# eth_send_scheduler

==> config.mk <==
export PLATFORM = sky130hd
export DESIGN_NAME = eth_send_scheduler
export DESIGN_NICKNAME = d
export VERILOG_FILES = /design/src/rtl/eth_send_scheduler.sv
export SDC_FILE = /design/constraint.sdc
export NUM_CORES = 1
export LEC_CHECK = 0
export ABC_CLOCK_PERIOD_IN_PS = 2800
export CORE_MARGIN = 2
export CORE_UTILIZATION = 54
export DETAILED_ROUTE_END_ITERATION = 8
export GPL_ROUTABILITY_DRIVEN = 0
export PLACE_DENSITY_LB_ADDON = 0.12
export SLEW_MARGIN = 0
export SYNTH_ARGS = -nofsm -noshare
export SYNTH_HDL_FRONTEND = slang
export SYNTH_SLANG_ARGS = --single-unit
==> constraint.sdc <==
create_clock -name eth_clk -period 2.8 [get_ports eth_clk]
set_input_delay 0.28 -clock eth_clk [delete_from_list [all_inputs] [get_ports eth_clk]]
set_output_delay 0.28 -clock eth_clk [all_outputs]
set_load 0.02 [all_outputs]
==> src/rtl/eth_send_scheduler.sv <==
// Packet launch scheduler between the encoder->Ethernet FIFO read side and the UDP/MAC TX engine.
// Decides payload size and launch time, stamps sequence numbers, enforces inter-packet gap.
module eth_send_scheduler #(
  parameter int LEVEL_W       = 15,
  parameter int PAYLOAD_BYTES = 1024,
  parameter int TIMEOUT_CYC   = 125000,
  parameter int GAP_CYC       = 96,
  parameter int SEQ_W         = 16
) (
  input  logic               eth_clk,
  input  logic               rst_n,
  input  logic               enable,
  input  logic [LEVEL_W-1:0] fifo_level,
  input  logic               flush_req,
  input  logic               byte_taken,
  input  logic               tx_done,
  output logic               start_send,
  output logic [15:0]        payload_len,
  output logic [SEQ_W-1:0]   seq_no,
  output logic               busy,
  output logic               err_len,
  output logic [31:0]        pkt_count
);

  localparam int TMR_W = $clog2(TIMEOUT_CYC + 1);
  localparam int GAP_W = $clog2(GAP_CYC + 1);
  localparam logic [LEVEL_W-1:0] FULL_LVL = LEVEL_W'(PAYLOAD_BYTES);
  localparam logic [TMR_W-1:0]   TMR_MAX  = TMR_W'(TIMEOUT_CYC);
  localparam logic [GAP_W-1:0]   GAP_END  = GAP_W'(GAP_CYC - 1);

  typedef enum logic [1:0] {IDLE, LAUNCH, SEND, GAP} state_t;

  state_t           state;
  logic [TMR_W-1:0] idle_timer;
  logic [GAP_W-1:0] gap_cnt;
  logic [15:0]      take_cnt;
  logic             flush_pending;

  logic        level_nz, level_full, launch;
  logic [15:0] take_total;

  assign level_nz   = |fifo_level;
  assign level_full = fifo_level >= FULL_LVL;
  assign launch     = (state == IDLE) && enable &&
                      (level_full || (level_nz && (flush_pending || idle_timer == TMR_MAX)));
  // a byte_taken coincident with tx_done belongs to the packet
  assign take_total = take_cnt + 16'(byte_taken);

  always_ff @(posedge eth_clk or negedge rst_n) begin
    if (!rst_n) begin
      state         <= IDLE;
      idle_timer    <= '0;
      gap_cnt       <= '0;
      take_cnt      <= '0;
      flush_pending <= 1'b0;
      start_send    <= 1'b0;
      payload_len   <= '0;
      seq_no        <= '0;
      busy          <= 1'b0;
      err_len       <= 1'b0;
      pkt_count     <= '0;
    end else begin
      if (flush_req)
        flush_pending <= 1'b1;
      else if (launch && fifo_level <= FULL_LVL)
        flush_pending <= 1'b0;

      case (state)
        IDLE: begin
          if (tx_done || byte_taken) err_len <= 1'b1;
          if (launch) begin
            payload_len <= level_full ? 16'(PAYLOAD_BYTES) : 16'(fifo_level);
            idle_timer  <= '0;
            start_send  <= 1'b1;
            busy        <= 1'b1;
            state       <= LAUNCH;
          end else if (!level_nz) begin
            idle_timer <= '0;
          end else if (idle_timer != TMR_MAX) begin
            idle_timer <= idle_timer + TMR_W'(1);
          end
        end
        LAUNCH: begin
          start_send <= 1'b0;
          take_cnt   <= take_total;
          if (tx_done) err_len <= 1'b1;
          state      <= SEND;
        end
        SEND: begin
          if (tx_done) begin
            if (take_total != payload_len) err_len <= 1'b1;
            seq_no    <= seq_no + SEQ_W'(1);
            pkt_count <= pkt_count + 32'd1;
            take_cnt  <= '0;
            // the tx_done cycle is the first cycle of the gap
            gap_cnt   <= GAP_W'(1);
            state     <= GAP;
          end else begin
            take_cnt <= take_total;
          end
        end
        GAP: begin
          if (tx_done || byte_taken) err_len <= 1'b1;
          if (gap_cnt >= GAP_END) begin
            busy  <= 1'b0;
            state <= IDLE;
          end else begin
            gap_cnt <= gap_cnt + GAP_W'(1);
          end
        end
        default: state <= IDLE;
      endcase
    end
  end

endmodule

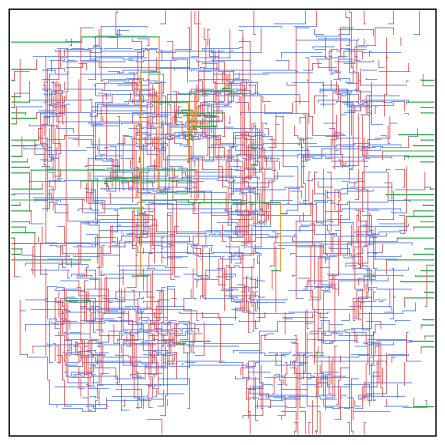
*Wiring by layer, eth_send_scheduler*
Drawn at 4 px/um.
red -> met2  # wire length 5340 um
blue -> met1  # wire length 5760 um
green -> met3  # wire length 593 um
orange -> met4  # wire length 156 um

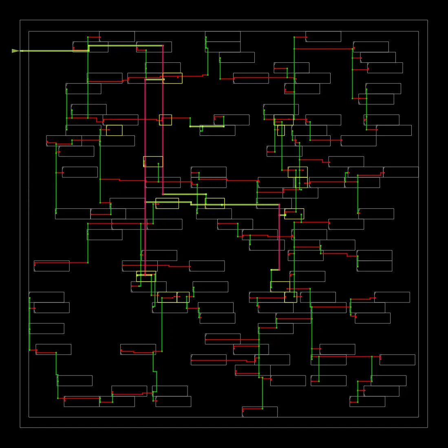
*Clock nets, eth_send_scheduler*
CTS Sinks: 109
clk pwr: 0.936 mW
later-pin clock latency in the skew report: 0.38 ns
flop count: 109
CTS buffer count: 9

==> qor.csv <==
stage;metric;value;unit
clocking;H-tree depth;3;
floorplan;floorplan utilization;55.3;%
critical_path;flop-to-flop setup slack;0.26;ns
synth;cell area after synthesis;5650;sq um
finish;synthesis-to-finish area growth;21.6;%
power;Tot Pwr;4.37;mW
final_timing;Finish-stage setup viols;0;
final_timing;TNS Setup;0;ns
finish;Comb/total area;39.9;%
drt;WL final;11.8;mm
synth;Largest logic family;simple AND/OR/NAND/NOR gates;
placed_design;port bufs;86;
flow_run;Max Cap Violations;0;
critical_path;critical path peak fanout;6;
placed_design;dpl hpwl;8.65;mm
synth;ao+oa area frac;10.0;%
finish;commonest cells after routing, fill and taps aside;dfrtp_1 (109), clkdlybuf4s50_1 (85), nand2_1 (82);
critical_path;max incr delay on CP;0.54;ns
clocking;CTS Buffer Depth;2;
synth;Cell Type Count;56;
floorplan;I/O pin count;88;
synth;yosys stat cell total;589;
floorplan;Well Taps;136;
synth;top cells, area;dfrtp_1 (48%), xnor2_1 (7.4%), nand2_1 (5.4%);
critical_path;Crit path depth;8;
synth;most frequent cells after synthesis;dfrtp_1 (109), nand2_1 (82), xnor2_1 (48);
power;Max VDD drop;364;uV
drt;number of vias per cell;5.57;
clocking;CTS tree;yes;
finish;Commonest Layout Cell;dfrtp_1;
critical_path;r2r endpoint;state[1];
drt;DR vias;4557;
synth;and+or+nand+nor area frac;23.0;%
drt;Routed Antenna Nets;0;
global_route;total gr overflow;0;
status;outcome;complete, no violations;
synth;number of enable flip-flop cells;0;
global_route;first-pass GRT wire length;20.2;mm
final_timing;Slew Limit Headroom;52.7;%
critical_path;critical path's top delay family;AND-OR/OR-AND gates;
critical_path;Reg2Reg Depth;8;
global_route;initial antenna violation count;0;
synth;register area share after synthesis;48.3;%
power;LEAKAGE;2.95;nW
global_route;GRT Overall Usage;22.1;%
finish;Register Area;2730;sq um
placed_design;placed cell areas;6670;sq um
final_timing;max-slew violations;0;
clocking;CTS clk-pin slew, worst paths;0.12;ns
finish;Final Cell Area;6880;sq um
critical_path;worst endpoint data arrival time;2.80;ns
synth;Yosys top cell by instances;dfrtp_1;
synth;Syn Nets;622;
drt;Detailed Route Iter0 Violations;233;
power;Max power group;sequential cells;
synth;area fraction in mux cells;0.753;%
floorplan;FP Rows;37;
synth;#FFs+latches synth;109;
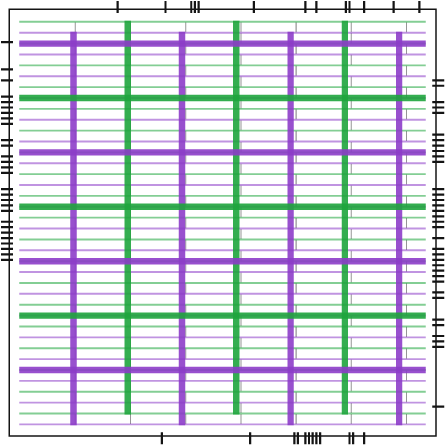
*Floorplan with the power grid, eth_send_scheduler*
Drawn at 4 px/um. Pins as bars on the die edge. Tap cells in grey.
purple -> VSS
green -> VDD
met4 straps = 7
signal pins = 88
met5 straps = 7
tap cells = 136
met1 rails = 38
die width: 106 um
DIE HEIGHT: 106 um

[layer usage]
metal  global-route usage, %  wire, um
met1                    30.5      5760
met2                    35.8      5340
met3                    3.68       592
met4                    7.05       155
met5                       0         0
[timing repair]
| item | CTS | global route |
|---|---|---|
| hold buffers | 1 | 0 |
| endpoints found under the hold margin | 45 | 0 |
| setup buffers | 0 | 0 |
[metrics by stage]
stage | setup WS (ns) | utilization [%] | std cells | hold WS [ns]
2_1_floorplan | 0.583 | - | 589 | -0.0156
3_3_place_gp | 0.206 | 65.2 | 801 | 0.331
3_5_place_dp | 0.144 | 65.2 | 801 | 0.335
4_1_cts | 0.275 | 67.2 | 818 | 0.465
5_1_grt | 0.109 | 67.2 | 818 | 0.472
6_report | 0.260 | 67.2 | 818 | 0.441
[flip-flops by register name (all words and copies together) (netlist names)]
signal	cells
payload_len	15
err_len	1
idle_timer	17
pkt_count	32
seq_no	16
start_send	1
take_cnt	16
busy	1
flush_pending	1
gap_cnt	7
state	2

# sram_chain_reader

`config.mk`:
```
export PLATFORM = sky130hd
export DESIGN_NAME = sram_chain_reader
export DESIGN_NICKNAME = d
export VERILOG_FILES = /design/src/rtl/sram_chain_reader.sv
export SDC_FILE = /design/constraint.sdc
export NUM_CORES = 1
export LEC_CHECK = 0
export ABC_AREA = 1
export CAP_MARGIN = 20
export CELL_PAD_IN_SITES_DETAIL_PLACEMENT = 0
export CELL_PAD_IN_SITES_GLOBAL_PLACEMENT = 1
export CORE_MARGIN = 2
export CORE_UTILIZATION = 30
export DETAILED_ROUTE_END_ITERATION = 12
export MAX_ROUTING_LAYER = met4
export PLACE_DENSITY_LB_ADDON = 0.1
export SLEW_MARGIN = 25
export SYNTH_ARGS = -nofsm -noshare
export SYNTH_HDL_FRONTEND = slang
export SYNTH_SLANG_ARGS = --single-unit
```
`constraint.sdc`:
```
create_clock -name clk -period 2.65 [get_ports clk]
set_input_delay 0.53 -clock clk [delete_from_list [all_inputs] [get_ports clk]]
set_output_delay 0.53 -clock clk [all_outputs]
set_load 0.03 [all_outputs]
```
`src/rtl/sram_chain_reader.sv`:
```
// sram_chain_reader: scans a bitcell chain one read wordline at a time and assembles the read word.
module sram_chain_reader #(
    parameter int NUM_CELLS = 8,
    parameter int SETTLE    = 1
) (
    input  logic                 clk,
    input  logic                 rst_n,
    input  logic                 en_clk,
    input  logic                 en_pwr,
    input  logic                 test_mode,
    input  logic                 start,
    input  logic                 rbl,
    input  logic                 ready,
    output logic [NUM_CELLS-1:0] rwl,
    output logic [NUM_CELLS-1:0] data,
    output logic                 valid,
    output logic                 busy,
    output logic                 aborted
);
    localparam int IW = NUM_CELLS > 1 ? $clog2(NUM_CELLS) : 1;
    localparam logic [IW-1:0] LAST = IW'(NUM_CELLS - 1);
    localparam logic [3:0] SET = 4'(SETTLE);

    typedef enum logic [1:0] {IDLE, READ, DONE} state_t;

    state_t               state, state_d;
    logic [IW-1:0]        idx, idx_d;
    logic [3:0]           cnt, cnt_d;
    logic [NUM_CELLS-1:0] shadow, shadow_d, data_d;
    logic                 valid_d, aborted_d;
    logic                 run, pwr;

    assign run  = en_clk | test_mode;
    assign pwr  = en_pwr | test_mode;
    assign busy = state == READ;
    assign rwl  = (state == READ && pwr) ? NUM_CELLS'(1) << idx : '0;

    always_comb begin
        state_d   = state;
        idx_d     = idx;
        cnt_d     = cnt;
        shadow_d  = shadow;
        data_d    = data;
        valid_d   = valid;
        aborted_d = run ? 1'b0 : aborted;
        if (run) begin
            case (state)
                IDLE: if (pwr && start) begin
                    state_d = READ;
                    idx_d   = '0;
                    cnt_d   = '0;
                end
                READ: if (!pwr) begin
                    state_d   = IDLE;
                    idx_d     = '0;
                    cnt_d     = '0;
                    shadow_d  = '0;
                    aborted_d = 1'b1;
                end else if (cnt != SET) begin
                    cnt_d = cnt + 1'b1;
                end else begin
                    // sample this cell and move the wordline on the same edge
                    shadow_d[idx] = rbl;
                    cnt_d         = '0;
                    if (idx == LAST) begin
                        data_d  = shadow_d;
                        valid_d = 1'b1;
                        state_d = DONE;
                    end else begin
                        idx_d = idx + 1'b1;
                    end
                end
                DONE: if (ready) begin
                    valid_d = 1'b0;
                    state_d = IDLE;
                end
                default: state_d = IDLE;
            endcase
        end
    end

    always_ff @(posedge clk or negedge rst_n) begin
        if (!rst_n) begin
            state   <= IDLE;
            idx     <= '0;
            cnt     <= '0;
            shadow  <= '0;
            data    <= '0;
            valid   <= 1'b0;
            aborted <= 1'b0;
        end else begin
            state   <= state_d;
            idx     <= idx_d;
            cnt     <= cnt_d;
            shadow  <= shadow_d;
            data    <= data_d;
            valid   <= valid_d;
            aborted <= aborted_d;
        end
    end
endmodule

```
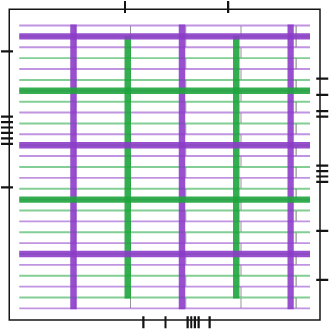
*Floorplan with the power grid, sram_chain_reader*
Drawn at 4 px/um. Pins as bars on the die edge. Tap cells in grey.
purple -> VSS
green -> VDD
tap cells = 70
rows = 26
met4 straps = 5
met5 straps = 5
signal pins = 27

==> qor.csv <==
stage;metric;value;unit
critical_path;Setup crit start kind;input port;
flow_run;Max Cap Violations;0;
finish;clk cell area share;2.48;%
final_timing;setup repair after global routing missed its margin;false;
finish;number of clock buffers in the layout;3;
synth;ys async rst share;100;%
worst_hold_path;Hold Path Class;flip-flop to flip-flop;
critical_path;critical path peak fanout;11;
synth;#FFs+latches synth;27;
floorplan;core area;5140;sq um
critical_path;slowest CP cell;clkdlybuf4s50_1;
synth;Yosys Chip Area;1610;sq um
synth;Top FF cell, synth;dfrtp_1;
global_route;GRT busiest layer;met1;
finish;Commonest Layout Cell;nand2_1;
drt;max layer used;met4;
global_route;GRT Overall Usage;13.3;%
worst_hold_path;Hold Startpoint;shadow[5];
critical_path;crit path to;rwl[2];
finish;Final Cell Area;1970;sq um
drt;Met2 Wirelength;1.41;mm
status;outcome;complete, no violations;
drt;DR vias;1333;
synth;syn avg cell area;7.87;sq um
critical_path;RR Startpoint;idx[0];
critical_path;Critical Path End Type;primary output;
power;Max VDD drop;493;uV
critical_path;Critical Path Start;test_mode;
clocking;CTS Buffer Depth;2;
drt;Detailed Route Iter0 Violations;71;
critical_path;flop-to-flop setup slack;1.01;ns
clocking;CTS clk-pin slew, worst paths;0.09;ns
finish;synthesis-to-finish area growth;22.1;%
drt;WL final;3.58;mm
critical_path;Reg2Reg Depth;6;
final_timing;Finish-stage setup viols;0;
placed_design;dpl hpwl;2.73;mm
finish;commonest cells after routing, fill and taps aside;nand2_1 (74), dfrtp_1 (27), inv_1 (19);
finish;Comb/total area;42.2;%
final_timing;Achievable Freq;0.426;GHz
finish;Comb gate area;831;sq um
placed_design;port bufs;26;
synth;cell area after synthesis;1610;sq um
critical_path;Crit path depth;6;
global_route;total gr overflow;0;
drt;Routed Antenna Nets;0;
global_route;vias in the first global route;1209;
drt;DR WL met3;156;um
drt;Remaining DRCs;0;
synth;register area share after synthesis;41.9;%
synth;number of enable flip-flop cells;0;
critical_path;crit path kind;input port to primary output;
critical_path;max incr delay on CP;0.49;ns
finish;dominant kind of cell;combinational gates;
finish;flop share of the area;34.3;%
global_route;largest net degree at the start of global routing;28;
drt;Avg WL per Cell;11.8;um
synth;Cell Type Count;24;
clocking;# hold bufs at CTS;0;
placed_design;GPL Wtd Cong;0.765;
finish;NonClk Buf Share;12.6;%
worst register-to-register path: stages (launching register included):
cell	delay [ns]
dfrtp_1	0.50
ha_1	0.30
ha_1	0.22
nand3_4	0.18
nand2_4	0.10
o21ai_0	0.18
nand2_1	0.06
cells in the mapped netlist (2+ instances only):
| master | count | area [sq um] |
|---|---|---|
| nand2_1 | 74 | 278 |
| dfrtp_1 | 27 | 676 |
| inv_1 | 19 | 71.3 |
| nand3_1 | 14 | 70.1 |
| o21ai_0 | 13 | 65.1 |
| nor2_1 | 12 | 45.0 |
| o21ai_1 | 10 | 50.1 |
| ha_1 | 9 | 113 |
| nor3_1 | 6 | 30.0 |
| nor2_4 | 4 | 45.0 |
| buf_6 | 2 | 22.5 |
| nand2_2 | 2 | 12.5 |
| nand3_4 | 2 | 35.0 |
report_power, final:
group          leakage (nW)  total [mW]  internal [mW]  switching [mW]
sequential            0.366       0.542          0.468          0.0737
clock                0.0217       0.247          0.107           0.141
combinational         0.607       0.571          0.184           0.387
total                 0.995        1.36          0.759           0.601
flip-flops by register name, summed over array words and instances, names as in the netlist, named ones only:
register  count
valid         1
data          8
state         2
idx           3
shadow        8
cnt           4

# imem_loader

### Met3 routing, imem_loader

Drawn at 1 px/um. Cells faint in the background.
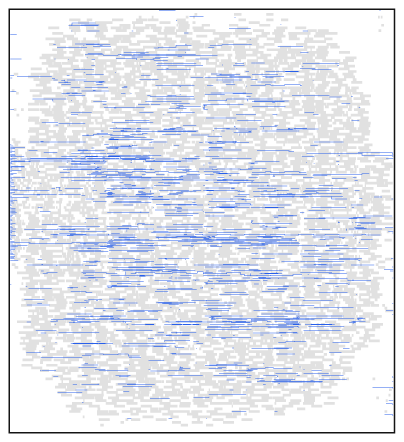
## src/rtl/imem_loader.sv

```systemverilog
// Instruction-memory front end: streams a program into a word array over valid/ready,
// holds the core in reset until loading settles, then serves combinational fetches.
module imem_loader #(
   parameter int unsigned DEPTH    = 64,
   parameter int unsigned ADDR_W   = 6,
   parameter int unsigned HOLD_CYC = 2,
   parameter logic [31:0] NOP_WORD = 32'h00000013
) (
   input  logic              CLK,
   input  logic              RST,
   input  logic              in_valid,
   input  logic [31:0]       in_data,
   input  logic              in_last,
   output logic              in_ready,
   input  logic              reload,
   input  logic [63:0]       fetch_addr,
   output logic [31:0]       fetch_inst,
   output logic              cpu_rst,
   output logic [ADDR_W:0]   word_count,
   output logic              overflow,
   output logic              loaded
);

   localparam logic [ADDR_W:0] LAST_IDX  = (ADDR_W + 1)'(DEPTH - 1);
   localparam logic [3:0]      HOLD_LAST = 4'(HOLD_CYC - 1);

   typedef enum logic [1:0] {
      ST_LOAD = 2'd0,
      ST_HOLD = 2'd1,
      ST_RUN  = 2'd2
   } state_e;

   state_e            state_q, state_d;
   logic [ADDR_W:0]   word_count_q, word_count_d;
   logic [3:0]        hold_cnt_q, hold_cnt_d;
   logic              overflow_q, overflow_d;
   logic              wr_en;
   logic [31:0]       mem_q [DEPTH];

   logic [ADDR_W-1:0] fetch_idx;
   logic              fetch_hi_zero;
   logic              fetch_hit;
   logic              unused_addr_bits;

   // NOTE: sequential state uses non-blocking assignments so every register samples
   // pre-edge values; blocking here would create order-dependent simulation results.
   always_ff @(posedge CLK or posedge RST) begin
      if (RST) begin
         state_q      <= ST_LOAD;
         word_count_q <= '0;
         hold_cnt_q   <= '0;
         overflow_q   <= 1'b0;
      end else begin
         state_q      <= state_d;
         word_count_q <= word_count_d;
         hold_cnt_q   <= hold_cnt_d;
         overflow_q   <= overflow_d;
      end
   end

   // NOTE: every signal written here gets a default first, so no path leaves a
   // value unassigned and no latch is inferred.
   always_comb begin
      state_d      = state_q;
      word_count_d = word_count_q;
      hold_cnt_d   = hold_cnt_q;
      overflow_d   = overflow_q;
      wr_en        = 1'b0;
      in_ready     = 1'b0;
      cpu_rst      = 1'b1;
      loaded       = 1'b0;

      case (state_q)
         ST_LOAD: begin
            in_ready = 1'b1;
            if (in_valid) begin
               wr_en        = 1'b1;
               word_count_d = word_count_q + 1'b1;
               // Filling the last slot without in_last ends the program as if it were last.
               if (in_last || (word_count_q == LAST_IDX)) begin
                  state_d    = ST_HOLD;
                  hold_cnt_d = '0;
                  if (!in_last) begin
                     overflow_d = 1'b1;
                  end
               end
            end
         end

         ST_HOLD: begin
            if (hold_cnt_q == HOLD_LAST) begin
               state_d = ST_RUN;
            end else begin
               hold_cnt_d = hold_cnt_q + 1'b1;
            end
         end

         ST_RUN: begin
            cpu_rst = 1'b0;
            loaded  = 1'b1;
            if (reload) begin
               state_d      = ST_LOAD;
               word_count_d = '0;
               overflow_d   = 1'b0;
            end
         end

         default: begin
            state_d = ST_LOAD;
         end
      endcase
   end

   // NOTE: the array has no reset; stale contents are masked by word_count on fetch.
   always_ff @(posedge CLK) begin
      if (wr_en) begin
         mem_q[word_count_q[ADDR_W-1:0]] <= in_data;
      end
   end

   // Fetch ignores the byte offset; PCs above the array or past the loaded words read as NOP.
   assign fetch_idx        = fetch_addr[ADDR_W+1:2];
   assign fetch_hi_zero    = (fetch_addr[63:ADDR_W+2] == '0);
   assign fetch_hit        = (state_q == ST_RUN) && fetch_hi_zero &&
                             ({1'b0, fetch_idx} < word_count_q);
   assign fetch_inst       = fetch_hit ? mem_q[fetch_idx] : NOP_WORD;
   assign unused_addr_bits = ^fetch_addr[1:0];

   assign word_count = word_count_q;
   assign overflow   = overflow_q;

endmodule
```

## config.mk

```make
export PLATFORM = sky130hd
export DESIGN_NAME = imem_loader
export DESIGN_NICKNAME = d
export VERILOG_FILES = /design/src/rtl/imem_loader.sv
export SDC_FILE = /design/constraint.sdc
export NUM_CORES = 2
export LEC_CHECK = 0
export CORE_ASPECT_RATIO = 1.1
export CORE_UTILIZATION = 50
export CTS_CLUSTER_SIZE = 24
export DETAILED_ROUTE_END_ITERATION = 7
export PLACE_DENSITY_LB_ADDON = 0.2
export SLEW_MARGIN = 20
export SYNTH_ARGS = -nofsm -noshare
export SYNTH_HDL_FRONTEND = slang
export SYNTH_SLANG_ARGS = --single-unit
```

## constraint.sdc

```tcl
create_clock -name CLK -period 6.4 [get_ports CLK]
set_input_delay 1.28 -clock CLK [delete_from_list [all_inputs] [get_ports CLK]]
set_output_delay 1.28 -clock CLK [all_outputs]
set_load 0.03 [all_outputs]
```

==> qor.csv <==
stage;metric;value;unit
status;outcome;complete, but fails checks;
status;failing checks;design-rule violations;
synth;Adder Share, Synth;0.125;%
clocking;H-tree depth;4;
placed_design;placed cell areas;85500;sq um
synth;cell area after synthesis;80100;sq um
synth;Yosys top cell by area;edfxtp_1;
critical_path;flop-to-flop setup slack;2.75;ns
finish;synthesis-to-finish area growth;14.3;%
power;Tot Pwr;28.6;mW
critical_path;Critical Path Start;fetch_addr[2];
placed_design;dpl hpwl;125;mm
floorplan;core area;159000;sq um
synth;synthesized instance count;3702;
synth;ys async rst share;0.679;%
finish;Final Util;57.7;%
synth;area fraction in mux cells;15.4;%
final_timing;Final Hold Viols;0;
drt;Remaining DRCs;10;
floorplan;I/O pin count;144;
floorplan;DIE HEIGHT;422;um
critical_path;crit path to;fetch_inst[24];
critical_path;crit path kind;input port to primary output;
critical_path;Critical Path End Type;primary output;
drt;drt pass-1 iters;8;
final_timing;final worst-path cycle share;91.8;%
placed_design;dpl ws;0.533;ns
critical_path;critical path's top delay family;buffers and inverters;
clocking;Clock Root Buffer;clkbuf_16;
final_timing;final worst slack;0.528;ns
About 'Met3 routing' of imem_loader:
wire length on this layer = 18000 um
share of all routed wire = 8.3%
longest straight run = 188 um
main direction = horizontal
nets with wire on the layer = 497

[worst register-to-register path: cells and delay by family (launching register included)]
family | cells | cell delay, ns
AND/OR/NAND/NOR | 4 | 1.90
buffers and inverters | 2 | 0.90
flip-flops | 1 | 0.43
[final cells by class]
class                           count  area (sq um)
Fill cell                       11400         67100
Sequential cell                  2062         61800
Multi-Input combinational cell   1424         17300
Clock buffer                      244          5230
Timing Repair Buffer              379          3760
Tap cell                         2092          2620
Clock inverter                    105           823
Inverter                           13          53.8
Antenna cell                        3          7.51
[power by group]
group	internal (mW)	switching [mW]
Clock	6.21	4.95
Combinational	0.735	1.42
Sequential	15.2	0.113
[cell usage in the layout, fill, tap and decap left out, types with 56 or more instances in the layout]
master              n
buf_4             225
nand3_1            56
clkbuf_16         203
mux4_2            453
nor2_4             65
buf_12             57
mux2i_1           181
nand2_1           124
edfxtp_1         2048
nor2_1             58
a21oi_1            58
clkdlybuf4s50_1    79
[flip-flops by register name (all words and copies together), names as in the netlist]
name and flops:
hold_cnt_q 4, state_q 2, word_count 7, mem_q 2048, overflow 1

# des_sbox_stage

### Wiring by layer, des_sbox_stage

Drawn at 2 px/um.
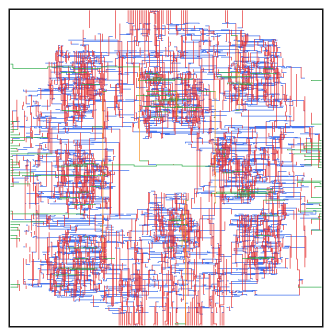
### Signal wires on met2, des_sbox_stage

Drawn at 2 px/um.
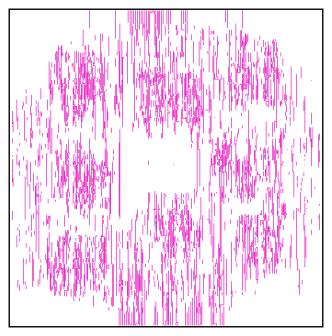
### Met3 routing, des_sbox_stage

Drawn at 2 px/um. Cells faint in the background.
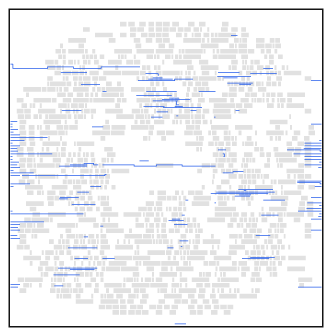
### src/rtl/des_sbox_stage.sv
// Two-stage elastic pipeline for the front half of the DES round function:
// E-expansion and subkey XOR in stage 1, the eight S-boxes in stage 2.
module des_sbox_stage #(
  parameter int TAG_W = 8
) (
  input  logic             clk,
  input  logic             rst_n,
  input  logic             in_valid,
  output logic             in_ready,
  input  logic [0:31]      r_in,
  input  logic [0:47]      k_in,
  input  logic [TAG_W-1:0] tag_in,
  output logic             out_valid,
  input  logic             out_ready,
  output logic [0:31]      s_out,
  output logic [TAG_W-1:0] tag_out
);

  // Each S-box is 64 nibbles, entry n = row*16+col at bits [4n:4n+3]; the
  // leftmost hex digit is row 0 / col 0.
  localparam logic [0:255] SBOX [8] = '{
    {64'hE4D12FB83A6C5907, 64'h0F74E2D1A6CB9538,
     64'h41E8D62BFC973A50, 64'hFC8249175B3EA06D},
    {64'hF18E6B34972DC05A, 64'h3D47F28EC01A69B5,
     64'h0E7BA4D158C6932F, 64'hD8A13F42B67C05E9},
    {64'hA09E63F51DC7B428, 64'hD709346A285ECBF1,
     64'hD6498F30B12C5AE7, 64'h1AD069874FE3B52C},
    {64'h7DE3069A1285BC4F, 64'hD8B56F03472C1AE9,
     64'hA690CB7DF13E5284, 64'h3F06A1D8945BC72E},
    {64'h2C417AB6853FD0E9, 64'hEB2C47D150FA3986,
     64'h421BAD78F9C5630E, 64'hB8C71E2D6F09A453},
    {64'hC1AF92680D34E75B, 64'hAF427C9561DE0B38,
     64'h9EF528C3704A1DB6, 64'h432C95FABE17608D},
    {64'h4B2EF08D3C975A61, 64'hD0B7491AE35C2F86,
     64'h14BDC37EAF680592, 64'h6BD814A7950FE23C},
    {64'hD2846FB1A93E50C7, 64'h1FD8A374C56B0E92,
     64'h7B419CE206ADF358, 64'h21E74A8DFC90356B}
  };

  logic             v1, v2;
  logic             ready1, ready2;
  logic             ld1, ld2;
  logic [0:47]      x_next, x_reg;
  logic [0:31]      s_next, s_reg;
  logic [TAG_W-1:0] tag1, tag2;

  assign ready2   = !v2 | out_ready;
  assign ready1   = !v1 | ready2;
  assign ld1      = in_valid & ready1;
  assign ld2      = v1 & ready2;
  assign in_ready = ready1;

  for (genvar i = 0; i < 8; i++) begin : g_box
    logic [0:5] grp;
    logic [5:0] idx;

    // E group i wraps around R: bits 4i-1 .. 4i+4 modulo 32.
    assign x_next[6*i +: 6] = {r_in[(4*i+31)%32], r_in[4*i +: 4],
                               r_in[(4*i+4)%32]} ^ k_in[6*i +: 6];

    // Outer bits pick the row, inner four pick the column.
    assign grp = x_reg[6*i +: 6];
    assign idx = {grp[0], grp[5], grp[1:4]};
    assign s_next[4*i +: 4] = SBOX[i][{idx, 2'b00} +: 4];
  end

  // NOTE: all state updates use non-blocking assignments so every register
  // samples pre-edge values; the data registers are reset as well so the
  // outputs read zero during reset instead of stale results.
  always_ff @(posedge clk or negedge rst_n) begin
    if (!rst_n) begin
      v1    <= 1'b0;
      v2    <= 1'b0;
      x_reg <= '0;
      tag1  <= '0;
      s_reg <= '0;
      tag2  <= '0;
    end else begin
      if (ld1) begin
        x_reg <= x_next;
        tag1  <= tag_in;
      end
      if (ld2) begin
        s_reg <= s_next;
        tag2  <= tag1;
      end
      v1 <= ld1 | (v1 & !ready2);
      v2 <= ld2 | (v2 & !out_ready);
    end
  end

  assign out_valid = v2;
  assign s_out     = s_reg;
  assign tag_out   = tag2;

endmodule

### config.mk
export PLATFORM = sky130hd
export DESIGN_NAME = des_sbox_stage
export DESIGN_NICKNAME = d
export VERILOG_FILES = /design/src/rtl/des_sbox_stage.sv
export SDC_FILE = /design/constraint.sdc
export NUM_CORES = 1
export LEC_CHECK = 0
export CORE_AREA = 3 3 153 155
export CTS_CLUSTER_DIAMETER = 100
export DETAILED_ROUTE_END_ITERATION = 8
export DIE_AREA = 0 0 156 158
export PLACE_DENSITY = 0.66
export SLEW_MARGIN = 30
export SYNTH_ARGS = -nofsm -noshare
export SYNTH_HDL_FRONTEND = slang
export SYNTH_SLANG_ARGS = --single-unit
export TNS_END_PERCENT = 100
### constraint.sdc
create_clock -name clk -period 2.1 [get_ports clk]
set_input_delay 0.42 -clock clk [delete_from_list [all_inputs] [get_ports clk]]
set_output_delay 0.42 -clock clk [all_outputs]
set_load 0.02 [all_outputs]
==> qor.csv <==
stage;metric;value;unit
final_timing;clock skew;0.00680;ns
clocking;H-tree depth;3;
power;LEAKAGE;4.65;nW
drt;Remaining DRCs;0;
flow_run;Max Cap Violations;0;
critical_path;Critical Path End Type;primary output;
finish;synthesis-to-finish area growth;24.9;%
clocking;CTS buffer count;9;
critical_path;flop-to-flop setup slack;0.15;ns
synth;Yosys Chip Area;8840;sq um
drt;Detailed Route Iter0 Violations;357;
power;Tot Pwr;9.79;mW
drt;Metal-1 WL;10.2;mm
placed_design;placed cell areas;10700;sq um
finish;FILL cells;2083;
synth;register area share after synthesis;27.7;%
final_timing;Achievable Freq;0.506;GHz
power;Comb pwr share;49.9;%
synth;syn avg cell area;8.14;sq um
status;outcome;complete, no violations;
power;internal cell power;5.91;mW
final_timing;Final Hold Viols;0;
synth;Syn Nets;1243;
synth;yosys synthesis warning count;0;
critical_path;Crit path required time;1.68;ns
global_route;total gr overflow;0;
critical_path;Setup crit start kind;input port;
synth;area fraction in mux cells;6.63;%
finish;ratio of cells with drive above 1 in the final layout;10.1;%
floorplan;FP Rows;54;
final_timing;Slew Limit Headroom;46.5;%
global_route;vias in the first global route;7718;
floorplan;chip area;24600;sq um
flow_run;tally of OpenROAD warnings;82;
clocking;later-pin clock latency in the skew report;0.35;ns
finish;Non-Filler Instances;1493;
global_route;met3 GRT Util;2.57;%
critical_path;critical path peak fanout;3;
About 'Wiring by layer' of des_sbox_stage:
red -> met2  # wire length 11100 um
blue -> met1  # wire length 10200 um
orange -> met4  # wire length 316 um
green -> met3  # wire length 1160 um

About 'Signal wires on met2' of des_sbox_stage:
longest straight run = 44.9 um
main direction = vertical
share of all routed wire = 49%
nets with wire on the layer = 1059
wire length on this layer = 11100 um
met2 usage: 31.0%
WL final: 22.8 mm
DR vias: 8245

About 'Met3 routing' of des_sbox_stage:
wire length on this layer = 1160 um
nets with wire on the layer = 121
longest straight run = 41.2 um
share of all routed wire = 5.1%

[cell usage in the layout (no fill, tap or decap), types with 8 or more instances in the layout]
master / n
o2111ai_1: 8
o31ai_1: 10
nand2b_1: 30
a21oi_1: 89
xnor2_1: 28
o211ai_1: 23
clkbuf_16: 9
ha_1: 64
o21ai_0: 69
dfrtp_1: 97
mux2i_1: 26
and2_1: 10
mux2_2: 13
a211o_1: 9
nand2_1: 104
clkdlybuf4s50_1: 131
nor2b_1: 24
inv_1: 39
nor2_1: 99
buf_4: 66
nand3_1: 15
xor2_1: 39
nor3_1: 24
a211oi_1: 21
a31oi_1: 19
mux4_2: 8
[cell type report]
class	count	area share (%)
Inverter	42	1.43
Clock buffer	11	2.29
Tap cell	280	3.17
Sequential cell	98	22.2
Antenna cell	1	0.0226
Multi-Input combinational cell	852	52.3
Clock inverter	4	0.895
Timing Repair Buffer	205	17.7
[critical path, cell delays in order]
cell and delay [ns]:
clkdlybuf4s50_1 0.45, nand3b_1 0.30, dlygate4sd2_1 0.39
[repair_timing]
item	4_1_cts	5_1_grt
setup buffers	0	0
endpoints found under the setup margin	1	3
pin swaps	0	0
resized	1	4

# evm_ballot_unit

### Met3 routing, evm_ballot_unit

Drawn at 4 px/um. Cells faint in the background.
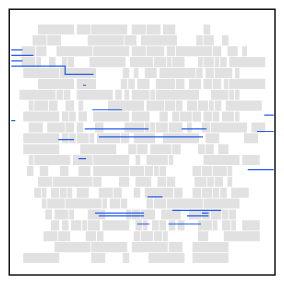
### Wiring by layer, evm_ballot_unit

Drawn at 6 px/um.
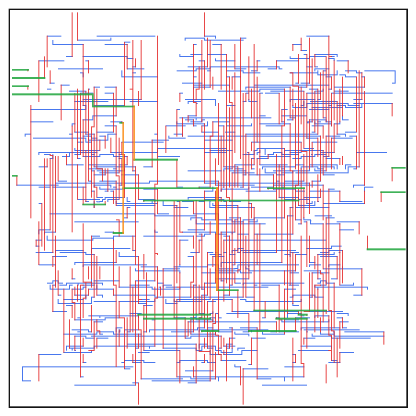
### Clock nets, evm_ballot_unit

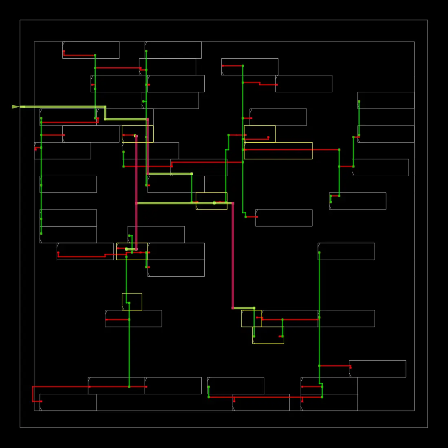
`config.mk`:
```
export PLATFORM = sky130hd
export DESIGN_NAME = evm_ballot_unit
export DESIGN_NICKNAME = d
export VERILOG_FILES = /design/src/rtl/evm_ballot_unit.sv
export SDC_FILE = /design/constraint.sdc
export NUM_CORES = 1
export LEC_CHECK = 0
export CAP_MARGIN = 20
export CORE_MARGIN = 2
export CORE_UTILIZATION = 59
export CTS_CLUSTER_DIAMETER = 50
export DETAILED_ROUTE_END_ITERATION = 10
export GPL_ROUTABILITY_DRIVEN = 0
export PLACE_DENSITY_LB_ADDON = 0.12
export SLEW_MARGIN = 20
export SYNTH_ARGS = -nofsm -noshare
export SYNTH_HDL_FRONTEND = slang
export SYNTH_SLANG_ARGS = --single-unit
```
`constraint.sdc`:
```
create_clock -name clk -period 2.59 [get_ports clk]
set_clock_uncertainty 0.15 [all_clocks]
set_input_delay 0.3885 -clock clk [delete_from_list [all_inputs] [get_ports clk]]
set_output_delay 0.3885 -clock clk [all_outputs]
set_load 0.01 [all_outputs]
```
`src/rtl/evm_ballot_unit.sv`:
```
// Voter-side ballot unit: arms on ballot_en, debounces one candidate button, sends the code
// over a one-wire serial frame, retries on ack timeout, then beeps. Optional VVPAT_EN adds vvpat_valid/vvpat_code.
module evm_ballot_unit #(
    parameter int NUM_CAND        = 4,
    parameter int DEBOUNCE_CYCLES = 16,
    parameter int BIT_CYCLES      = 4,
    parameter int ACK_TIMEOUT     = 64,
    parameter int MAX_RETRY       = 2,
    parameter int BEEP_CYCLES     = 32,
    localparam int CODE_W         = $clog2(NUM_CAND)
) (
    input  logic                clk,
    input  logic                rst,
    input  logic                ballot_en,
    input  logic [NUM_CAND-1:0] btn,
    input  logic                cu_ack,
    output logic                tx_line,
    output logic                led_ready,
    output logic                busy,
    output logic                beep,
    output logic                err
`ifdef VVPAT_EN
    ,
    output logic                vvpat_valid,
    output logic [CODE_W-1:0]   vvpat_code
`endif
);

    localparam logic [2:0] S_IDLE     = 3'd0;
    localparam logic [2:0] S_ARMED    = 3'd1;
    localparam logic [2:0] S_DEBOUNCE = 3'd2;
    localparam logic [2:0] S_SEND     = 3'd3;
    localparam logic [2:0] S_WAIT_ACK = 3'd4;
    localparam logic [2:0] S_BEEP     = 3'd5;
    localparam logic [2:0] S_ERROR    = 3'd6;

    localparam int FRAME_LEN   = CODE_W + 2;
    localparam int IDX_W       = $clog2(FRAME_LEN);
    localparam int FRAME_SLOTS = 1 << IDX_W;
    localparam int DEB_W       = $clog2(DEBOUNCE_CYCLES + 1);
    localparam int BIT_W       = $clog2(BIT_CYCLES + 1);
    localparam int TOUT_W      = $clog2(ACK_TIMEOUT + 1);
    localparam int RTY_W       = $clog2(MAX_RETRY + 2);
    localparam int BEEP_W      = $clog2(BEEP_CYCLES + 1);

    logic [NUM_CAND-1:0] btn_meta_reg, btn_sync_reg;
    logic                en_prev_reg;
    logic [2:0]          state_reg, state_next;
    logic [CODE_W-1:0]   code_reg, code_next;
    logic                led_ready_reg, led_ready_next;
    logic [DEB_W-1:0]    deb_cnt_reg, deb_cnt_next;
    logic [BIT_W-1:0]    bit_cnt_reg, bit_cnt_next;
    logic [IDX_W-1:0]    bit_idx_reg, bit_idx_next;
    logic [TOUT_W-1:0]   tout_cnt_reg, tout_cnt_next;
    logic [RTY_W-1:0]    retry_reg, retry_next;
    logic [BEEP_W-1:0]   beep_cnt_reg, beep_cnt_next;

    logic                en_rise;
    logic                btn_onehot;
    logic [CODE_W-1:0]   btn_idx;
    logic [NUM_CAND-1:0] code_mask;
    logic [FRAME_SLOTS-1:0] frame_bits;

    assign en_rise    = ballot_en & ~en_prev_reg;
    assign btn_onehot = (btn_sync_reg != '0) && ((btn_sync_reg & (btn_sync_reg - 1'b1)) == '0);

    always_comb begin
        btn_idx = '0;
        for (int i = 0; i < NUM_CAND; i++) begin
            if (btn_sync_reg[i]) btn_idx = CODE_W'(i);
        end
    end

    // Frame slot 0 is the start bit, data MSB first, then even parity; unused slots read 0.
    generate
        for (genvar gi = 0; gi < NUM_CAND; gi++) begin : g_mask
            assign code_mask[gi] = (code_reg == CODE_W'(gi));
        end
        for (genvar gi = 0; gi < FRAME_SLOTS; gi++) begin : g_frame
            if (gi == 0) begin : g_start
                assign frame_bits[gi] = 1'b1;
            end else if (gi <= CODE_W) begin : g_data
                assign frame_bits[gi] = code_reg[CODE_W-gi];
            end else if (gi == CODE_W + 1) begin : g_par
                assign frame_bits[gi] = ^code_reg;
            end else begin : g_pad
                assign frame_bits[gi] = 1'b0;
            end
        end
    endgenerate

    always_comb begin
        state_next     = state_reg;
        code_next      = code_reg;
        led_ready_next = led_ready_reg;
        deb_cnt_next   = deb_cnt_reg;
        bit_cnt_next   = bit_cnt_reg;
        bit_idx_next   = bit_idx_reg;
        tout_cnt_next  = tout_cnt_reg;
        retry_next     = retry_reg;
        beep_cnt_next  = beep_cnt_reg;
        case (state_reg)
            S_IDLE: begin
                if (en_rise) begin
                    state_next     = S_ARMED;
                    led_ready_next = 1'b1;
                end
            end
            S_ARMED: begin
                if (btn_onehot) begin
                    code_next    = btn_idx;
                    deb_cnt_next = '0;
                    state_next   = S_DEBOUNCE;
                end
            end
            S_DEBOUNCE: begin
                if (btn_sync_reg != code_mask) begin
                    state_next = S_ARMED;
                end else if (deb_cnt_reg == DEB_W'(DEBOUNCE_CYCLES - 1)) begin
                    state_next     = S_SEND;
                    led_ready_next = 1'b0;
                    bit_cnt_next   = '0;
                    bit_idx_next   = '0;
                end else begin
                    deb_cnt_next = deb_cnt_reg + 1'b1;
                end
            end
            S_SEND: begin
                if (bit_cnt_reg == BIT_W'(BIT_CYCLES - 1)) begin
                    bit_cnt_next = '0;
                    if (bit_idx_reg == IDX_W'(FRAME_LEN - 1)) begin
                        state_next    = S_WAIT_ACK;
                        tout_cnt_next = '0;
                    end else begin
                        bit_idx_next = bit_idx_reg + 1'b1;
                    end
                end else begin
                    bit_cnt_next = bit_cnt_reg + 1'b1;
                end
            end
            S_WAIT_ACK: begin
                if (cu_ack) begin
                    state_next    = S_BEEP;
                    beep_cnt_next = '0;
                end else if (tout_cnt_reg == TOUT_W'(ACK_TIMEOUT - 1)) begin
                    if (retry_reg < RTY_W'(MAX_RETRY)) begin
                        retry_next   = retry_reg + 1'b1;
                        state_next   = S_SEND;
                        bit_cnt_next = '0;
                        bit_idx_next = '0;
                    end else begin
                        state_next = S_ERROR;
                    end
                end else begin
                    tout_cnt_next = tout_cnt_reg + 1'b1;
                end
            end
            S_BEEP: begin
                if (beep_cnt_reg == BEEP_W'(BEEP_CYCLES - 1)) begin
                    state_next = S_IDLE;
                    retry_next = '0;
                end else begin
                    beep_cnt_next = beep_cnt_reg + 1'b1;
                end
            end
            S_ERROR: ;
            default: state_next = S_IDLE;
        endcase
    end

    always_ff @(posedge clk or posedge rst) begin
        if (rst) begin
            btn_meta_reg  <= '0;
            btn_sync_reg  <= '0;
            en_prev_reg   <= 1'b0;
            state_reg     <= S_IDLE;
            code_reg      <= '0;
            led_ready_reg <= 1'b0;
            deb_cnt_reg   <= '0;
            bit_cnt_reg   <= '0;
            bit_idx_reg   <= '0;
            tout_cnt_reg  <= '0;
            retry_reg     <= '0;
            beep_cnt_reg  <= '0;
        end else begin
            btn_meta_reg  <= btn;
            btn_sync_reg  <= btn_meta_reg;
            en_prev_reg   <= ballot_en;
            state_reg     <= state_next;
            code_reg      <= code_next;
            led_ready_reg <= led_ready_next;
            deb_cnt_reg   <= deb_cnt_next;
            bit_cnt_reg   <= bit_cnt_next;
            bit_idx_reg   <= bit_idx_next;
            tout_cnt_reg  <= tout_cnt_next;
            retry_reg     <= retry_next;
            beep_cnt_reg  <= beep_cnt_next;
        end
    end

    // Outputs decode from registered state, so an async reset clears them immediately.
    assign tx_line   = (state_reg == S_SEND) & frame_bits[bit_idx_reg];
    assign led_ready = led_ready_reg;
    assign busy      = (state_reg != S_IDLE) && (state_reg != S_ERROR);
    assign beep      = (state_reg == S_BEEP);
    assign err       = (state_reg == S_ERROR);

`ifdef VVPAT_EN
    assign vvpat_valid = (state_reg == S_BEEP);
    assign vvpat_code  = (state_reg == S_BEEP) ? code_reg : '0;
`endif

endmodule

```
==> qor.csv <==
stage;metric;value;unit
status;outcome;complete, no violations;
global_route;initial antenna violation count;0;
clocking;CTS Buffer Depth;2;
clocking;H-tree depth;2;
synth;top cells, area;dfrtp_1 (44%), ha_1 (5.5%), a21oi_1 (2.6%);
synth;and+or+nand+nor area frac;20.5;%
drt;drt pass-1 iters;4;
synth;synthesized instance count;226;
critical_path;max incr delay on CP;0.57;ns
global_route;vias in the first global route;1760;
synth;Top FF cell, synth;dfrtp_1;
drt;number of vias per cell;6.02;
power;clock share of power;21.5;%
power;Comb group;0.975;mW
placed_design;dpl hpwl;3.34;mm
final_timing;max-slew violations;0;
finish;Largest register FFs;7;
synth;Yosys top cell by instances;dfrtp_1;
critical_path;critical path buffer and inverter count;2;
final_timing;Achievable Freq;0.406;GHz
final_timing;final worst-path cycle share;95.1;%
clocking;Gates resized, CTS repair;0;
flow_run;Max Cap Violations;0;
drt;WL final;4.55;mm
drt;max layer used;met4;
critical_path;Critical Path End Type;primary output;
## Picture notes: 'Met3 routing' of evm_ballot_unit
nets with wire on the layer = 19
main direction = horizontal

## Picture notes: 'Wiring by layer' of evm_ballot_unit
blue -> met1  # wire length 2040 um
orange -> met4  # wire length 44.2 um
green -> met3  # wire length 161 um
red -> met2  # wire length 2300 um

## Picture notes: 'Clock nets' of evm_ballot_unit
flop count: 40
number of clock buffers in the layout: 5

path summary, 6_finish.rpt:
path	start	end	slack, ns	cells after the start
setup / recovery	state_reg[1]	beep	0.13	4
hold / removal	btn_meta_reg[2]	btn_sync_reg[2]	0.20	0
setup reg to reg	beep_cnt_reg[0]	state_reg[2]	0.35	6
hold reg to reg	btn_meta_reg[2]	btn_sync_reg[2]	0.20	0
max in group asynchronous	rst	bit_idx_reg[1]	1.59	3
min in group asynchronous	rst	deb_cnt_reg[2]	0.35	3
cell type report:
class | instances | area (sq um) | area share [%]
timing repair buffer | 18 | 168 | 6.47
sequential | 40 | 1000 | 38.6
clock inverter | 3 | 47.5 | 1.83
tap | 48 | 60.1 | 2.32
inverter | 12 | 45.0 | 1.74
clock buffer | 5 | 68.8 | 2.65
multi-input combinational | 168 | 1200 | 46.4
stage by stage:
stage	total power, mW	hold WS [ns]	setup WS [ns]	util, %	instances
after floorplan	1.60	0.181	0.534	-	226
after global placement	1.82	0.182	0.305	67.0	286
after detailed placement	1.88	0.186	0.241	67.0	286
after CTS	2.41	0.205	0.0428	70.1	294
after global routing	2.57	0.216	0.0228	70.3	294
final	2.39	0.203	0.126	70.3	294

# fixed_encode

## src/rtl/fixed_encode_pkg.sv

```systemverilog
// Shared types and constants for the FLAC fixed-predictor subframe encoder.
// The zigzag helper maps a signed residual onto the unsigned Rice domain.
package fixed_encode_pkg;

    typedef enum logic [2:0] {
        ST_IDLE,
        ST_WARM,
        ST_PARAM,
        ST_RES_Q,
        ST_RES_STOP,
        ST_RES_REM,
        ST_FLUSH,
        ST_DONE
    } state_t;

    localparam logic [1:0] RICE_METHOD = 2'b00;
    localparam logic [3:0] PART_ORDER  = 4'd0;
    localparam int         RES_W       = 20;
    localparam int         WORD_W      = 16;

    function automatic logic [RES_W-1:0] zigzag(input logic signed [RES_W-1:0] e);
        return (e <<< 1) ^ (e >>> (RES_W - 1));
    endfunction

endpackage

```

## src/rtl/fixed_encode_bit_packer.sv

```systemverilog
// MSB-first bit packer: appends 1..16-bit fields into a 32-bit accumulator and
// emits each completed 16-bit word with its RAM address on the following cycle.
module fixed_encode_bit_packer
    import fixed_encode_pkg::*;
(
    input  logic              clk,
    input  logic              rst_n,
    input  logic              init,
    input  logic [WORD_W-1:0] base_addr,
    input  logic              field_valid,
    input  logic [WORD_W-1:0] field_value,
    input  logic [4:0]        field_len,
    input  logic              flush,
    output logic              not_full,
    output logic [WORD_W-1:0] word,
    output logic [WORD_W-1:0] word_addr,
    output logic              word_valid
);

    logic [2*WORD_W-1:0] acc;
    logic [4:0]          count;
    logic [WORD_W-1:0]   next_addr;

    logic [WORD_W:0]     ones;
    logic [WORD_W-1:0]   masked;
    logic [2*WORD_W-1:0] placed;
    logic [2*WORD_W-1:0] acc_sum;
    logic [4:0]          cnt_sum;

    // Completed words drain immediately, so the only stall is the flush cycle.
    assign not_full = ~flush;

    always_comb begin
        ones    = (17'd1 << field_len) - 17'd1;
        masked  = field_value & ones[WORD_W-1:0];
        placed  = ({masked, 16'h0000} << (5'd16 - field_len)) >> count;
        acc_sum = acc | placed;
        cnt_sum = count + field_len;
    end

    // NOTE: sequential state uses non-blocking assignments so every register
    // samples the pre-edge values regardless of statement order.
    always_ff @(posedge clk) begin
        if (!rst_n) begin
            acc        <= '0;
            count      <= '0;
            next_addr  <= '0;
            word       <= '0;
            word_addr  <= '0;
            word_valid <= 1'b0;
        end else begin
            word_valid <= 1'b0;
            if (init) begin
                acc       <= '0;
                count     <= '0;
                next_addr <= base_addr;
            end else if (flush) begin
                if (count != 5'd0) begin
                    word       <= acc[2*WORD_W-1:WORD_W];
                    word_addr  <= next_addr;
                    next_addr  <= next_addr + 16'd1;
                    word_valid <= 1'b1;
                end
                acc   <= '0;
                count <= '0;
            end else if (field_valid) begin
                if (cnt_sum >= 5'd16) begin
                    word       <= acc_sum[2*WORD_W-1:WORD_W];
                    word_addr  <= next_addr;
                    next_addr  <= next_addr + 16'd1;
                    word_valid <= 1'b1;
                    acc        <= acc_sum << WORD_W;
                    count      <= cnt_sum - 5'd16;
                end else begin
                    acc   <= acc_sum;
                    count <= cnt_sum;
                end
            end
        end
    end

endmodule

```

## src/rtl/fixed_encode.sv

```systemverilog
// Streaming FLAC fixed-predictor subframe encoder: warm-up samples verbatim,
// a Rice parameter header, then one Rice-coded residual per remaining sample.
module fixed_encode
    import fixed_encode_pkg::*;
#(
    parameter int MAX_ORDER = 4
) (
    input  logic        iClk,
    input  logic        iRst,
    input  logic        iStart,
    input  logic [2:0]  iOrder,
    input  logic [3:0]  iRiceParam,
    input  logic [15:0] iBlockSize,
    input  logic [15:0] StartAddr,
    input  logic [15:0] iSample,
    input  logic        iValid,
    output logic        oReady,
    output logic [15:0] oData,
    output logic [15:0] oWriteAddr,
    output logic        oWrEn,
    output logic        oDone,
    output logic [15:0] SamplesRead
);

    localparam int         CAP       = (MAX_ORDER > 4) ? 4 : MAX_ORDER;
    localparam logic [2:0] ORDER_CAP = 3'(CAP);

    state_t state, state_n;

    logic [2:0]         order_q;
    logic [3:0]         k_q;
    logic [15:0]        block_q;
    logic [RES_W-1:0]   q_rem;
    logic [14:0]        r_q;
    logic               q_pend;
    logic signed [15:0] hist [4];

    logic               accept, chunk_emit, more;
    logic [2:0]         order_in;
    logic signed [RES_W-1:0] x0, x1, x2, x3, x4, e;
    logic [RES_W-1:0]   u, q_new;

    logic               pk_init, pk_flush, pk_not_full, f_valid;
    logic [15:0]        f_value;
    logic [4:0]         f_len;

    assign accept   = iValid && oReady;
    assign more     = SamplesRead < block_q;
    assign order_in = (iOrder > ORDER_CAP) ? ORDER_CAP : iOrder;

    always_comb begin
        x0 = {{4{iSample[15]}}, iSample};
        x1 = {{4{hist[0][15]}}, hist[0]};
        x2 = {{4{hist[1][15]}}, hist[1]};
        x3 = {{4{hist[2][15]}}, hist[2]};
        x4 = {{4{hist[3][15]}}, hist[3]};
        case (order_q)
            3'd0:    e = x0;
            3'd1:    e = x0 - x1;
            3'd2:    e = x0 - (x1 <<< 1) + x2;
            3'd3:    e = x0 - ((x1 <<< 1) + x1) + ((x2 <<< 1) + x2) - x3;
            default: e = x0 - (x1 <<< 2) + ((x2 <<< 2) + (x2 <<< 1)) - (x3 <<< 2) + x4;
        endcase
        u     = zigzag(e);
        q_new = u >> k_q;
    end

    // NOTE: every always_comb output gets a default first so no path leaves
    // a signal unassigned and infers a latch.
    always_comb begin
        state_n    = state;
        oReady     = 1'b0;
        f_valid    = 1'b0;
        f_value    = '0;
        f_len      = '0;
        pk_init    = 1'b0;
        pk_flush   = 1'b0;
        chunk_emit = 1'b0;
        unique case (state)
            ST_IDLE: begin
                if (iStart) begin
                    pk_init = 1'b1;
                    state_n = (order_in == 3'd0) ? ST_PARAM : ST_WARM;
                end
            end
            ST_WARM: begin
                oReady = pk_not_full;
                if (accept) begin
                    f_valid = 1'b1;
                    f_value = iSample;
                    f_len   = 5'd16;
                    if (SamplesRead + 16'd1 == {13'd0, order_q}) state_n = ST_PARAM;
                end
            end
            ST_PARAM: begin
                if (pk_not_full) begin
                    f_valid = 1'b1;
                    f_value = {6'd0, RICE_METHOD, PART_ORDER, k_q};
                    f_len   = 5'd10;
                    state_n = ST_RES_Q;
                end
            end
            ST_RES_Q: begin
                if (q_pend) begin
                    if (pk_not_full) begin
                        chunk_emit = 1'b1;
                        f_valid    = 1'b1;
                        f_len      = 5'd16;
                        if (q_rem < 20'd32) state_n = ST_RES_STOP;
                    end
                end else begin
                    oReady = pk_not_full;
                    if (accept && q_new < 20'd16) state_n = ST_RES_STOP;
                end
            end
            ST_RES_STOP: begin
                if (pk_not_full) begin
                    f_valid = 1'b1;
                    f_value = 16'd1;
                    f_len   = {1'b0, q_rem[3:0]} + 5'd1;
                    if (k_q != 4'd0) state_n = ST_RES_REM;
                    else             state_n = more ? ST_RES_Q : ST_FLUSH;
                end
            end
            ST_RES_REM: begin
                if (pk_not_full) begin
                    f_valid = 1'b1;
                    f_value = {1'b0, r_q};
                    f_len   = {1'b0, k_q};
                    state_n = more ? ST_RES_Q : ST_FLUSH;
                end
            end
            ST_FLUSH: begin
                pk_flush = 1'b1;
                state_n  = ST_DONE;
            end
            ST_DONE:  state_n = ST_IDLE;
            default:  state_n = ST_IDLE;
        endcase
    end

    always_ff @(posedge iClk) begin
        if (!iRst) begin
            state       <= ST_IDLE;
            order_q     <= '0;
            k_q         <= '0;
            block_q     <= '0;
            q_rem       <= '0;
            r_q         <= '0;
            q_pend      <= 1'b0;
            SamplesRead <= '0;
            oDone       <= 1'b0;
        end else begin
            state <= state_n;
            oDone <= (state == ST_DONE);
            if (state == ST_IDLE && iStart) begin
                order_q     <= order_in;
                k_q         <= iRiceParam;
                block_q     <= iBlockSize;
                SamplesRead <= '0;
            end
            if (accept) SamplesRead <= SamplesRead + 16'd1;
            if (state == ST_RES_Q && accept) begin
                q_rem  <= q_new;
                r_q    <= u[14:0];
                q_pend <= (q_new >= 20'd16);
            end else if (chunk_emit) begin
                q_rem  <= q_rem - 20'd16;
                q_pend <= (q_rem >= 20'd32);
            end
        end
    end

    // NOTE: the sample history is pure datapath with no reset; warm-up always
    // refills the taps an order needs before any residual reads them.
    always_ff @(posedge iClk) begin
        if (accept) begin
            hist[0] <= iSample;
            for (int i = 1; i < 4; i++) hist[i] <= hist[i-1];
        end
    end

    fixed_encode_bit_packer bit_packer (
        .clk         (iClk),
        .rst_n       (iRst),
        .init        (pk_init),
        .base_addr   (StartAddr),
        .field_valid (f_valid),
        .field_value (f_value),
        .field_len   (f_len),
        .flush       (pk_flush),
        .not_full    (pk_not_full),
        .word        (oData),
        .word_addr   (oWriteAddr),
        .word_valid  (oWrEn)
    );

endmodule

```

## config.mk

```make
export PLATFORM = sky130hd
export DESIGN_NAME = fixed_encode
export DESIGN_NICKNAME = d
export VERILOG_FILES = /design/src/rtl/fixed_encode_pkg.sv /design/src/rtl/fixed_encode_bit_packer.sv /design/src/rtl/fixed_encode.sv
export SDC_FILE = /design/constraint.sdc
export NUM_CORES = 1
export LEC_CHECK = 0
export ABC_AREA = 1
export CELL_PAD_IN_SITES_DETAIL_PLACEMENT = 1
export CELL_PAD_IN_SITES_GLOBAL_PLACEMENT = 1
export CORE_MARGIN = 1.5
export CORE_UTILIZATION = 40
export CTS_BUF_LIST = sky130_fd_sc_hd__clkbuf_8
export DETAILED_ROUTE_END_ITERATION = 8
export HOLD_SLACK_MARGIN = 0.1
export PLACE_DENSITY_LB_ADDON = 0.1
export SYNTH_ARGS = -nofsm -noshare
export SYNTH_HDL_FRONTEND = slang
export SYNTH_HIERARCHICAL = 1
export SYNTH_SLANG_ARGS = --single-unit
```

## constraint.sdc

```tcl
create_clock -name iClk -period 5.8 [get_ports iClk]
set_input_delay 1.16 -clock iClk [delete_from_list [all_inputs] [get_ports iClk]]
set_output_delay 1.16 -clock iClk [all_outputs]
set_load 0.03 [all_outputs]
```

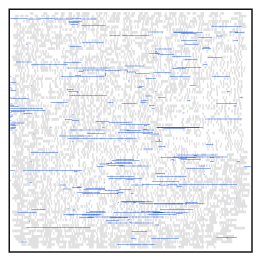
*Met3 routing, fixed_encode*
Drawn at 1 px/um. Cells faint in the background.
wire length on this layer = 3380 um
longest straight run = 74.5 um

==> qor.csv <==
stage;metric;value;unit
synth;Top cell area share;14.5;%
critical_path;Setup crit start kind;input port;
finish;bufs w/o clock;366;
synth;yosys stat cell total;3329;
drt;DR vias;23500;
synth;Syn Nets;3647;
finish;Comb gates;2406;
clocking;CTS clk-pin slew, worst paths;0.06;ns
synth;synthesized instance count;3329;
power;Sw Share;54.0;%
final_timing;clock skew;0.0529;ns
floorplan;die width;241;um
finish;Register Area;5200;sq um
synth;Cell Type Count;61;
power;Comb group;16.4;mW
worst_hold_path;Hold Crit Depth;2;
status;outcome;complete, no violations;
global_route;vias in the first global route;24200;
power;Max VDD drop;418;uV
synth;ys async rst share;0;%
finish;Largest register FFs;64;
## synth_stat cells, drive strengths merged, types with 2 or more instances
cell type / count
o21a: 5
o32ai: 3
o221ai: 4
nor4: 6
clkbuf: 63
nand3b: 18
buf: 38
a31o: 3
nand2: 809
edfxtp: 64
a32oi: 2
o22ai: 22
dfxtp: 164
o21bai: 7
a2111oi: 2
o21ai: 142
ha: 112
o31ai: 3
a21oi: 199
clkinv: 9
nor2: 260
nor3b: 17
or2: 14
xnor2: 13
a21o: 8
nand3: 432
a211oi: 12
and2: 9
inv: 588
a31oi: 13
o211ai: 16
nor3: 28
fa: 147
a22oi: 14
xor2: 36
nand4: 43
## critical path: cells and delay by family
family / cells / cell delay (ns)
fa+ha+maj: 5 / 1.84
buf+inv: 3 / 0.64
simple gates: 26 / 2.49
## cells by family (layout without fill, tap and decap cells)
| kind of cell | Yosys count | in the layout | synth area share, % |
|---|---|---|---|
| xor gates and xnor gates | 49 | 49 | 1.92 |
| AOI/OAI and AO/OA | 459 | 459 | 11.3 |
| and+or+nand+nor | 1636 | 1639 | 32.9 |
| DFF | 228 | 228 | 22.9 |
| adders and majority gates | 259 | 259 | 19.1 |
| buffers and inverters | 698 | 1047 | 11.8 |

# reg_pipe_vr

<file path="src/rtl/reg_pipe_vr.sv">
// Multi-stage valid/ready register pipeline with bubble collapsing, a synchronous
// flush and a registered occupancy count.
module reg_pipe_vr #(
  parameter int              WIDTH     = 8,
  parameter int              DEPTH     = 3,
  parameter logic [WIDTH-1:0] RESET_VAL = '0,
  parameter bit              DATA_RST  = 1'b1
) (
  input  logic                       clk,
  input  logic                       reset,
  input  logic                       flush_i,
  input  logic                       in_valid_i,
  input  logic [WIDTH-1:0]           in_data_i,
  output logic                       in_ready_o,
  output logic                       out_valid_o,
  output logic [WIDTH-1:0]           out_data_o,
  input  logic                       out_ready_i,
  output logic [$clog2(DEPTH+1)-1:0] count_o
);

  localparam int CW = $clog2(DEPTH+1);

  logic [DEPTH-1:0] v;
  logic [DEPTH-1:0] v_next;
  logic [DEPTH-1:0] adv;
  logic [DEPTH-1:0] load;
  logic [DEPTH-1:0] cap;
  logic [WIDTH-1:0] d [DEPTH];
  logic [CW-1:0]    cnt_next;

  // The downstream port acts as an always-occupied stage whose advance is out_ready_i.
  always_comb begin
    logic nxt_v;
    logic nxt_adv;
    nxt_v   = 1'b1;
    nxt_adv = out_ready_i;
    adv     = '0;
    load    = '0;
    for (int k = DEPTH - 1; k >= 0; k--) begin
      adv[k]  = v[k] & (~nxt_v | nxt_adv);
      load[k] = ~v[k] | adv[k];
      nxt_v   = v[k];
      nxt_adv = adv[k];
    end
  end

  assign in_ready_o = ~flush_i & load[0];

  always_comb begin
    v_next = v;
    cap    = '0;
    if (flush_i) begin
      v_next = '0;
    end else begin
      if (load[0]) v_next[0] = in_valid_i & in_ready_o;
      for (int k = 1; k < DEPTH; k++) begin
        if (load[k]) v_next[k] = adv[k-1];
      end
    end
    // Data only moves on a real transfer, and never during a flush.
    cap[0] = in_valid_i & in_ready_o;
    for (int k = 1; k < DEPTH; k++) begin
      cap[k] = adv[k-1] & ~flush_i;
    end
    cnt_next = '0;
    for (int k = 0; k < DEPTH; k++) begin
      cnt_next = cnt_next + CW'(v_next[k]);
    end
  end

  always_ff @(posedge clk or posedge reset) begin
    if (reset) begin
      v       <= '0;
      count_o <= '0;
    end else begin
      v       <= v_next;
      count_o <= cnt_next;
    end
  end

  if (DATA_RST) begin : g_data_rst
    always_ff @(posedge clk or posedge reset) begin
      if (reset) begin
        for (int k = 0; k < DEPTH; k++) d[k] <= RESET_VAL;
      end else begin
        if (cap[0]) d[0] <= in_data_i;
        for (int k = 1; k < DEPTH; k++) begin
          if (cap[k]) d[k] <= d[k-1];
        end
      end
    end
  end else begin : g_data_nrst
    always_ff @(posedge clk) begin
      if (cap[0]) d[0] <= in_data_i;
      for (int k = 1; k < DEPTH; k++) begin
        if (cap[k]) d[k] <= d[k-1];
      end
    end
  end

  assign out_valid_o = v[DEPTH-1];
  assign out_data_o  = d[DEPTH-1];

endmodule

</file>
<file path="config.mk">
export PLATFORM = sky130hd
export DESIGN_NAME = reg_pipe_vr
export DESIGN_NICKNAME = d
export VERILOG_FILES = /design/src/rtl/reg_pipe_vr.sv
export SDC_FILE = /design/constraint.sdc
export NUM_CORES = 1
export LEC_CHECK = 0
export ABC_AREA = 0
export CAP_MARGIN = 20
export CORE_MARGIN = 2
export CORE_UTILIZATION = 45
export CTS_CLUSTER_DIAMETER = 150
export CTS_CLUSTER_SIZE = 14
export DETAILED_ROUTE_END_ITERATION = 8
export GPL_ROUTABILITY_DRIVEN = 0
export GPL_TIMING_DRIVEN = 0
export PLACE_DENSITY = 0.71
export SYNTH_ARGS = -nofsm -noshare
export SYNTH_HDL_FRONTEND = slang
export SYNTH_SLANG_ARGS = --single-unit
</file>
<file path="constraint.sdc">
create_clock -name clk -period 2.61 [get_ports clk]
set_clock_uncertainty 0.15 [all_clocks]
set_input_delay 0.783 -clock clk [delete_from_list [all_inputs] [get_ports clk]]
set_output_delay 0.783 -clock clk [all_outputs]
set_load 0.02 [all_outputs]
</file>
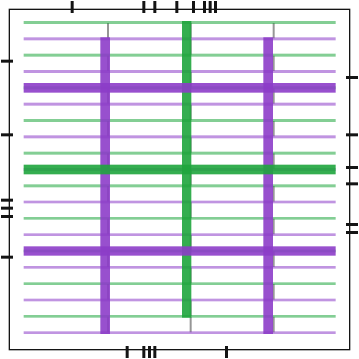
*Floorplan with the power grid, reg_pipe_vr*
Drawn at 6 px/um. Pins as bars on the die edge. Tap cells in grey.
green -> VDD
purple -> VSS
tap cells = 31
met5 straps = 3
signal pins = 25
rows = 19
met4 straps = 3

==> qor.csv <==
stage;metric;value;unit
status;outcome;complete, no violations;
placed_design;port bufs;23;
flow_run;tally of OpenROAD warnings;26;
synth;register area share after synthesis;58.5;%
floorplan;DIE HEIGHT;56.5;um
critical_path;worst endpoint data arrival time;1.53;ns
synth;Yosys Chip Area;1240;sq um
power;Pwr per Cell Area;814;nW/um^2
clocking;later-pin clock latency in the skew report;0.31;ns
finish;Final Util;59.8;%
floorplan;floorplan utilization;46.2;%
critical_path;Crit path required time;1.68;ns
critical_path;slowest CP cell;dlygate4sd2_1;
critical_path;CP Cell Sequence;dlygate4sd2_1 > nor2b_4 > buf_6 > a31oi_4 > buf_6;
clocking;CTS Sinks;29;
worst_hold_path;Hold Path Class;flip-flop to flip-flop;
finish;Final Cell Area;1610;sq um
global_route;total gr overflow;0;
finish;Nets;125;
finish;number of clock buffers in the layout;7;
critical_path;crit path kind;input port to primary output;
critical_path;r2r endpoint;out_data_o[2];
synth;yosys synthesis warning count;0;
final_timing;TNS Setup;0;ns
global_route;vias in the first global route;709;
placed_design;dpl hpwl;1.31;mm
clocking;setup bufs post-CTS;0;
flow_run;Max Cap Violations;0;
finish;ratio of cells with drive above 1 in the final layout;42.3;%
finish;flop count;29;
clocking;Clock Root Buffer;clkbuf_4;
power;Max VDD drop;580;uV
synth;synthesized instance count;80;
finish;Comb gate area;420;sq um
clocking;CTS tree;yes;
final_timing;Achievable Freq;0.407;GHz
finish;Non-Filler Instances;142;
global_route;largest net degree at the start of global routing;30;
[cells in the mapped netlist]
cell type  instances
nor2_1             4
nor2b_4            1
nor3b_4            1
fa_1               1
buf_6              3
inv_1              3
a311o_1            1
clkbuf_1           1
a211o_2            1
mux2_4             8
a31oi_1            2
buf_4              8
mux2_2            16
dfrtp_1           29
a21oi_1            1
[worst max-delay path, delay by kind of cell]
kind            cells  cell delay [ns]
compound gates      1             0.09
buf+inv             3             0.54
simple gates        1             0.11
[sequential cells by signal, summed over array words and instances (netlist names)]
name	flops
out_data_o	8
count_o	2
d	16
v	3
[timing repair]
action,in CTS,in global routing
resized,9,0
hold endpoints to repair,0,0
endpoints found under the setup margin,1,0
[routing by layer]
layer / vias up / GRT usage, % / part of all wire [%]
met5: - / 0 / 0
li1: 323 / - / -
met1: 353 / 16.7 / 43
met4: 0 / 6.12 / 0.88
met2: 17 / 21.4 / 51
met3: 2 / 5.07 / 5.2
[power breakdown]
part           total, mW  leakage (nW)  switching [mW]  internal (mW)
clock network      0.268        0.0314           0.141          0.127
logic              0.429         0.348           0.157          0.272
registers          0.611         0.353          0.0529          0.558

# uart_tx_fifo

**src/rtl/uart_tx_fifo.sv**
```systemverilog
`default_nettype none
// +--------------------------------------------------------------------------+
// | Module   : uart_tx_fifo                                                  |
// | Purpose  : UART transmitter with input FIFO, parity and stop-bit options |
// | Revision : 1.0 - initial release                                         |
// +--------------------------------------------------------------------------+
module uart_tx_fifo #(
   parameter int B_PER_T    = 8,
   parameter int BR         = 9600,
   parameter int CLK_FREQ   = 50_000_000,
   parameter int PARITY     = 0,
   parameter int STOP_BITS  = 1,
   parameter int FIFO_DEPTH = 4
) (
   input  logic                              i_clk,
   input  logic                              i_rst,
   input  logic [B_PER_T-1:0]                i_data,
   input  logic                              i_dv,
   output logic                              o_ready,
   output logic                              o_tx,
   output logic                              o_busy,
   output logic                              o_tx_done,
   output logic [$clog2(FIFO_DEPTH+1)-1:0]   o_count
);

   localparam int c_baud_ticks = CLK_FREQ / BR;
   localparam int c_baud_w     = (c_baud_ticks > 1) ? $clog2(c_baud_ticks) : 1;
   localparam int c_idx_w      = $clog2(B_PER_T + 1);
   localparam int c_ptr_w      = $clog2(FIFO_DEPTH);
   localparam int c_cnt_w      = $clog2(FIFO_DEPTH + 1);

   localparam logic [c_baud_w-1:0] c_baud_last = c_baud_w'(c_baud_ticks - 1);
   localparam logic [c_baud_w-1:0] c_baud_one  = c_baud_w'(1);
   localparam logic [c_idx_w-1:0]  c_data_last = c_idx_w'(B_PER_T - 1);
   localparam logic [c_idx_w-1:0]  c_stop_last = c_idx_w'(STOP_BITS - 1);
   localparam logic [c_idx_w-1:0]  c_idx_one   = c_idx_w'(1);
   localparam logic [c_ptr_w-1:0]  c_ptr_one   = c_ptr_w'(1);
   localparam logic [c_cnt_w-1:0]  c_cnt_one   = c_cnt_w'(1);
   localparam logic [c_cnt_w-1:0]  c_full      = c_cnt_w'(FIFO_DEPTH);

   localparam logic [2:0] c_st_idle   = 3'd0;
   localparam logic [2:0] c_st_start  = 3'd1;
   localparam logic [2:0] c_st_data   = 3'd2;
   localparam logic [2:0] c_st_parity = 3'd3;
   localparam logic [2:0] c_st_stop   = 3'd4;

   logic [B_PER_T-1:0]  r_mem [FIFO_DEPTH];
   logic [c_ptr_w-1:0]  r_wr_ptr;
   logic [c_ptr_w-1:0]  r_rd_ptr;
   logic [c_cnt_w-1:0]  r_count;
   logic [2:0]          r_state;
   logic [2:0]          w_state_next;
   logic [c_baud_w-1:0] r_baud;
   logic [c_idx_w-1:0]  r_idx;
   logic [B_PER_T-1:0]  r_shreg;
   logic                r_par;
   logic                r_tx;
   logic                r_busy;
   logic                r_done;
   logic                w_tx_next;
   logic                w_busy_next;
   logic                w_done_next;
   logic                w_push;
   logic                w_pop;
   logic                w_baud_end;
   logic [B_PER_T-1:0]  w_head;

   // A full FIFO refuses writes even when the same edge pops a word.
   assign o_ready    = (r_count != c_full);
   assign o_count    = r_count;
   assign w_push     = i_dv && o_ready;
   assign w_pop      = (r_state == c_st_idle) && (r_count != '0);
   assign w_head     = r_mem[r_rd_ptr];
   assign w_baud_end = (r_baud == c_baud_last);

   always_ff @(posedge i_clk) begin
      if (w_push) begin
         r_mem[r_wr_ptr] <= i_data;
      end
   end

   always_ff @(posedge i_clk or posedge i_rst) begin
      if (i_rst) begin
         r_wr_ptr <= '0;
         r_rd_ptr <= '0;
         r_count  <= '0;
      end else begin
         if (w_push) r_wr_ptr <= r_wr_ptr + c_ptr_one;
         if (w_pop)  r_rd_ptr <= r_rd_ptr + c_ptr_one;
         case ({w_push, w_pop})
            2'b10:   r_count <= r_count + c_cnt_one;
            2'b01:   r_count <= r_count - c_cnt_one;
            default: r_count <= r_count;
         endcase
      end
   end

   always_ff @(posedge i_clk or posedge i_rst) begin
      if (i_rst) begin
         r_state <= c_st_idle;
      end else begin
         r_state <= w_state_next;
      end
   end

   always_comb begin
      w_state_next = r_state;
      case (r_state)
         c_st_idle:   if (r_count != '0) w_state_next = c_st_start;
         c_st_start:  if (w_baud_end) w_state_next = c_st_data;
         c_st_data:   if (w_baud_end && (r_idx == c_data_last))
                         w_state_next = (PARITY != 0) ? c_st_parity : c_st_stop;
         c_st_parity: if (w_baud_end) w_state_next = c_st_stop;
         c_st_stop:   if (w_baud_end && (r_idx == c_stop_last)) w_state_next = c_st_idle;
         default:     w_state_next = c_st_idle;
      endcase
   end

   // Baud and bit-index counters restart on every state change.
   always_ff @(posedge i_clk or posedge i_rst) begin
      if (i_rst) begin
         r_baud  <= '0;
         r_idx   <= '0;
         r_shreg <= '0;
         r_par   <= 1'b0;
      end else begin
         if (w_pop) begin
            r_shreg <= w_head;
            r_par   <= (PARITY == 1) ? ~(^w_head) : (^w_head);
         end else if ((r_state == c_st_data) && w_baud_end) begin
            r_shreg <= r_shreg >> 1;
         end
         if (w_state_next != r_state) begin
            r_baud <= '0;
            r_idx  <= '0;
         end else if (r_state != c_st_idle) begin
            if (w_baud_end) begin
               r_baud <= '0;
               r_idx  <= r_idx + c_idx_one;
            end else begin
               r_baud <= r_baud + c_baud_one;
            end
         end
      end
   end

   always_comb begin
      w_tx_next   = 1'b1;
      w_busy_next = 1'b0;
      w_done_next = 1'b0;
      case (r_state)
         c_st_start: begin
            w_tx_next   = 1'b0;
            w_busy_next = 1'b1;
         end
         c_st_data: begin
            w_tx_next   = r_shreg[0];
            w_busy_next = 1'b1;
         end
         c_st_parity: begin
            w_tx_next   = r_par;
            w_busy_next = 1'b1;
         end
         c_st_stop: begin
            w_busy_next = 1'b1;
            w_done_next = w_baud_end && (r_idx == c_stop_last);
         end
         default: ;
      endcase
   end

   // Line outputs are registered together so o_busy and o_tx_done track o_tx.
   always_ff @(posedge i_clk or posedge i_rst) begin
      if (i_rst) begin
         r_tx   <= 1'b1;
         r_busy <= 1'b0;
         r_done <= 1'b0;
      end else begin
         r_tx   <= w_tx_next;
         r_busy <= w_busy_next;
         r_done <= w_done_next;
      end
   end

   assign o_tx      = r_tx;
   assign o_busy    = r_busy;
   assign o_tx_done = r_done;

endmodule
`default_nettype wire

```
**config.mk**
```make
export PLATFORM = sky130hd
export DESIGN_NAME = uart_tx_fifo
export DESIGN_NICKNAME = d
export VERILOG_FILES = /design/src/rtl/uart_tx_fifo.sv
export SDC_FILE = /design/constraint.sdc
export NUM_CORES = 1
export LEC_CHECK = 0
export CAP_MARGIN = 10
export CORE_ASPECT_RATIO = 1.1
export CORE_UTILIZATION = 44
export DETAILED_ROUTE_END_ITERATION = 8
export PLACE_DENSITY = 0.73
export SKIP_CTS_REPAIR_TIMING = 1
export SLEW_MARGIN = 25
export SYNTH_ARGS = -nofsm -noshare
export SYNTH_HDL_FRONTEND = slang
export SYNTH_SLANG_ARGS = --single-unit
```
**constraint.sdc**
```tcl
create_clock -name i_clk -period 2.4 [get_ports i_clk]
set_clock_uncertainty 0.1 [all_clocks]
set_input_delay 0.24 -clock i_clk [delete_from_list [all_inputs] [get_ports i_clk]]
set_output_delay 0.24 -clock i_clk [all_outputs]
set_load 0.01 [all_outputs]
```
==> qor.csv <==
stage;metric;value;unit
power;sw power;0.821;mW
finish;Final Cell Area;3780;sq um
finish;bufs w/o clock;27;
finish;Comb/total area;32.7;%
drt;WL final;5.42;mm
floorplan;floorplan utilization;45.9;%
critical_path;CP Cell Sequence;inv_1 > nand3_2 > and2_1 > inv_1 > ha_1 > inv_1 > fa_1 > xor2_1 > nor2_1 > xor2_1;
critical_path;critical path peak fanout;6;
status;outcome;complete, but fails checks;
placed_design;dpl hpwl;3.77;mm
finish;# diodes;0;
synth;Yosys top cell by instances;dfrtp_1;
status;failing checks;design-rule violations;
critical_path;critical path buffer and inverter count;3;
drt;Met2 Wirelength;2.71;mm
finish;number of clock buffers in the layout;9;
final_timing;Final Hold Viols;0;
final_timing;Achievable Freq;0.461;GHz
placed_design;GPL Wtd Cong;0.815;
synth;Largest logic family;simple AND/OR/NAND/NOR gates;
synth;ys async rst share;54.9;%
drt;drt pass-1 iters;6;
critical_path;max incr delay on CP;0.44;ns
floorplan;DIE HEIGHT;92.2;um
final_timing;max-slew violations;0;
synth;syn avg cell area;12.8;sq um
drt;Remaining DRCs;2;
clocking;later-pin clock latency in the skew report;0.34;ns
floorplan;I/O pin count;18;
clocking;CTS clk-pin slew, worst paths;0.08;ns
power;internal cell power;2.16;mW
global_route;met2 usage;26.8;%
global_route;GRT busiest layer;met2;
placed_design;placed cell areas;3570;sq um
drt;max layer used;met4;
finish;flop count;71;
synth;Syn Nets;274;
power;Comb pwr share;16.7;%
finish;Comb gate area;1230;sq um
critical_path;Critical Path End Type;flip-flop;
global_route;total gr overflow;0;
critical_path;critical path's top delay family;adder cells;
critical_path;Crit path required time;2.57;ns
finish;Largest register FFs;32;
synth;Top cell area share;29.5;%
critical_path;Setup crit start kind;flip-flop;
drt;Avg WL per Cell;14.5;um
==> power groups by stage <==
stage | logic, mW | clock network (mW) | registers (mW)
floorplan | 0.308 | 0 | 1.52
global placement | 0.483 | 0 | 1.52
detailed placement | 0.499 | 0 | 1.53
CTS | 0.502 | 1.01 | 1.50
global route | 0.553 | 1.05 | 1.52
finish | 0.497 | 0.975 | 1.51
==> per-stage QoR <==
stage / util [%] / worst slack [ns] / hold slack, ns
floorplan: - / 0.166 / 0.239
global placement: 50.3 / 0.202 / 0.366
detailed placement: 50.3 / 0.155 / 0.376
CTS: 53.2 / 0.138 / 0.227
global route: 53.3 / 0.0429 / 0.258
finish: 53.3 / 0.229 / 0.208
==> path summary, 6_finish.rpt <==
path	slack, ns	endpoint	cells after the start	from
min reg2reg	0.39	r_par	2	r_par
max	0.23	o_count[2]	10	o_count[0]
max in group asynchronous	1.64	o_tx	3	i_rst
max reg2reg	0.23	o_count[2]	10	o_count[0]
min	0.21	o_tx_done	3	i_rst
min in group i_clk	0.39	r_par	2	r_par
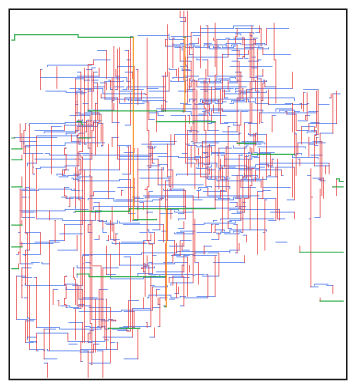
*Wiring by layer, uart_tx_fifo*
Drawn at 4 px/um.
orange -> met4  # wire length 88.4 um
red -> met2  # wire length 2710 um
green -> met3  # wire length 199 um
blue -> met1  # wire length 2430 um


# counter_cmd_conditioner

### Signal wires on met2, counter_cmd_conditioner

Drawn at 2 px/um.
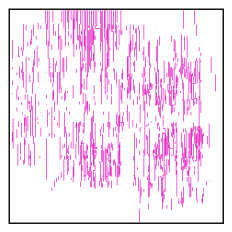
### Floorplan with the power grid, counter_cmd_conditioner

Drawn at 4 px/um. Pins as bars on the die edge. Tap cells in grey.
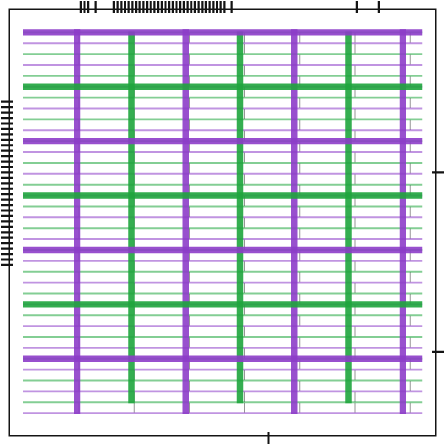
<file path="src/rtl/counter_cmd_pkg.sv">
// Shared constants and button identifiers for the counter command front end.
package counter_cmd_pkg;

    localparam int DB_CYCLES_SIM   = 4;
    localparam int DB_CYCLES_BOARD = 500000;
    localparam int LOAD_DEFAULT_C  = 4;
    localparam int NUM_BTNS        = 3;

    typedef enum logic [1:0] {
        BTN_LOAD = 2'd0,
        BTN_DEC  = 2'd1,
        BTN_EN   = 2'd2
    } btn_id_t;

endpackage

</file>
<file path="src/rtl/btn_debouncer.sv">
// One pushbutton channel: 2-flop synchroniser, stability counter and
// registered rising-edge detect of the debounced level.
module btn_debouncer #(
    parameter int DB_CYCLES = 4
) (
    input  logic clock,
    input  logic reset,
    input  logic raw,
    output logic stable,
    output logic press,
    output logic press_next
);

    localparam int CNT_W = $clog2(DB_CYCLES);
    localparam logic [CNT_W-1:0] CNT_MAX = CNT_W'(DB_CYCLES - 1);

    logic             sync1_q, sync2_q;
    logic             stable_q, stable_d;
    logic             stable_dly_q;
    logic             press_q;
    logic [CNT_W-1:0] cnt_q, cnt_d;

    // Any disagreement that does not persist for DB_CYCLES cycles restarts the count.
    always_comb begin
        cnt_d    = cnt_q;
        stable_d = stable_q;
        if (sync2_q == stable_q) begin
            cnt_d = '0;
        end else if (cnt_q == CNT_MAX) begin
            stable_d = sync2_q;
            cnt_d    = '0;
        end else begin
            cnt_d = cnt_q + 1'b1;
        end
    end

    // Exposed so the parent can act on the same edge that raises press.
    assign press_next = stable_q & ~stable_dly_q;

    always_ff @(posedge clock or negedge reset) begin
        if (!reset) begin
            sync1_q      <= 1'b0;
            sync2_q      <= 1'b0;
            cnt_q        <= '0;
            stable_q     <= 1'b0;
            stable_dly_q <= 1'b0;
            press_q      <= 1'b0;
        end else begin
            sync1_q      <= raw;
            sync2_q      <= sync1_q;
            cnt_q        <= cnt_d;
            stable_q     <= stable_d;
            stable_dly_q <= stable_q;
            press_q      <= press_next;
        end
    end

    assign stable = stable_q;
    assign press  = press_q;

endmodule

</file>
<file path="src/rtl/counter_cmd_conditioner.sv">
// Conditions three bouncy buttons into load/dec/enable controls and holds
// the load reference captured from the switch bank.
module counter_cmd_conditioner
    import counter_cmd_pkg::*;
#(
    parameter int   N            = 32,
    parameter int   DB_CYCLES    = DB_CYCLES_BOARD,
    parameter int   LOAD_DEFAULT = LOAD_DEFAULT_C,
    parameter logic EN_RESET     = 1'b1,
    parameter logic DEC_RESET    = 1'b0
) (
    input  logic         clock,
    input  logic         reset,
    input  logic         btn_load_raw,
    input  logic         btn_dec_raw,
    input  logic         btn_en_raw,
    input  logic [N-1:0] sw_ref,
    output logic         load,
    output logic         dec,
    output logic         enable,
    output logic [N-1:0] Load_Ref_value
);

    logic [NUM_BTNS-1:0] raw_vec;
    logic [NUM_BTNS-1:0] stable_vec;
    logic [NUM_BTNS-1:0] press_vec;
    logic [NUM_BTNS-1:0] set_vec;
    logic                unused_stable;

    logic         dec_q;
    logic         enable_q;
    logic [N-1:0] ref_q;

    assign raw_vec = {btn_en_raw, btn_dec_raw, btn_load_raw};

    generate
        for (genvar gi = 0; gi < NUM_BTNS; gi++) begin : g_btn
            btn_debouncer #(
                .DB_CYCLES(DB_CYCLES)
            ) u_db (
                .clock      (clock),
                .reset      (reset),
                .raw        (raw_vec[gi]),
                .stable     (stable_vec[gi]),
                .press      (press_vec[gi]),
                .press_next (set_vec[gi])
            );
        end
    endgenerate

    // Debounced levels are not needed here; only their edges drive the counter.
    assign unused_stable = ^stable_vec;

    // Actions fire on the edge that raises press, so the counter sees the
    // new reference in the same cycle as its load pulse.
    always_ff @(posedge clock or negedge reset) begin
        if (!reset) begin
            dec_q    <= DEC_RESET;
            enable_q <= EN_RESET;
            ref_q    <= N'(LOAD_DEFAULT);
        end else begin
            if (set_vec[BTN_LOAD]) ref_q    <= sw_ref;
            if (set_vec[BTN_DEC])  dec_q    <= ~dec_q;
            if (set_vec[BTN_EN])   enable_q <= ~enable_q;
        end
    end

    assign load           = press_vec[BTN_LOAD];
    assign dec            = dec_q;
    assign enable         = enable_q;
    assign Load_Ref_value = ref_q;

endmodule

</file>
<file path="config.mk">
export PLATFORM = sky130hd
export DESIGN_NAME = counter_cmd_conditioner
export DESIGN_NICKNAME = d
export VERILOG_FILES = /design/src/rtl/counter_cmd_pkg.sv /design/src/rtl/btn_debouncer.sv /design/src/rtl/counter_cmd_conditioner.sv
export SDC_FILE = /design/constraint.sdc
export NUM_CORES = 1
export LEC_CHECK = 0
export CAP_MARGIN = 25
export CORE_MARGIN = 3
export CORE_UTILIZATION = 45
export DETAILED_ROUTE_END_ITERATION = 12
export PLACE_DENSITY = 0.7
export SLEW_MARGIN = 20
export SYNTH_ARGS = -nofsm -noshare
export SYNTH_HDL_FRONTEND = slang
export SYNTH_SLANG_ARGS = --single-unit
</file>
<file path="constraint.sdc">
create_clock -name clock -period 6.7 [get_ports clock]
set_clock_uncertainty 0.2 [all_clocks]
set_input_delay 1.675 -clock clock [delete_from_list [all_inputs] [get_ports clock]]
set_output_delay 1.675 -clock clock [all_outputs]
set_load 0.05 [all_outputs]
</file>
==> qor.csv <==
stage;metric;value;unit
placed_design;placed cell areas;5370;sq um
power;Tot Pwr;1.06;mW
critical_path;slowest CP cell;clkdlybuf4s50_1;
placed_design;GPL Wtd Cong;0.776;
synth;yosys synthesis warning count;0;
finish;number of clock buffers in the layout;12;
finish;synthesis-to-finish area growth;22.9;%
global_route;GRT Overall Usage;16.2;%
final_timing;TNS Setup;0;ns
finish;Final Util;58.4;%
global_route;total gr overflow;0;
clocking;CTS Buffer Depth;2;
synth;Adder Share, Synth;0.830;%
finish;Register Area;2610;sq um
critical_path;RR Startpoint;g_btn[2].u_db.cnt_q[0];
clocking;# hold bufs at CTS;0;
floorplan;chip area;11300;sq um
critical_path;Crit path required time;4.83;ns
global_route;met3 GRT Util;6.07;%
drt;Routed Antenna Nets;0;
synth;Top FF cell, synth;dfrtp_1;
drt;DR WL met3;485;um
finish;Comb gate area;1820;sq um
floorplan;I/O pin count;72;
finish;Non-Filler Instances;598;
synth;Syn Nets;430;
power;Max VDD drop;112;uV
placed_design;dpl hpwl;6.02;mm
finish;FILL cells;817;
global_route;first-pass GRT wire length;14.8;mm
final_timing;final worst-path cycle share;53.2;%
synth;register area share after synthesis;57.6;%
floorplan;DIE HEIGHT;106;um
final_timing;final worst slack;3.13;ns
finish;Final Cell Area;5550;sq um
floorplan;Well Taps;129;
status;outcome;complete, no violations;
global_route;vias in the first global route;3295;
synth;Cell Type Count;42;
placed_design;DP Cell Count;583;
drt;max layer used;met4;
synth;top cells, area;dfrtp_1 (56%), mux2_2 (8.7%), xnor2_1 (5.8%);
final_timing;Worst Tran Pin Value;0.905;ns
Notes on 'Signal wires on met2' of counter_cmd_conditioner above:
nets with wire on the layer = 441
longest straight run = 37.4 um
main direction = vertical
WL final: 8.56 mm
DR vias: 3161

Notes on 'Floorplan with the power grid' of counter_cmd_conditioner above:
green -> VDD
purple -> VSS
met4 straps = 7
met1 rails = 36

state kept, by name, summed over array words and instances (netlist names):
signal	cells
Load_Ref_value	32
dec	1
enable	1
g_btn.u_db.cnt_q	57
g_btn.u_db.press	1
g_btn.u_db.stable	3
g_btn.u_db.stable_dly_q	3
g_btn.u_db.sync1_q	3
g_btn.u_db.sync2_q	3
worst min path at each step:
| stage | from | endpoint | slack (ns) | cells past startpoint |
|---|---|---|---|---|
| after floorplan | g_btn[0].u_db.sync1_q | g_btn[0].u_db.sync2_q | 0.13 | 0 |
| after global placement | g_btn[2].u_db.sync1_q | g_btn[2].u_db.sync2_q | 0.13 | 0 |
| after detailed placement | g_btn[0].u_db.sync1_q | g_btn[0].u_db.sync2_q | 0.14 | 0 |
| after CTS | g_btn[2].u_db.sync1_q | g_btn[2].u_db.sync2_q | 0.15 | 0 |
| after global routing | g_btn[1].u_db.sync1_q | g_btn[1].u_db.sync2_q | 0.17 | 0 |
| final | g_btn[2].u_db.sync1_q | g_btn[2].u_db.sync2_q | 0.15 | 0 |
report_power, final:
part	switching (mW)	total, mW	internal [mW]
registers	0.00537	0.639	0.633
logic	0.0245	0.0486	0.0241
clock network	0.196	0.377	0.181

# uart_tx_arbiter

### Clock nets, uart_tx_arbiter

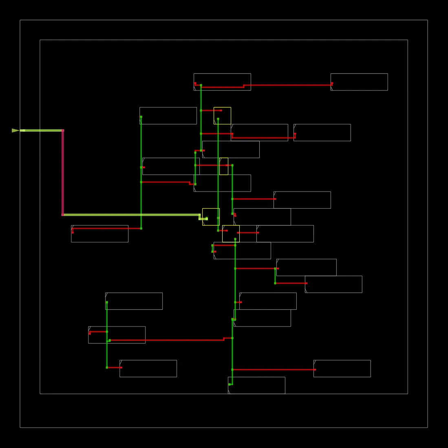
### Wiring by layer, uart_tx_arbiter

Drawn at 6 px/um.
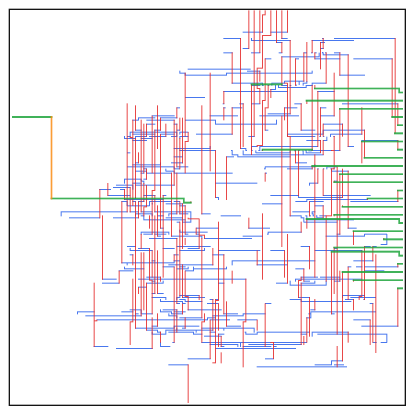
===== src/rtl/uart_tx_arbiter.sv =====
// Round-robin arbiter sharing one uart_tx between NREQ byte requesters, with start-ack timeout/retry.
// Define UART_TX_ARB_FIXED_PRIO_EN for fixed priority (lowest index wins) instead of round-robin.
module uart_tx_arbiter #(
  parameter int NREQ        = 2,
  parameter int DATA_W      = 8,
  parameter int ACK_TIMEOUT = 15
) (
  input  logic                   clk,
  input  logic                   rst,
  input  logic [NREQ-1:0]        req_valid,
  input  logic [NREQ*DATA_W-1:0] req_data,
  output logic [NREQ-1:0]        req_ready,
  output logic [DATA_W-1:0]      tx_data,
  output logic                   tx_start,
  input  logic                   tx_busy,
  output logic [NREQ-1:0]        grant,
  output logic                   busy
);

  localparam int IDX_W = $clog2(NREQ);

  typedef enum logic [1:0] {IDLE, START, WAIT_ACK, WAIT_DONE} state_t;

  state_t              state_q, state_d;
  logic [DATA_W-1:0]   tx_data_q, tx_data_d;
  logic                tx_start_q, tx_start_d;
  logic [NREQ-1:0]     grant_q, grant_d;
  logic [IDX_W-1:0]    last_grant_q, last_grant_d;
  logic [7:0]          cnt_q, cnt_d;

  logic                win_found;
  logic [IDX_W-1:0]    win_idx;
  logic [NREQ-1:0]     win_onehot;

  // Scan in reverse so the last hit is the first requester in priority order.
  always_comb begin
    int idx;
    win_found = 1'b0;
    win_idx   = '0;
    idx       = 0;
`ifdef UART_TX_ARB_FIXED_PRIO_EN
    for (int i = NREQ - 1; i >= 0; i--) begin
      if (req_valid[i]) begin
        win_found = 1'b1;
        win_idx   = IDX_W'(i);
      end
    end
`else
    for (int k = NREQ; k >= 1; k--) begin
      idx = int'(last_grant_q) + k;
      if (idx >= NREQ) idx = idx - NREQ;
      if (req_valid[idx]) begin
        win_found = 1'b1;
        win_idx   = IDX_W'(idx);
      end
    end
`endif
    win_onehot = NREQ'(1) << win_idx;
  end

  always_comb begin
    state_d      = state_q;
    tx_data_d    = tx_data_q;
    grant_d      = grant_q;
    last_grant_d = last_grant_q;
    cnt_d        = cnt_q;
    req_ready    = '0;
    case (state_q)
      IDLE: begin
        if (win_found) begin
          req_ready    = win_onehot;
          tx_data_d    = req_data[int'(win_idx)*DATA_W +: DATA_W];
          grant_d      = win_onehot;
          last_grant_d = win_idx;
          state_d      = START;
        end
      end
      START: begin
        cnt_d   = '0;
        state_d = WAIT_ACK;
      end
      WAIT_ACK: begin
        // Compare before incrementing: ACK_TIMEOUT wait cycles, re-pulse ACK_TIMEOUT+1 after the first.
        if (tx_busy) begin
          state_d = WAIT_DONE;
        end else if (cnt_q == 8'(ACK_TIMEOUT - 1)) begin
          state_d = START;
        end else begin
          cnt_d = cnt_q + 8'd1;
        end
      end
      WAIT_DONE: begin
        if (!tx_busy) begin
          state_d = IDLE;
          grant_d = '0;
        end
      end
      default: state_d = IDLE;
    endcase
    tx_start_d = (state_d == START);
  end

  always_ff @(posedge clk or posedge rst) begin
    if (rst) begin
      state_q      <= IDLE;
      tx_data_q    <= '0;
      tx_start_q   <= 1'b0;
      grant_q      <= '0;
      last_grant_q <= IDX_W'(NREQ - 1);
      cnt_q        <= '0;
    end else begin
      state_q      <= state_d;
      tx_data_q    <= tx_data_d;
      tx_start_q   <= tx_start_d;
      grant_q      <= grant_d;
      last_grant_q <= last_grant_d;
      cnt_q        <= cnt_d;
    end
  end

  assign tx_data  = tx_data_q;
  assign tx_start = tx_start_q;
  assign grant    = grant_q;
  assign busy     = (state_q != IDLE);

endmodule

===== config.mk =====
export PLATFORM = sky130hd
export DESIGN_NAME = uart_tx_arbiter
export DESIGN_NICKNAME = d
export VERILOG_FILES = /design/src/rtl/uart_tx_arbiter.sv
export SDC_FILE = /design/constraint.sdc
export NUM_CORES = 1
export LEC_CHECK = 0
export CAP_MARGIN = 20
export CELL_PAD_IN_SITES_DETAIL_PLACEMENT = 1
export CELL_PAD_IN_SITES_GLOBAL_PLACEMENT = 2
export CORE_MARGIN = 3
export CORE_UTILIZATION = 29
export CTS_CLUSTER_SIZE = 40
export DETAILED_ROUTE_END_ITERATION = 8
export HOLD_SLACK_MARGIN = 0.12
export MAX_ROUTING_LAYER = met4
export PLACE_DENSITY = 0.88
export REMOVE_ABC_BUFFERS = 1
export SYNTH_ARGS = -nofsm -noshare
export SYNTH_HDL_FRONTEND = slang
export SYNTH_SLANG_ARGS = --single-unit

===== constraint.sdc =====
create_clock -name clk -period 3.5 [get_ports clk]
set_clock_uncertainty 0.1 [all_clocks]
set_input_delay 0.35 -clock clk [delete_from_list [all_inputs] [get_ports clk]]
set_output_delay 0.35 -clock clk [all_outputs]
set_load 0.01 [all_outputs]

==> qor.csv <==
stage;metric;value;unit
finish;Nets;158;
floorplan;floorplan utilization;30.6;%
critical_path;critical path buffer and inverter count;1;
floorplan;FP Rows;21;
floorplan;chip area;4330;sq um
global_route;initial antenna violation count;0;
critical_path;Critical Path End Type;primary output;
floorplan;DIE HEIGHT;65.8;um
clocking;later-pin clock latency in the skew report;0.30;ns
synth;top cells, area;dfrtp_1 (51%), a222oi_1 (7.7%), inv_1 (4.0%);
critical_path;Crit path required time;3.05;ns
final_timing;Final min period;2.53;ns
drt;Remaining DRCs;0;
power;clock share of power;12.3;%
drt;Routed Antenna Nets;0;
critical_path;slowest CP cell;clkdlybuf4s50_1;
floorplan;I/O pin count;35;
placed_design;dpl ws;1.13;ns
synth;ao+oa area frac;22.5;%
synth;Top cell area share;50.7;%
synth;number of enable flip-flop cells;0;
clocking;# hold bufs at CTS;0;
final_timing;Final Hold Viols;0;
floorplan;core area;3390;sq um
power;internal cell power;0.633;mW
status;outcome;complete, no violations;
placed_design;GPL Wtd Cong;0.761;
synth;most frequent cells after synthesis;dfrtp_1 (21), inv_1 (11), a222oi_1 (8);
synth;and+or+nand+nor area frac;14.7;%
finish;# diodes;0;
global_route;met3 GRT Util;3.57;%
placed_design;port bufs;34;
synth;yosys stat cell total;99;
final_timing;Slew Limit Headroom;45.0;%
power;Comb pwr share;45.9;%
synth;XOR Share, Synth;0;%
critical_path;max incr delay on CP;0.62;ns
synth;synthesized instance count;99;
finish;flop count;22;
floorplan;die width;65.8;um
flow_run;Max Cap Violations;0;
final_timing;final worst slack;0.972;ns
finish;inverter count;11;
final_timing;WHS;0.392;ns
final_timing;Finish-stage setup viols;0;
finish;bufs w/o clock;35;
global_route;total gr overflow;0;
global_route;met1 Resource Use GR;16.7;%
synth;Yosys Chip Area;1040;sq um
drt;max layer used;met4;
clocking;Clock Root Buffer;clkbuf_4;
global_route;first-pass GRT wire length;4.66;mm
critical_path;Critical Path Start;state_q[1];
About 'Clock nets' of uart_tx_arbiter:
CTS Sinks: 22
number of clock buffers in the layout: 4
CTS buffer count: 3

About 'Wiring by layer' of uart_tx_arbiter:
orange -> met4  # wire length 13.6 um
green -> met3  # wire length 238 um
blue -> met1  # wire length 1170 um
red -> met2  # wire length 1290 um
Avg WL per Cell: 15.1 um
DR vias: 935
GRT Overall Usage: 14.0%
WL final: 2.71 mm

[stage by stage]
step | instance area (sq um) | utilization, %
2_1_floorplan | 1010 | -
3_3_place_gp | 1420 | 41.9
3_5_place_dp | 1420 | 41.9
4_1_cts | 1450 | 42.6
5_1_grt | 1450 | 42.6
6_report | 1450 | 42.6
[placed cells by master (no fill, tap or decap), types with 2 or more instances in the layout]
| cell | instances |
|---|---|
| ha_1 | 2 |
| or3_1 | 3 |
| o21ai_0 | 7 |
| inv_1 | 11 |
| and3_1 | 3 |
| dfrtp_1 | 21 |
| a31o_2 | 3 |
| nand2b_1 | 2 |
| a222oi_1 | 8 |
| nor2_1 | 2 |
| nand2_1 | 7 |
| clkbuf_4 | 3 |
| clkdlybuf4s50_1 | 34 |
| a31oi_1 | 2 |
| nand3_1 | 4 |
| a21oi_1 | 4 |
[power groups by stage]
stage	Clock [mW]	Sequential (mW)	Combinational, mW
finish	0.120	0.410	0.450
global route	0.140	0.422	0.500
floorplan	0	0.431	0.206
global placement	0	0.410	0.444
detailed placement	0	0.414	0.457
CTS	0.126	0.408	0.459

# fetch_unit

File: config.mk
export PLATFORM = sky130hd
export DESIGN_NAME = fetch_unit
export DESIGN_NICKNAME = d
export VERILOG_FILES = /design/src/rtl/fetch_unit.sv
export SDC_FILE = /design/constraint.sdc
export NUM_CORES = 1
export LEC_CHECK = 0
export CORE_AREA = 2 2 121 153
export DETAILED_ROUTE_END_ITERATION = 12
export DIE_AREA = 0 0 123 155
export PLACE_DENSITY_LB_ADDON = 0.3
export SETUP_SLACK_MARGIN = 0.15
export SLEW_MARGIN = 10
export SYNTH_ARGS = -nofsm -noshare
export SYNTH_HDL_FRONTEND = slang
export SYNTH_SLANG_ARGS = --single-unit
export TNS_END_PERCENT = 20
File: constraint.sdc
create_clock -name clk_i -period 7.25 [get_ports clk_i]
set_input_delay 1.45 -clock clk_i [delete_from_list [all_inputs] [get_ports clk_i]]
set_output_delay 1.45 -clock clk_i [all_outputs]
set_load 0.1 [all_outputs]
File: src/rtl/fetch_unit.sv
// IF stage: owns the PC, issues in-order word fetches to instruction memory and
// buffers up to two returned instructions in a skid FIFO ahead of IF/ID.
module fetch_unit #(
    parameter logic [31:0] RESET_PC = 32'h0000_0000,
    parameter int          DEPTH    = 2
) (
    input  logic        clk_i,
    input  logic        rst_i,
    input  logic        Stall_i,
    input  logic        Branch_i,
    input  logic [31:0] BranchPC_i,
    output logic        imem_req_o,
    output logic [31:0] imem_addr_o,
    input  logic        imem_rvalid_i,
    input  logic [31:0] imem_rdata_i,
    output logic        valid_o,
    output logic [31:0] PC_o,
    output logic [31:0] instr_o
);

    logic [31:0] pc_q, pc_d;
    logic [31:0] req_pc_q, req_pc_d;
    logic        outstanding_q, outstanding_d;
    logic        kill_q, kill_d;
    logic [1:0]  count_q, count_d;
    logic [31:0] fifo_pc_q    [DEPTH];
    logic [31:0] fifo_pc_d    [DEPTH];
    logic [31:0] fifo_instr_q [DEPTH];
    logic [31:0] fifo_instr_d [DEPTH];

    logic        resp;
    logic        pop;
    logic        push;
    logic        issue;
    logic [2:0]  occupancy;
    logic [1:0]  fill;

    assign valid_o     = (count_q != 2'd0);
    assign PC_o        = valid_o ? fifo_pc_q[0] : 32'h0;
    assign instr_o     = valid_o ? fifo_instr_q[0] : 32'h0;
    assign imem_req_o  = issue;
    assign imem_addr_o = pc_q;

    // A live in-flight fetch already owns a FIFO slot, so only issue when one is left over.
    always_comb begin
        resp      = imem_rvalid_i & outstanding_q;
        pop       = valid_o & ~Stall_i & ~Branch_i;
        push      = resp & ~kill_q & ~Branch_i;
        occupancy = {1'b0, count_q} - {2'b00, pop} + {2'b00, outstanding_q & ~kill_q};
        issue     = ~Branch_i & ~rst_i & (~outstanding_q | imem_rvalid_i)
                    & (occupancy < 3'(DEPTH));
    end

    always_comb begin
        pc_d          = pc_q;
        req_pc_d      = req_pc_q;
        outstanding_d = outstanding_q;
        kill_d        = kill_q;
        if (issue) begin
            pc_d          = pc_q + 32'd4;
            req_pc_d      = pc_q;
            outstanding_d = 1'b1;
        end else if (resp) begin
            outstanding_d = 1'b0;
        end
        if (resp) begin
            kill_d = 1'b0;
        end
        // A redirect with a fetch still in the air marks that response for discard.
        if (Branch_i) begin
            pc_d = BranchPC_i;
            if (outstanding_q & ~imem_rvalid_i) begin
                kill_d = 1'b1;
            end
        end
    end

    always_comb begin
        fifo_pc_d    = fifo_pc_q;
        fifo_instr_d = fifo_instr_q;
        fill         = count_q - {1'b0, pop};
        if (pop) begin
            fifo_pc_d[0]    = fifo_pc_q[1];
            fifo_instr_d[0] = fifo_instr_q[1];
        end
        if (push) begin
            if (fill == 2'd0) begin
                fifo_pc_d[0]    = req_pc_q;
                fifo_instr_d[0] = imem_rdata_i;
            end else begin
                fifo_pc_d[1]    = req_pc_q;
                fifo_instr_d[1] = imem_rdata_i;
            end
        end
        count_d = Branch_i ? 2'd0 : (fill + {1'b0, push});
    end

    always_ff @(posedge clk_i or posedge rst_i) begin
        if (rst_i) begin
            pc_q          <= RESET_PC;
            req_pc_q      <= 32'h0;
            outstanding_q <= 1'b0;
            kill_q        <= 1'b0;
            count_q       <= 2'd0;
            for (int i = 0; i < DEPTH; i++) begin
                fifo_pc_q[i]    <= 32'h0;
                fifo_instr_q[i] <= 32'h0;
            end
        end else begin
            pc_q          <= pc_d;
            req_pc_q      <= req_pc_d;
            outstanding_q <= outstanding_d;
            kill_q        <= kill_d;
            count_q       <= count_d;
            fifo_pc_q     <= fifo_pc_d;
            fifo_instr_q  <= fifo_instr_d;
        end
    end

endmodule

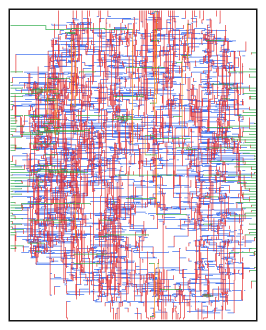
*Wiring by layer, fetch_unit*
Drawn at 2 px/um.
orange -> met4  # wire length 422 um
green -> met3  # wire length 1320 um
blue -> met1  # wire length 9770 um
red -> met2  # wire length 10600 um

==> qor.csv <==
stage;metric;value;unit
clocking;# hold bufs at CTS;0;
final_timing;Final Hold Viols;0;
clocking;CTS buffer count;17;
final_timing;Final min period;5.71;ns
clocking;CTS tree;yes;
synth;synthesized instance count;910;
clocking;Clock Root Buffer;clkbuf_16;
drt;Routed Antenna Nets;0;
floorplan;DIE HEIGHT;155;um
synth;syn avg cell area;10.1;sq um
global_route;GRT busiest layer;met2;
synth;most frequent cells after synthesis;dfrtp_1 (196), nand2_1 (152), mux2_2 (99);
synth;ys async rst share;100;%
drt;Detailed Route Iter0 Violations;740;
critical_path;Reg2Reg Depth;10;
flow_run;Max Cap Violations;0;
clocking;setup bufs post-CTS;0;
floorplan;core area;17800;sq um
floorplan;FP Rows;55;
final_timing;Slew Limit Headroom;24.0;%
finish;commonest cells after routing, fill and taps aside;dfrtp_1 (196), clkdlybuf4s50_1 (164), nand2_1 (152);
critical_path;Crit path required time;5.80;ns
power;Flop pwr share;43.9;%
status;outcome;complete, no violations;
drt;Metal-1 WL;9.77;mm
power;Comb pwr share;33.2;%
synth;Yosys top cell by area;dfrtp_1;
power;clock share of power;22.9;%
final_timing;max-slew violations;0;
synth;Adder Share, Synth;0.624;%
global_route;largest net degree at the start of global routing;128;
==> area by class of cell <==
| cell class | instances | area, sq um | share of cell area (%) |
|---|---|---|---|
| inverters | 11 | 48.8 | 0.420 |
| flip-flops and latches | 196 | 4900 | 42.2 |
| well taps | 228 | 285 | 2.46 |
| repair buffers | 177 | 1750 | 15.1 |
| multi-input cells | 640 | 4050 | 34.8 |
| clock inverters | 11 | 128 | 1.10 |
| clock buffers | 20 | 457 | 3.93 |
==> worst max path at each step <==
stage | start | slack (ns) | to
after global routing | Stall_i | 1.46 | imem_req_o
after detailed placement | Stall_i | 1.60 | imem_req_o
after global placement | Stall_i | 1.64 | imem_req_o
after CTS | Stall_i | 1.57 | imem_req_o
after floorplan | rst_i | 0.46 | count_q[0]
final | Stall_i | 1.54 | imem_req_o
==> worst max-delay path, stage by stage <==
cell and delay, ns:
clkdlybuf4s50_1 0.40, or3_2 0.68, xnor2_1 0.22, nand2_1 0.08
fa_1 0.51, nor2b_1 0.27, nand3_1 0.24, nor2_4 0.21
buf_12 0.20
==> kinds of logic after synthesis <==
kind of cell	after synthesis
compound gates	127
buf+inv	74
xor+xnor	8
simple gates	401
fa+ha+maj	4
mux	100
flops	196

# p256_squarer

$ cat config.mk
export PLATFORM = sky130hd
export DESIGN_NAME = p256_squarer
export DESIGN_NICKNAME = d
export VERILOG_FILES = /design/src/rtl/p256_squarer.sv
export SDC_FILE = /design/constraint.sdc
export NUM_CORES = 2
export LEC_CHECK = 0
export ABC_AREA = 0
export CORE_ASPECT_RATIO = 1.25
export CORE_MARGIN = 4
export CORE_UTILIZATION = 50
export CTS_CLUSTER_DIAMETER = 150
export DETAILED_ROUTE_END_ITERATION = 12
export PLACE_DENSITY_LB_ADDON = 0.08
export SKIP_CTS_REPAIR_TIMING = 1
export SYNTH_ARGS = -nofsm -noshare
export SYNTH_HDL_FRONTEND = slang
export SYNTH_SLANG_ARGS = --single-unit
$ cat constraint.sdc
create_clock -name clk -period 14.9 [get_ports clk]
set_input_delay 2.98 -clock clk [delete_from_list [all_inputs] [get_ports clk]]
set_output_delay 2.98 -clock clk [all_outputs]
set_load 0.05 [all_outputs]
$ cat src/rtl/p256_squarer.sv
`timescale 1ns/1ps
// p256_squarer: multi-cycle 256x256 product-scanning squarer, one 32x32 multiply per cycle.
// Optional macro P256_SQR_SYMMETRY_EN: compute each cross product once and add it doubled.
//
// state   | meaning
// IDLE    | waiting for start, outputs zero
// MAC     | accumulate a[i]*a[k-i] for the current column k
// COL_END | retire limb r[k] from the accumulator, advance to column k+1
// FINISH  | retire final limb r[15]
// DONE    | result valid on a_high/a_low, start restarts
module p256_squarer #(
  parameter int LIMB_W    = 32,
  parameter int NUM_LIMBS = 8
) (
  input  logic                          clk,
  input  logic                          rst_n,
  input  logic                          start,
  input  logic [LIMB_W*NUM_LIMBS-1:0]   a_in,
  output logic                          busy,
  output logic                          done,
  output logic [LIMB_W*NUM_LIMBS-1:0]   a_high,
  output logic [LIMB_W*NUM_LIMBS-1:0]   a_low
);

  localparam int OP_W  = LIMB_W * NUM_LIMBS;
  localparam int ACC_W = 96;

  typedef enum logic [2:0] {
    S_IDLE,
    S_MAC,
    S_COL_END,
    S_FINISH,
    S_DONE
  } state_t;

  state_t              state_q, state_d;
  logic [OP_W-1:0]     a_q, a_d;
  logic [2*OP_W-1:0]   r_q, r_d;
  logic [ACC_W-1:0]    acc_q, acc_d;
  logic [3:0]          k_q, k_d;
  logic [2:0]          i_q, i_d;

  logic [2:0]          j;
  logic [2:0]          i_last;
  logic [3:0]          k_nx;
  logic [2*LIMB_W-1:0] op_i, op_j, prod;
  logic [ACC_W-1:0]    addend;

  always_comb begin
    j    = k_q[2:0] - i_q;
    k_nx = k_q + 4'd1;
    op_i = {{LIMB_W{1'b0}}, a_q[i_q*LIMB_W +: LIMB_W]};
    op_j = {{LIMB_W{1'b0}}, a_q[j*LIMB_W +: LIMB_W]};
    prod = op_i * op_j;
`ifdef P256_SQR_SYMMETRY_EN
    // Only i <= k-i is visited, so every off-diagonal pair stands in for its mirror.
    i_last = k_q[3:1];
    if (i_q != j)
      addend = {{(ACC_W-2*LIMB_W-1){1'b0}}, prod, 1'b0};
    else
      addend = {{(ACC_W-2*LIMB_W){1'b0}}, prod};
`else
    i_last = (k_q > 4'd7) ? 3'd7 : k_q[2:0];
    addend = {{(ACC_W-2*LIMB_W){1'b0}}, prod};
`endif
  end

  always_comb begin
    state_d = state_q;
    a_d     = a_q;
    r_d     = r_q;
    acc_d   = acc_q;
    k_d     = k_q;
    i_d     = i_q;
    unique case (state_q)
      S_IDLE, S_DONE: begin
        if (start) begin
          a_d     = a_in;
          r_d     = '0;
          acc_d   = '0;
          k_d     = 4'd0;
          i_d     = 3'd0;
          state_d = S_MAC;
        end
      end
      S_MAC: begin
        acc_d = acc_q + addend;
        if (i_q == i_last) state_d = S_COL_END;
        else               i_d     = i_q + 3'd1;
      end
      S_COL_END: begin
        r_d[k_q*LIMB_W +: LIMB_W] = acc_q[LIMB_W-1:0];
        acc_d = acc_q >> LIMB_W;
        if (k_q == 4'd14) begin
          state_d = S_FINISH;
        end else begin
          k_d     = k_nx;
          // first row of column k+1 is max(0, k+1-7)
          i_d     = k_nx[3] ? (k_nx[2:0] + 3'd1) : 3'd0;
          state_d = S_MAC;
        end
      end
      S_FINISH: begin
        r_d[15*LIMB_W +: LIMB_W] = acc_q[LIMB_W-1:0];
        state_d = S_DONE;
      end
      default: state_d = S_IDLE;
    endcase
  end

  always_ff @(posedge clk or negedge rst_n) begin
    if (!rst_n) begin
      state_q <= S_IDLE;
      a_q     <= '0;
      r_q     <= '0;
      acc_q   <= '0;
      k_q     <= '0;
      i_q     <= '0;
    end else begin
      state_q <= state_d;
      a_q     <= a_d;
      r_q     <= r_d;
      acc_q   <= acc_d;
      k_q     <= k_d;
      i_q     <= i_d;
    end
  end

  // Result limbs are only exposed in DONE, so partial columns never reach the reducer.
  assign busy   = (state_q == S_MAC) || (state_q == S_COL_END) || (state_q == S_FINISH);
  assign done   = (state_q == S_DONE);
  assign a_low  = done ? r_q[OP_W-1:0]      : '0;
  assign a_high = done ? r_q[2*OP_W-1:OP_W] : '0;

endmodule

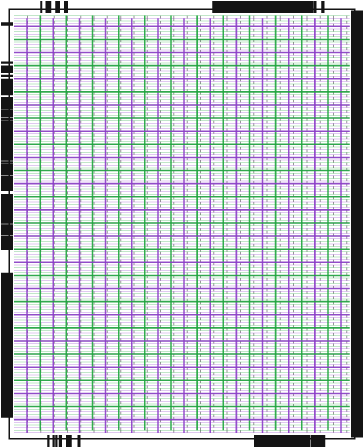
*Floorplan with the power grid, p256_squarer*
Pins as bars on the die edge. Tap cells in grey.
purple -> VSS
green -> VDD
met1 rails = 160
rows = 159
tap cells = 2012
met4 straps = 25

==> qor.csv <==
stage;metric;value;unit
status;outcome;complete, but fails checks;
status;failing checks;max-capacitance violations, max-slew violations;
floorplan;FP Rows;159;
finish;synthesis-to-finish area growth;15.8;%
worst_hold_path;Worst Hold Endpoint;r_q[256];
clocking;CTS tree;yes;
drt;Remaining DRCs;0;
final_timing;Worst Tran Pin Value;1.48;ns
critical_path;critical path buffer and inverter count;8;
synth;cell area after synthesis;76000;sq um
final_timing;max-slew violations;1;
flow_run;Max Cap Violations;1;
clocking;CTS clk-pin slew, worst paths;0.06;ns
finish;commonest cells after routing, fill and taps aside;nand2_1 (1732), inv_1 (1109), fa_1 (962);
global_route;met3 GRT Util;6.72;%
final_timing;clock skew;0.0476;ns
drt;number of vias per cell;5.87;
floorplan;chip area;158000;sq um
placed_design;dpl hpwl;210;mm
floorplan;I/O pin count;773;
flow_run;tally of OpenROAD warnings;62;
finish;Register Area;21900;sq um
floorplan;floorplan utilization;50.5;%
synth;synthesized instance count;8275;
clocking;CTS Buffer Depth;3;
floorplan;DIE HEIGHT;444;um
clocking;H-tree depth;3;
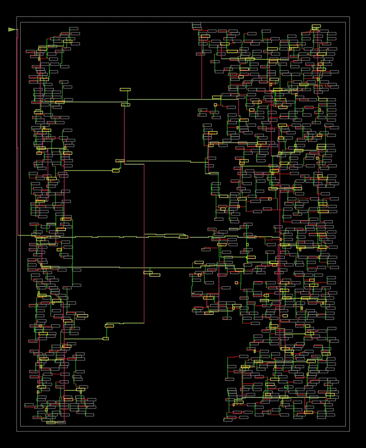
*Clock nets, p256_squarer*
CTS buffer count: 92
flop count: 874
number of clock buffers in the layout: 128
CTS Sinks: 874

[worst register-to-register path, delay by kind of cell, from the launching register on]
kind / cells / cell delay (ns)
AOI/OAI and AO/OA: 6 / 1.85
xor gates and xnor gates: 2 / 0.52
adders and majority gates: 11 / 5.11
buffers and inverters: 8 / 0.99
DFF: 1 / 0.81
muxes: 2 / 1.82
and+or+nand+nor: 3 / 0.56
[registers in the layout, summed over array words and instances (netlist names)]
signal   cells
k_q          4
state_q      3
i_q          3
acc_q       96
a_q        256
r_q        512
[layout make-up]
class | count | share of cell area [%]
clock inverter | 36 | 0.477
antenna | 5 | 0.0142
timing repair buffer | 902 | 9.97
inverter | 1110 | 4.73
tap | 2012 | 2.86
sequential | 874 | 24.9
clock buffer | 128 | 3.01
multi-input combinational | 5664 | 54.1
[logic make-up after synthesis]
kind of cell / after synthesis / share of synthesized area [%]
simple gates: 3204 / 18.7
buf+inv: 1737 / 8.92
fa+ha+maj: 1231 / 29.8
compound gates: 957 / 8.22
flops: 874 / 28.8
mux: 188 / 4.66
xor+xnor: 84 / 0.988

# reg_pipe

`config.mk`:
```
export PLATFORM = sky130hd
export DESIGN_NAME = reg_pipe
export DESIGN_NICKNAME = d
export VERILOG_FILES = /design/src/rtl/reg_pipe.sv
export SDC_FILE = /design/constraint.sdc
export NUM_CORES = 1
export LEC_CHECK = 0
export CAP_MARGIN = 20
export CORE_MARGIN = 2
export CORE_UTILIZATION = 53
export CTS_CLUSTER_DIAMETER = 120
export CTS_CLUSTER_SIZE = 14
export DETAILED_ROUTE_END_ITERATION = 10
export HOLD_SLACK_MARGIN = 0.1
export PLACE_DENSITY = 0.88
export SYNTH_ARGS = -nofsm -noshare
export SYNTH_HDL_FRONTEND = slang
export SYNTH_SLANG_ARGS = --single-unit
```
`constraint.sdc`:
```
create_clock -name clk -period 3.9 [get_ports clk]
set_input_delay 1.17 -clock clk [delete_from_list [all_inputs] [get_ports clk]]
set_output_delay 1.17 -clock clk [all_outputs]
set_load 0.01 [all_outputs]
```
`src/rtl/reg_pipe.sv`:
```
// reg_pipe: bubble-collapsing valid/ready register pipeline with synchronous flush
module reg_pipe #(
  parameter int WIDTH = 8,
  parameter int DEPTH = 3,
  parameter logic [WIDTH-1:0] RESET_VAL = '0
) (
  input  logic                         clk,
  input  logic                         rst,
  input  logic                         in_valid,
  output logic                         in_ready,
  input  logic [WIDTH-1:0]             in_data,
  output logic                         out_valid,
  input  logic                         out_ready,
  output logic [WIDTH-1:0]             out_data,
  input  logic                         flush,
  output logic [$clog2(DEPTH+1)-1:0]   occupancy
);
  localparam int OW = $clog2(DEPTH+1);
  logic [DEPTH-1:0] v, slot, ld, mv;
  logic [DEPTH:0] nxt, lv;
  logic [DEPTH-1:0][WIDTH-1:0] d;
  logic [DEPTH:0][WIDTH-1:0] src;
  genvar i;
  for (i = 0; i < DEPTH; i++) begin : g_slot
    assign slot[i] = out_ready | ~&v[DEPTH-1:i];
  end
  assign nxt = {out_ready, slot};
  assign mv = v & nxt[DEPTH:1];
  assign lv = {mv, in_valid & in_ready};
  assign ld = lv[DEPTH-1:0];
  assign src = {d, in_data};
  assign in_ready = slot[0] & ~flush & ~rst;
  assign out_valid = v[DEPTH-1] & ~flush;
  assign out_data = d[DEPTH-1];
  always_comb begin
    occupancy = '0;
    for (int k = 0; k < DEPTH; k++) occupancy = occupancy + OW'(v[k]);
  end
  always_ff @(posedge clk or posedge rst) begin
    if (rst) begin
      v <= '0;
      d <= {DEPTH{RESET_VAL}};
    end else if (flush) begin
      v <= '0;
    end else begin
      v <= ld | (v & ~mv);
      for (int k = 0; k < DEPTH; k++) if (ld[k]) d[k] <= src[k];
    end
  end
endmodule

```
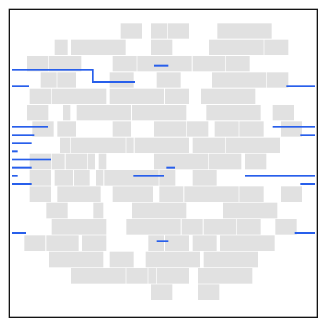
*Met3 routing, reg_pipe*
Drawn at 6 px/um. Cells faint in the background.
wire length on this layer = 92.4 um
longest straight run = 13.3 um
main direction = horizontal

==> qor.csv <==
stage;metric;value;unit
status;outcome;complete, no violations;
finish;dominant kind of cell;registers;
finish;ratio of cells with drive above 1 in the final layout;14.6;%
drt;Met2 Wirelength;821;um
placed_design;port bufs;24;
clocking;CTS clk-pin slew, worst paths;0.13;ns
final_timing;setup repair after global routing missed its margin;false;
drt;Metal-1 WL;729;um
clocking;CTS Buffer Depth;2;
floorplan;I/O pin count;25;
finish;Comb/total area;29.5;%
floorplan;core area;2150;sq um
clocking;H-tree depth;1;
drt;DR WL met3;92;um
power;clock share of power;17.2;%
power;LEAKAGE;0.643;nW
worst_hold_path;Hold Startpoint;out_data[1];
final_timing;final worst-path cycle share;95.9;%
synth;Yosys Chip Area;1180;sq um
power;Pwr per Cell Area;480;nW/um^2
drt;Avg WL per Cell;13.6;um
synth;synthesized instance count;78;
clocking;# hold bufs at CTS;0;
critical_path;Reg2Reg Depth;3;
final_timing;Slew Limit Headroom;35.7;%
drt;DR vias;636;
finish;FILL cells;161;
floorplan;chip area;2610;sq um
-- routing by layer --
metal	global-route usage, %	vias to the layer above
li1	-	295
met1	18.2	316
met2	26.2	20
met3	2.92	5
met4	10.8	0
met5	0	-
-- cells in the mapped netlist --
| master | number |
|---|---|
| nor3b_1 | 1 |
| buf_2 | 2 |
| nand2b_1 | 1 |
| dfrtp_1 | 27 |
| fa_1 | 1 |
| nor3b_4 | 1 |
| buf_4 | 9 |
| inv_1 | 2 |
| nor2b_1 | 1 |
| nand4b_1 | 1 |
| nor2_1 | 3 |
| mux2_4 | 8 |
| or3b_1 | 1 |
| nor2b_2 | 1 |
| a21oi_1 | 2 |
| mux2_1 | 16 |
| a211o_1 | 1 |
-- kinds of logic (layout without fill, tap and decap cells) --
group                    after synthesis  in the layout  share of synthesized area (%)
AND-OR/OR-AND                          3              3                           1.60
AND/OR/NAND/NOR                       10             10                           6.49
flip-flops                            27             27                           57.4
adder cells (fa/ha/maj)                1              1                           1.70
buffers and inverters                 13             31                           7.23
multiplexers                          24             24                           25.5
-- registers in the layout (all words and copies together) (netlist names) --
name and count:
out_data 8, d 16, v 3

# sc_line_buf_2d

### Met3 routing, sc_line_buf_2d

Drawn at 1 px/um. Cells faint in the background.
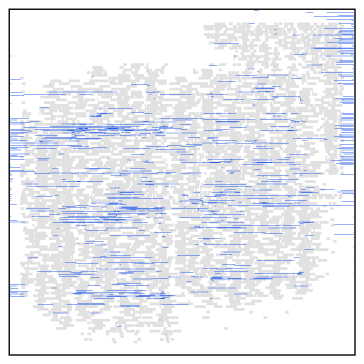
## src/rtl/sc_line_buf_2d_pkg.sv

```systemverilog
// Shared widths for the stencil line buffer: element width, taps per column, column width.
// Also provides the row/column counter width helper.
package sc_line_buf_2d_pkg;
    localparam int BW   = 32;
    localparam int ST   = 3;
    localparam int COLW = ST * BW;

    function automatic int cnt_w(input int w, input int h);
        int m;
        m = (w > h) ? w : h;
        return (m <= 2) ? 1 : $clog2(m);
    endfunction
endpackage

```

## src/rtl/sc_row_fifo.sv

```systemverilog
// One row of history: W-deep circular buffer, read-before-write, output is the element pushed W pushes ago.
// Output is combinational from the read pointer; state only advances on i_push.
module sc_row_fifo
    import sc_line_buf_2d_pkg::*;
#(
    parameter int W  = 16,
    parameter int DW = BW
) (
    input  logic          i_clock,
    input  logic          i_reset,
    input  logic          i_push,
    input  logic [DW-1:0] i_din,
    output logic [DW-1:0] o_dout
);
    localparam int PW = (W <= 2) ? 1 : $clog2(W);

    logic [DW-1:0] r_mem [W];
    logic [PW-1:0] r_ptr;

    assign o_dout = r_mem[r_ptr];

    always_ff @(posedge i_clock or posedge i_reset) begin
        if (i_reset) begin
            r_ptr <= '0;
        end else if (i_push) begin
            r_ptr <= (r_ptr == PW'(W - 1)) ? '0 : r_ptr + 1'b1;
        end
    end

    // Contents need no reset: nothing reaches the output until ST-1 full rows are rewritten.
    always_ff @(posedge i_clock) begin
        if (i_push) begin
            r_mem[r_ptr] <= i_din;
        end
    end
endmodule

```

## src/rtl/sc_line_buf_2d.sv

```systemverilog
// Raster stream to vertical ST-element columns for the stencil core; 1-cycle latency, push-only downstream.
// Stalls (i_pix_vld=0) freeze all state; the core cannot backpressure.
module sc_line_buf_2d
    import sc_line_buf_2d_pkg::*;
#(
    parameter int W = 16,
    parameter int H = 16
) (
    input  logic            i_clock,
    input  logic            i_reset,
    input  logic            i_sof,
    input  logic            i_pix_vld,
    input  logic [BW-1:0]   i_pix,
    input  logic            i_wt_we,
    input  logic [COLW-1:0] i_wt_data,
    output logic            o_col_vld,
    output logic [COLW-1:0] o_col,
    output logic [COLW-1:0] o_col_wt,
    output logic            o_eof
);
    localparam int CW = cnt_w(W, H);

    logic [CW-1:0]   r_c_cnt;
    logic [CW-1:0]   r_r_cnt;
    logic            r_col_vld;
    logic [COLW-1:0] r_col;
    logic [COLW-1:0] r_col_wt;
    logic            r_eof;

    logic [CW-1:0]   w_c_eff;
    logic [CW-1:0]   w_r_eff;
    logic [CW-1:0]   w_c_nxt;
    logic [CW-1:0]   w_r_nxt;
    logic            w_out_ok;
    logic            w_last;
    logic [BW-1:0]   w_fifo_in  [ST-1];
    logic [BW-1:0]   w_fifo_out [ST-1];
    logic [COLW-1:0] w_col;

    // Cascade: FIFO k holds row r-1-k; the current pixel forms the top slice.
    for (genvar k = 0; k < ST - 1; k++) begin : g_rows
        if (k == 0) begin : g_head
            assign w_fifo_in[k] = i_pix;
        end else begin : g_tail
            assign w_fifo_in[k] = w_fifo_out[k-1];
        end

        sc_row_fifo #(.W(W), .DW(BW)) u_row (
            .i_clock (i_clock),
            .i_reset (i_reset),
            .i_push  (i_pix_vld),
            .i_din   (w_fifo_in[k]),
            .o_dout  (w_fifo_out[k])
        );

        assign w_col[k*BW +: BW] = w_fifo_out[ST-2-k];
    end
    assign w_col[(ST-1)*BW +: BW] = i_pix;

    always_comb begin
        w_c_eff  = i_sof ? '0 : r_c_cnt;
        w_r_eff  = i_sof ? '0 : r_r_cnt;
        w_c_nxt  = w_c_eff + 1'b1;
        w_r_nxt  = w_r_eff;
        if (w_c_eff == CW'(W - 1)) begin
            w_c_nxt = '0;
            w_r_nxt = (w_r_eff == CW'(H - 1)) ? '0 : w_r_eff + 1'b1;
        end
        w_out_ok = (w_r_eff >= CW'(ST - 1));
        w_last   = (w_r_eff == CW'(H - 1)) && (w_c_eff == CW'(W - 1));
    end

    always_ff @(posedge i_clock or posedge i_reset) begin
        if (i_reset) begin
            r_c_cnt   <= '0;
            r_r_cnt   <= '0;
            r_col_vld <= 1'b0;
            r_col     <= '0;
            r_col_wt  <= '0;
            r_eof     <= 1'b0;
        end else begin
            if (i_wt_we) begin
                r_col_wt <= i_wt_data;
            end
            r_col_vld <= 1'b0;
            r_eof     <= 1'b0;
            if (i_pix_vld) begin
                r_c_cnt <= w_c_nxt;
                r_r_cnt <= w_r_nxt;
                if (w_out_ok) begin
                    r_col_vld <= 1'b1;
                    r_col     <= w_col;
                    r_eof     <= w_last;
                end else if (i_sof) begin
                    // A restarted frame looks like a reset to the core, weights aside.
                    r_col <= '0;
                end
            end
        end
    end

    assign o_col_vld = r_col_vld;
    assign o_col     = r_col;
    assign o_col_wt  = r_col_wt;
    assign o_eof     = r_eof;
endmodule

```

## config.mk

```make
export PLATFORM = sky130hd
export DESIGN_NAME = sc_line_buf_2d
export DESIGN_NICKNAME = d
export VERILOG_FILES = /design/src/rtl/sc_line_buf_2d_pkg.sv /design/src/rtl/sc_row_fifo.sv /design/src/rtl/sc_line_buf_2d.sv
export SDC_FILE = /design/constraint.sdc
export NUM_CORES = 1
export LEC_CHECK = 0
export CAP_MARGIN = 40
export CORE_MARGIN = 10
export CORE_UTILIZATION = 45
export CTS_BUF_LIST = sky130_fd_sc_hd__clkbuf_8
export DETAILED_ROUTE_END_ITERATION = 6
export HOLD_SLACK_MARGIN = 0.06
export PLACE_DENSITY = 0.66
export SLEW_MARGIN = 0
export SYNTH_ARGS = -nofsm -noshare
export SYNTH_HDL_FRONTEND = slang
export SYNTH_SLANG_ARGS = --single-unit
```

## constraint.sdc

```tcl
create_clock -name i_clock -period 7.2 [get_ports i_clock]
set_input_delay 1.8 -clock i_clock [delete_from_list [all_inputs] [get_ports i_clock]]
set_output_delay 1.8 -clock i_clock [all_outputs]
set_load 0.005 [all_outputs]
```

==> qor.csv <==
stage;metric;value;unit
placed_design;placed cell areas;53000;sq um
finish;flop count;1234;
global_route;total gr overflow;0;
synth;ao+oa area frac;3.55;%
critical_path;critical path peak fanout;45;
floorplan;FP Rows;118;
finish;Final Util;54.7;%
critical_path;crit path kind;input port to flip-flop;
critical_path;max incr delay on CP;0.73;ns
drt;drt pass-1 iters;7;
drt;DR vias;24600;
status;outcome;complete, no violations;
final_timing;Slew Limit Headroom;36.2;%
worst_hold_path;Hold Path Class;flip-flop to flip-flop;
final_timing;WHS;0.503;ns
power;sw power;6.42;mW
final_timing;Final Hold Viols;0;
finish;clk cell area share;6.63;%
critical_path;crit path to;o_col[85];
critical_path;Critical Path Start;i_sof;
placed_design;GPL Wtd Cong;0.793;
synth;#FFs+latches synth;1234;
final_timing;Finish-stage setup viols;0;
clocking;# hold bufs at CTS;0;
power;LEAKAGE;19.8;nW
synth;yosys stat cell total;2278;
finish;Commonest Layout Cell;edfxtp_1;
global_route;vias in the first global route;26100;
drt;Met2 Wirelength;57.0;mm
finish;dominant kind of cell;registers;
finish;NonClk Buf Share;7.94;%
critical_path;Crit path required time;7.96;ns
placed_design;dpl ws;2.39;ns
finish;bufs w/o clock;421;
floorplan;I/O pin count;327;
About 'Met3 routing' of sc_line_buf_2d:
nets with wire on the layer = 382
main direction = horizontal
met3 GRT Util: 4.52%
WL final: 115 mm

logic make-up (layout without fill, tap and decap cells):
logic type	count (synthesis)	count (layout)
buf+inv	137	784
xor+xnor	4	4
mux	482	482
compound gates	213	213
flops	1234	1234
other cells	0	3
fa+ha+maj	11	11
simple gates	197	197
worst min-delay path by stage:
stage | slack [ns] | cells past startpoint | start | to
global route | 0.52 | 1 | o_col_wt[64] | o_col_wt[64]
detailed placement | 0.49 | 1 | o_col[95] | o_col[95]
CTS | 0.51 | 1 | o_col_wt[94] | o_col_wt[94]
global placement | 0.48 | 1 | r_c_cnt[0] | r_c_cnt[0]
floorplan | 0.46 | 2 | o_col[32] | o_col[32]
finish | 0.50 | 1 | o_col_wt[77] | o_col_wt[77]
power groups by stage:
stage	clock (mW)	sequential, mW	combinational, mW
global placement	0	10.0	5.21
floorplan	0	9.62	3.71
detailed placement	0	9.93	5.73
global route	6.13	9.85	6.09
finish	5.68	9.78	5.70
CTS	5.80	9.78	5.74
metal layers:
layer,track usage (%),vias up
li1,-,10400
met1,25.6,12900
met2,31.5,1136
met3,4.52,193
met4,6.11,14
met5,0,-

# key_cmd_queue

File: src/rtl/key_pkg.sv
// Shared constants for the key command path: default key count, code width
// and the key index assignments used by the game/control logic.
// Ports: none (package only).
package key_pkg;

  localparam int NKEYS_DEF  = 5;
  localparam int CODE_W_DEF = 3;

  // Key indices; index 0 has the highest arbitration priority.
  localparam int KEY_UP    = 0;
  localparam int KEY_DOWN  = 1;
  localparam int KEY_LEFT  = 2;
  localparam int KEY_RIGHT = 3;
  localparam int KEY_RESET = 4;

endpackage

File: src/rtl/key_cmd_queue_sync_fifo.sv
// Purpose: DEPTH x W register-array FIFO holding encoded key codes.
// Latency: a write is visible at the head the cycle after wr_en; rd_dat is combinational from the head.
// Backpressure: writes are ignored when full unless a read happens in the same cycle; reads ignored when empty.
// Ports: Clk/Rst (sync, active-high), wr_en/wr_dat, rd_en/rd_dat (0 when empty), full, empty, level.
module sync_fifo #(
  parameter int DEPTH = 4,
  parameter int W     = 3
) (
  input  logic                     Clk,
  input  logic                     Rst,
  input  logic                     wr_en,
  input  logic [W-1:0]             wr_dat,
  input  logic                     rd_en,
  output logic [W-1:0]             rd_dat,
  output logic                     full,
  output logic                     empty,
  output logic [$clog2(DEPTH):0]   level
);

  localparam int AW = $clog2(DEPTH);
  localparam int LW = AW + 1;

  logic [W-1:0]  r_mem [DEPTH];
  logic [AW-1:0] r_wr_ptr;
  logic [AW-1:0] r_rd_ptr;
  logic [LW-1:0] r_level;
  logic          w_wr;
  logic          w_rd;

  assign full  = (r_level == LW'(DEPTH));
  assign empty = (r_level == '0);
  assign level = r_level;

  // A write into a full FIFO is legal when the head leaves in the same cycle:
  // the tail slot is then the slot being vacated.
  assign w_rd = rd_en & ~empty;
  assign w_wr = wr_en & (~full | w_rd);

  assign rd_dat = empty ? '0 : r_mem[r_rd_ptr];

  // DEPTH is a power of two, so the pointers wrap by natural overflow.
  always_ff @(posedge Clk) begin
    if (Rst) begin
      r_wr_ptr <= '0;
      r_rd_ptr <= '0;
      r_level  <= '0;
    end else begin
      if (w_wr) r_wr_ptr <= r_wr_ptr + AW'(1);
      if (w_rd) r_rd_ptr <= r_rd_ptr + AW'(1);
      if (w_wr && !w_rd)      r_level <= r_level + LW'(1);
      else if (w_rd && !w_wr) r_level <= r_level - LW'(1);
    end
  end

  // Storage needs no reset: the head is masked to 0 while empty.
  always_ff @(posedge Clk) begin
    if (w_wr) r_mem[r_wr_ptr] <= wr_dat;
  end

endmodule

File: src/rtl/key_cmd_queue.sv
// Purpose: capture debounced key pulses, arbitrate by fixed priority (index 0 first), queue key codes.
// Latency: key_en in cycle N -> pending in N+1 -> cmd_valid/cmd_code in N+2 when the queue is empty.
// Backpressure: cmd_ready stalls the head; a press on a key already pending and not granted is dropped (ovf, drop_cnt).
// Ports: Clk/Rst (sync, active-high), key_en[NKEYS] pulses, cmd_valid/cmd_code/cmd_ready handshake,
//        ovf sticky drop flag with ovf_clr, drop_cnt saturating at 255, level = queue occupancy.
module key_cmd_queue
  import key_pkg::*;
#(
  parameter int NKEYS  = NKEYS_DEF,
  parameter int DEPTH  = 4,
  parameter int CODE_W = CODE_W_DEF
) (
  input  logic                     Clk,
  input  logic                     Rst,
  input  logic [NKEYS-1:0]         key_en,
  output logic                     cmd_valid,
  output logic [CODE_W-1:0]        cmd_code,
  input  logic                     cmd_ready,
  output logic                     ovf,
  input  logic                     ovf_clr,
  output logic [7:0]               drop_cnt,
  output logic [$clog2(DEPTH):0]   level
);

  logic [NKEYS-1:0]  r_pend;
  logic              r_ovf;
  logic [7:0]        r_drop_cnt;

  logic [NKEYS-1:0]  w_grant;
  logic [CODE_W-1:0] w_grant_code;
  logic              w_pop;
  logic              w_can_wr;
  logic              w_wr;
  logic              w_drop;
  logic              w_full;
  logic              w_empty;

  assign w_pop    = cmd_valid & cmd_ready;
  // A full queue still takes a write when its head leaves this cycle.
  assign w_can_wr = ~w_full | w_pop;

  // Fixed-priority arbiter: scanning from the top down leaves the lowest set index.
  always_comb begin
    w_grant      = '0;
    w_grant_code = '0;
    for (int i = NKEYS - 1; i >= 0; i--) begin
      if (r_pend[i]) begin
        w_grant      = '0;
        w_grant[i]   = 1'b1;
        w_grant_code = CODE_W'(i);
      end
    end
    if (!w_can_wr) begin
      w_grant      = '0;
      w_grant_code = '0;
    end
  end

  assign w_wr = |w_grant;

  // A bit being granted this cycle frees its slot, so a new pulse on it is kept.
  assign w_drop = |(key_en & r_pend & ~w_grant);

  always_ff @(posedge Clk) begin
    if (Rst) begin
      r_pend     <= '0;
      r_ovf      <= 1'b0;
      r_drop_cnt <= '0;
    end else begin
      r_pend <= (r_pend & ~w_grant) | key_en;
      // Set has priority over clear so a drop is never hidden.
      if (w_drop)       r_ovf <= 1'b1;
      else if (ovf_clr) r_ovf <= 1'b0;
      if (w_drop && (r_drop_cnt != 8'hFF)) r_drop_cnt <= r_drop_cnt + 8'd1;
    end
  end

  assign ovf      = r_ovf;
  assign drop_cnt = r_drop_cnt;

  sync_fifo #(
    .DEPTH (DEPTH),
    .W     (CODE_W)
  ) u_fifo (
    .Clk    (Clk),
    .Rst    (Rst),
    .wr_en  (w_wr),
    .wr_dat (w_grant_code),
    .rd_en  (w_pop),
    .rd_dat (cmd_code),
    .full   (w_full),
    .empty  (w_empty),
    .level  (level)
  );

  assign cmd_valid = ~w_empty;

endmodule

File: config.mk
export PLATFORM = sky130hd
export DESIGN_NAME = key_cmd_queue
export DESIGN_NICKNAME = d
export VERILOG_FILES = /design/src/rtl/key_pkg.sv /design/src/rtl/key_cmd_queue_sync_fifo.sv /design/src/rtl/key_cmd_queue.sv
export SDC_FILE = /design/constraint.sdc
export NUM_CORES = 1
export LEC_CHECK = 0
export ABC_AREA = 1
export CAP_MARGIN = 10
export CORE_ASPECT_RATIO = 0.75
export CORE_MARGIN = 3
export CORE_UTILIZATION = 40
export DETAILED_ROUTE_END_ITERATION = 8
export GPL_TIMING_DRIVEN = 0
export PLACE_DENSITY_LB_ADDON = 0.25
export SKIP_CTS_REPAIR_TIMING = 1
export SLEW_MARGIN = 20
export SYNTH_ARGS = -nofsm -noshare
export SYNTH_HDL_FRONTEND = slang
export SYNTH_SLANG_ARGS = --single-unit
File: constraint.sdc
create_clock -name Clk -period 2.4 [get_ports Clk]
set_input_delay 0.24 -clock Clk [delete_from_list [all_inputs] [get_ports Clk]]
set_output_delay 0.24 -clock Clk [all_outputs]
set_load 0.01 [all_outputs]
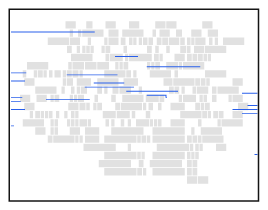
*Met3 routing, key_cmd_queue*
Drawn at 3 px/um. Cells faint in the background.
longest straight run = 27.6 um
nets with wire on the layer = 17

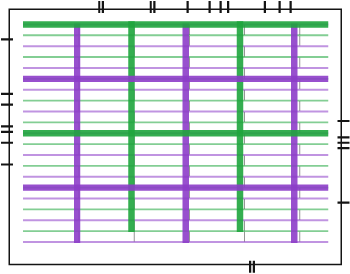
*Floorplan with the power grid, key_cmd_queue*
Drawn at 4 px/um. Pins as bars on the die edge. Tap cells in grey.
green -> VDD
purple -> VSS
tap cells = 55
rows = 20
met1 rails = 21

==> qor.csv <==
stage;metric;value;unit
clocking;CTS Buffer Depth;2;
synth;#FFs+latches synth;35;
global_route;initial antenna violation count;0;
synth;yosys synthesis warning count;0;
final_timing;final worst slack;0.280;ns
final_timing;setup repair after global routing missed its margin;false;
critical_path;Setup crit start kind;input port;
critical_path;Critical Path End Type;flip-flop;
finish;# diodes;0;
clocking;CTS clk-pin slew, worst paths;0.07;ns
finish;Nets;264;
drt;number of vias per cell;4.58;
final_timing;clock skew;0.00879;ns
drt;Routed Antenna Nets;0;
clocking;CTS buffer count;5;
global_route;total gr overflow;0;
final_timing;Achievable Freq;0.472;GHz
floorplan;core area;4150;sq um
drt;WL final;3.16;mm
drt;DR vias;1391;
floorplan;I/O pin count;25;
final_timing;Worst Tran Pin Value;0.443;ns
critical_path;critical path peak fanout;9;
status;outcome;complete, no violations;
synth;Yosys top cell by area;dfxtp_1;
placed_design;port bufs;23;
drt;Remaining DRCs;0;
synth;Yosys Chip Area;1760;sq um
finish;ratio of cells with drive above 1 in the final layout;13.7;%
synth;Top cell area share;26.2;%
critical_path;RR Startpoint;u_fifo.level[1];
finish;FILL cells;406;
placed_design;dpl hpwl;2.43;mm
floorplan;chip area;5240;sq um
clocking;CTS Sinks;35;
flow_run;Max Cap Violations;0;
power;Pwr per Cell Area;857;nW/um^2
final_timing;Final min period;2.12;ns
critical_path;Critical Path Start;cmd_ready;
global_route;largest net degree at the start of global routing;11;
clocking;Clock Root Buffer;clkbuf_8;
flow_run;tally of OpenROAD warnings;29;
drt;drt pass-1 iters;4;
finish;Non-Filler Instances;304;
critical_path;Reg2Reg Depth;11;
final_timing;max-slew violations;0;
floorplan;die width;82.6;um
final_timing;final worst-path cycle share;88.3;%
finish;inverter count;34;
synth;top cells, area;dfxtp_1 (26%), edfxtp_1 (20%), nor2_1 (8.7%);
critical_path;worst endpoint data arrival time;2.29;ns
drt;Detailed Route Iter0 Violations;74;
placed_design;dpl ws;-0.0179;ns
final_timing;TNS Setup;0;ns
finish;NonClk Buf Share;11.6;%
floorplan;floorplan utilization;42.4;%
finish;Comb gates;146;
-- flip-flops by register name, indices dropped and copies added, names as in the netlist, named ones only --
signal           cells
r_pend               5
ovf                  1
u_fifo.r_rd_ptr      2
u_fifo.r_mem        12
u_fifo.level         3
u_fifo.r_wr_ptr      2
drop_cnt             8
-- power by group --
| group | internal, mW | switching [mW] | total, mW |
|---|---|---|---|
| Sequential | 0.730 | 0.0795 | 0.809 |
| Combinational | 0.277 | 0.342 | 0.619 |
| Clock | 0.229 | 0.185 | 0.415 |
| Total | 1.24 | 0.606 | 1.84 |
-- layer usage --
metal	GRT usage (%)	routed length [um]
met4	4.29	17
met3	3.86	175
met2	18.1	1210
met5	0	0
met1	22.2	1760
-- critical path: cells and delay by family --
kind	cells	cell delay, ns
buffers and inverters	3	0.69
adders and majority gates	2	0.51
AOI/OAI and AO/OA	4	0.48
and+or+nand+nor	3	0.36
-- kinds of logic (layout without fill, tap and decap cells) --
kind of cell	count (synthesis)	after routing	synth area share (%)
AND-OR/OR-AND	36	36	10.2
flip-flops	35	35	46.6
adder cells (fa/ha/maj)	7	7	5.40
buffers and inverters	37	68	8.39
AND/OR/NAND/NOR	102	102	28.9
XOR/XNOR	1	1	0.498

# ps2_tx

<file path="config.mk">
export PLATFORM = sky130hd
export DESIGN_NAME = ps2_tx
export DESIGN_NICKNAME = d
export VERILOG_FILES = /design/src/rtl/ps2_tx.sv
export SDC_FILE = /design/constraint.sdc
export NUM_CORES = 1
export LEC_CHECK = 0
export CAP_MARGIN = 30
export CORE_MARGIN = 8
export CORE_UTILIZATION = 40
export CTS_BUF_LIST = sky130_fd_sc_hd__clkbuf_2
export CTS_CLUSTER_DIAMETER = 200
export CTS_CLUSTER_SIZE = 28
export DETAILED_ROUTE_END_ITERATION = 8
export PLACE_DENSITY_LB_ADDON = 0.15
export SYNTH_ARGS = -nofsm -noshare
export SYNTH_HDL_FRONTEND = slang
export SYNTH_SLANG_ARGS = --single-unit
</file>
<file path="constraint.sdc">
create_clock -name clk -period 4.4 [get_ports clk]
set_input_delay 0.66 -clock clk [delete_from_list [all_inputs] [get_ports clk]]
set_output_delay 0.66 -clock clk [all_outputs]
set_load 0.02 [all_outputs]
</file>
<file path="src/rtl/ps2_tx.sv">
// Host-to-device PS/2 transmitter: request-to-send, 11-bit frame clocked by the device, ACK check.
// Lines are open-drain enables; tx_idle gates the companion receiver off during our own frame.
module ps2_tx #(
    parameter int INHIBIT_CYCLES = 10000,
    parameter int TIMEOUT_CYCLES = 1500000
) (
    input  logic       clk,
    input  logic       reset,
    input  logic       wr_ps2,
    input  logic [7:0] din,
    input  logic       ps2c_in,
    input  logic       ps2d_in,
    output logic       ps2c_oe,
    output logic       ps2d_oe,
    output logic       tx_idle,
    output logic       tx_done_tick,
    output logic       ack_err,
    output logic       timeout_tick
);
    localparam int CNT_MAX = (INHIBIT_CYCLES > TIMEOUT_CYCLES) ? INHIBIT_CYCLES : TIMEOUT_CYCLES;
    localparam int CW = $clog2(CNT_MAX + 1);
    localparam logic [CW-1:0] INH_LAST = CW'(INHIBIT_CYCLES - 1);
    localparam logic [CW-1:0] TMO_LAST = CW'(TIMEOUT_CYCLES - 1);

    typedef enum logic [2:0] {
        S_IDLE, S_RTS, S_START, S_DATA, S_STOP, S_WAIT_IDLE
    } state_t;

    state_t        r_state, w_state_next;
    logic [7:0]    r_filt;
    logic          r_c_filt, w_c_filt_next, w_fall_edge;
    logic [CW-1:0] r_cnt, w_cnt_next;
    logic [3:0]    r_n, w_n_next;
    logic [8:0]    r_frame, w_frame_next;
    logic          r_ack_err, w_ack_err_next;
    logic          w_wdog_on;

    always_comb begin
        w_c_filt_next = r_c_filt;
        if (r_filt == 8'hFF)
            w_c_filt_next = 1'b1;
        else if (r_filt == 8'h00)
            w_c_filt_next = 1'b0;
    end

    assign w_fall_edge = r_c_filt & ~w_c_filt_next;
    assign w_wdog_on   = (r_state == S_START) || (r_state == S_DATA) ||
                         (r_state == S_STOP)  || (r_state == S_WAIT_IDLE);
    assign ack_err     = r_ack_err;

    always_ff @(posedge clk) begin
        if (reset) begin
            r_state   <= S_IDLE;
            r_filt    <= 8'h00;
            r_c_filt  <= 1'b0;
            r_cnt     <= '0;
            r_n       <= 4'd0;
            r_frame   <= 9'd0;
            r_ack_err <= 1'b0;
        end else begin
            r_state   <= w_state_next;
            r_filt    <= {ps2c_in, r_filt[7:1]};
            r_c_filt  <= w_c_filt_next;
            r_cnt     <= w_cnt_next;
            r_n       <= w_n_next;
            r_frame   <= w_frame_next;
            r_ack_err <= w_ack_err_next;
        end
    end

    always_comb begin
        w_state_next   = r_state;
        w_cnt_next     = r_cnt;
        w_n_next       = r_n;
        w_frame_next   = r_frame;
        w_ack_err_next = r_ack_err;
        ps2c_oe        = 1'b0;
        ps2d_oe        = 1'b0;
        tx_idle        = 1'b0;
        tx_done_tick   = 1'b0;
        timeout_tick   = 1'b0;

        // Watchdog: every device falling edge restarts the window
        if (w_wdog_on)
            w_cnt_next = w_fall_edge ? '0 : r_cnt + 1'b1;

        case (r_state)
            S_IDLE: begin
                tx_idle = 1'b1;
                if (wr_ps2) begin
                    w_frame_next   = {~^din, din};
                    w_cnt_next     = '0;
                    w_ack_err_next = 1'b0;
                    w_state_next   = S_RTS;
                end
            end
            S_RTS: begin
                ps2c_oe    = 1'b1;
                w_cnt_next = r_cnt + 1'b1;
                if (r_cnt == INH_LAST) begin
                    w_cnt_next   = '0;
                    w_state_next = S_START;
                end
            end
            S_START: begin
                ps2d_oe = 1'b1;
                if (w_fall_edge) begin
                    w_n_next     = 4'd8;
                    w_state_next = S_DATA;
                end
            end
            S_DATA: begin
                ps2d_oe = ~r_frame[0];
                if (w_fall_edge) begin
                    if (r_n == 4'd0) begin
                        w_state_next = S_STOP;
                    end else begin
                        w_frame_next = {1'b0, r_frame[8:1]};
                        w_n_next     = r_n - 4'd1;
                    end
                end
            end
            S_STOP: begin
                // Device pulls data low to ACK; a high line means no ACK
                if (w_fall_edge) begin
                    w_ack_err_next = ps2d_in;
                    w_state_next   = S_WAIT_IDLE;
                end
            end
            S_WAIT_IDLE: begin
                if (r_c_filt && ps2d_in) begin
                    tx_done_tick = 1'b1;
                    w_state_next = S_IDLE;
                end
            end
            default: w_state_next = S_IDLE;
        endcase

        if (w_wdog_on && !w_fall_edge && r_cnt == TMO_LAST) begin
            ps2d_oe      = 1'b0;
            tx_done_tick = 1'b0;
            timeout_tick = 1'b1;
            w_cnt_next   = '0;
            w_state_next = S_IDLE;
        end
    end
endmodule

</file>
==> qor.csv <==
stage;metric;value;unit
status;outcome;complete, no violations;
flow_run;Max Cap Violations;0;
critical_path;Crit path required time;3.74;ns
finish;Final Cell Area;2800;sq um
critical_path;RR Startpoint;r_state[1];
critical_path;flop-to-flop setup slack;1.53;ns
drt;number of vias per cell;5.42;
critical_path;Reg2Reg Depth;8;
power;Comb group;0.125;mW
critical_path;critical path peak fanout;12;
finish;NonClk Buf Share;6.98;%
final_timing;final worst-path cycle share;79.6;%
final_timing;setup repair after global routing missed its margin;false;
power;Pwr per Cell Area;272;nW/um^2
synth;Yosys Chip Area;2530;sq um
placed_design;placed cell areas;2760;sq um
power;clock share of power;22.9;%
clocking;CTS buffer count;5;
final_timing;TNS Setup;0;ns
critical_path;Setup crit start kind;flip-flop;
global_route;initial antenna violation count;0;
floorplan;chip area;9130;sq um
finish;Largest register FFs;21;
synth;syn avg cell area;8.08;sq um
worst_hold_path;Hold Path Class;flip-flop to flip-flop;
placed_design;GPL Wtd Cong;0.804;
[metal layers]
metal | wire length (um) | up-vias | GRT usage [%]
met4 | 70 | 0 | 4.23
met1 | 2870 | 1016 | 17.6
met5 | 0 | - | 0
met2 | 2550 | 36 | 20.9
li1 | - | 1137 | -
met3 | 184 | 6 | 3.31
[per-stage QoR]
stage	setup WS [ns]	power, mW	util (%)
CTS	0.910	0.773	44.8
finish	0.900	0.760	44.8
global route	0.668	0.805	44.8
global placement	1.43	0.595	44.2
detailed placement	1.46	0.595	44.2
floorplan	1.92	0.556	-
[cell usage after synthesis (2+ instances only)]
cell type	count
mux2i_1	2
xnor2_1	12
ha_1	5
o21ai_0	15
nor2_1	27
nand2_1	42
buf_4	3
nor4_1	2
and2_1	4
nor2b_1	10
a31oi_1	3
nor3_2	2
o21a_1	2
dfxtp_1	47
a311oi_1	9
a21oi_1	18
a21o_1	4
o31ai_1	2
or2_2	2
nor3_1	14
nor4_4	2
or3_1	5
inv_1	11
a211oi_1	4
nand3_1	20
nand2b_1	3
nand3b_1	4
buf_2	4
nand4b_1	2
nand4_1	5
clkbuf_1	6
or4_4	2
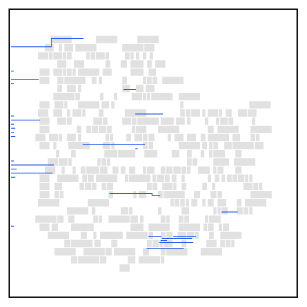
*Met3 routing, ps2_tx*
Drawn at 3 px/um. Cells faint in the background.
wire length on this layer = 184 um
main direction = horizontal
nets with wire on the layer = 23
WL final: 5.68 mm
met3 GRT Util: 3.31%
DR vias: 2195

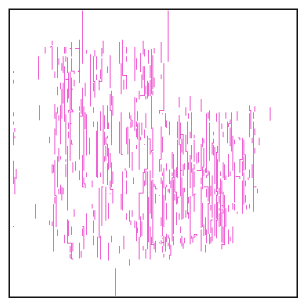
*Signal wires on met2, ps2_tx*
Drawn at 3 px/um.
main direction = vertical
share of all routed wire = 45%
longest straight run = 29.9 um
wire length on this layer = 2550 um
met2 usage: 20.9%


# waveform_buffer_reader

### Clock nets, waveform_buffer_reader

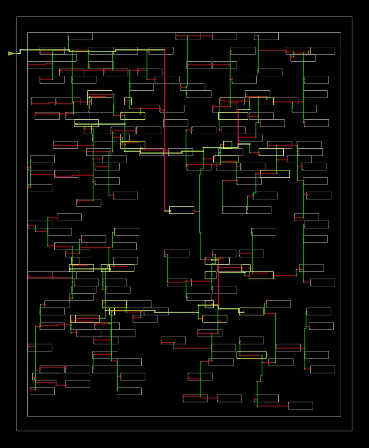
### Signal wires on met2, waveform_buffer_reader

Drawn at 2 px/um.
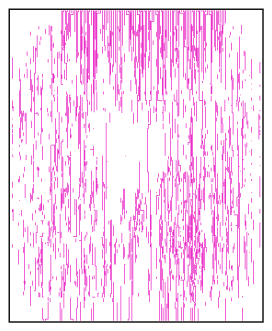
<file path="src/rtl/wvb_rd_pkg.sv">
// Shared types and constants for the waveform buffer reader: FSM states, header field
// placement and the end-of-event flag position inside a stored word.
package wvb_rd_pkg;

  typedef enum logic [2:0] {
    StIdle,
    StPop,
    StHdr,
    StRead,
    StFlush
  } state_e;

  // Header address fields are packed back to back from bit 0, one address width each.
  localparam int unsigned HdrStartField = 0;
  localparam int unsigned HdrStopField  = 1;

  localparam int unsigned EoeBit = 0;

  function automatic int unsigned hdr_field_lsb(input int unsigned field,
                                                input int unsigned adr_w);
    return field * adr_w;
  endfunction

endpackage

</file>
<file path="src/rtl/wvb_rd_skid.sv">
// Two-entry output skid buffer (data + last) with valid/ready on both sides; the level output
// lets the producer account for reads still in flight.
module wvb_rd_skid #(
  parameter int unsigned Width = 21
) (
  input  logic             clk,
  input  logic             rst_n,
  input  logic [Width-1:0] in_data,
  input  logic             in_last,
  input  logic             in_valid,
  output logic             in_ready,
  output logic [Width-1:0] out_data,
  output logic             out_last,
  output logic             out_valid,
  input  logic             out_ready,
  output logic [1:0]       level
);

  logic [Width:0] mem_q [2];
  logic           wr_ptr_q;
  logic           rd_ptr_q;
  logic [1:0]     cnt_q;
  logic           push;
  logic           pop;

  assign out_valid = (cnt_q != 2'd0);
  assign pop       = out_valid && out_ready;
  // A full buffer may still accept when the head leaves in the same cycle.
  assign in_ready  = (cnt_q != 2'd2) || out_ready;
  assign push      = in_valid && in_ready;

  always_ff @(posedge clk or negedge rst_n) begin
    if (!rst_n) begin
      mem_q[0] <= '0;
      mem_q[1] <= '0;
      wr_ptr_q <= 1'b0;
      rd_ptr_q <= 1'b0;
      cnt_q    <= 2'd0;
    end else begin
      if (push) begin
        mem_q[wr_ptr_q] <= {in_data, in_last};
        wr_ptr_q        <= ~wr_ptr_q;
      end
      if (pop) begin
        rd_ptr_q <= ~rd_ptr_q;
      end
      cnt_q <= cnt_q + {1'b0, push} - {1'b0, pop};
    end
  end

  assign out_data = mem_q[rd_ptr_q][Width:1];
  assign out_last = out_valid && mem_q[rd_ptr_q][0];
  assign level    = cnt_q;

endmodule

</file>
<file path="src/rtl/waveform_buffer_reader.sv">
// Pops event headers, streams the addressed waveform samples through a skid buffer.
// Optional eoe/stop-address consistency check enabled by defining WVB_RD_EOE_CHECK_EN.
module waveform_buffer_reader
  import wvb_rd_pkg::*;
#(
  parameter int unsigned P_DATA_WIDTH = 22,
  parameter int unsigned P_ADR_WIDTH  = 12,
  parameter int unsigned P_HDR_WIDTH  = 80
) (
  input  logic                    clk,
  input  logic                    rst_n,
  input  logic                    en,
  input  logic                    hdr_empty,
  input  logic [P_HDR_WIDTH-1:0]  hdr_data_in,
  output logic                    hdr_rdreq,
  output logic [P_ADR_WIDTH-1:0]  wvb_rd_addr,
  input  logic [P_DATA_WIDTH-1:0] wvb_data_in,
  output logic [P_HDR_WIDTH-1:0]  hdr_out,
  output logic                    hdr_out_valid,
  input  logic                    hdr_out_ready,
  output logic [P_DATA_WIDTH-2:0] dout,
  output logic                    dout_valid,
  input  logic                    dout_ready,
  output logic                    dout_last,
  output logic                    busy,
  output logic                    eoe_err
);

  localparam int unsigned StartLsb = hdr_field_lsb(HdrStartField, P_ADR_WIDTH);
  localparam int unsigned StopLsb  = hdr_field_lsb(HdrStopField, P_ADR_WIDTH);

  state_e                   state_q, state_d;
  logic                     armed_q;
  logic [P_HDR_WIDTH-1:0]   hdr_q, hdr_d;
  logic [P_ADR_WIDTH-1:0]   addr_q, addr_d;
  logic [P_ADR_WIDTH-1:0]   stop_q, stop_d;
  logic                     pend_q, pend_d;
  logic                     pend_last_q, pend_last_d;
  logic [1:0]               skid_level;
  logic                     skid_in_ready;
  logic                     xfer_last;
  logic                     room;

  assign xfer_last = dout_valid && dout_ready && dout_last;
  // Buffered + in-flight samples after this cycle's pop must leave a slot for a new read.
  assign room = ({1'b0, skid_level} + {2'b00, pend_q}) < (3'd2 + {2'b00, dout_valid && dout_ready});

  always_comb begin
    state_d     = state_q;
    hdr_d       = hdr_q;
    addr_d      = addr_q;
    stop_d      = stop_q;
    pend_d      = 1'b0;
    pend_last_d = 1'b0;
    hdr_rdreq   = 1'b0;
    unique case (state_q)
      StIdle: begin
        // armed_q keeps the pop strobe low while reset is asserted.
        if (en && !hdr_empty && armed_q) begin
          hdr_rdreq = 1'b1;
          state_d   = StPop;
        end
      end
      StPop: begin
        hdr_d   = hdr_data_in;
        addr_d  = hdr_data_in[StartLsb +: P_ADR_WIDTH];
        stop_d  = hdr_data_in[StopLsb +: P_ADR_WIDTH];
        state_d = StHdr;
      end
      StHdr: begin
        if (hdr_out_ready) begin
          state_d = StRead;
        end
      end
      StRead: begin
        if (room && skid_in_ready) begin
          pend_d      = 1'b1;
          pend_last_d = (addr_q == stop_q);
          if (addr_q == stop_q) begin
            state_d = StFlush;
          end else begin
            addr_d = addr_q + P_ADR_WIDTH'(1);
          end
        end
      end
      StFlush: begin
        if (xfer_last) begin
          state_d = StIdle;
        end
      end
      default: state_d = StIdle;
    endcase
  end

  always_ff @(posedge clk or negedge rst_n) begin
    if (!rst_n) begin
      state_q     <= StIdle;
      armed_q     <= 1'b0;
      hdr_q       <= '0;
      addr_q      <= '0;
      stop_q      <= '0;
      pend_q      <= 1'b0;
      pend_last_q <= 1'b0;
    end else begin
      state_q     <= state_d;
      armed_q     <= 1'b1;
      hdr_q       <= hdr_d;
      addr_q      <= addr_d;
      stop_q      <= stop_d;
      pend_q      <= pend_d;
      pend_last_q <= pend_last_d;
    end
  end

  wvb_rd_skid #(
    .Width(P_DATA_WIDTH - 1)
  ) u_skid (
    .clk      (clk),
    .rst_n    (rst_n),
    .in_data  (wvb_data_in[P_DATA_WIDTH-1:1]),
    .in_last  (pend_last_q),
    .in_valid (pend_q),
    .in_ready (skid_in_ready),
    .out_data (dout),
    .out_last (dout_last),
    .out_valid(dout_valid),
    .out_ready(dout_ready),
    .level    (skid_level)
  );

  assign hdr_out       = hdr_q;
  assign hdr_out_valid = (state_q == StHdr);
  assign wvb_rd_addr   = addr_q;
  assign busy          = (state_q != StIdle);

`ifdef WVB_RD_EOE_CHECK_EN
  logic eoe_err_q;

  always_ff @(posedge clk or negedge rst_n) begin
    if (!rst_n) begin
      eoe_err_q <= 1'b0;
    end else if (pend_q && (wvb_data_in[EoeBit] != pend_last_q)) begin
      eoe_err_q <= 1'b1;
    end
  end

  assign eoe_err = eoe_err_q;
`else
  logic unused_eoe;
  assign unused_eoe = wvb_data_in[EoeBit];
  assign eoe_err    = 1'b0;
`endif

endmodule

</file>
<file path="config.mk">
export PLATFORM = sky130hd
export DESIGN_NAME = waveform_buffer_reader
export DESIGN_NICKNAME = d
export VERILOG_FILES = /design/src/rtl/wvb_rd_pkg.sv /design/src/rtl/wvb_rd_skid.sv /design/src/rtl/waveform_buffer_reader.sv
export SDC_FILE = /design/constraint.sdc
export NUM_CORES = 1
export LEC_CHECK = 0
export ABC_AREA = 1
export ABC_CLOCK_PERIOD_IN_PS = 2500
export CAP_MARGIN = 30
export CORE_ASPECT_RATIO = 1.25
export CORE_MARGIN = 4
export CORE_UTILIZATION = 38
export CTS_CLUSTER_SIZE = 16
export DETAILED_ROUTE_END_ITERATION = 7
export MAX_ROUTING_LAYER = met4
export PLACE_DENSITY_LB_ADDON = 0.12
export SLEW_MARGIN = 20
export SYNTH_ARGS = -nofsm -noshare
export SYNTH_HDL_FRONTEND = slang
export SYNTH_SLANG_ARGS = --single-unit
</file>
<file path="constraint.sdc">
create_clock -name clk -period 2.5 [get_ports clk]
set_input_delay 0.5 -clock clk [delete_from_list [all_inputs] [get_ports clk]]
set_output_delay 0.5 -clock clk [all_outputs]
set_load 0.05 [all_outputs]
</file>
==> qor.csv <==
stage;metric;value;unit
synth;top cells, area;dfrtp_1 (55%), nand2_1 (14%), mux2_2 (11%);
global_route;first-pass GRT wire length;28.2;mm
critical_path;Reg2Reg Depth;10;
status;outcome;complete, no violations;
clocking;Gates resized, CTS repair;1;
synth;area fraction in mux cells;11.2;%
finish;Nets;1058;
placed_design;dpl ws;0.453;ns
global_route;met1 Resource Use GR;21.4;%
finish;ratio of cells with drive above 1 in the final layout;16.0;%
finish;Comb gates;471;
drt;Remaining DRCs;0;
synth;Cell Type Count;31;
placed_design;dpl hpwl;12.9;mm
final_timing;final worst slack;0.178;ns
floorplan;Well Taps;220;
clocking;CTS buffer count;17;
synth;Syn Nets;831;
finish;NonClk Buf Share;26.6;%
clocking;# hold bufs at CTS;0;
global_route;GRT busiest layer;met2;
final_timing;WHS;0.0399;ns
synth;register area share after synthesis;55.1;%
finish;Register Area;3650;sq um
synth;ys async rst share;100;%
flow_run;Max Cap Violations;0;
clocking;Clock Root Buffer;clkbuf_16;
synth;Top FF cell, synth;dfrtp_1;
final_timing;final worst-path cycle share;92.9;%
critical_path;RR Startpoint;wvb_rd_addr[7];
finish;clk cell area share;6.07;%
global_route;initial antenna violation count;0;
## Picture notes: 'Clock nets' of waveform_buffer_reader
clock skew: 0.00966 ns
number of clock buffers in the layout: 18
flop count: 146

## Picture notes: 'Signal wires on met2' of waveform_buffer_reader
longest straight run = 50.3 um
share of all routed wire = 51%
wire length on this layer = 9040 um
nets with wire on the layer = 858

==> placed cells by master (no fill, tap or decap), drive strengths merged, types with 3 or more instances in the layout <==
cell type	instances
nand2	243
clkdlybuf4s50	198
dfrtp	146
inv	73
mux2	66
o21ai	58
buf	42
nor2	32
nand3	21
clkbuf	18
nand4	17
a21oi	12
ha	5
xnor2	4
nor3	4
clkinvlp	3
bufinv	3
clkinv	3
==> worst max-delay path by stage <==
| stage | end | from | cells after the start |
|---|---|---|---|
| final | wvb_rd_addr[7] | wvb_rd_addr[7] | 1 |
| after global routing | wvb_rd_addr[7] | wvb_rd_addr[7] | 1 |
| after CTS | wvb_rd_addr[7] | wvb_rd_addr[7] | 1 |
| after detailed placement | busy | state_q[1] | 3 |
| after global placement | busy | state_q[1] | 3 |
| after floorplan | hdr_rdreq | state_q[1] | 3 |
==> sequential cells by signal, indices dropped and copies added, names as in the netlist <==
| signal | flops |
|---|---|
| armed_q | 1 |
| hdr_out | 80 |
| pend_last_q | 1 |
| pend_q | 1 |
| state_q | 3 |
| u_skid.level | 2 |
| u_skid.mem_q | 44 |
| u_skid.rd_ptr_q | 1 |
| u_skid.wr_ptr_q | 1 |
| wvb_rd_addr | 12 |

# rr_arbiter_4req

### Met3 routing, rr_arbiter_4req

Drawn at 6 px/um. Cells faint in the background.
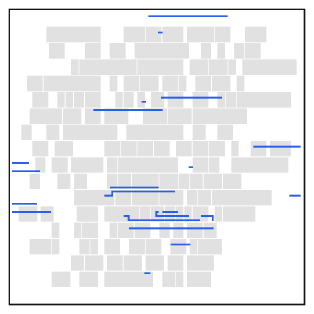
===== config.mk =====
export PLATFORM = sky130hd
export DESIGN_NAME = rr_arbiter_4req
export DESIGN_NICKNAME = d
export VERILOG_FILES = /design/src/rtl/arb_pkg.sv /design/src/rtl/Decoder_2x4_dataflow.sv /design/src/rtl/rr_arbiter_4req.sv
export SDC_FILE = /design/constraint.sdc
export NUM_CORES = 1
export LEC_CHECK = 0
export CORE_UTILIZATION = 40
export DETAILED_ROUTE_END_ITERATION = 12
export PLACE_DENSITY = 0.65
export SYNTH_ARGS = -nofsm -noshare
export SYNTH_HDL_FRONTEND = slang
export SYNTH_SLANG_ARGS = --single-unit

===== constraint.sdc =====
create_clock -name clk -period 2.05 [get_ports clk]
set_input_delay 0.615 -clock clk [delete_from_list [all_inputs] [get_ports clk]]
set_output_delay 0.615 -clock clk [all_outputs]
set_load 0.02 [all_outputs]

===== src/rtl/arb_pkg.sv =====
// Shared constants and types for the 4-requester round-robin arbiter.
package arb_pkg;

    localparam int NUM_REQ = 4;
    localparam int IDX_W   = 2;
    localparam int CNT_W   = 4;

    typedef enum logic {
        IDLE = 1'b0,
        BUSY = 1'b1
    } state_t;

    // Result of a round-robin search: whether anyone was found, and who.
    typedef struct packed {
        logic             found;
        logic [IDX_W-1:0] idx;
    } pick_t;

endpackage


===== src/rtl/Decoder_2x4_dataflow.sv =====
// Plain 2-to-4 one-hot decoder, dataflow style; S1 is the MSB of the select.
module Decoder_2x4_dataflow (
    input  logic       S0,
    input  logic       S1,
    output logic [3:0] m
);

    assign m[0] = ~S1 & ~S0;
    assign m[1] = ~S1 &  S0;
    assign m[2] =  S1 & ~S0;
    assign m[3] =  S1 &  S0;

endmodule


===== src/rtl/rr_arbiter_4req.sv =====
// Four-way round-robin arbiter with a bounded hold time: an owner keeps the
// grant while it requests, but yields after MAX_HOLD cycles if anyone waits.
module rr_arbiter_4req
    import arb_pkg::*;
#(
    parameter int MAX_HOLD = 4
) (
    input  logic               clk,
    input  logic               rst_n,
    input  logic [NUM_REQ-1:0] req,
    output logic [NUM_REQ-1:0] gnt,
    output logic [IDX_W-1:0]   gnt_idx,
    output logic               gnt_valid
);

    if (MAX_HOLD < 1 || MAX_HOLD > 15) begin : g_bad_max_hold
        $error("rr_arbiter_4req: MAX_HOLD must be in 1..15");
    end

    localparam logic [CNT_W-1:0] HOLD_LAST = CNT_W'(MAX_HOLD - 1);

    // First set bit of r at or after start, wrapping modulo NUM_REQ. Walking
    // the offsets downward lets the nearest candidate overwrite the others.
    function automatic pick_t rr_pick(input logic [NUM_REQ-1:0] r,
                                      input logic [IDX_W-1:0]   start);
        pick_t            p;
        logic [IDX_W-1:0] cand;
        p = '0;
        for (int i = NUM_REQ - 1; i >= 0; i--) begin
            cand = start + IDX_W'(i);
            if (r[cand]) begin
                p.found = 1'b1;
                p.idx   = cand;
            end
        end
        return p;
    endfunction

    state_t             state_q, state_d;
    logic [IDX_W-1:0]   owner_q, owner_d;
    logic [IDX_W-1:0]   ptr_q,   ptr_d;
    logic [CNT_W-1:0]   hold_q,  hold_d;

    logic [NUM_REQ-1:0] owner_oh;
    logic [NUM_REQ-1:0] others;
    logic               owner_req;
    pick_t              pick_any;
    pick_t              pick_other;
    logic               install;
    logic [IDX_W-1:0]   win_idx;

    Decoder_2x4_dataflow u_dec (
        .S0 (owner_q[0]),
        .S1 (owner_q[1]),
        .m  (owner_oh)
    );

    // Outputs come straight from state registers; req never reaches them.
    assign gnt_valid = (state_q == BUSY);
    assign gnt_idx   = owner_q;
    assign gnt       = owner_oh & {NUM_REQ{gnt_valid}};

    assign others     = req & ~owner_oh;
    assign owner_req  = |(req & owner_oh);
    assign pick_any   = rr_pick(req, ptr_q);
    assign pick_other = rr_pick(others, ptr_q);

    // NOTE: every signal assigned here gets a default first, so no path can
    // leave one unassigned and infer a latch.
    always_comb begin
        state_d = state_q;
        owner_d = owner_q;
        ptr_d   = ptr_q;
        hold_d  = hold_q;
        install = 1'b0;
        win_idx = '0;

        case (state_q)
            IDLE: begin
                if (pick_any.found) begin
                    install = 1'b1;
                    win_idx = pick_any.idx;
                end
            end
            BUSY: begin
                if (!owner_req) begin
                    if (pick_other.found) begin
                        install = 1'b1;
                        win_idx = pick_other.idx;
                    end else begin
                        state_d = IDLE;
                        owner_d = '0;
                        hold_d  = '0;
                    end
                end else if (hold_q == HOLD_LAST && pick_other.found) begin
                    install = 1'b1;
                    win_idx = pick_other.idx;
                end else if (hold_q != HOLD_LAST) begin
                    hold_d = hold_q + CNT_W'(1);
                end
            end
            default: state_d = IDLE;
        endcase

        if (install) begin
            state_d = BUSY;
            owner_d = win_idx;
            ptr_d   = win_idx + IDX_W'(1);
            hold_d  = '0;
        end
    end

    // NOTE: state registers use non-blocking assignments so every flop
    // samples the pre-edge values, independent of statement order.
    always_ff @(posedge clk or negedge rst_n) begin
        if (!rst_n) begin
            state_q <= IDLE;
            owner_q <= '0;
            ptr_q   <= '0;
            hold_q  <= '0;
        end else begin
            state_q <= state_d;
            owner_q <= owner_d;
            ptr_q   <= ptr_d;
            hold_q  <= hold_d;
        end
    end

endmodule


==> qor.csv <==
stage;metric;value;unit
status;outcome;complete, but fails checks;
status;failing checks;negative setup slack;
floorplan;DIE HEIGHT;49.0;um
power;clock share of power;7.0;%
finish;NonClk Buf Share;26.2;%
finish;# diodes;0;
synth;#FFs+latches synth;9;
clocking;CTS Sinks;9;
synth;Yosys Chip Area;882;sq um
critical_path;flop-to-flop setup slack;-0.03;ns
clocking;Clock Root Buffer;clkbuf_4;
finish;Largest Register;hold_q;
worst_hold_path;Hold Path Class;flip-flop to flip-flop;
synth;Top cell area share;25.5;%
power;Comb group;1.52;mW
finish;Comb gate area;669;sq um
floorplan;die width;49.0;um
drt;Remaining DRCs;0;
final_timing;final worst-path cycle share;102;%
drt;Avg WL per Cell;14.6;um
critical_path;critical path peak fanout;7;
critical_path;Crit path required time;2.24;ns
final_timing;final worst slack;-0.0323;ns
finish;Final Cell Area;1320;sq um
finish;Nets;150;
synth;Syn Nets;112;
drt;Detailed Route Iter0 Violations;26;
power;Comb pwr share;75.3;%
final_timing;Finish-stage setup viols;2;
final_timing;Final min period;2.08;ns
finish;flop count;9;
power;Pwr per Cell Area;1530;nW/um^2
final_timing;max-slew violations;0;
placed_design;dpl ws;-0.553;ns
clocking;# hold bufs at CTS;0;
global_route;initial antenna violation count;0;
placed_design;placed cell areas;1140;sq um
clocking;CTS tree;yes;
placed_design;port bufs;12;
floorplan;floorplan utilization;43.6;%
finish;ratio of cells with drive above 1 in the final layout;42.3;%
global_route;total gr overflow;0;
synth;Cell Type Count;46;
synth;Top FF cell, synth;dfrtp_1;
floorplan;chip area;2400;sq um
critical_path;Critical Path Start;ptr_q[0];
synth;ys async rst share;100;%
About 'Met3 routing' of rr_arbiter_4req:
main direction = horizontal
wire length on this layer = 123 um
share of all routed wire = 5.0%
nets with wire on the layer = 14
longest straight run = 13.8 um
met3 GRT Util: 7.17%
DR vias: 963
WL final: 2.47 mm

## per-layer routing
| metal | GRT usage (%) | share of wire, % | routed length, um | vias up |
|---|---|---|---|---|
| met1 | 27.8 | 46 | 1120 | 461 |
| met2 | 35.4 | 47 | 1170 | 31 |
| met4 | 7.84 | 2.2 | 54 | 0 |
| met5 | 0 | 0 | 0 | - |
| met3 | 7.17 | 4.9 | 122 | 7 |
| li1 | - | - | - | 464 |
## repair_timing
action / 4_1_cts / 5_1_grt
pin swaps: 3 / 4
setup buffers: 3 / 4
gates resized: 17 / 20
setup endpoints to repair: 14 / 13
## critical path, stage by stage, from the launching register on
cell,delay (ns)
dfrtp_2,0.50
xnor2_4,0.16
a22o_2,0.27
buf_4,0.14
a32oi_2,0.21
mux2_4,0.34
a211o_1,0.25
a31oi_1,0.12
## cell families (layout without fill, tap and decap cells)
logic type,after synthesis,in the layout,synth area share [%]
XOR/XNOR,2,2,2.84
AND-OR/OR-AND,38,38,31.2
adder cells (fa/ha/maj),1,1,1.42
multiplexers,3,3,5.96
flip-flops,9,9,25.5
AND/OR/NAND/NOR,38,38,23.0
buffers and inverters,14,51,10.1

# fifo_wr_arbiter

### Met3 routing, fifo_wr_arbiter

Drawn at 4 px/um. Cells faint in the background.
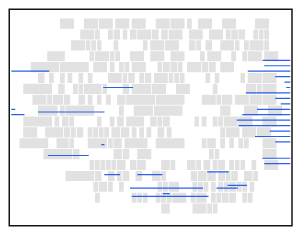
### Floorplan with the power grid, fifo_wr_arbiter

Drawn at 6 px/um. Pins as bars on the die edge. Tap cells in grey.
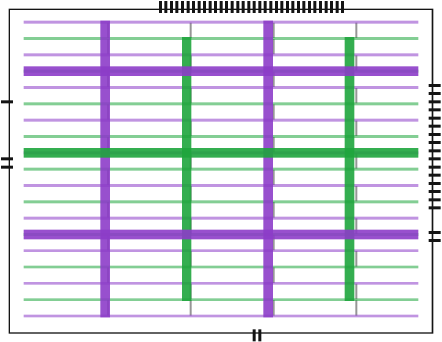
### src/rtl/fifo_wr_arbiter.sv
// Round-robin arbiter sharing one async-FIFO write port among NUM_REQ requesters.
// Grants last up to MAX_BURST words; every release costs one IDLE bubble cycle.
module fifo_wr_arbiter #(
    parameter int NUM_REQ    = 4,
    parameter int DATA_WIDTH = 8,
    parameter int MAX_BURST  = 4
) (
    input  logic                          wclk,
    input  logic                          wrst_n,
    input  logic [NUM_REQ-1:0]            req,
    input  logic [NUM_REQ*DATA_WIDTH-1:0] req_data,
    input  logic                          wfull,
    output logic [NUM_REQ-1:0]            ack,
    output logic [NUM_REQ-1:0]            gnt,
    output logic                          winc,
    output logic [DATA_WIDTH-1:0]         wdata,
    output logic                          busy
);

    localparam int IDX_W = $clog2(NUM_REQ);
    localparam int CNT_W = $clog2(MAX_BURST + 1);
    localparam logic [IDX_W-1:0] LAST_IDX  = IDX_W'(NUM_REQ - 1);
    localparam logic [IDX_W:0]   NUM_REQ_W = (IDX_W + 1)'(NUM_REQ);
    localparam logic [CNT_W-1:0] LAST_BEAT = CNT_W'(MAX_BURST - 1);

    typedef enum logic {
        IDLE,
        BURST
    } state_t;

    state_t             state, state_nxt;
    logic [IDX_W-1:0]   owner, owner_nxt;
    logic [IDX_W-1:0]   rr_ptr, rr_ptr_nxt;
    logic [CNT_W-1:0]   beat_cnt, beat_cnt_nxt;
    logic [NUM_REQ-1:0] gnt_nxt;
    logic [IDX_W-1:0]   sel;
    logic               found;
    logic               owner_req;
    logic               release_now;

    // First requester at or above rr_ptr, wrapping explicitly for non-power-of-2 counts.
    always_comb begin
        logic [IDX_W:0]   sum;
        logic [IDX_W-1:0] cand;
        // NOTE: every combinational output gets a default first so no path leaves it unassigned (no latch).
        sel   = rr_ptr;
        found = 1'b0;
        sum   = '0;
        cand  = '0;
        for (int i = 0; i < NUM_REQ; i++) begin
            sum = {1'b0, rr_ptr} + (IDX_W + 1)'(i);
            if (sum >= NUM_REQ_W) begin
                sum = sum - NUM_REQ_W;
            end
            cand = sum[IDX_W-1:0];
            if (!found && req[cand]) begin
                found = 1'b1;
                sel   = cand;
            end
        end
    end

    // gnt is one-hot on the owner during BURST, so it doubles as the datapath select.
    always_comb begin
        ack       = gnt & req & {NUM_REQ{~wfull}};
        winc      = |ack;
        owner_req = |(gnt & req);
        busy      = (state == BURST);
        wdata     = '0;
        for (int i = 0; i < NUM_REQ; i++) begin
            if (gnt[i]) begin
                wdata = req_data[i*DATA_WIDTH +: DATA_WIDTH];
            end
        end
    end

    always_comb begin
        state_nxt    = state;
        owner_nxt    = owner;
        rr_ptr_nxt   = rr_ptr;
        beat_cnt_nxt = beat_cnt;
        gnt_nxt      = gnt;
        release_now  = 1'b0;

        case (state)
            IDLE: begin
                if (found) begin
                    state_nxt    = BURST;
                    owner_nxt    = sel;
                    beat_cnt_nxt = '0;
                    gnt_nxt      = '0;
                    gnt_nxt[sel] = 1'b1;
                end
            end
            BURST: begin
                if (winc) begin
                    if (beat_cnt == LAST_BEAT) begin
                        release_now = 1'b1;
                    end else begin
                        beat_cnt_nxt = beat_cnt + 1'b1;
                    end
                end else if (!owner_req) begin
                    release_now = 1'b1;
                end
            end
            default: state_nxt = IDLE;
        endcase

        if (release_now) begin
            state_nxt  = IDLE;
            gnt_nxt    = '0;
            rr_ptr_nxt = (owner == LAST_IDX) ? '0 : owner + 1'b1;
        end
    end

    always_ff @(posedge wclk) begin
        // NOTE: state registers use non-blocking assignments so all of them update together at the edge.
        if (!wrst_n) begin
            state    <= IDLE;
            owner    <= '0;
            rr_ptr   <= '0;
            beat_cnt <= '0;
            gnt      <= '0;
        end else begin
            state    <= state_nxt;
            owner    <= owner_nxt;
            rr_ptr   <= rr_ptr_nxt;
            beat_cnt <= beat_cnt_nxt;
            gnt      <= gnt_nxt;
        end
    end

endmodule

### config.mk
export PLATFORM = sky130hd
export DESIGN_NAME = fifo_wr_arbiter
export DESIGN_NICKNAME = d
export VERILOG_FILES = /design/src/rtl/fifo_wr_arbiter.sv
export SDC_FILE = /design/constraint.sdc
export NUM_CORES = 1
export LEC_CHECK = 0
export ABC_AREA = 1
export CAP_MARGIN = 20
export CORE_ASPECT_RATIO = 0.75
export CORE_MARGIN = 2
export CORE_UTILIZATION = 35
export DETAILED_ROUTE_END_ITERATION = 6
export GPL_ROUTABILITY_DRIVEN = 0
export PLACE_DENSITY = 0.71
export SYNTH_ARGS = -nofsm -noshare
export SYNTH_HDL_FRONTEND = slang
export SYNTH_SLANG_ARGS = --single-unit
### constraint.sdc
create_clock -name wclk -period 2.8 [get_ports wclk]
set_input_delay 0.56 -clock wclk [delete_from_list [all_inputs] [get_ports wclk]]
set_output_delay 0.56 -clock wclk [all_outputs]
set_load 0.01 [all_outputs]
==> qor.csv <==
stage;metric;value;unit
synth;number of enable flip-flop cells;0;
critical_path;Critical Path Start;req[1];
finish;commonest cells after routing, fill and taps aside;nand2_1 (84), clkdlybuf4s50_1 (56), a21oi_1 (21);
final_timing;max-slew violations;0;
finish;Commonest Layout Cell;nand2_1;
finish;flop count;12;
synth;yosys synthesis warning count;0;
power;Max VDD drop;547;uV
synth;register area share after synthesis;20.8;%
floorplan;Well Taps;40;
critical_path;crit path kind;input port to primary output;
final_timing;final worst slack;0.128;ns
synth;yosys stat cell total;209;
drt;WL final;3.60;mm
critical_path;Reg2Reg Depth;10;
power;seq pwr;0.320;mW
power;Sw Share;50.0;%
flow_run;tally of OpenROAD warnings;26;
power;clock share of power;10.3;%
status;outcome;complete, no violations;
synth;Cell Type Count;22;
clocking;CTS Buffer Depth;2;
finish;FILL cells;330;
About 'Met3 routing' of fifo_wr_arbiter:
main direction = horizontal
wire length on this layer = 229 um
nets with wire on the layer = 28
longest straight run = 18.9 um

About 'Floorplan with the power grid' of fifo_wr_arbiter:
green -> VDD
purple -> VSS
signal pins = 57
met5 straps = 3

[synth_stat cells, drive strengths merged, types with 2 or more instances]
cell type	number	area share, %
buf	2	1.6
inv	21	6.8
o21ai	4	2.7
ha	3	3.3
nand3	18	8.2
nor2	21	7.1
dfxtp	12	21
a21oi	21	9.1
nand2	93	32
nand4	6	3.3
clkbuf	3	0.98
[cell families after synthesis]
kind of cell	Yosys count	synth area share [%]
AND-OR/OR-AND	29	14.6
adder cells (fa/ha/maj)	3	3.25
buffers and inverters	26	9.44
flip-flops	12	20.8
AND/OR/NAND/NOR	139	51.8
[critical path, stage by stage]
cell and delay [ns]:
clkdlybuf4s50_1 0.54, nand2_1 0.09, nand4_1 0.12, inv_1 0.05
nor2_1 0.17, clkdlybuf4s50_1 0.59
[registers in the layout, indices dropped and copies added, names as in the netlist]
| register | count |
|---|---|
| rr_ptr | 2 |
| gnt | 4 |
| busy | 1 |
| owner | 2 |
| beat_cnt | 3 |
[metal layers]
layer | wire length [um] | vias to the layer above | track usage [%]
li1 | - | 793 | -
met1 | 1880 | 655 | 27.7
met2 | 1460 | 41 | 29.1
met3 | 228 | 5 | 4.12
met4 | 35 | 0 | 4.81
met5 | 0 | - | 0


==> layout pictures side by side <==
Wiring by layer.
shot_01.png
Drawn at 4 px/um.
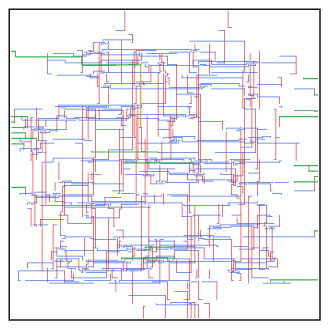
shot_02.png
Drawn at 1 px/um.
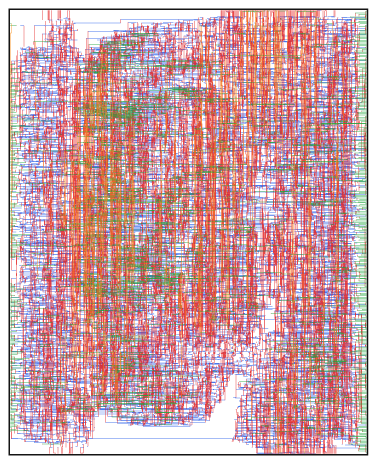
shot_03.png
Drawn at 4 px/um.
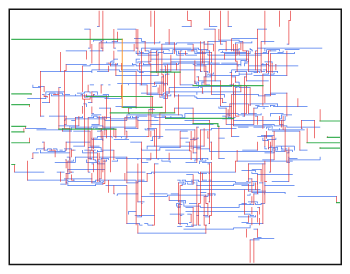
shot_04.png
Drawn at 1 px/um.
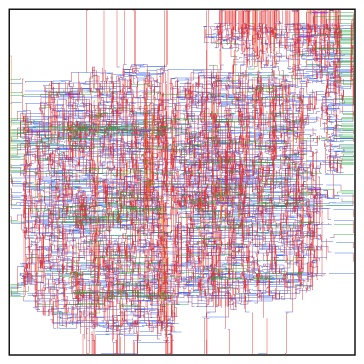
shot_05.png
Drawn at 2 px/um.
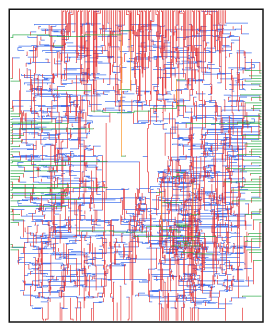
shot_06.png
Drawn at 4 px/um.
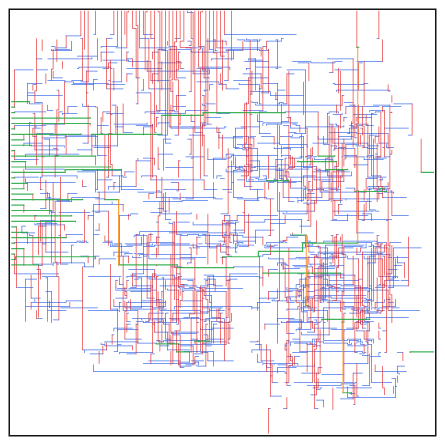
| picture | from |
|---|---|
| shot_03.png | key_cmd_queue |
| shot_04.png | sc_line_buf_2d |
| shot_05.png | waveform_buffer_reader |
| shot_01.png | sram_chain_reader |
| shot_02.png | p256_squarer |
| shot_06.png | counter_cmd_conditioner |
- most wire: shot_02.png
- largest die: shot_02.png


==> layout pictures side by side <==
Met3 routing.
Plate I
Drawn at 2 px/um. Cells faint in the background.
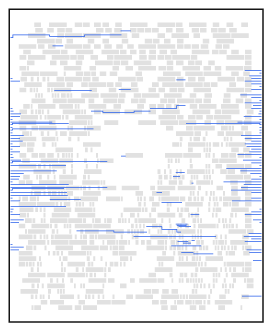
Plate II
Drawn at 2 px/um. Cells faint in the background.
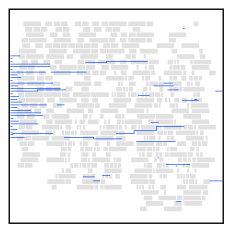
Plate III
Drawn at 2 px/um. Cells faint in the background.
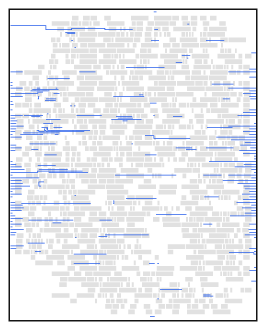
Plate IV
Drawn at 4 px/um. Cells faint in the background.
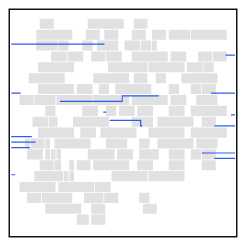
Plate V
Drawn at 4 px/um. Cells faint in the background.
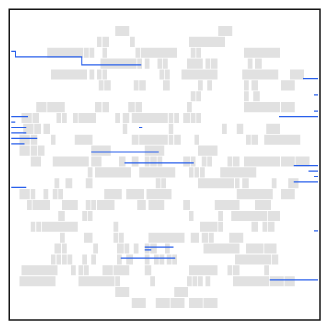
Plate VI
Drawn at 4 px/um. Cells faint in the background.
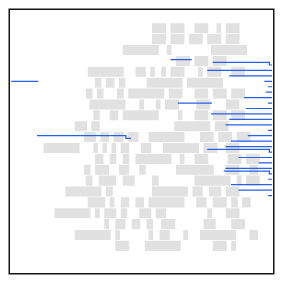
| picture | from |
|---|---|
| Plate III | fetch_unit |
| Plate IV | reg_pipe_vr |
| Plate V | sram_chain_reader |
| Plate I | waveform_buffer_reader |
| Plate VI | uart_tx_arbiter |
| Plate II | counter_cmd_conditioner |
The one with the smallest die is Plate IV.

No activity file was given, so power comes from the tool's default toggle rates.
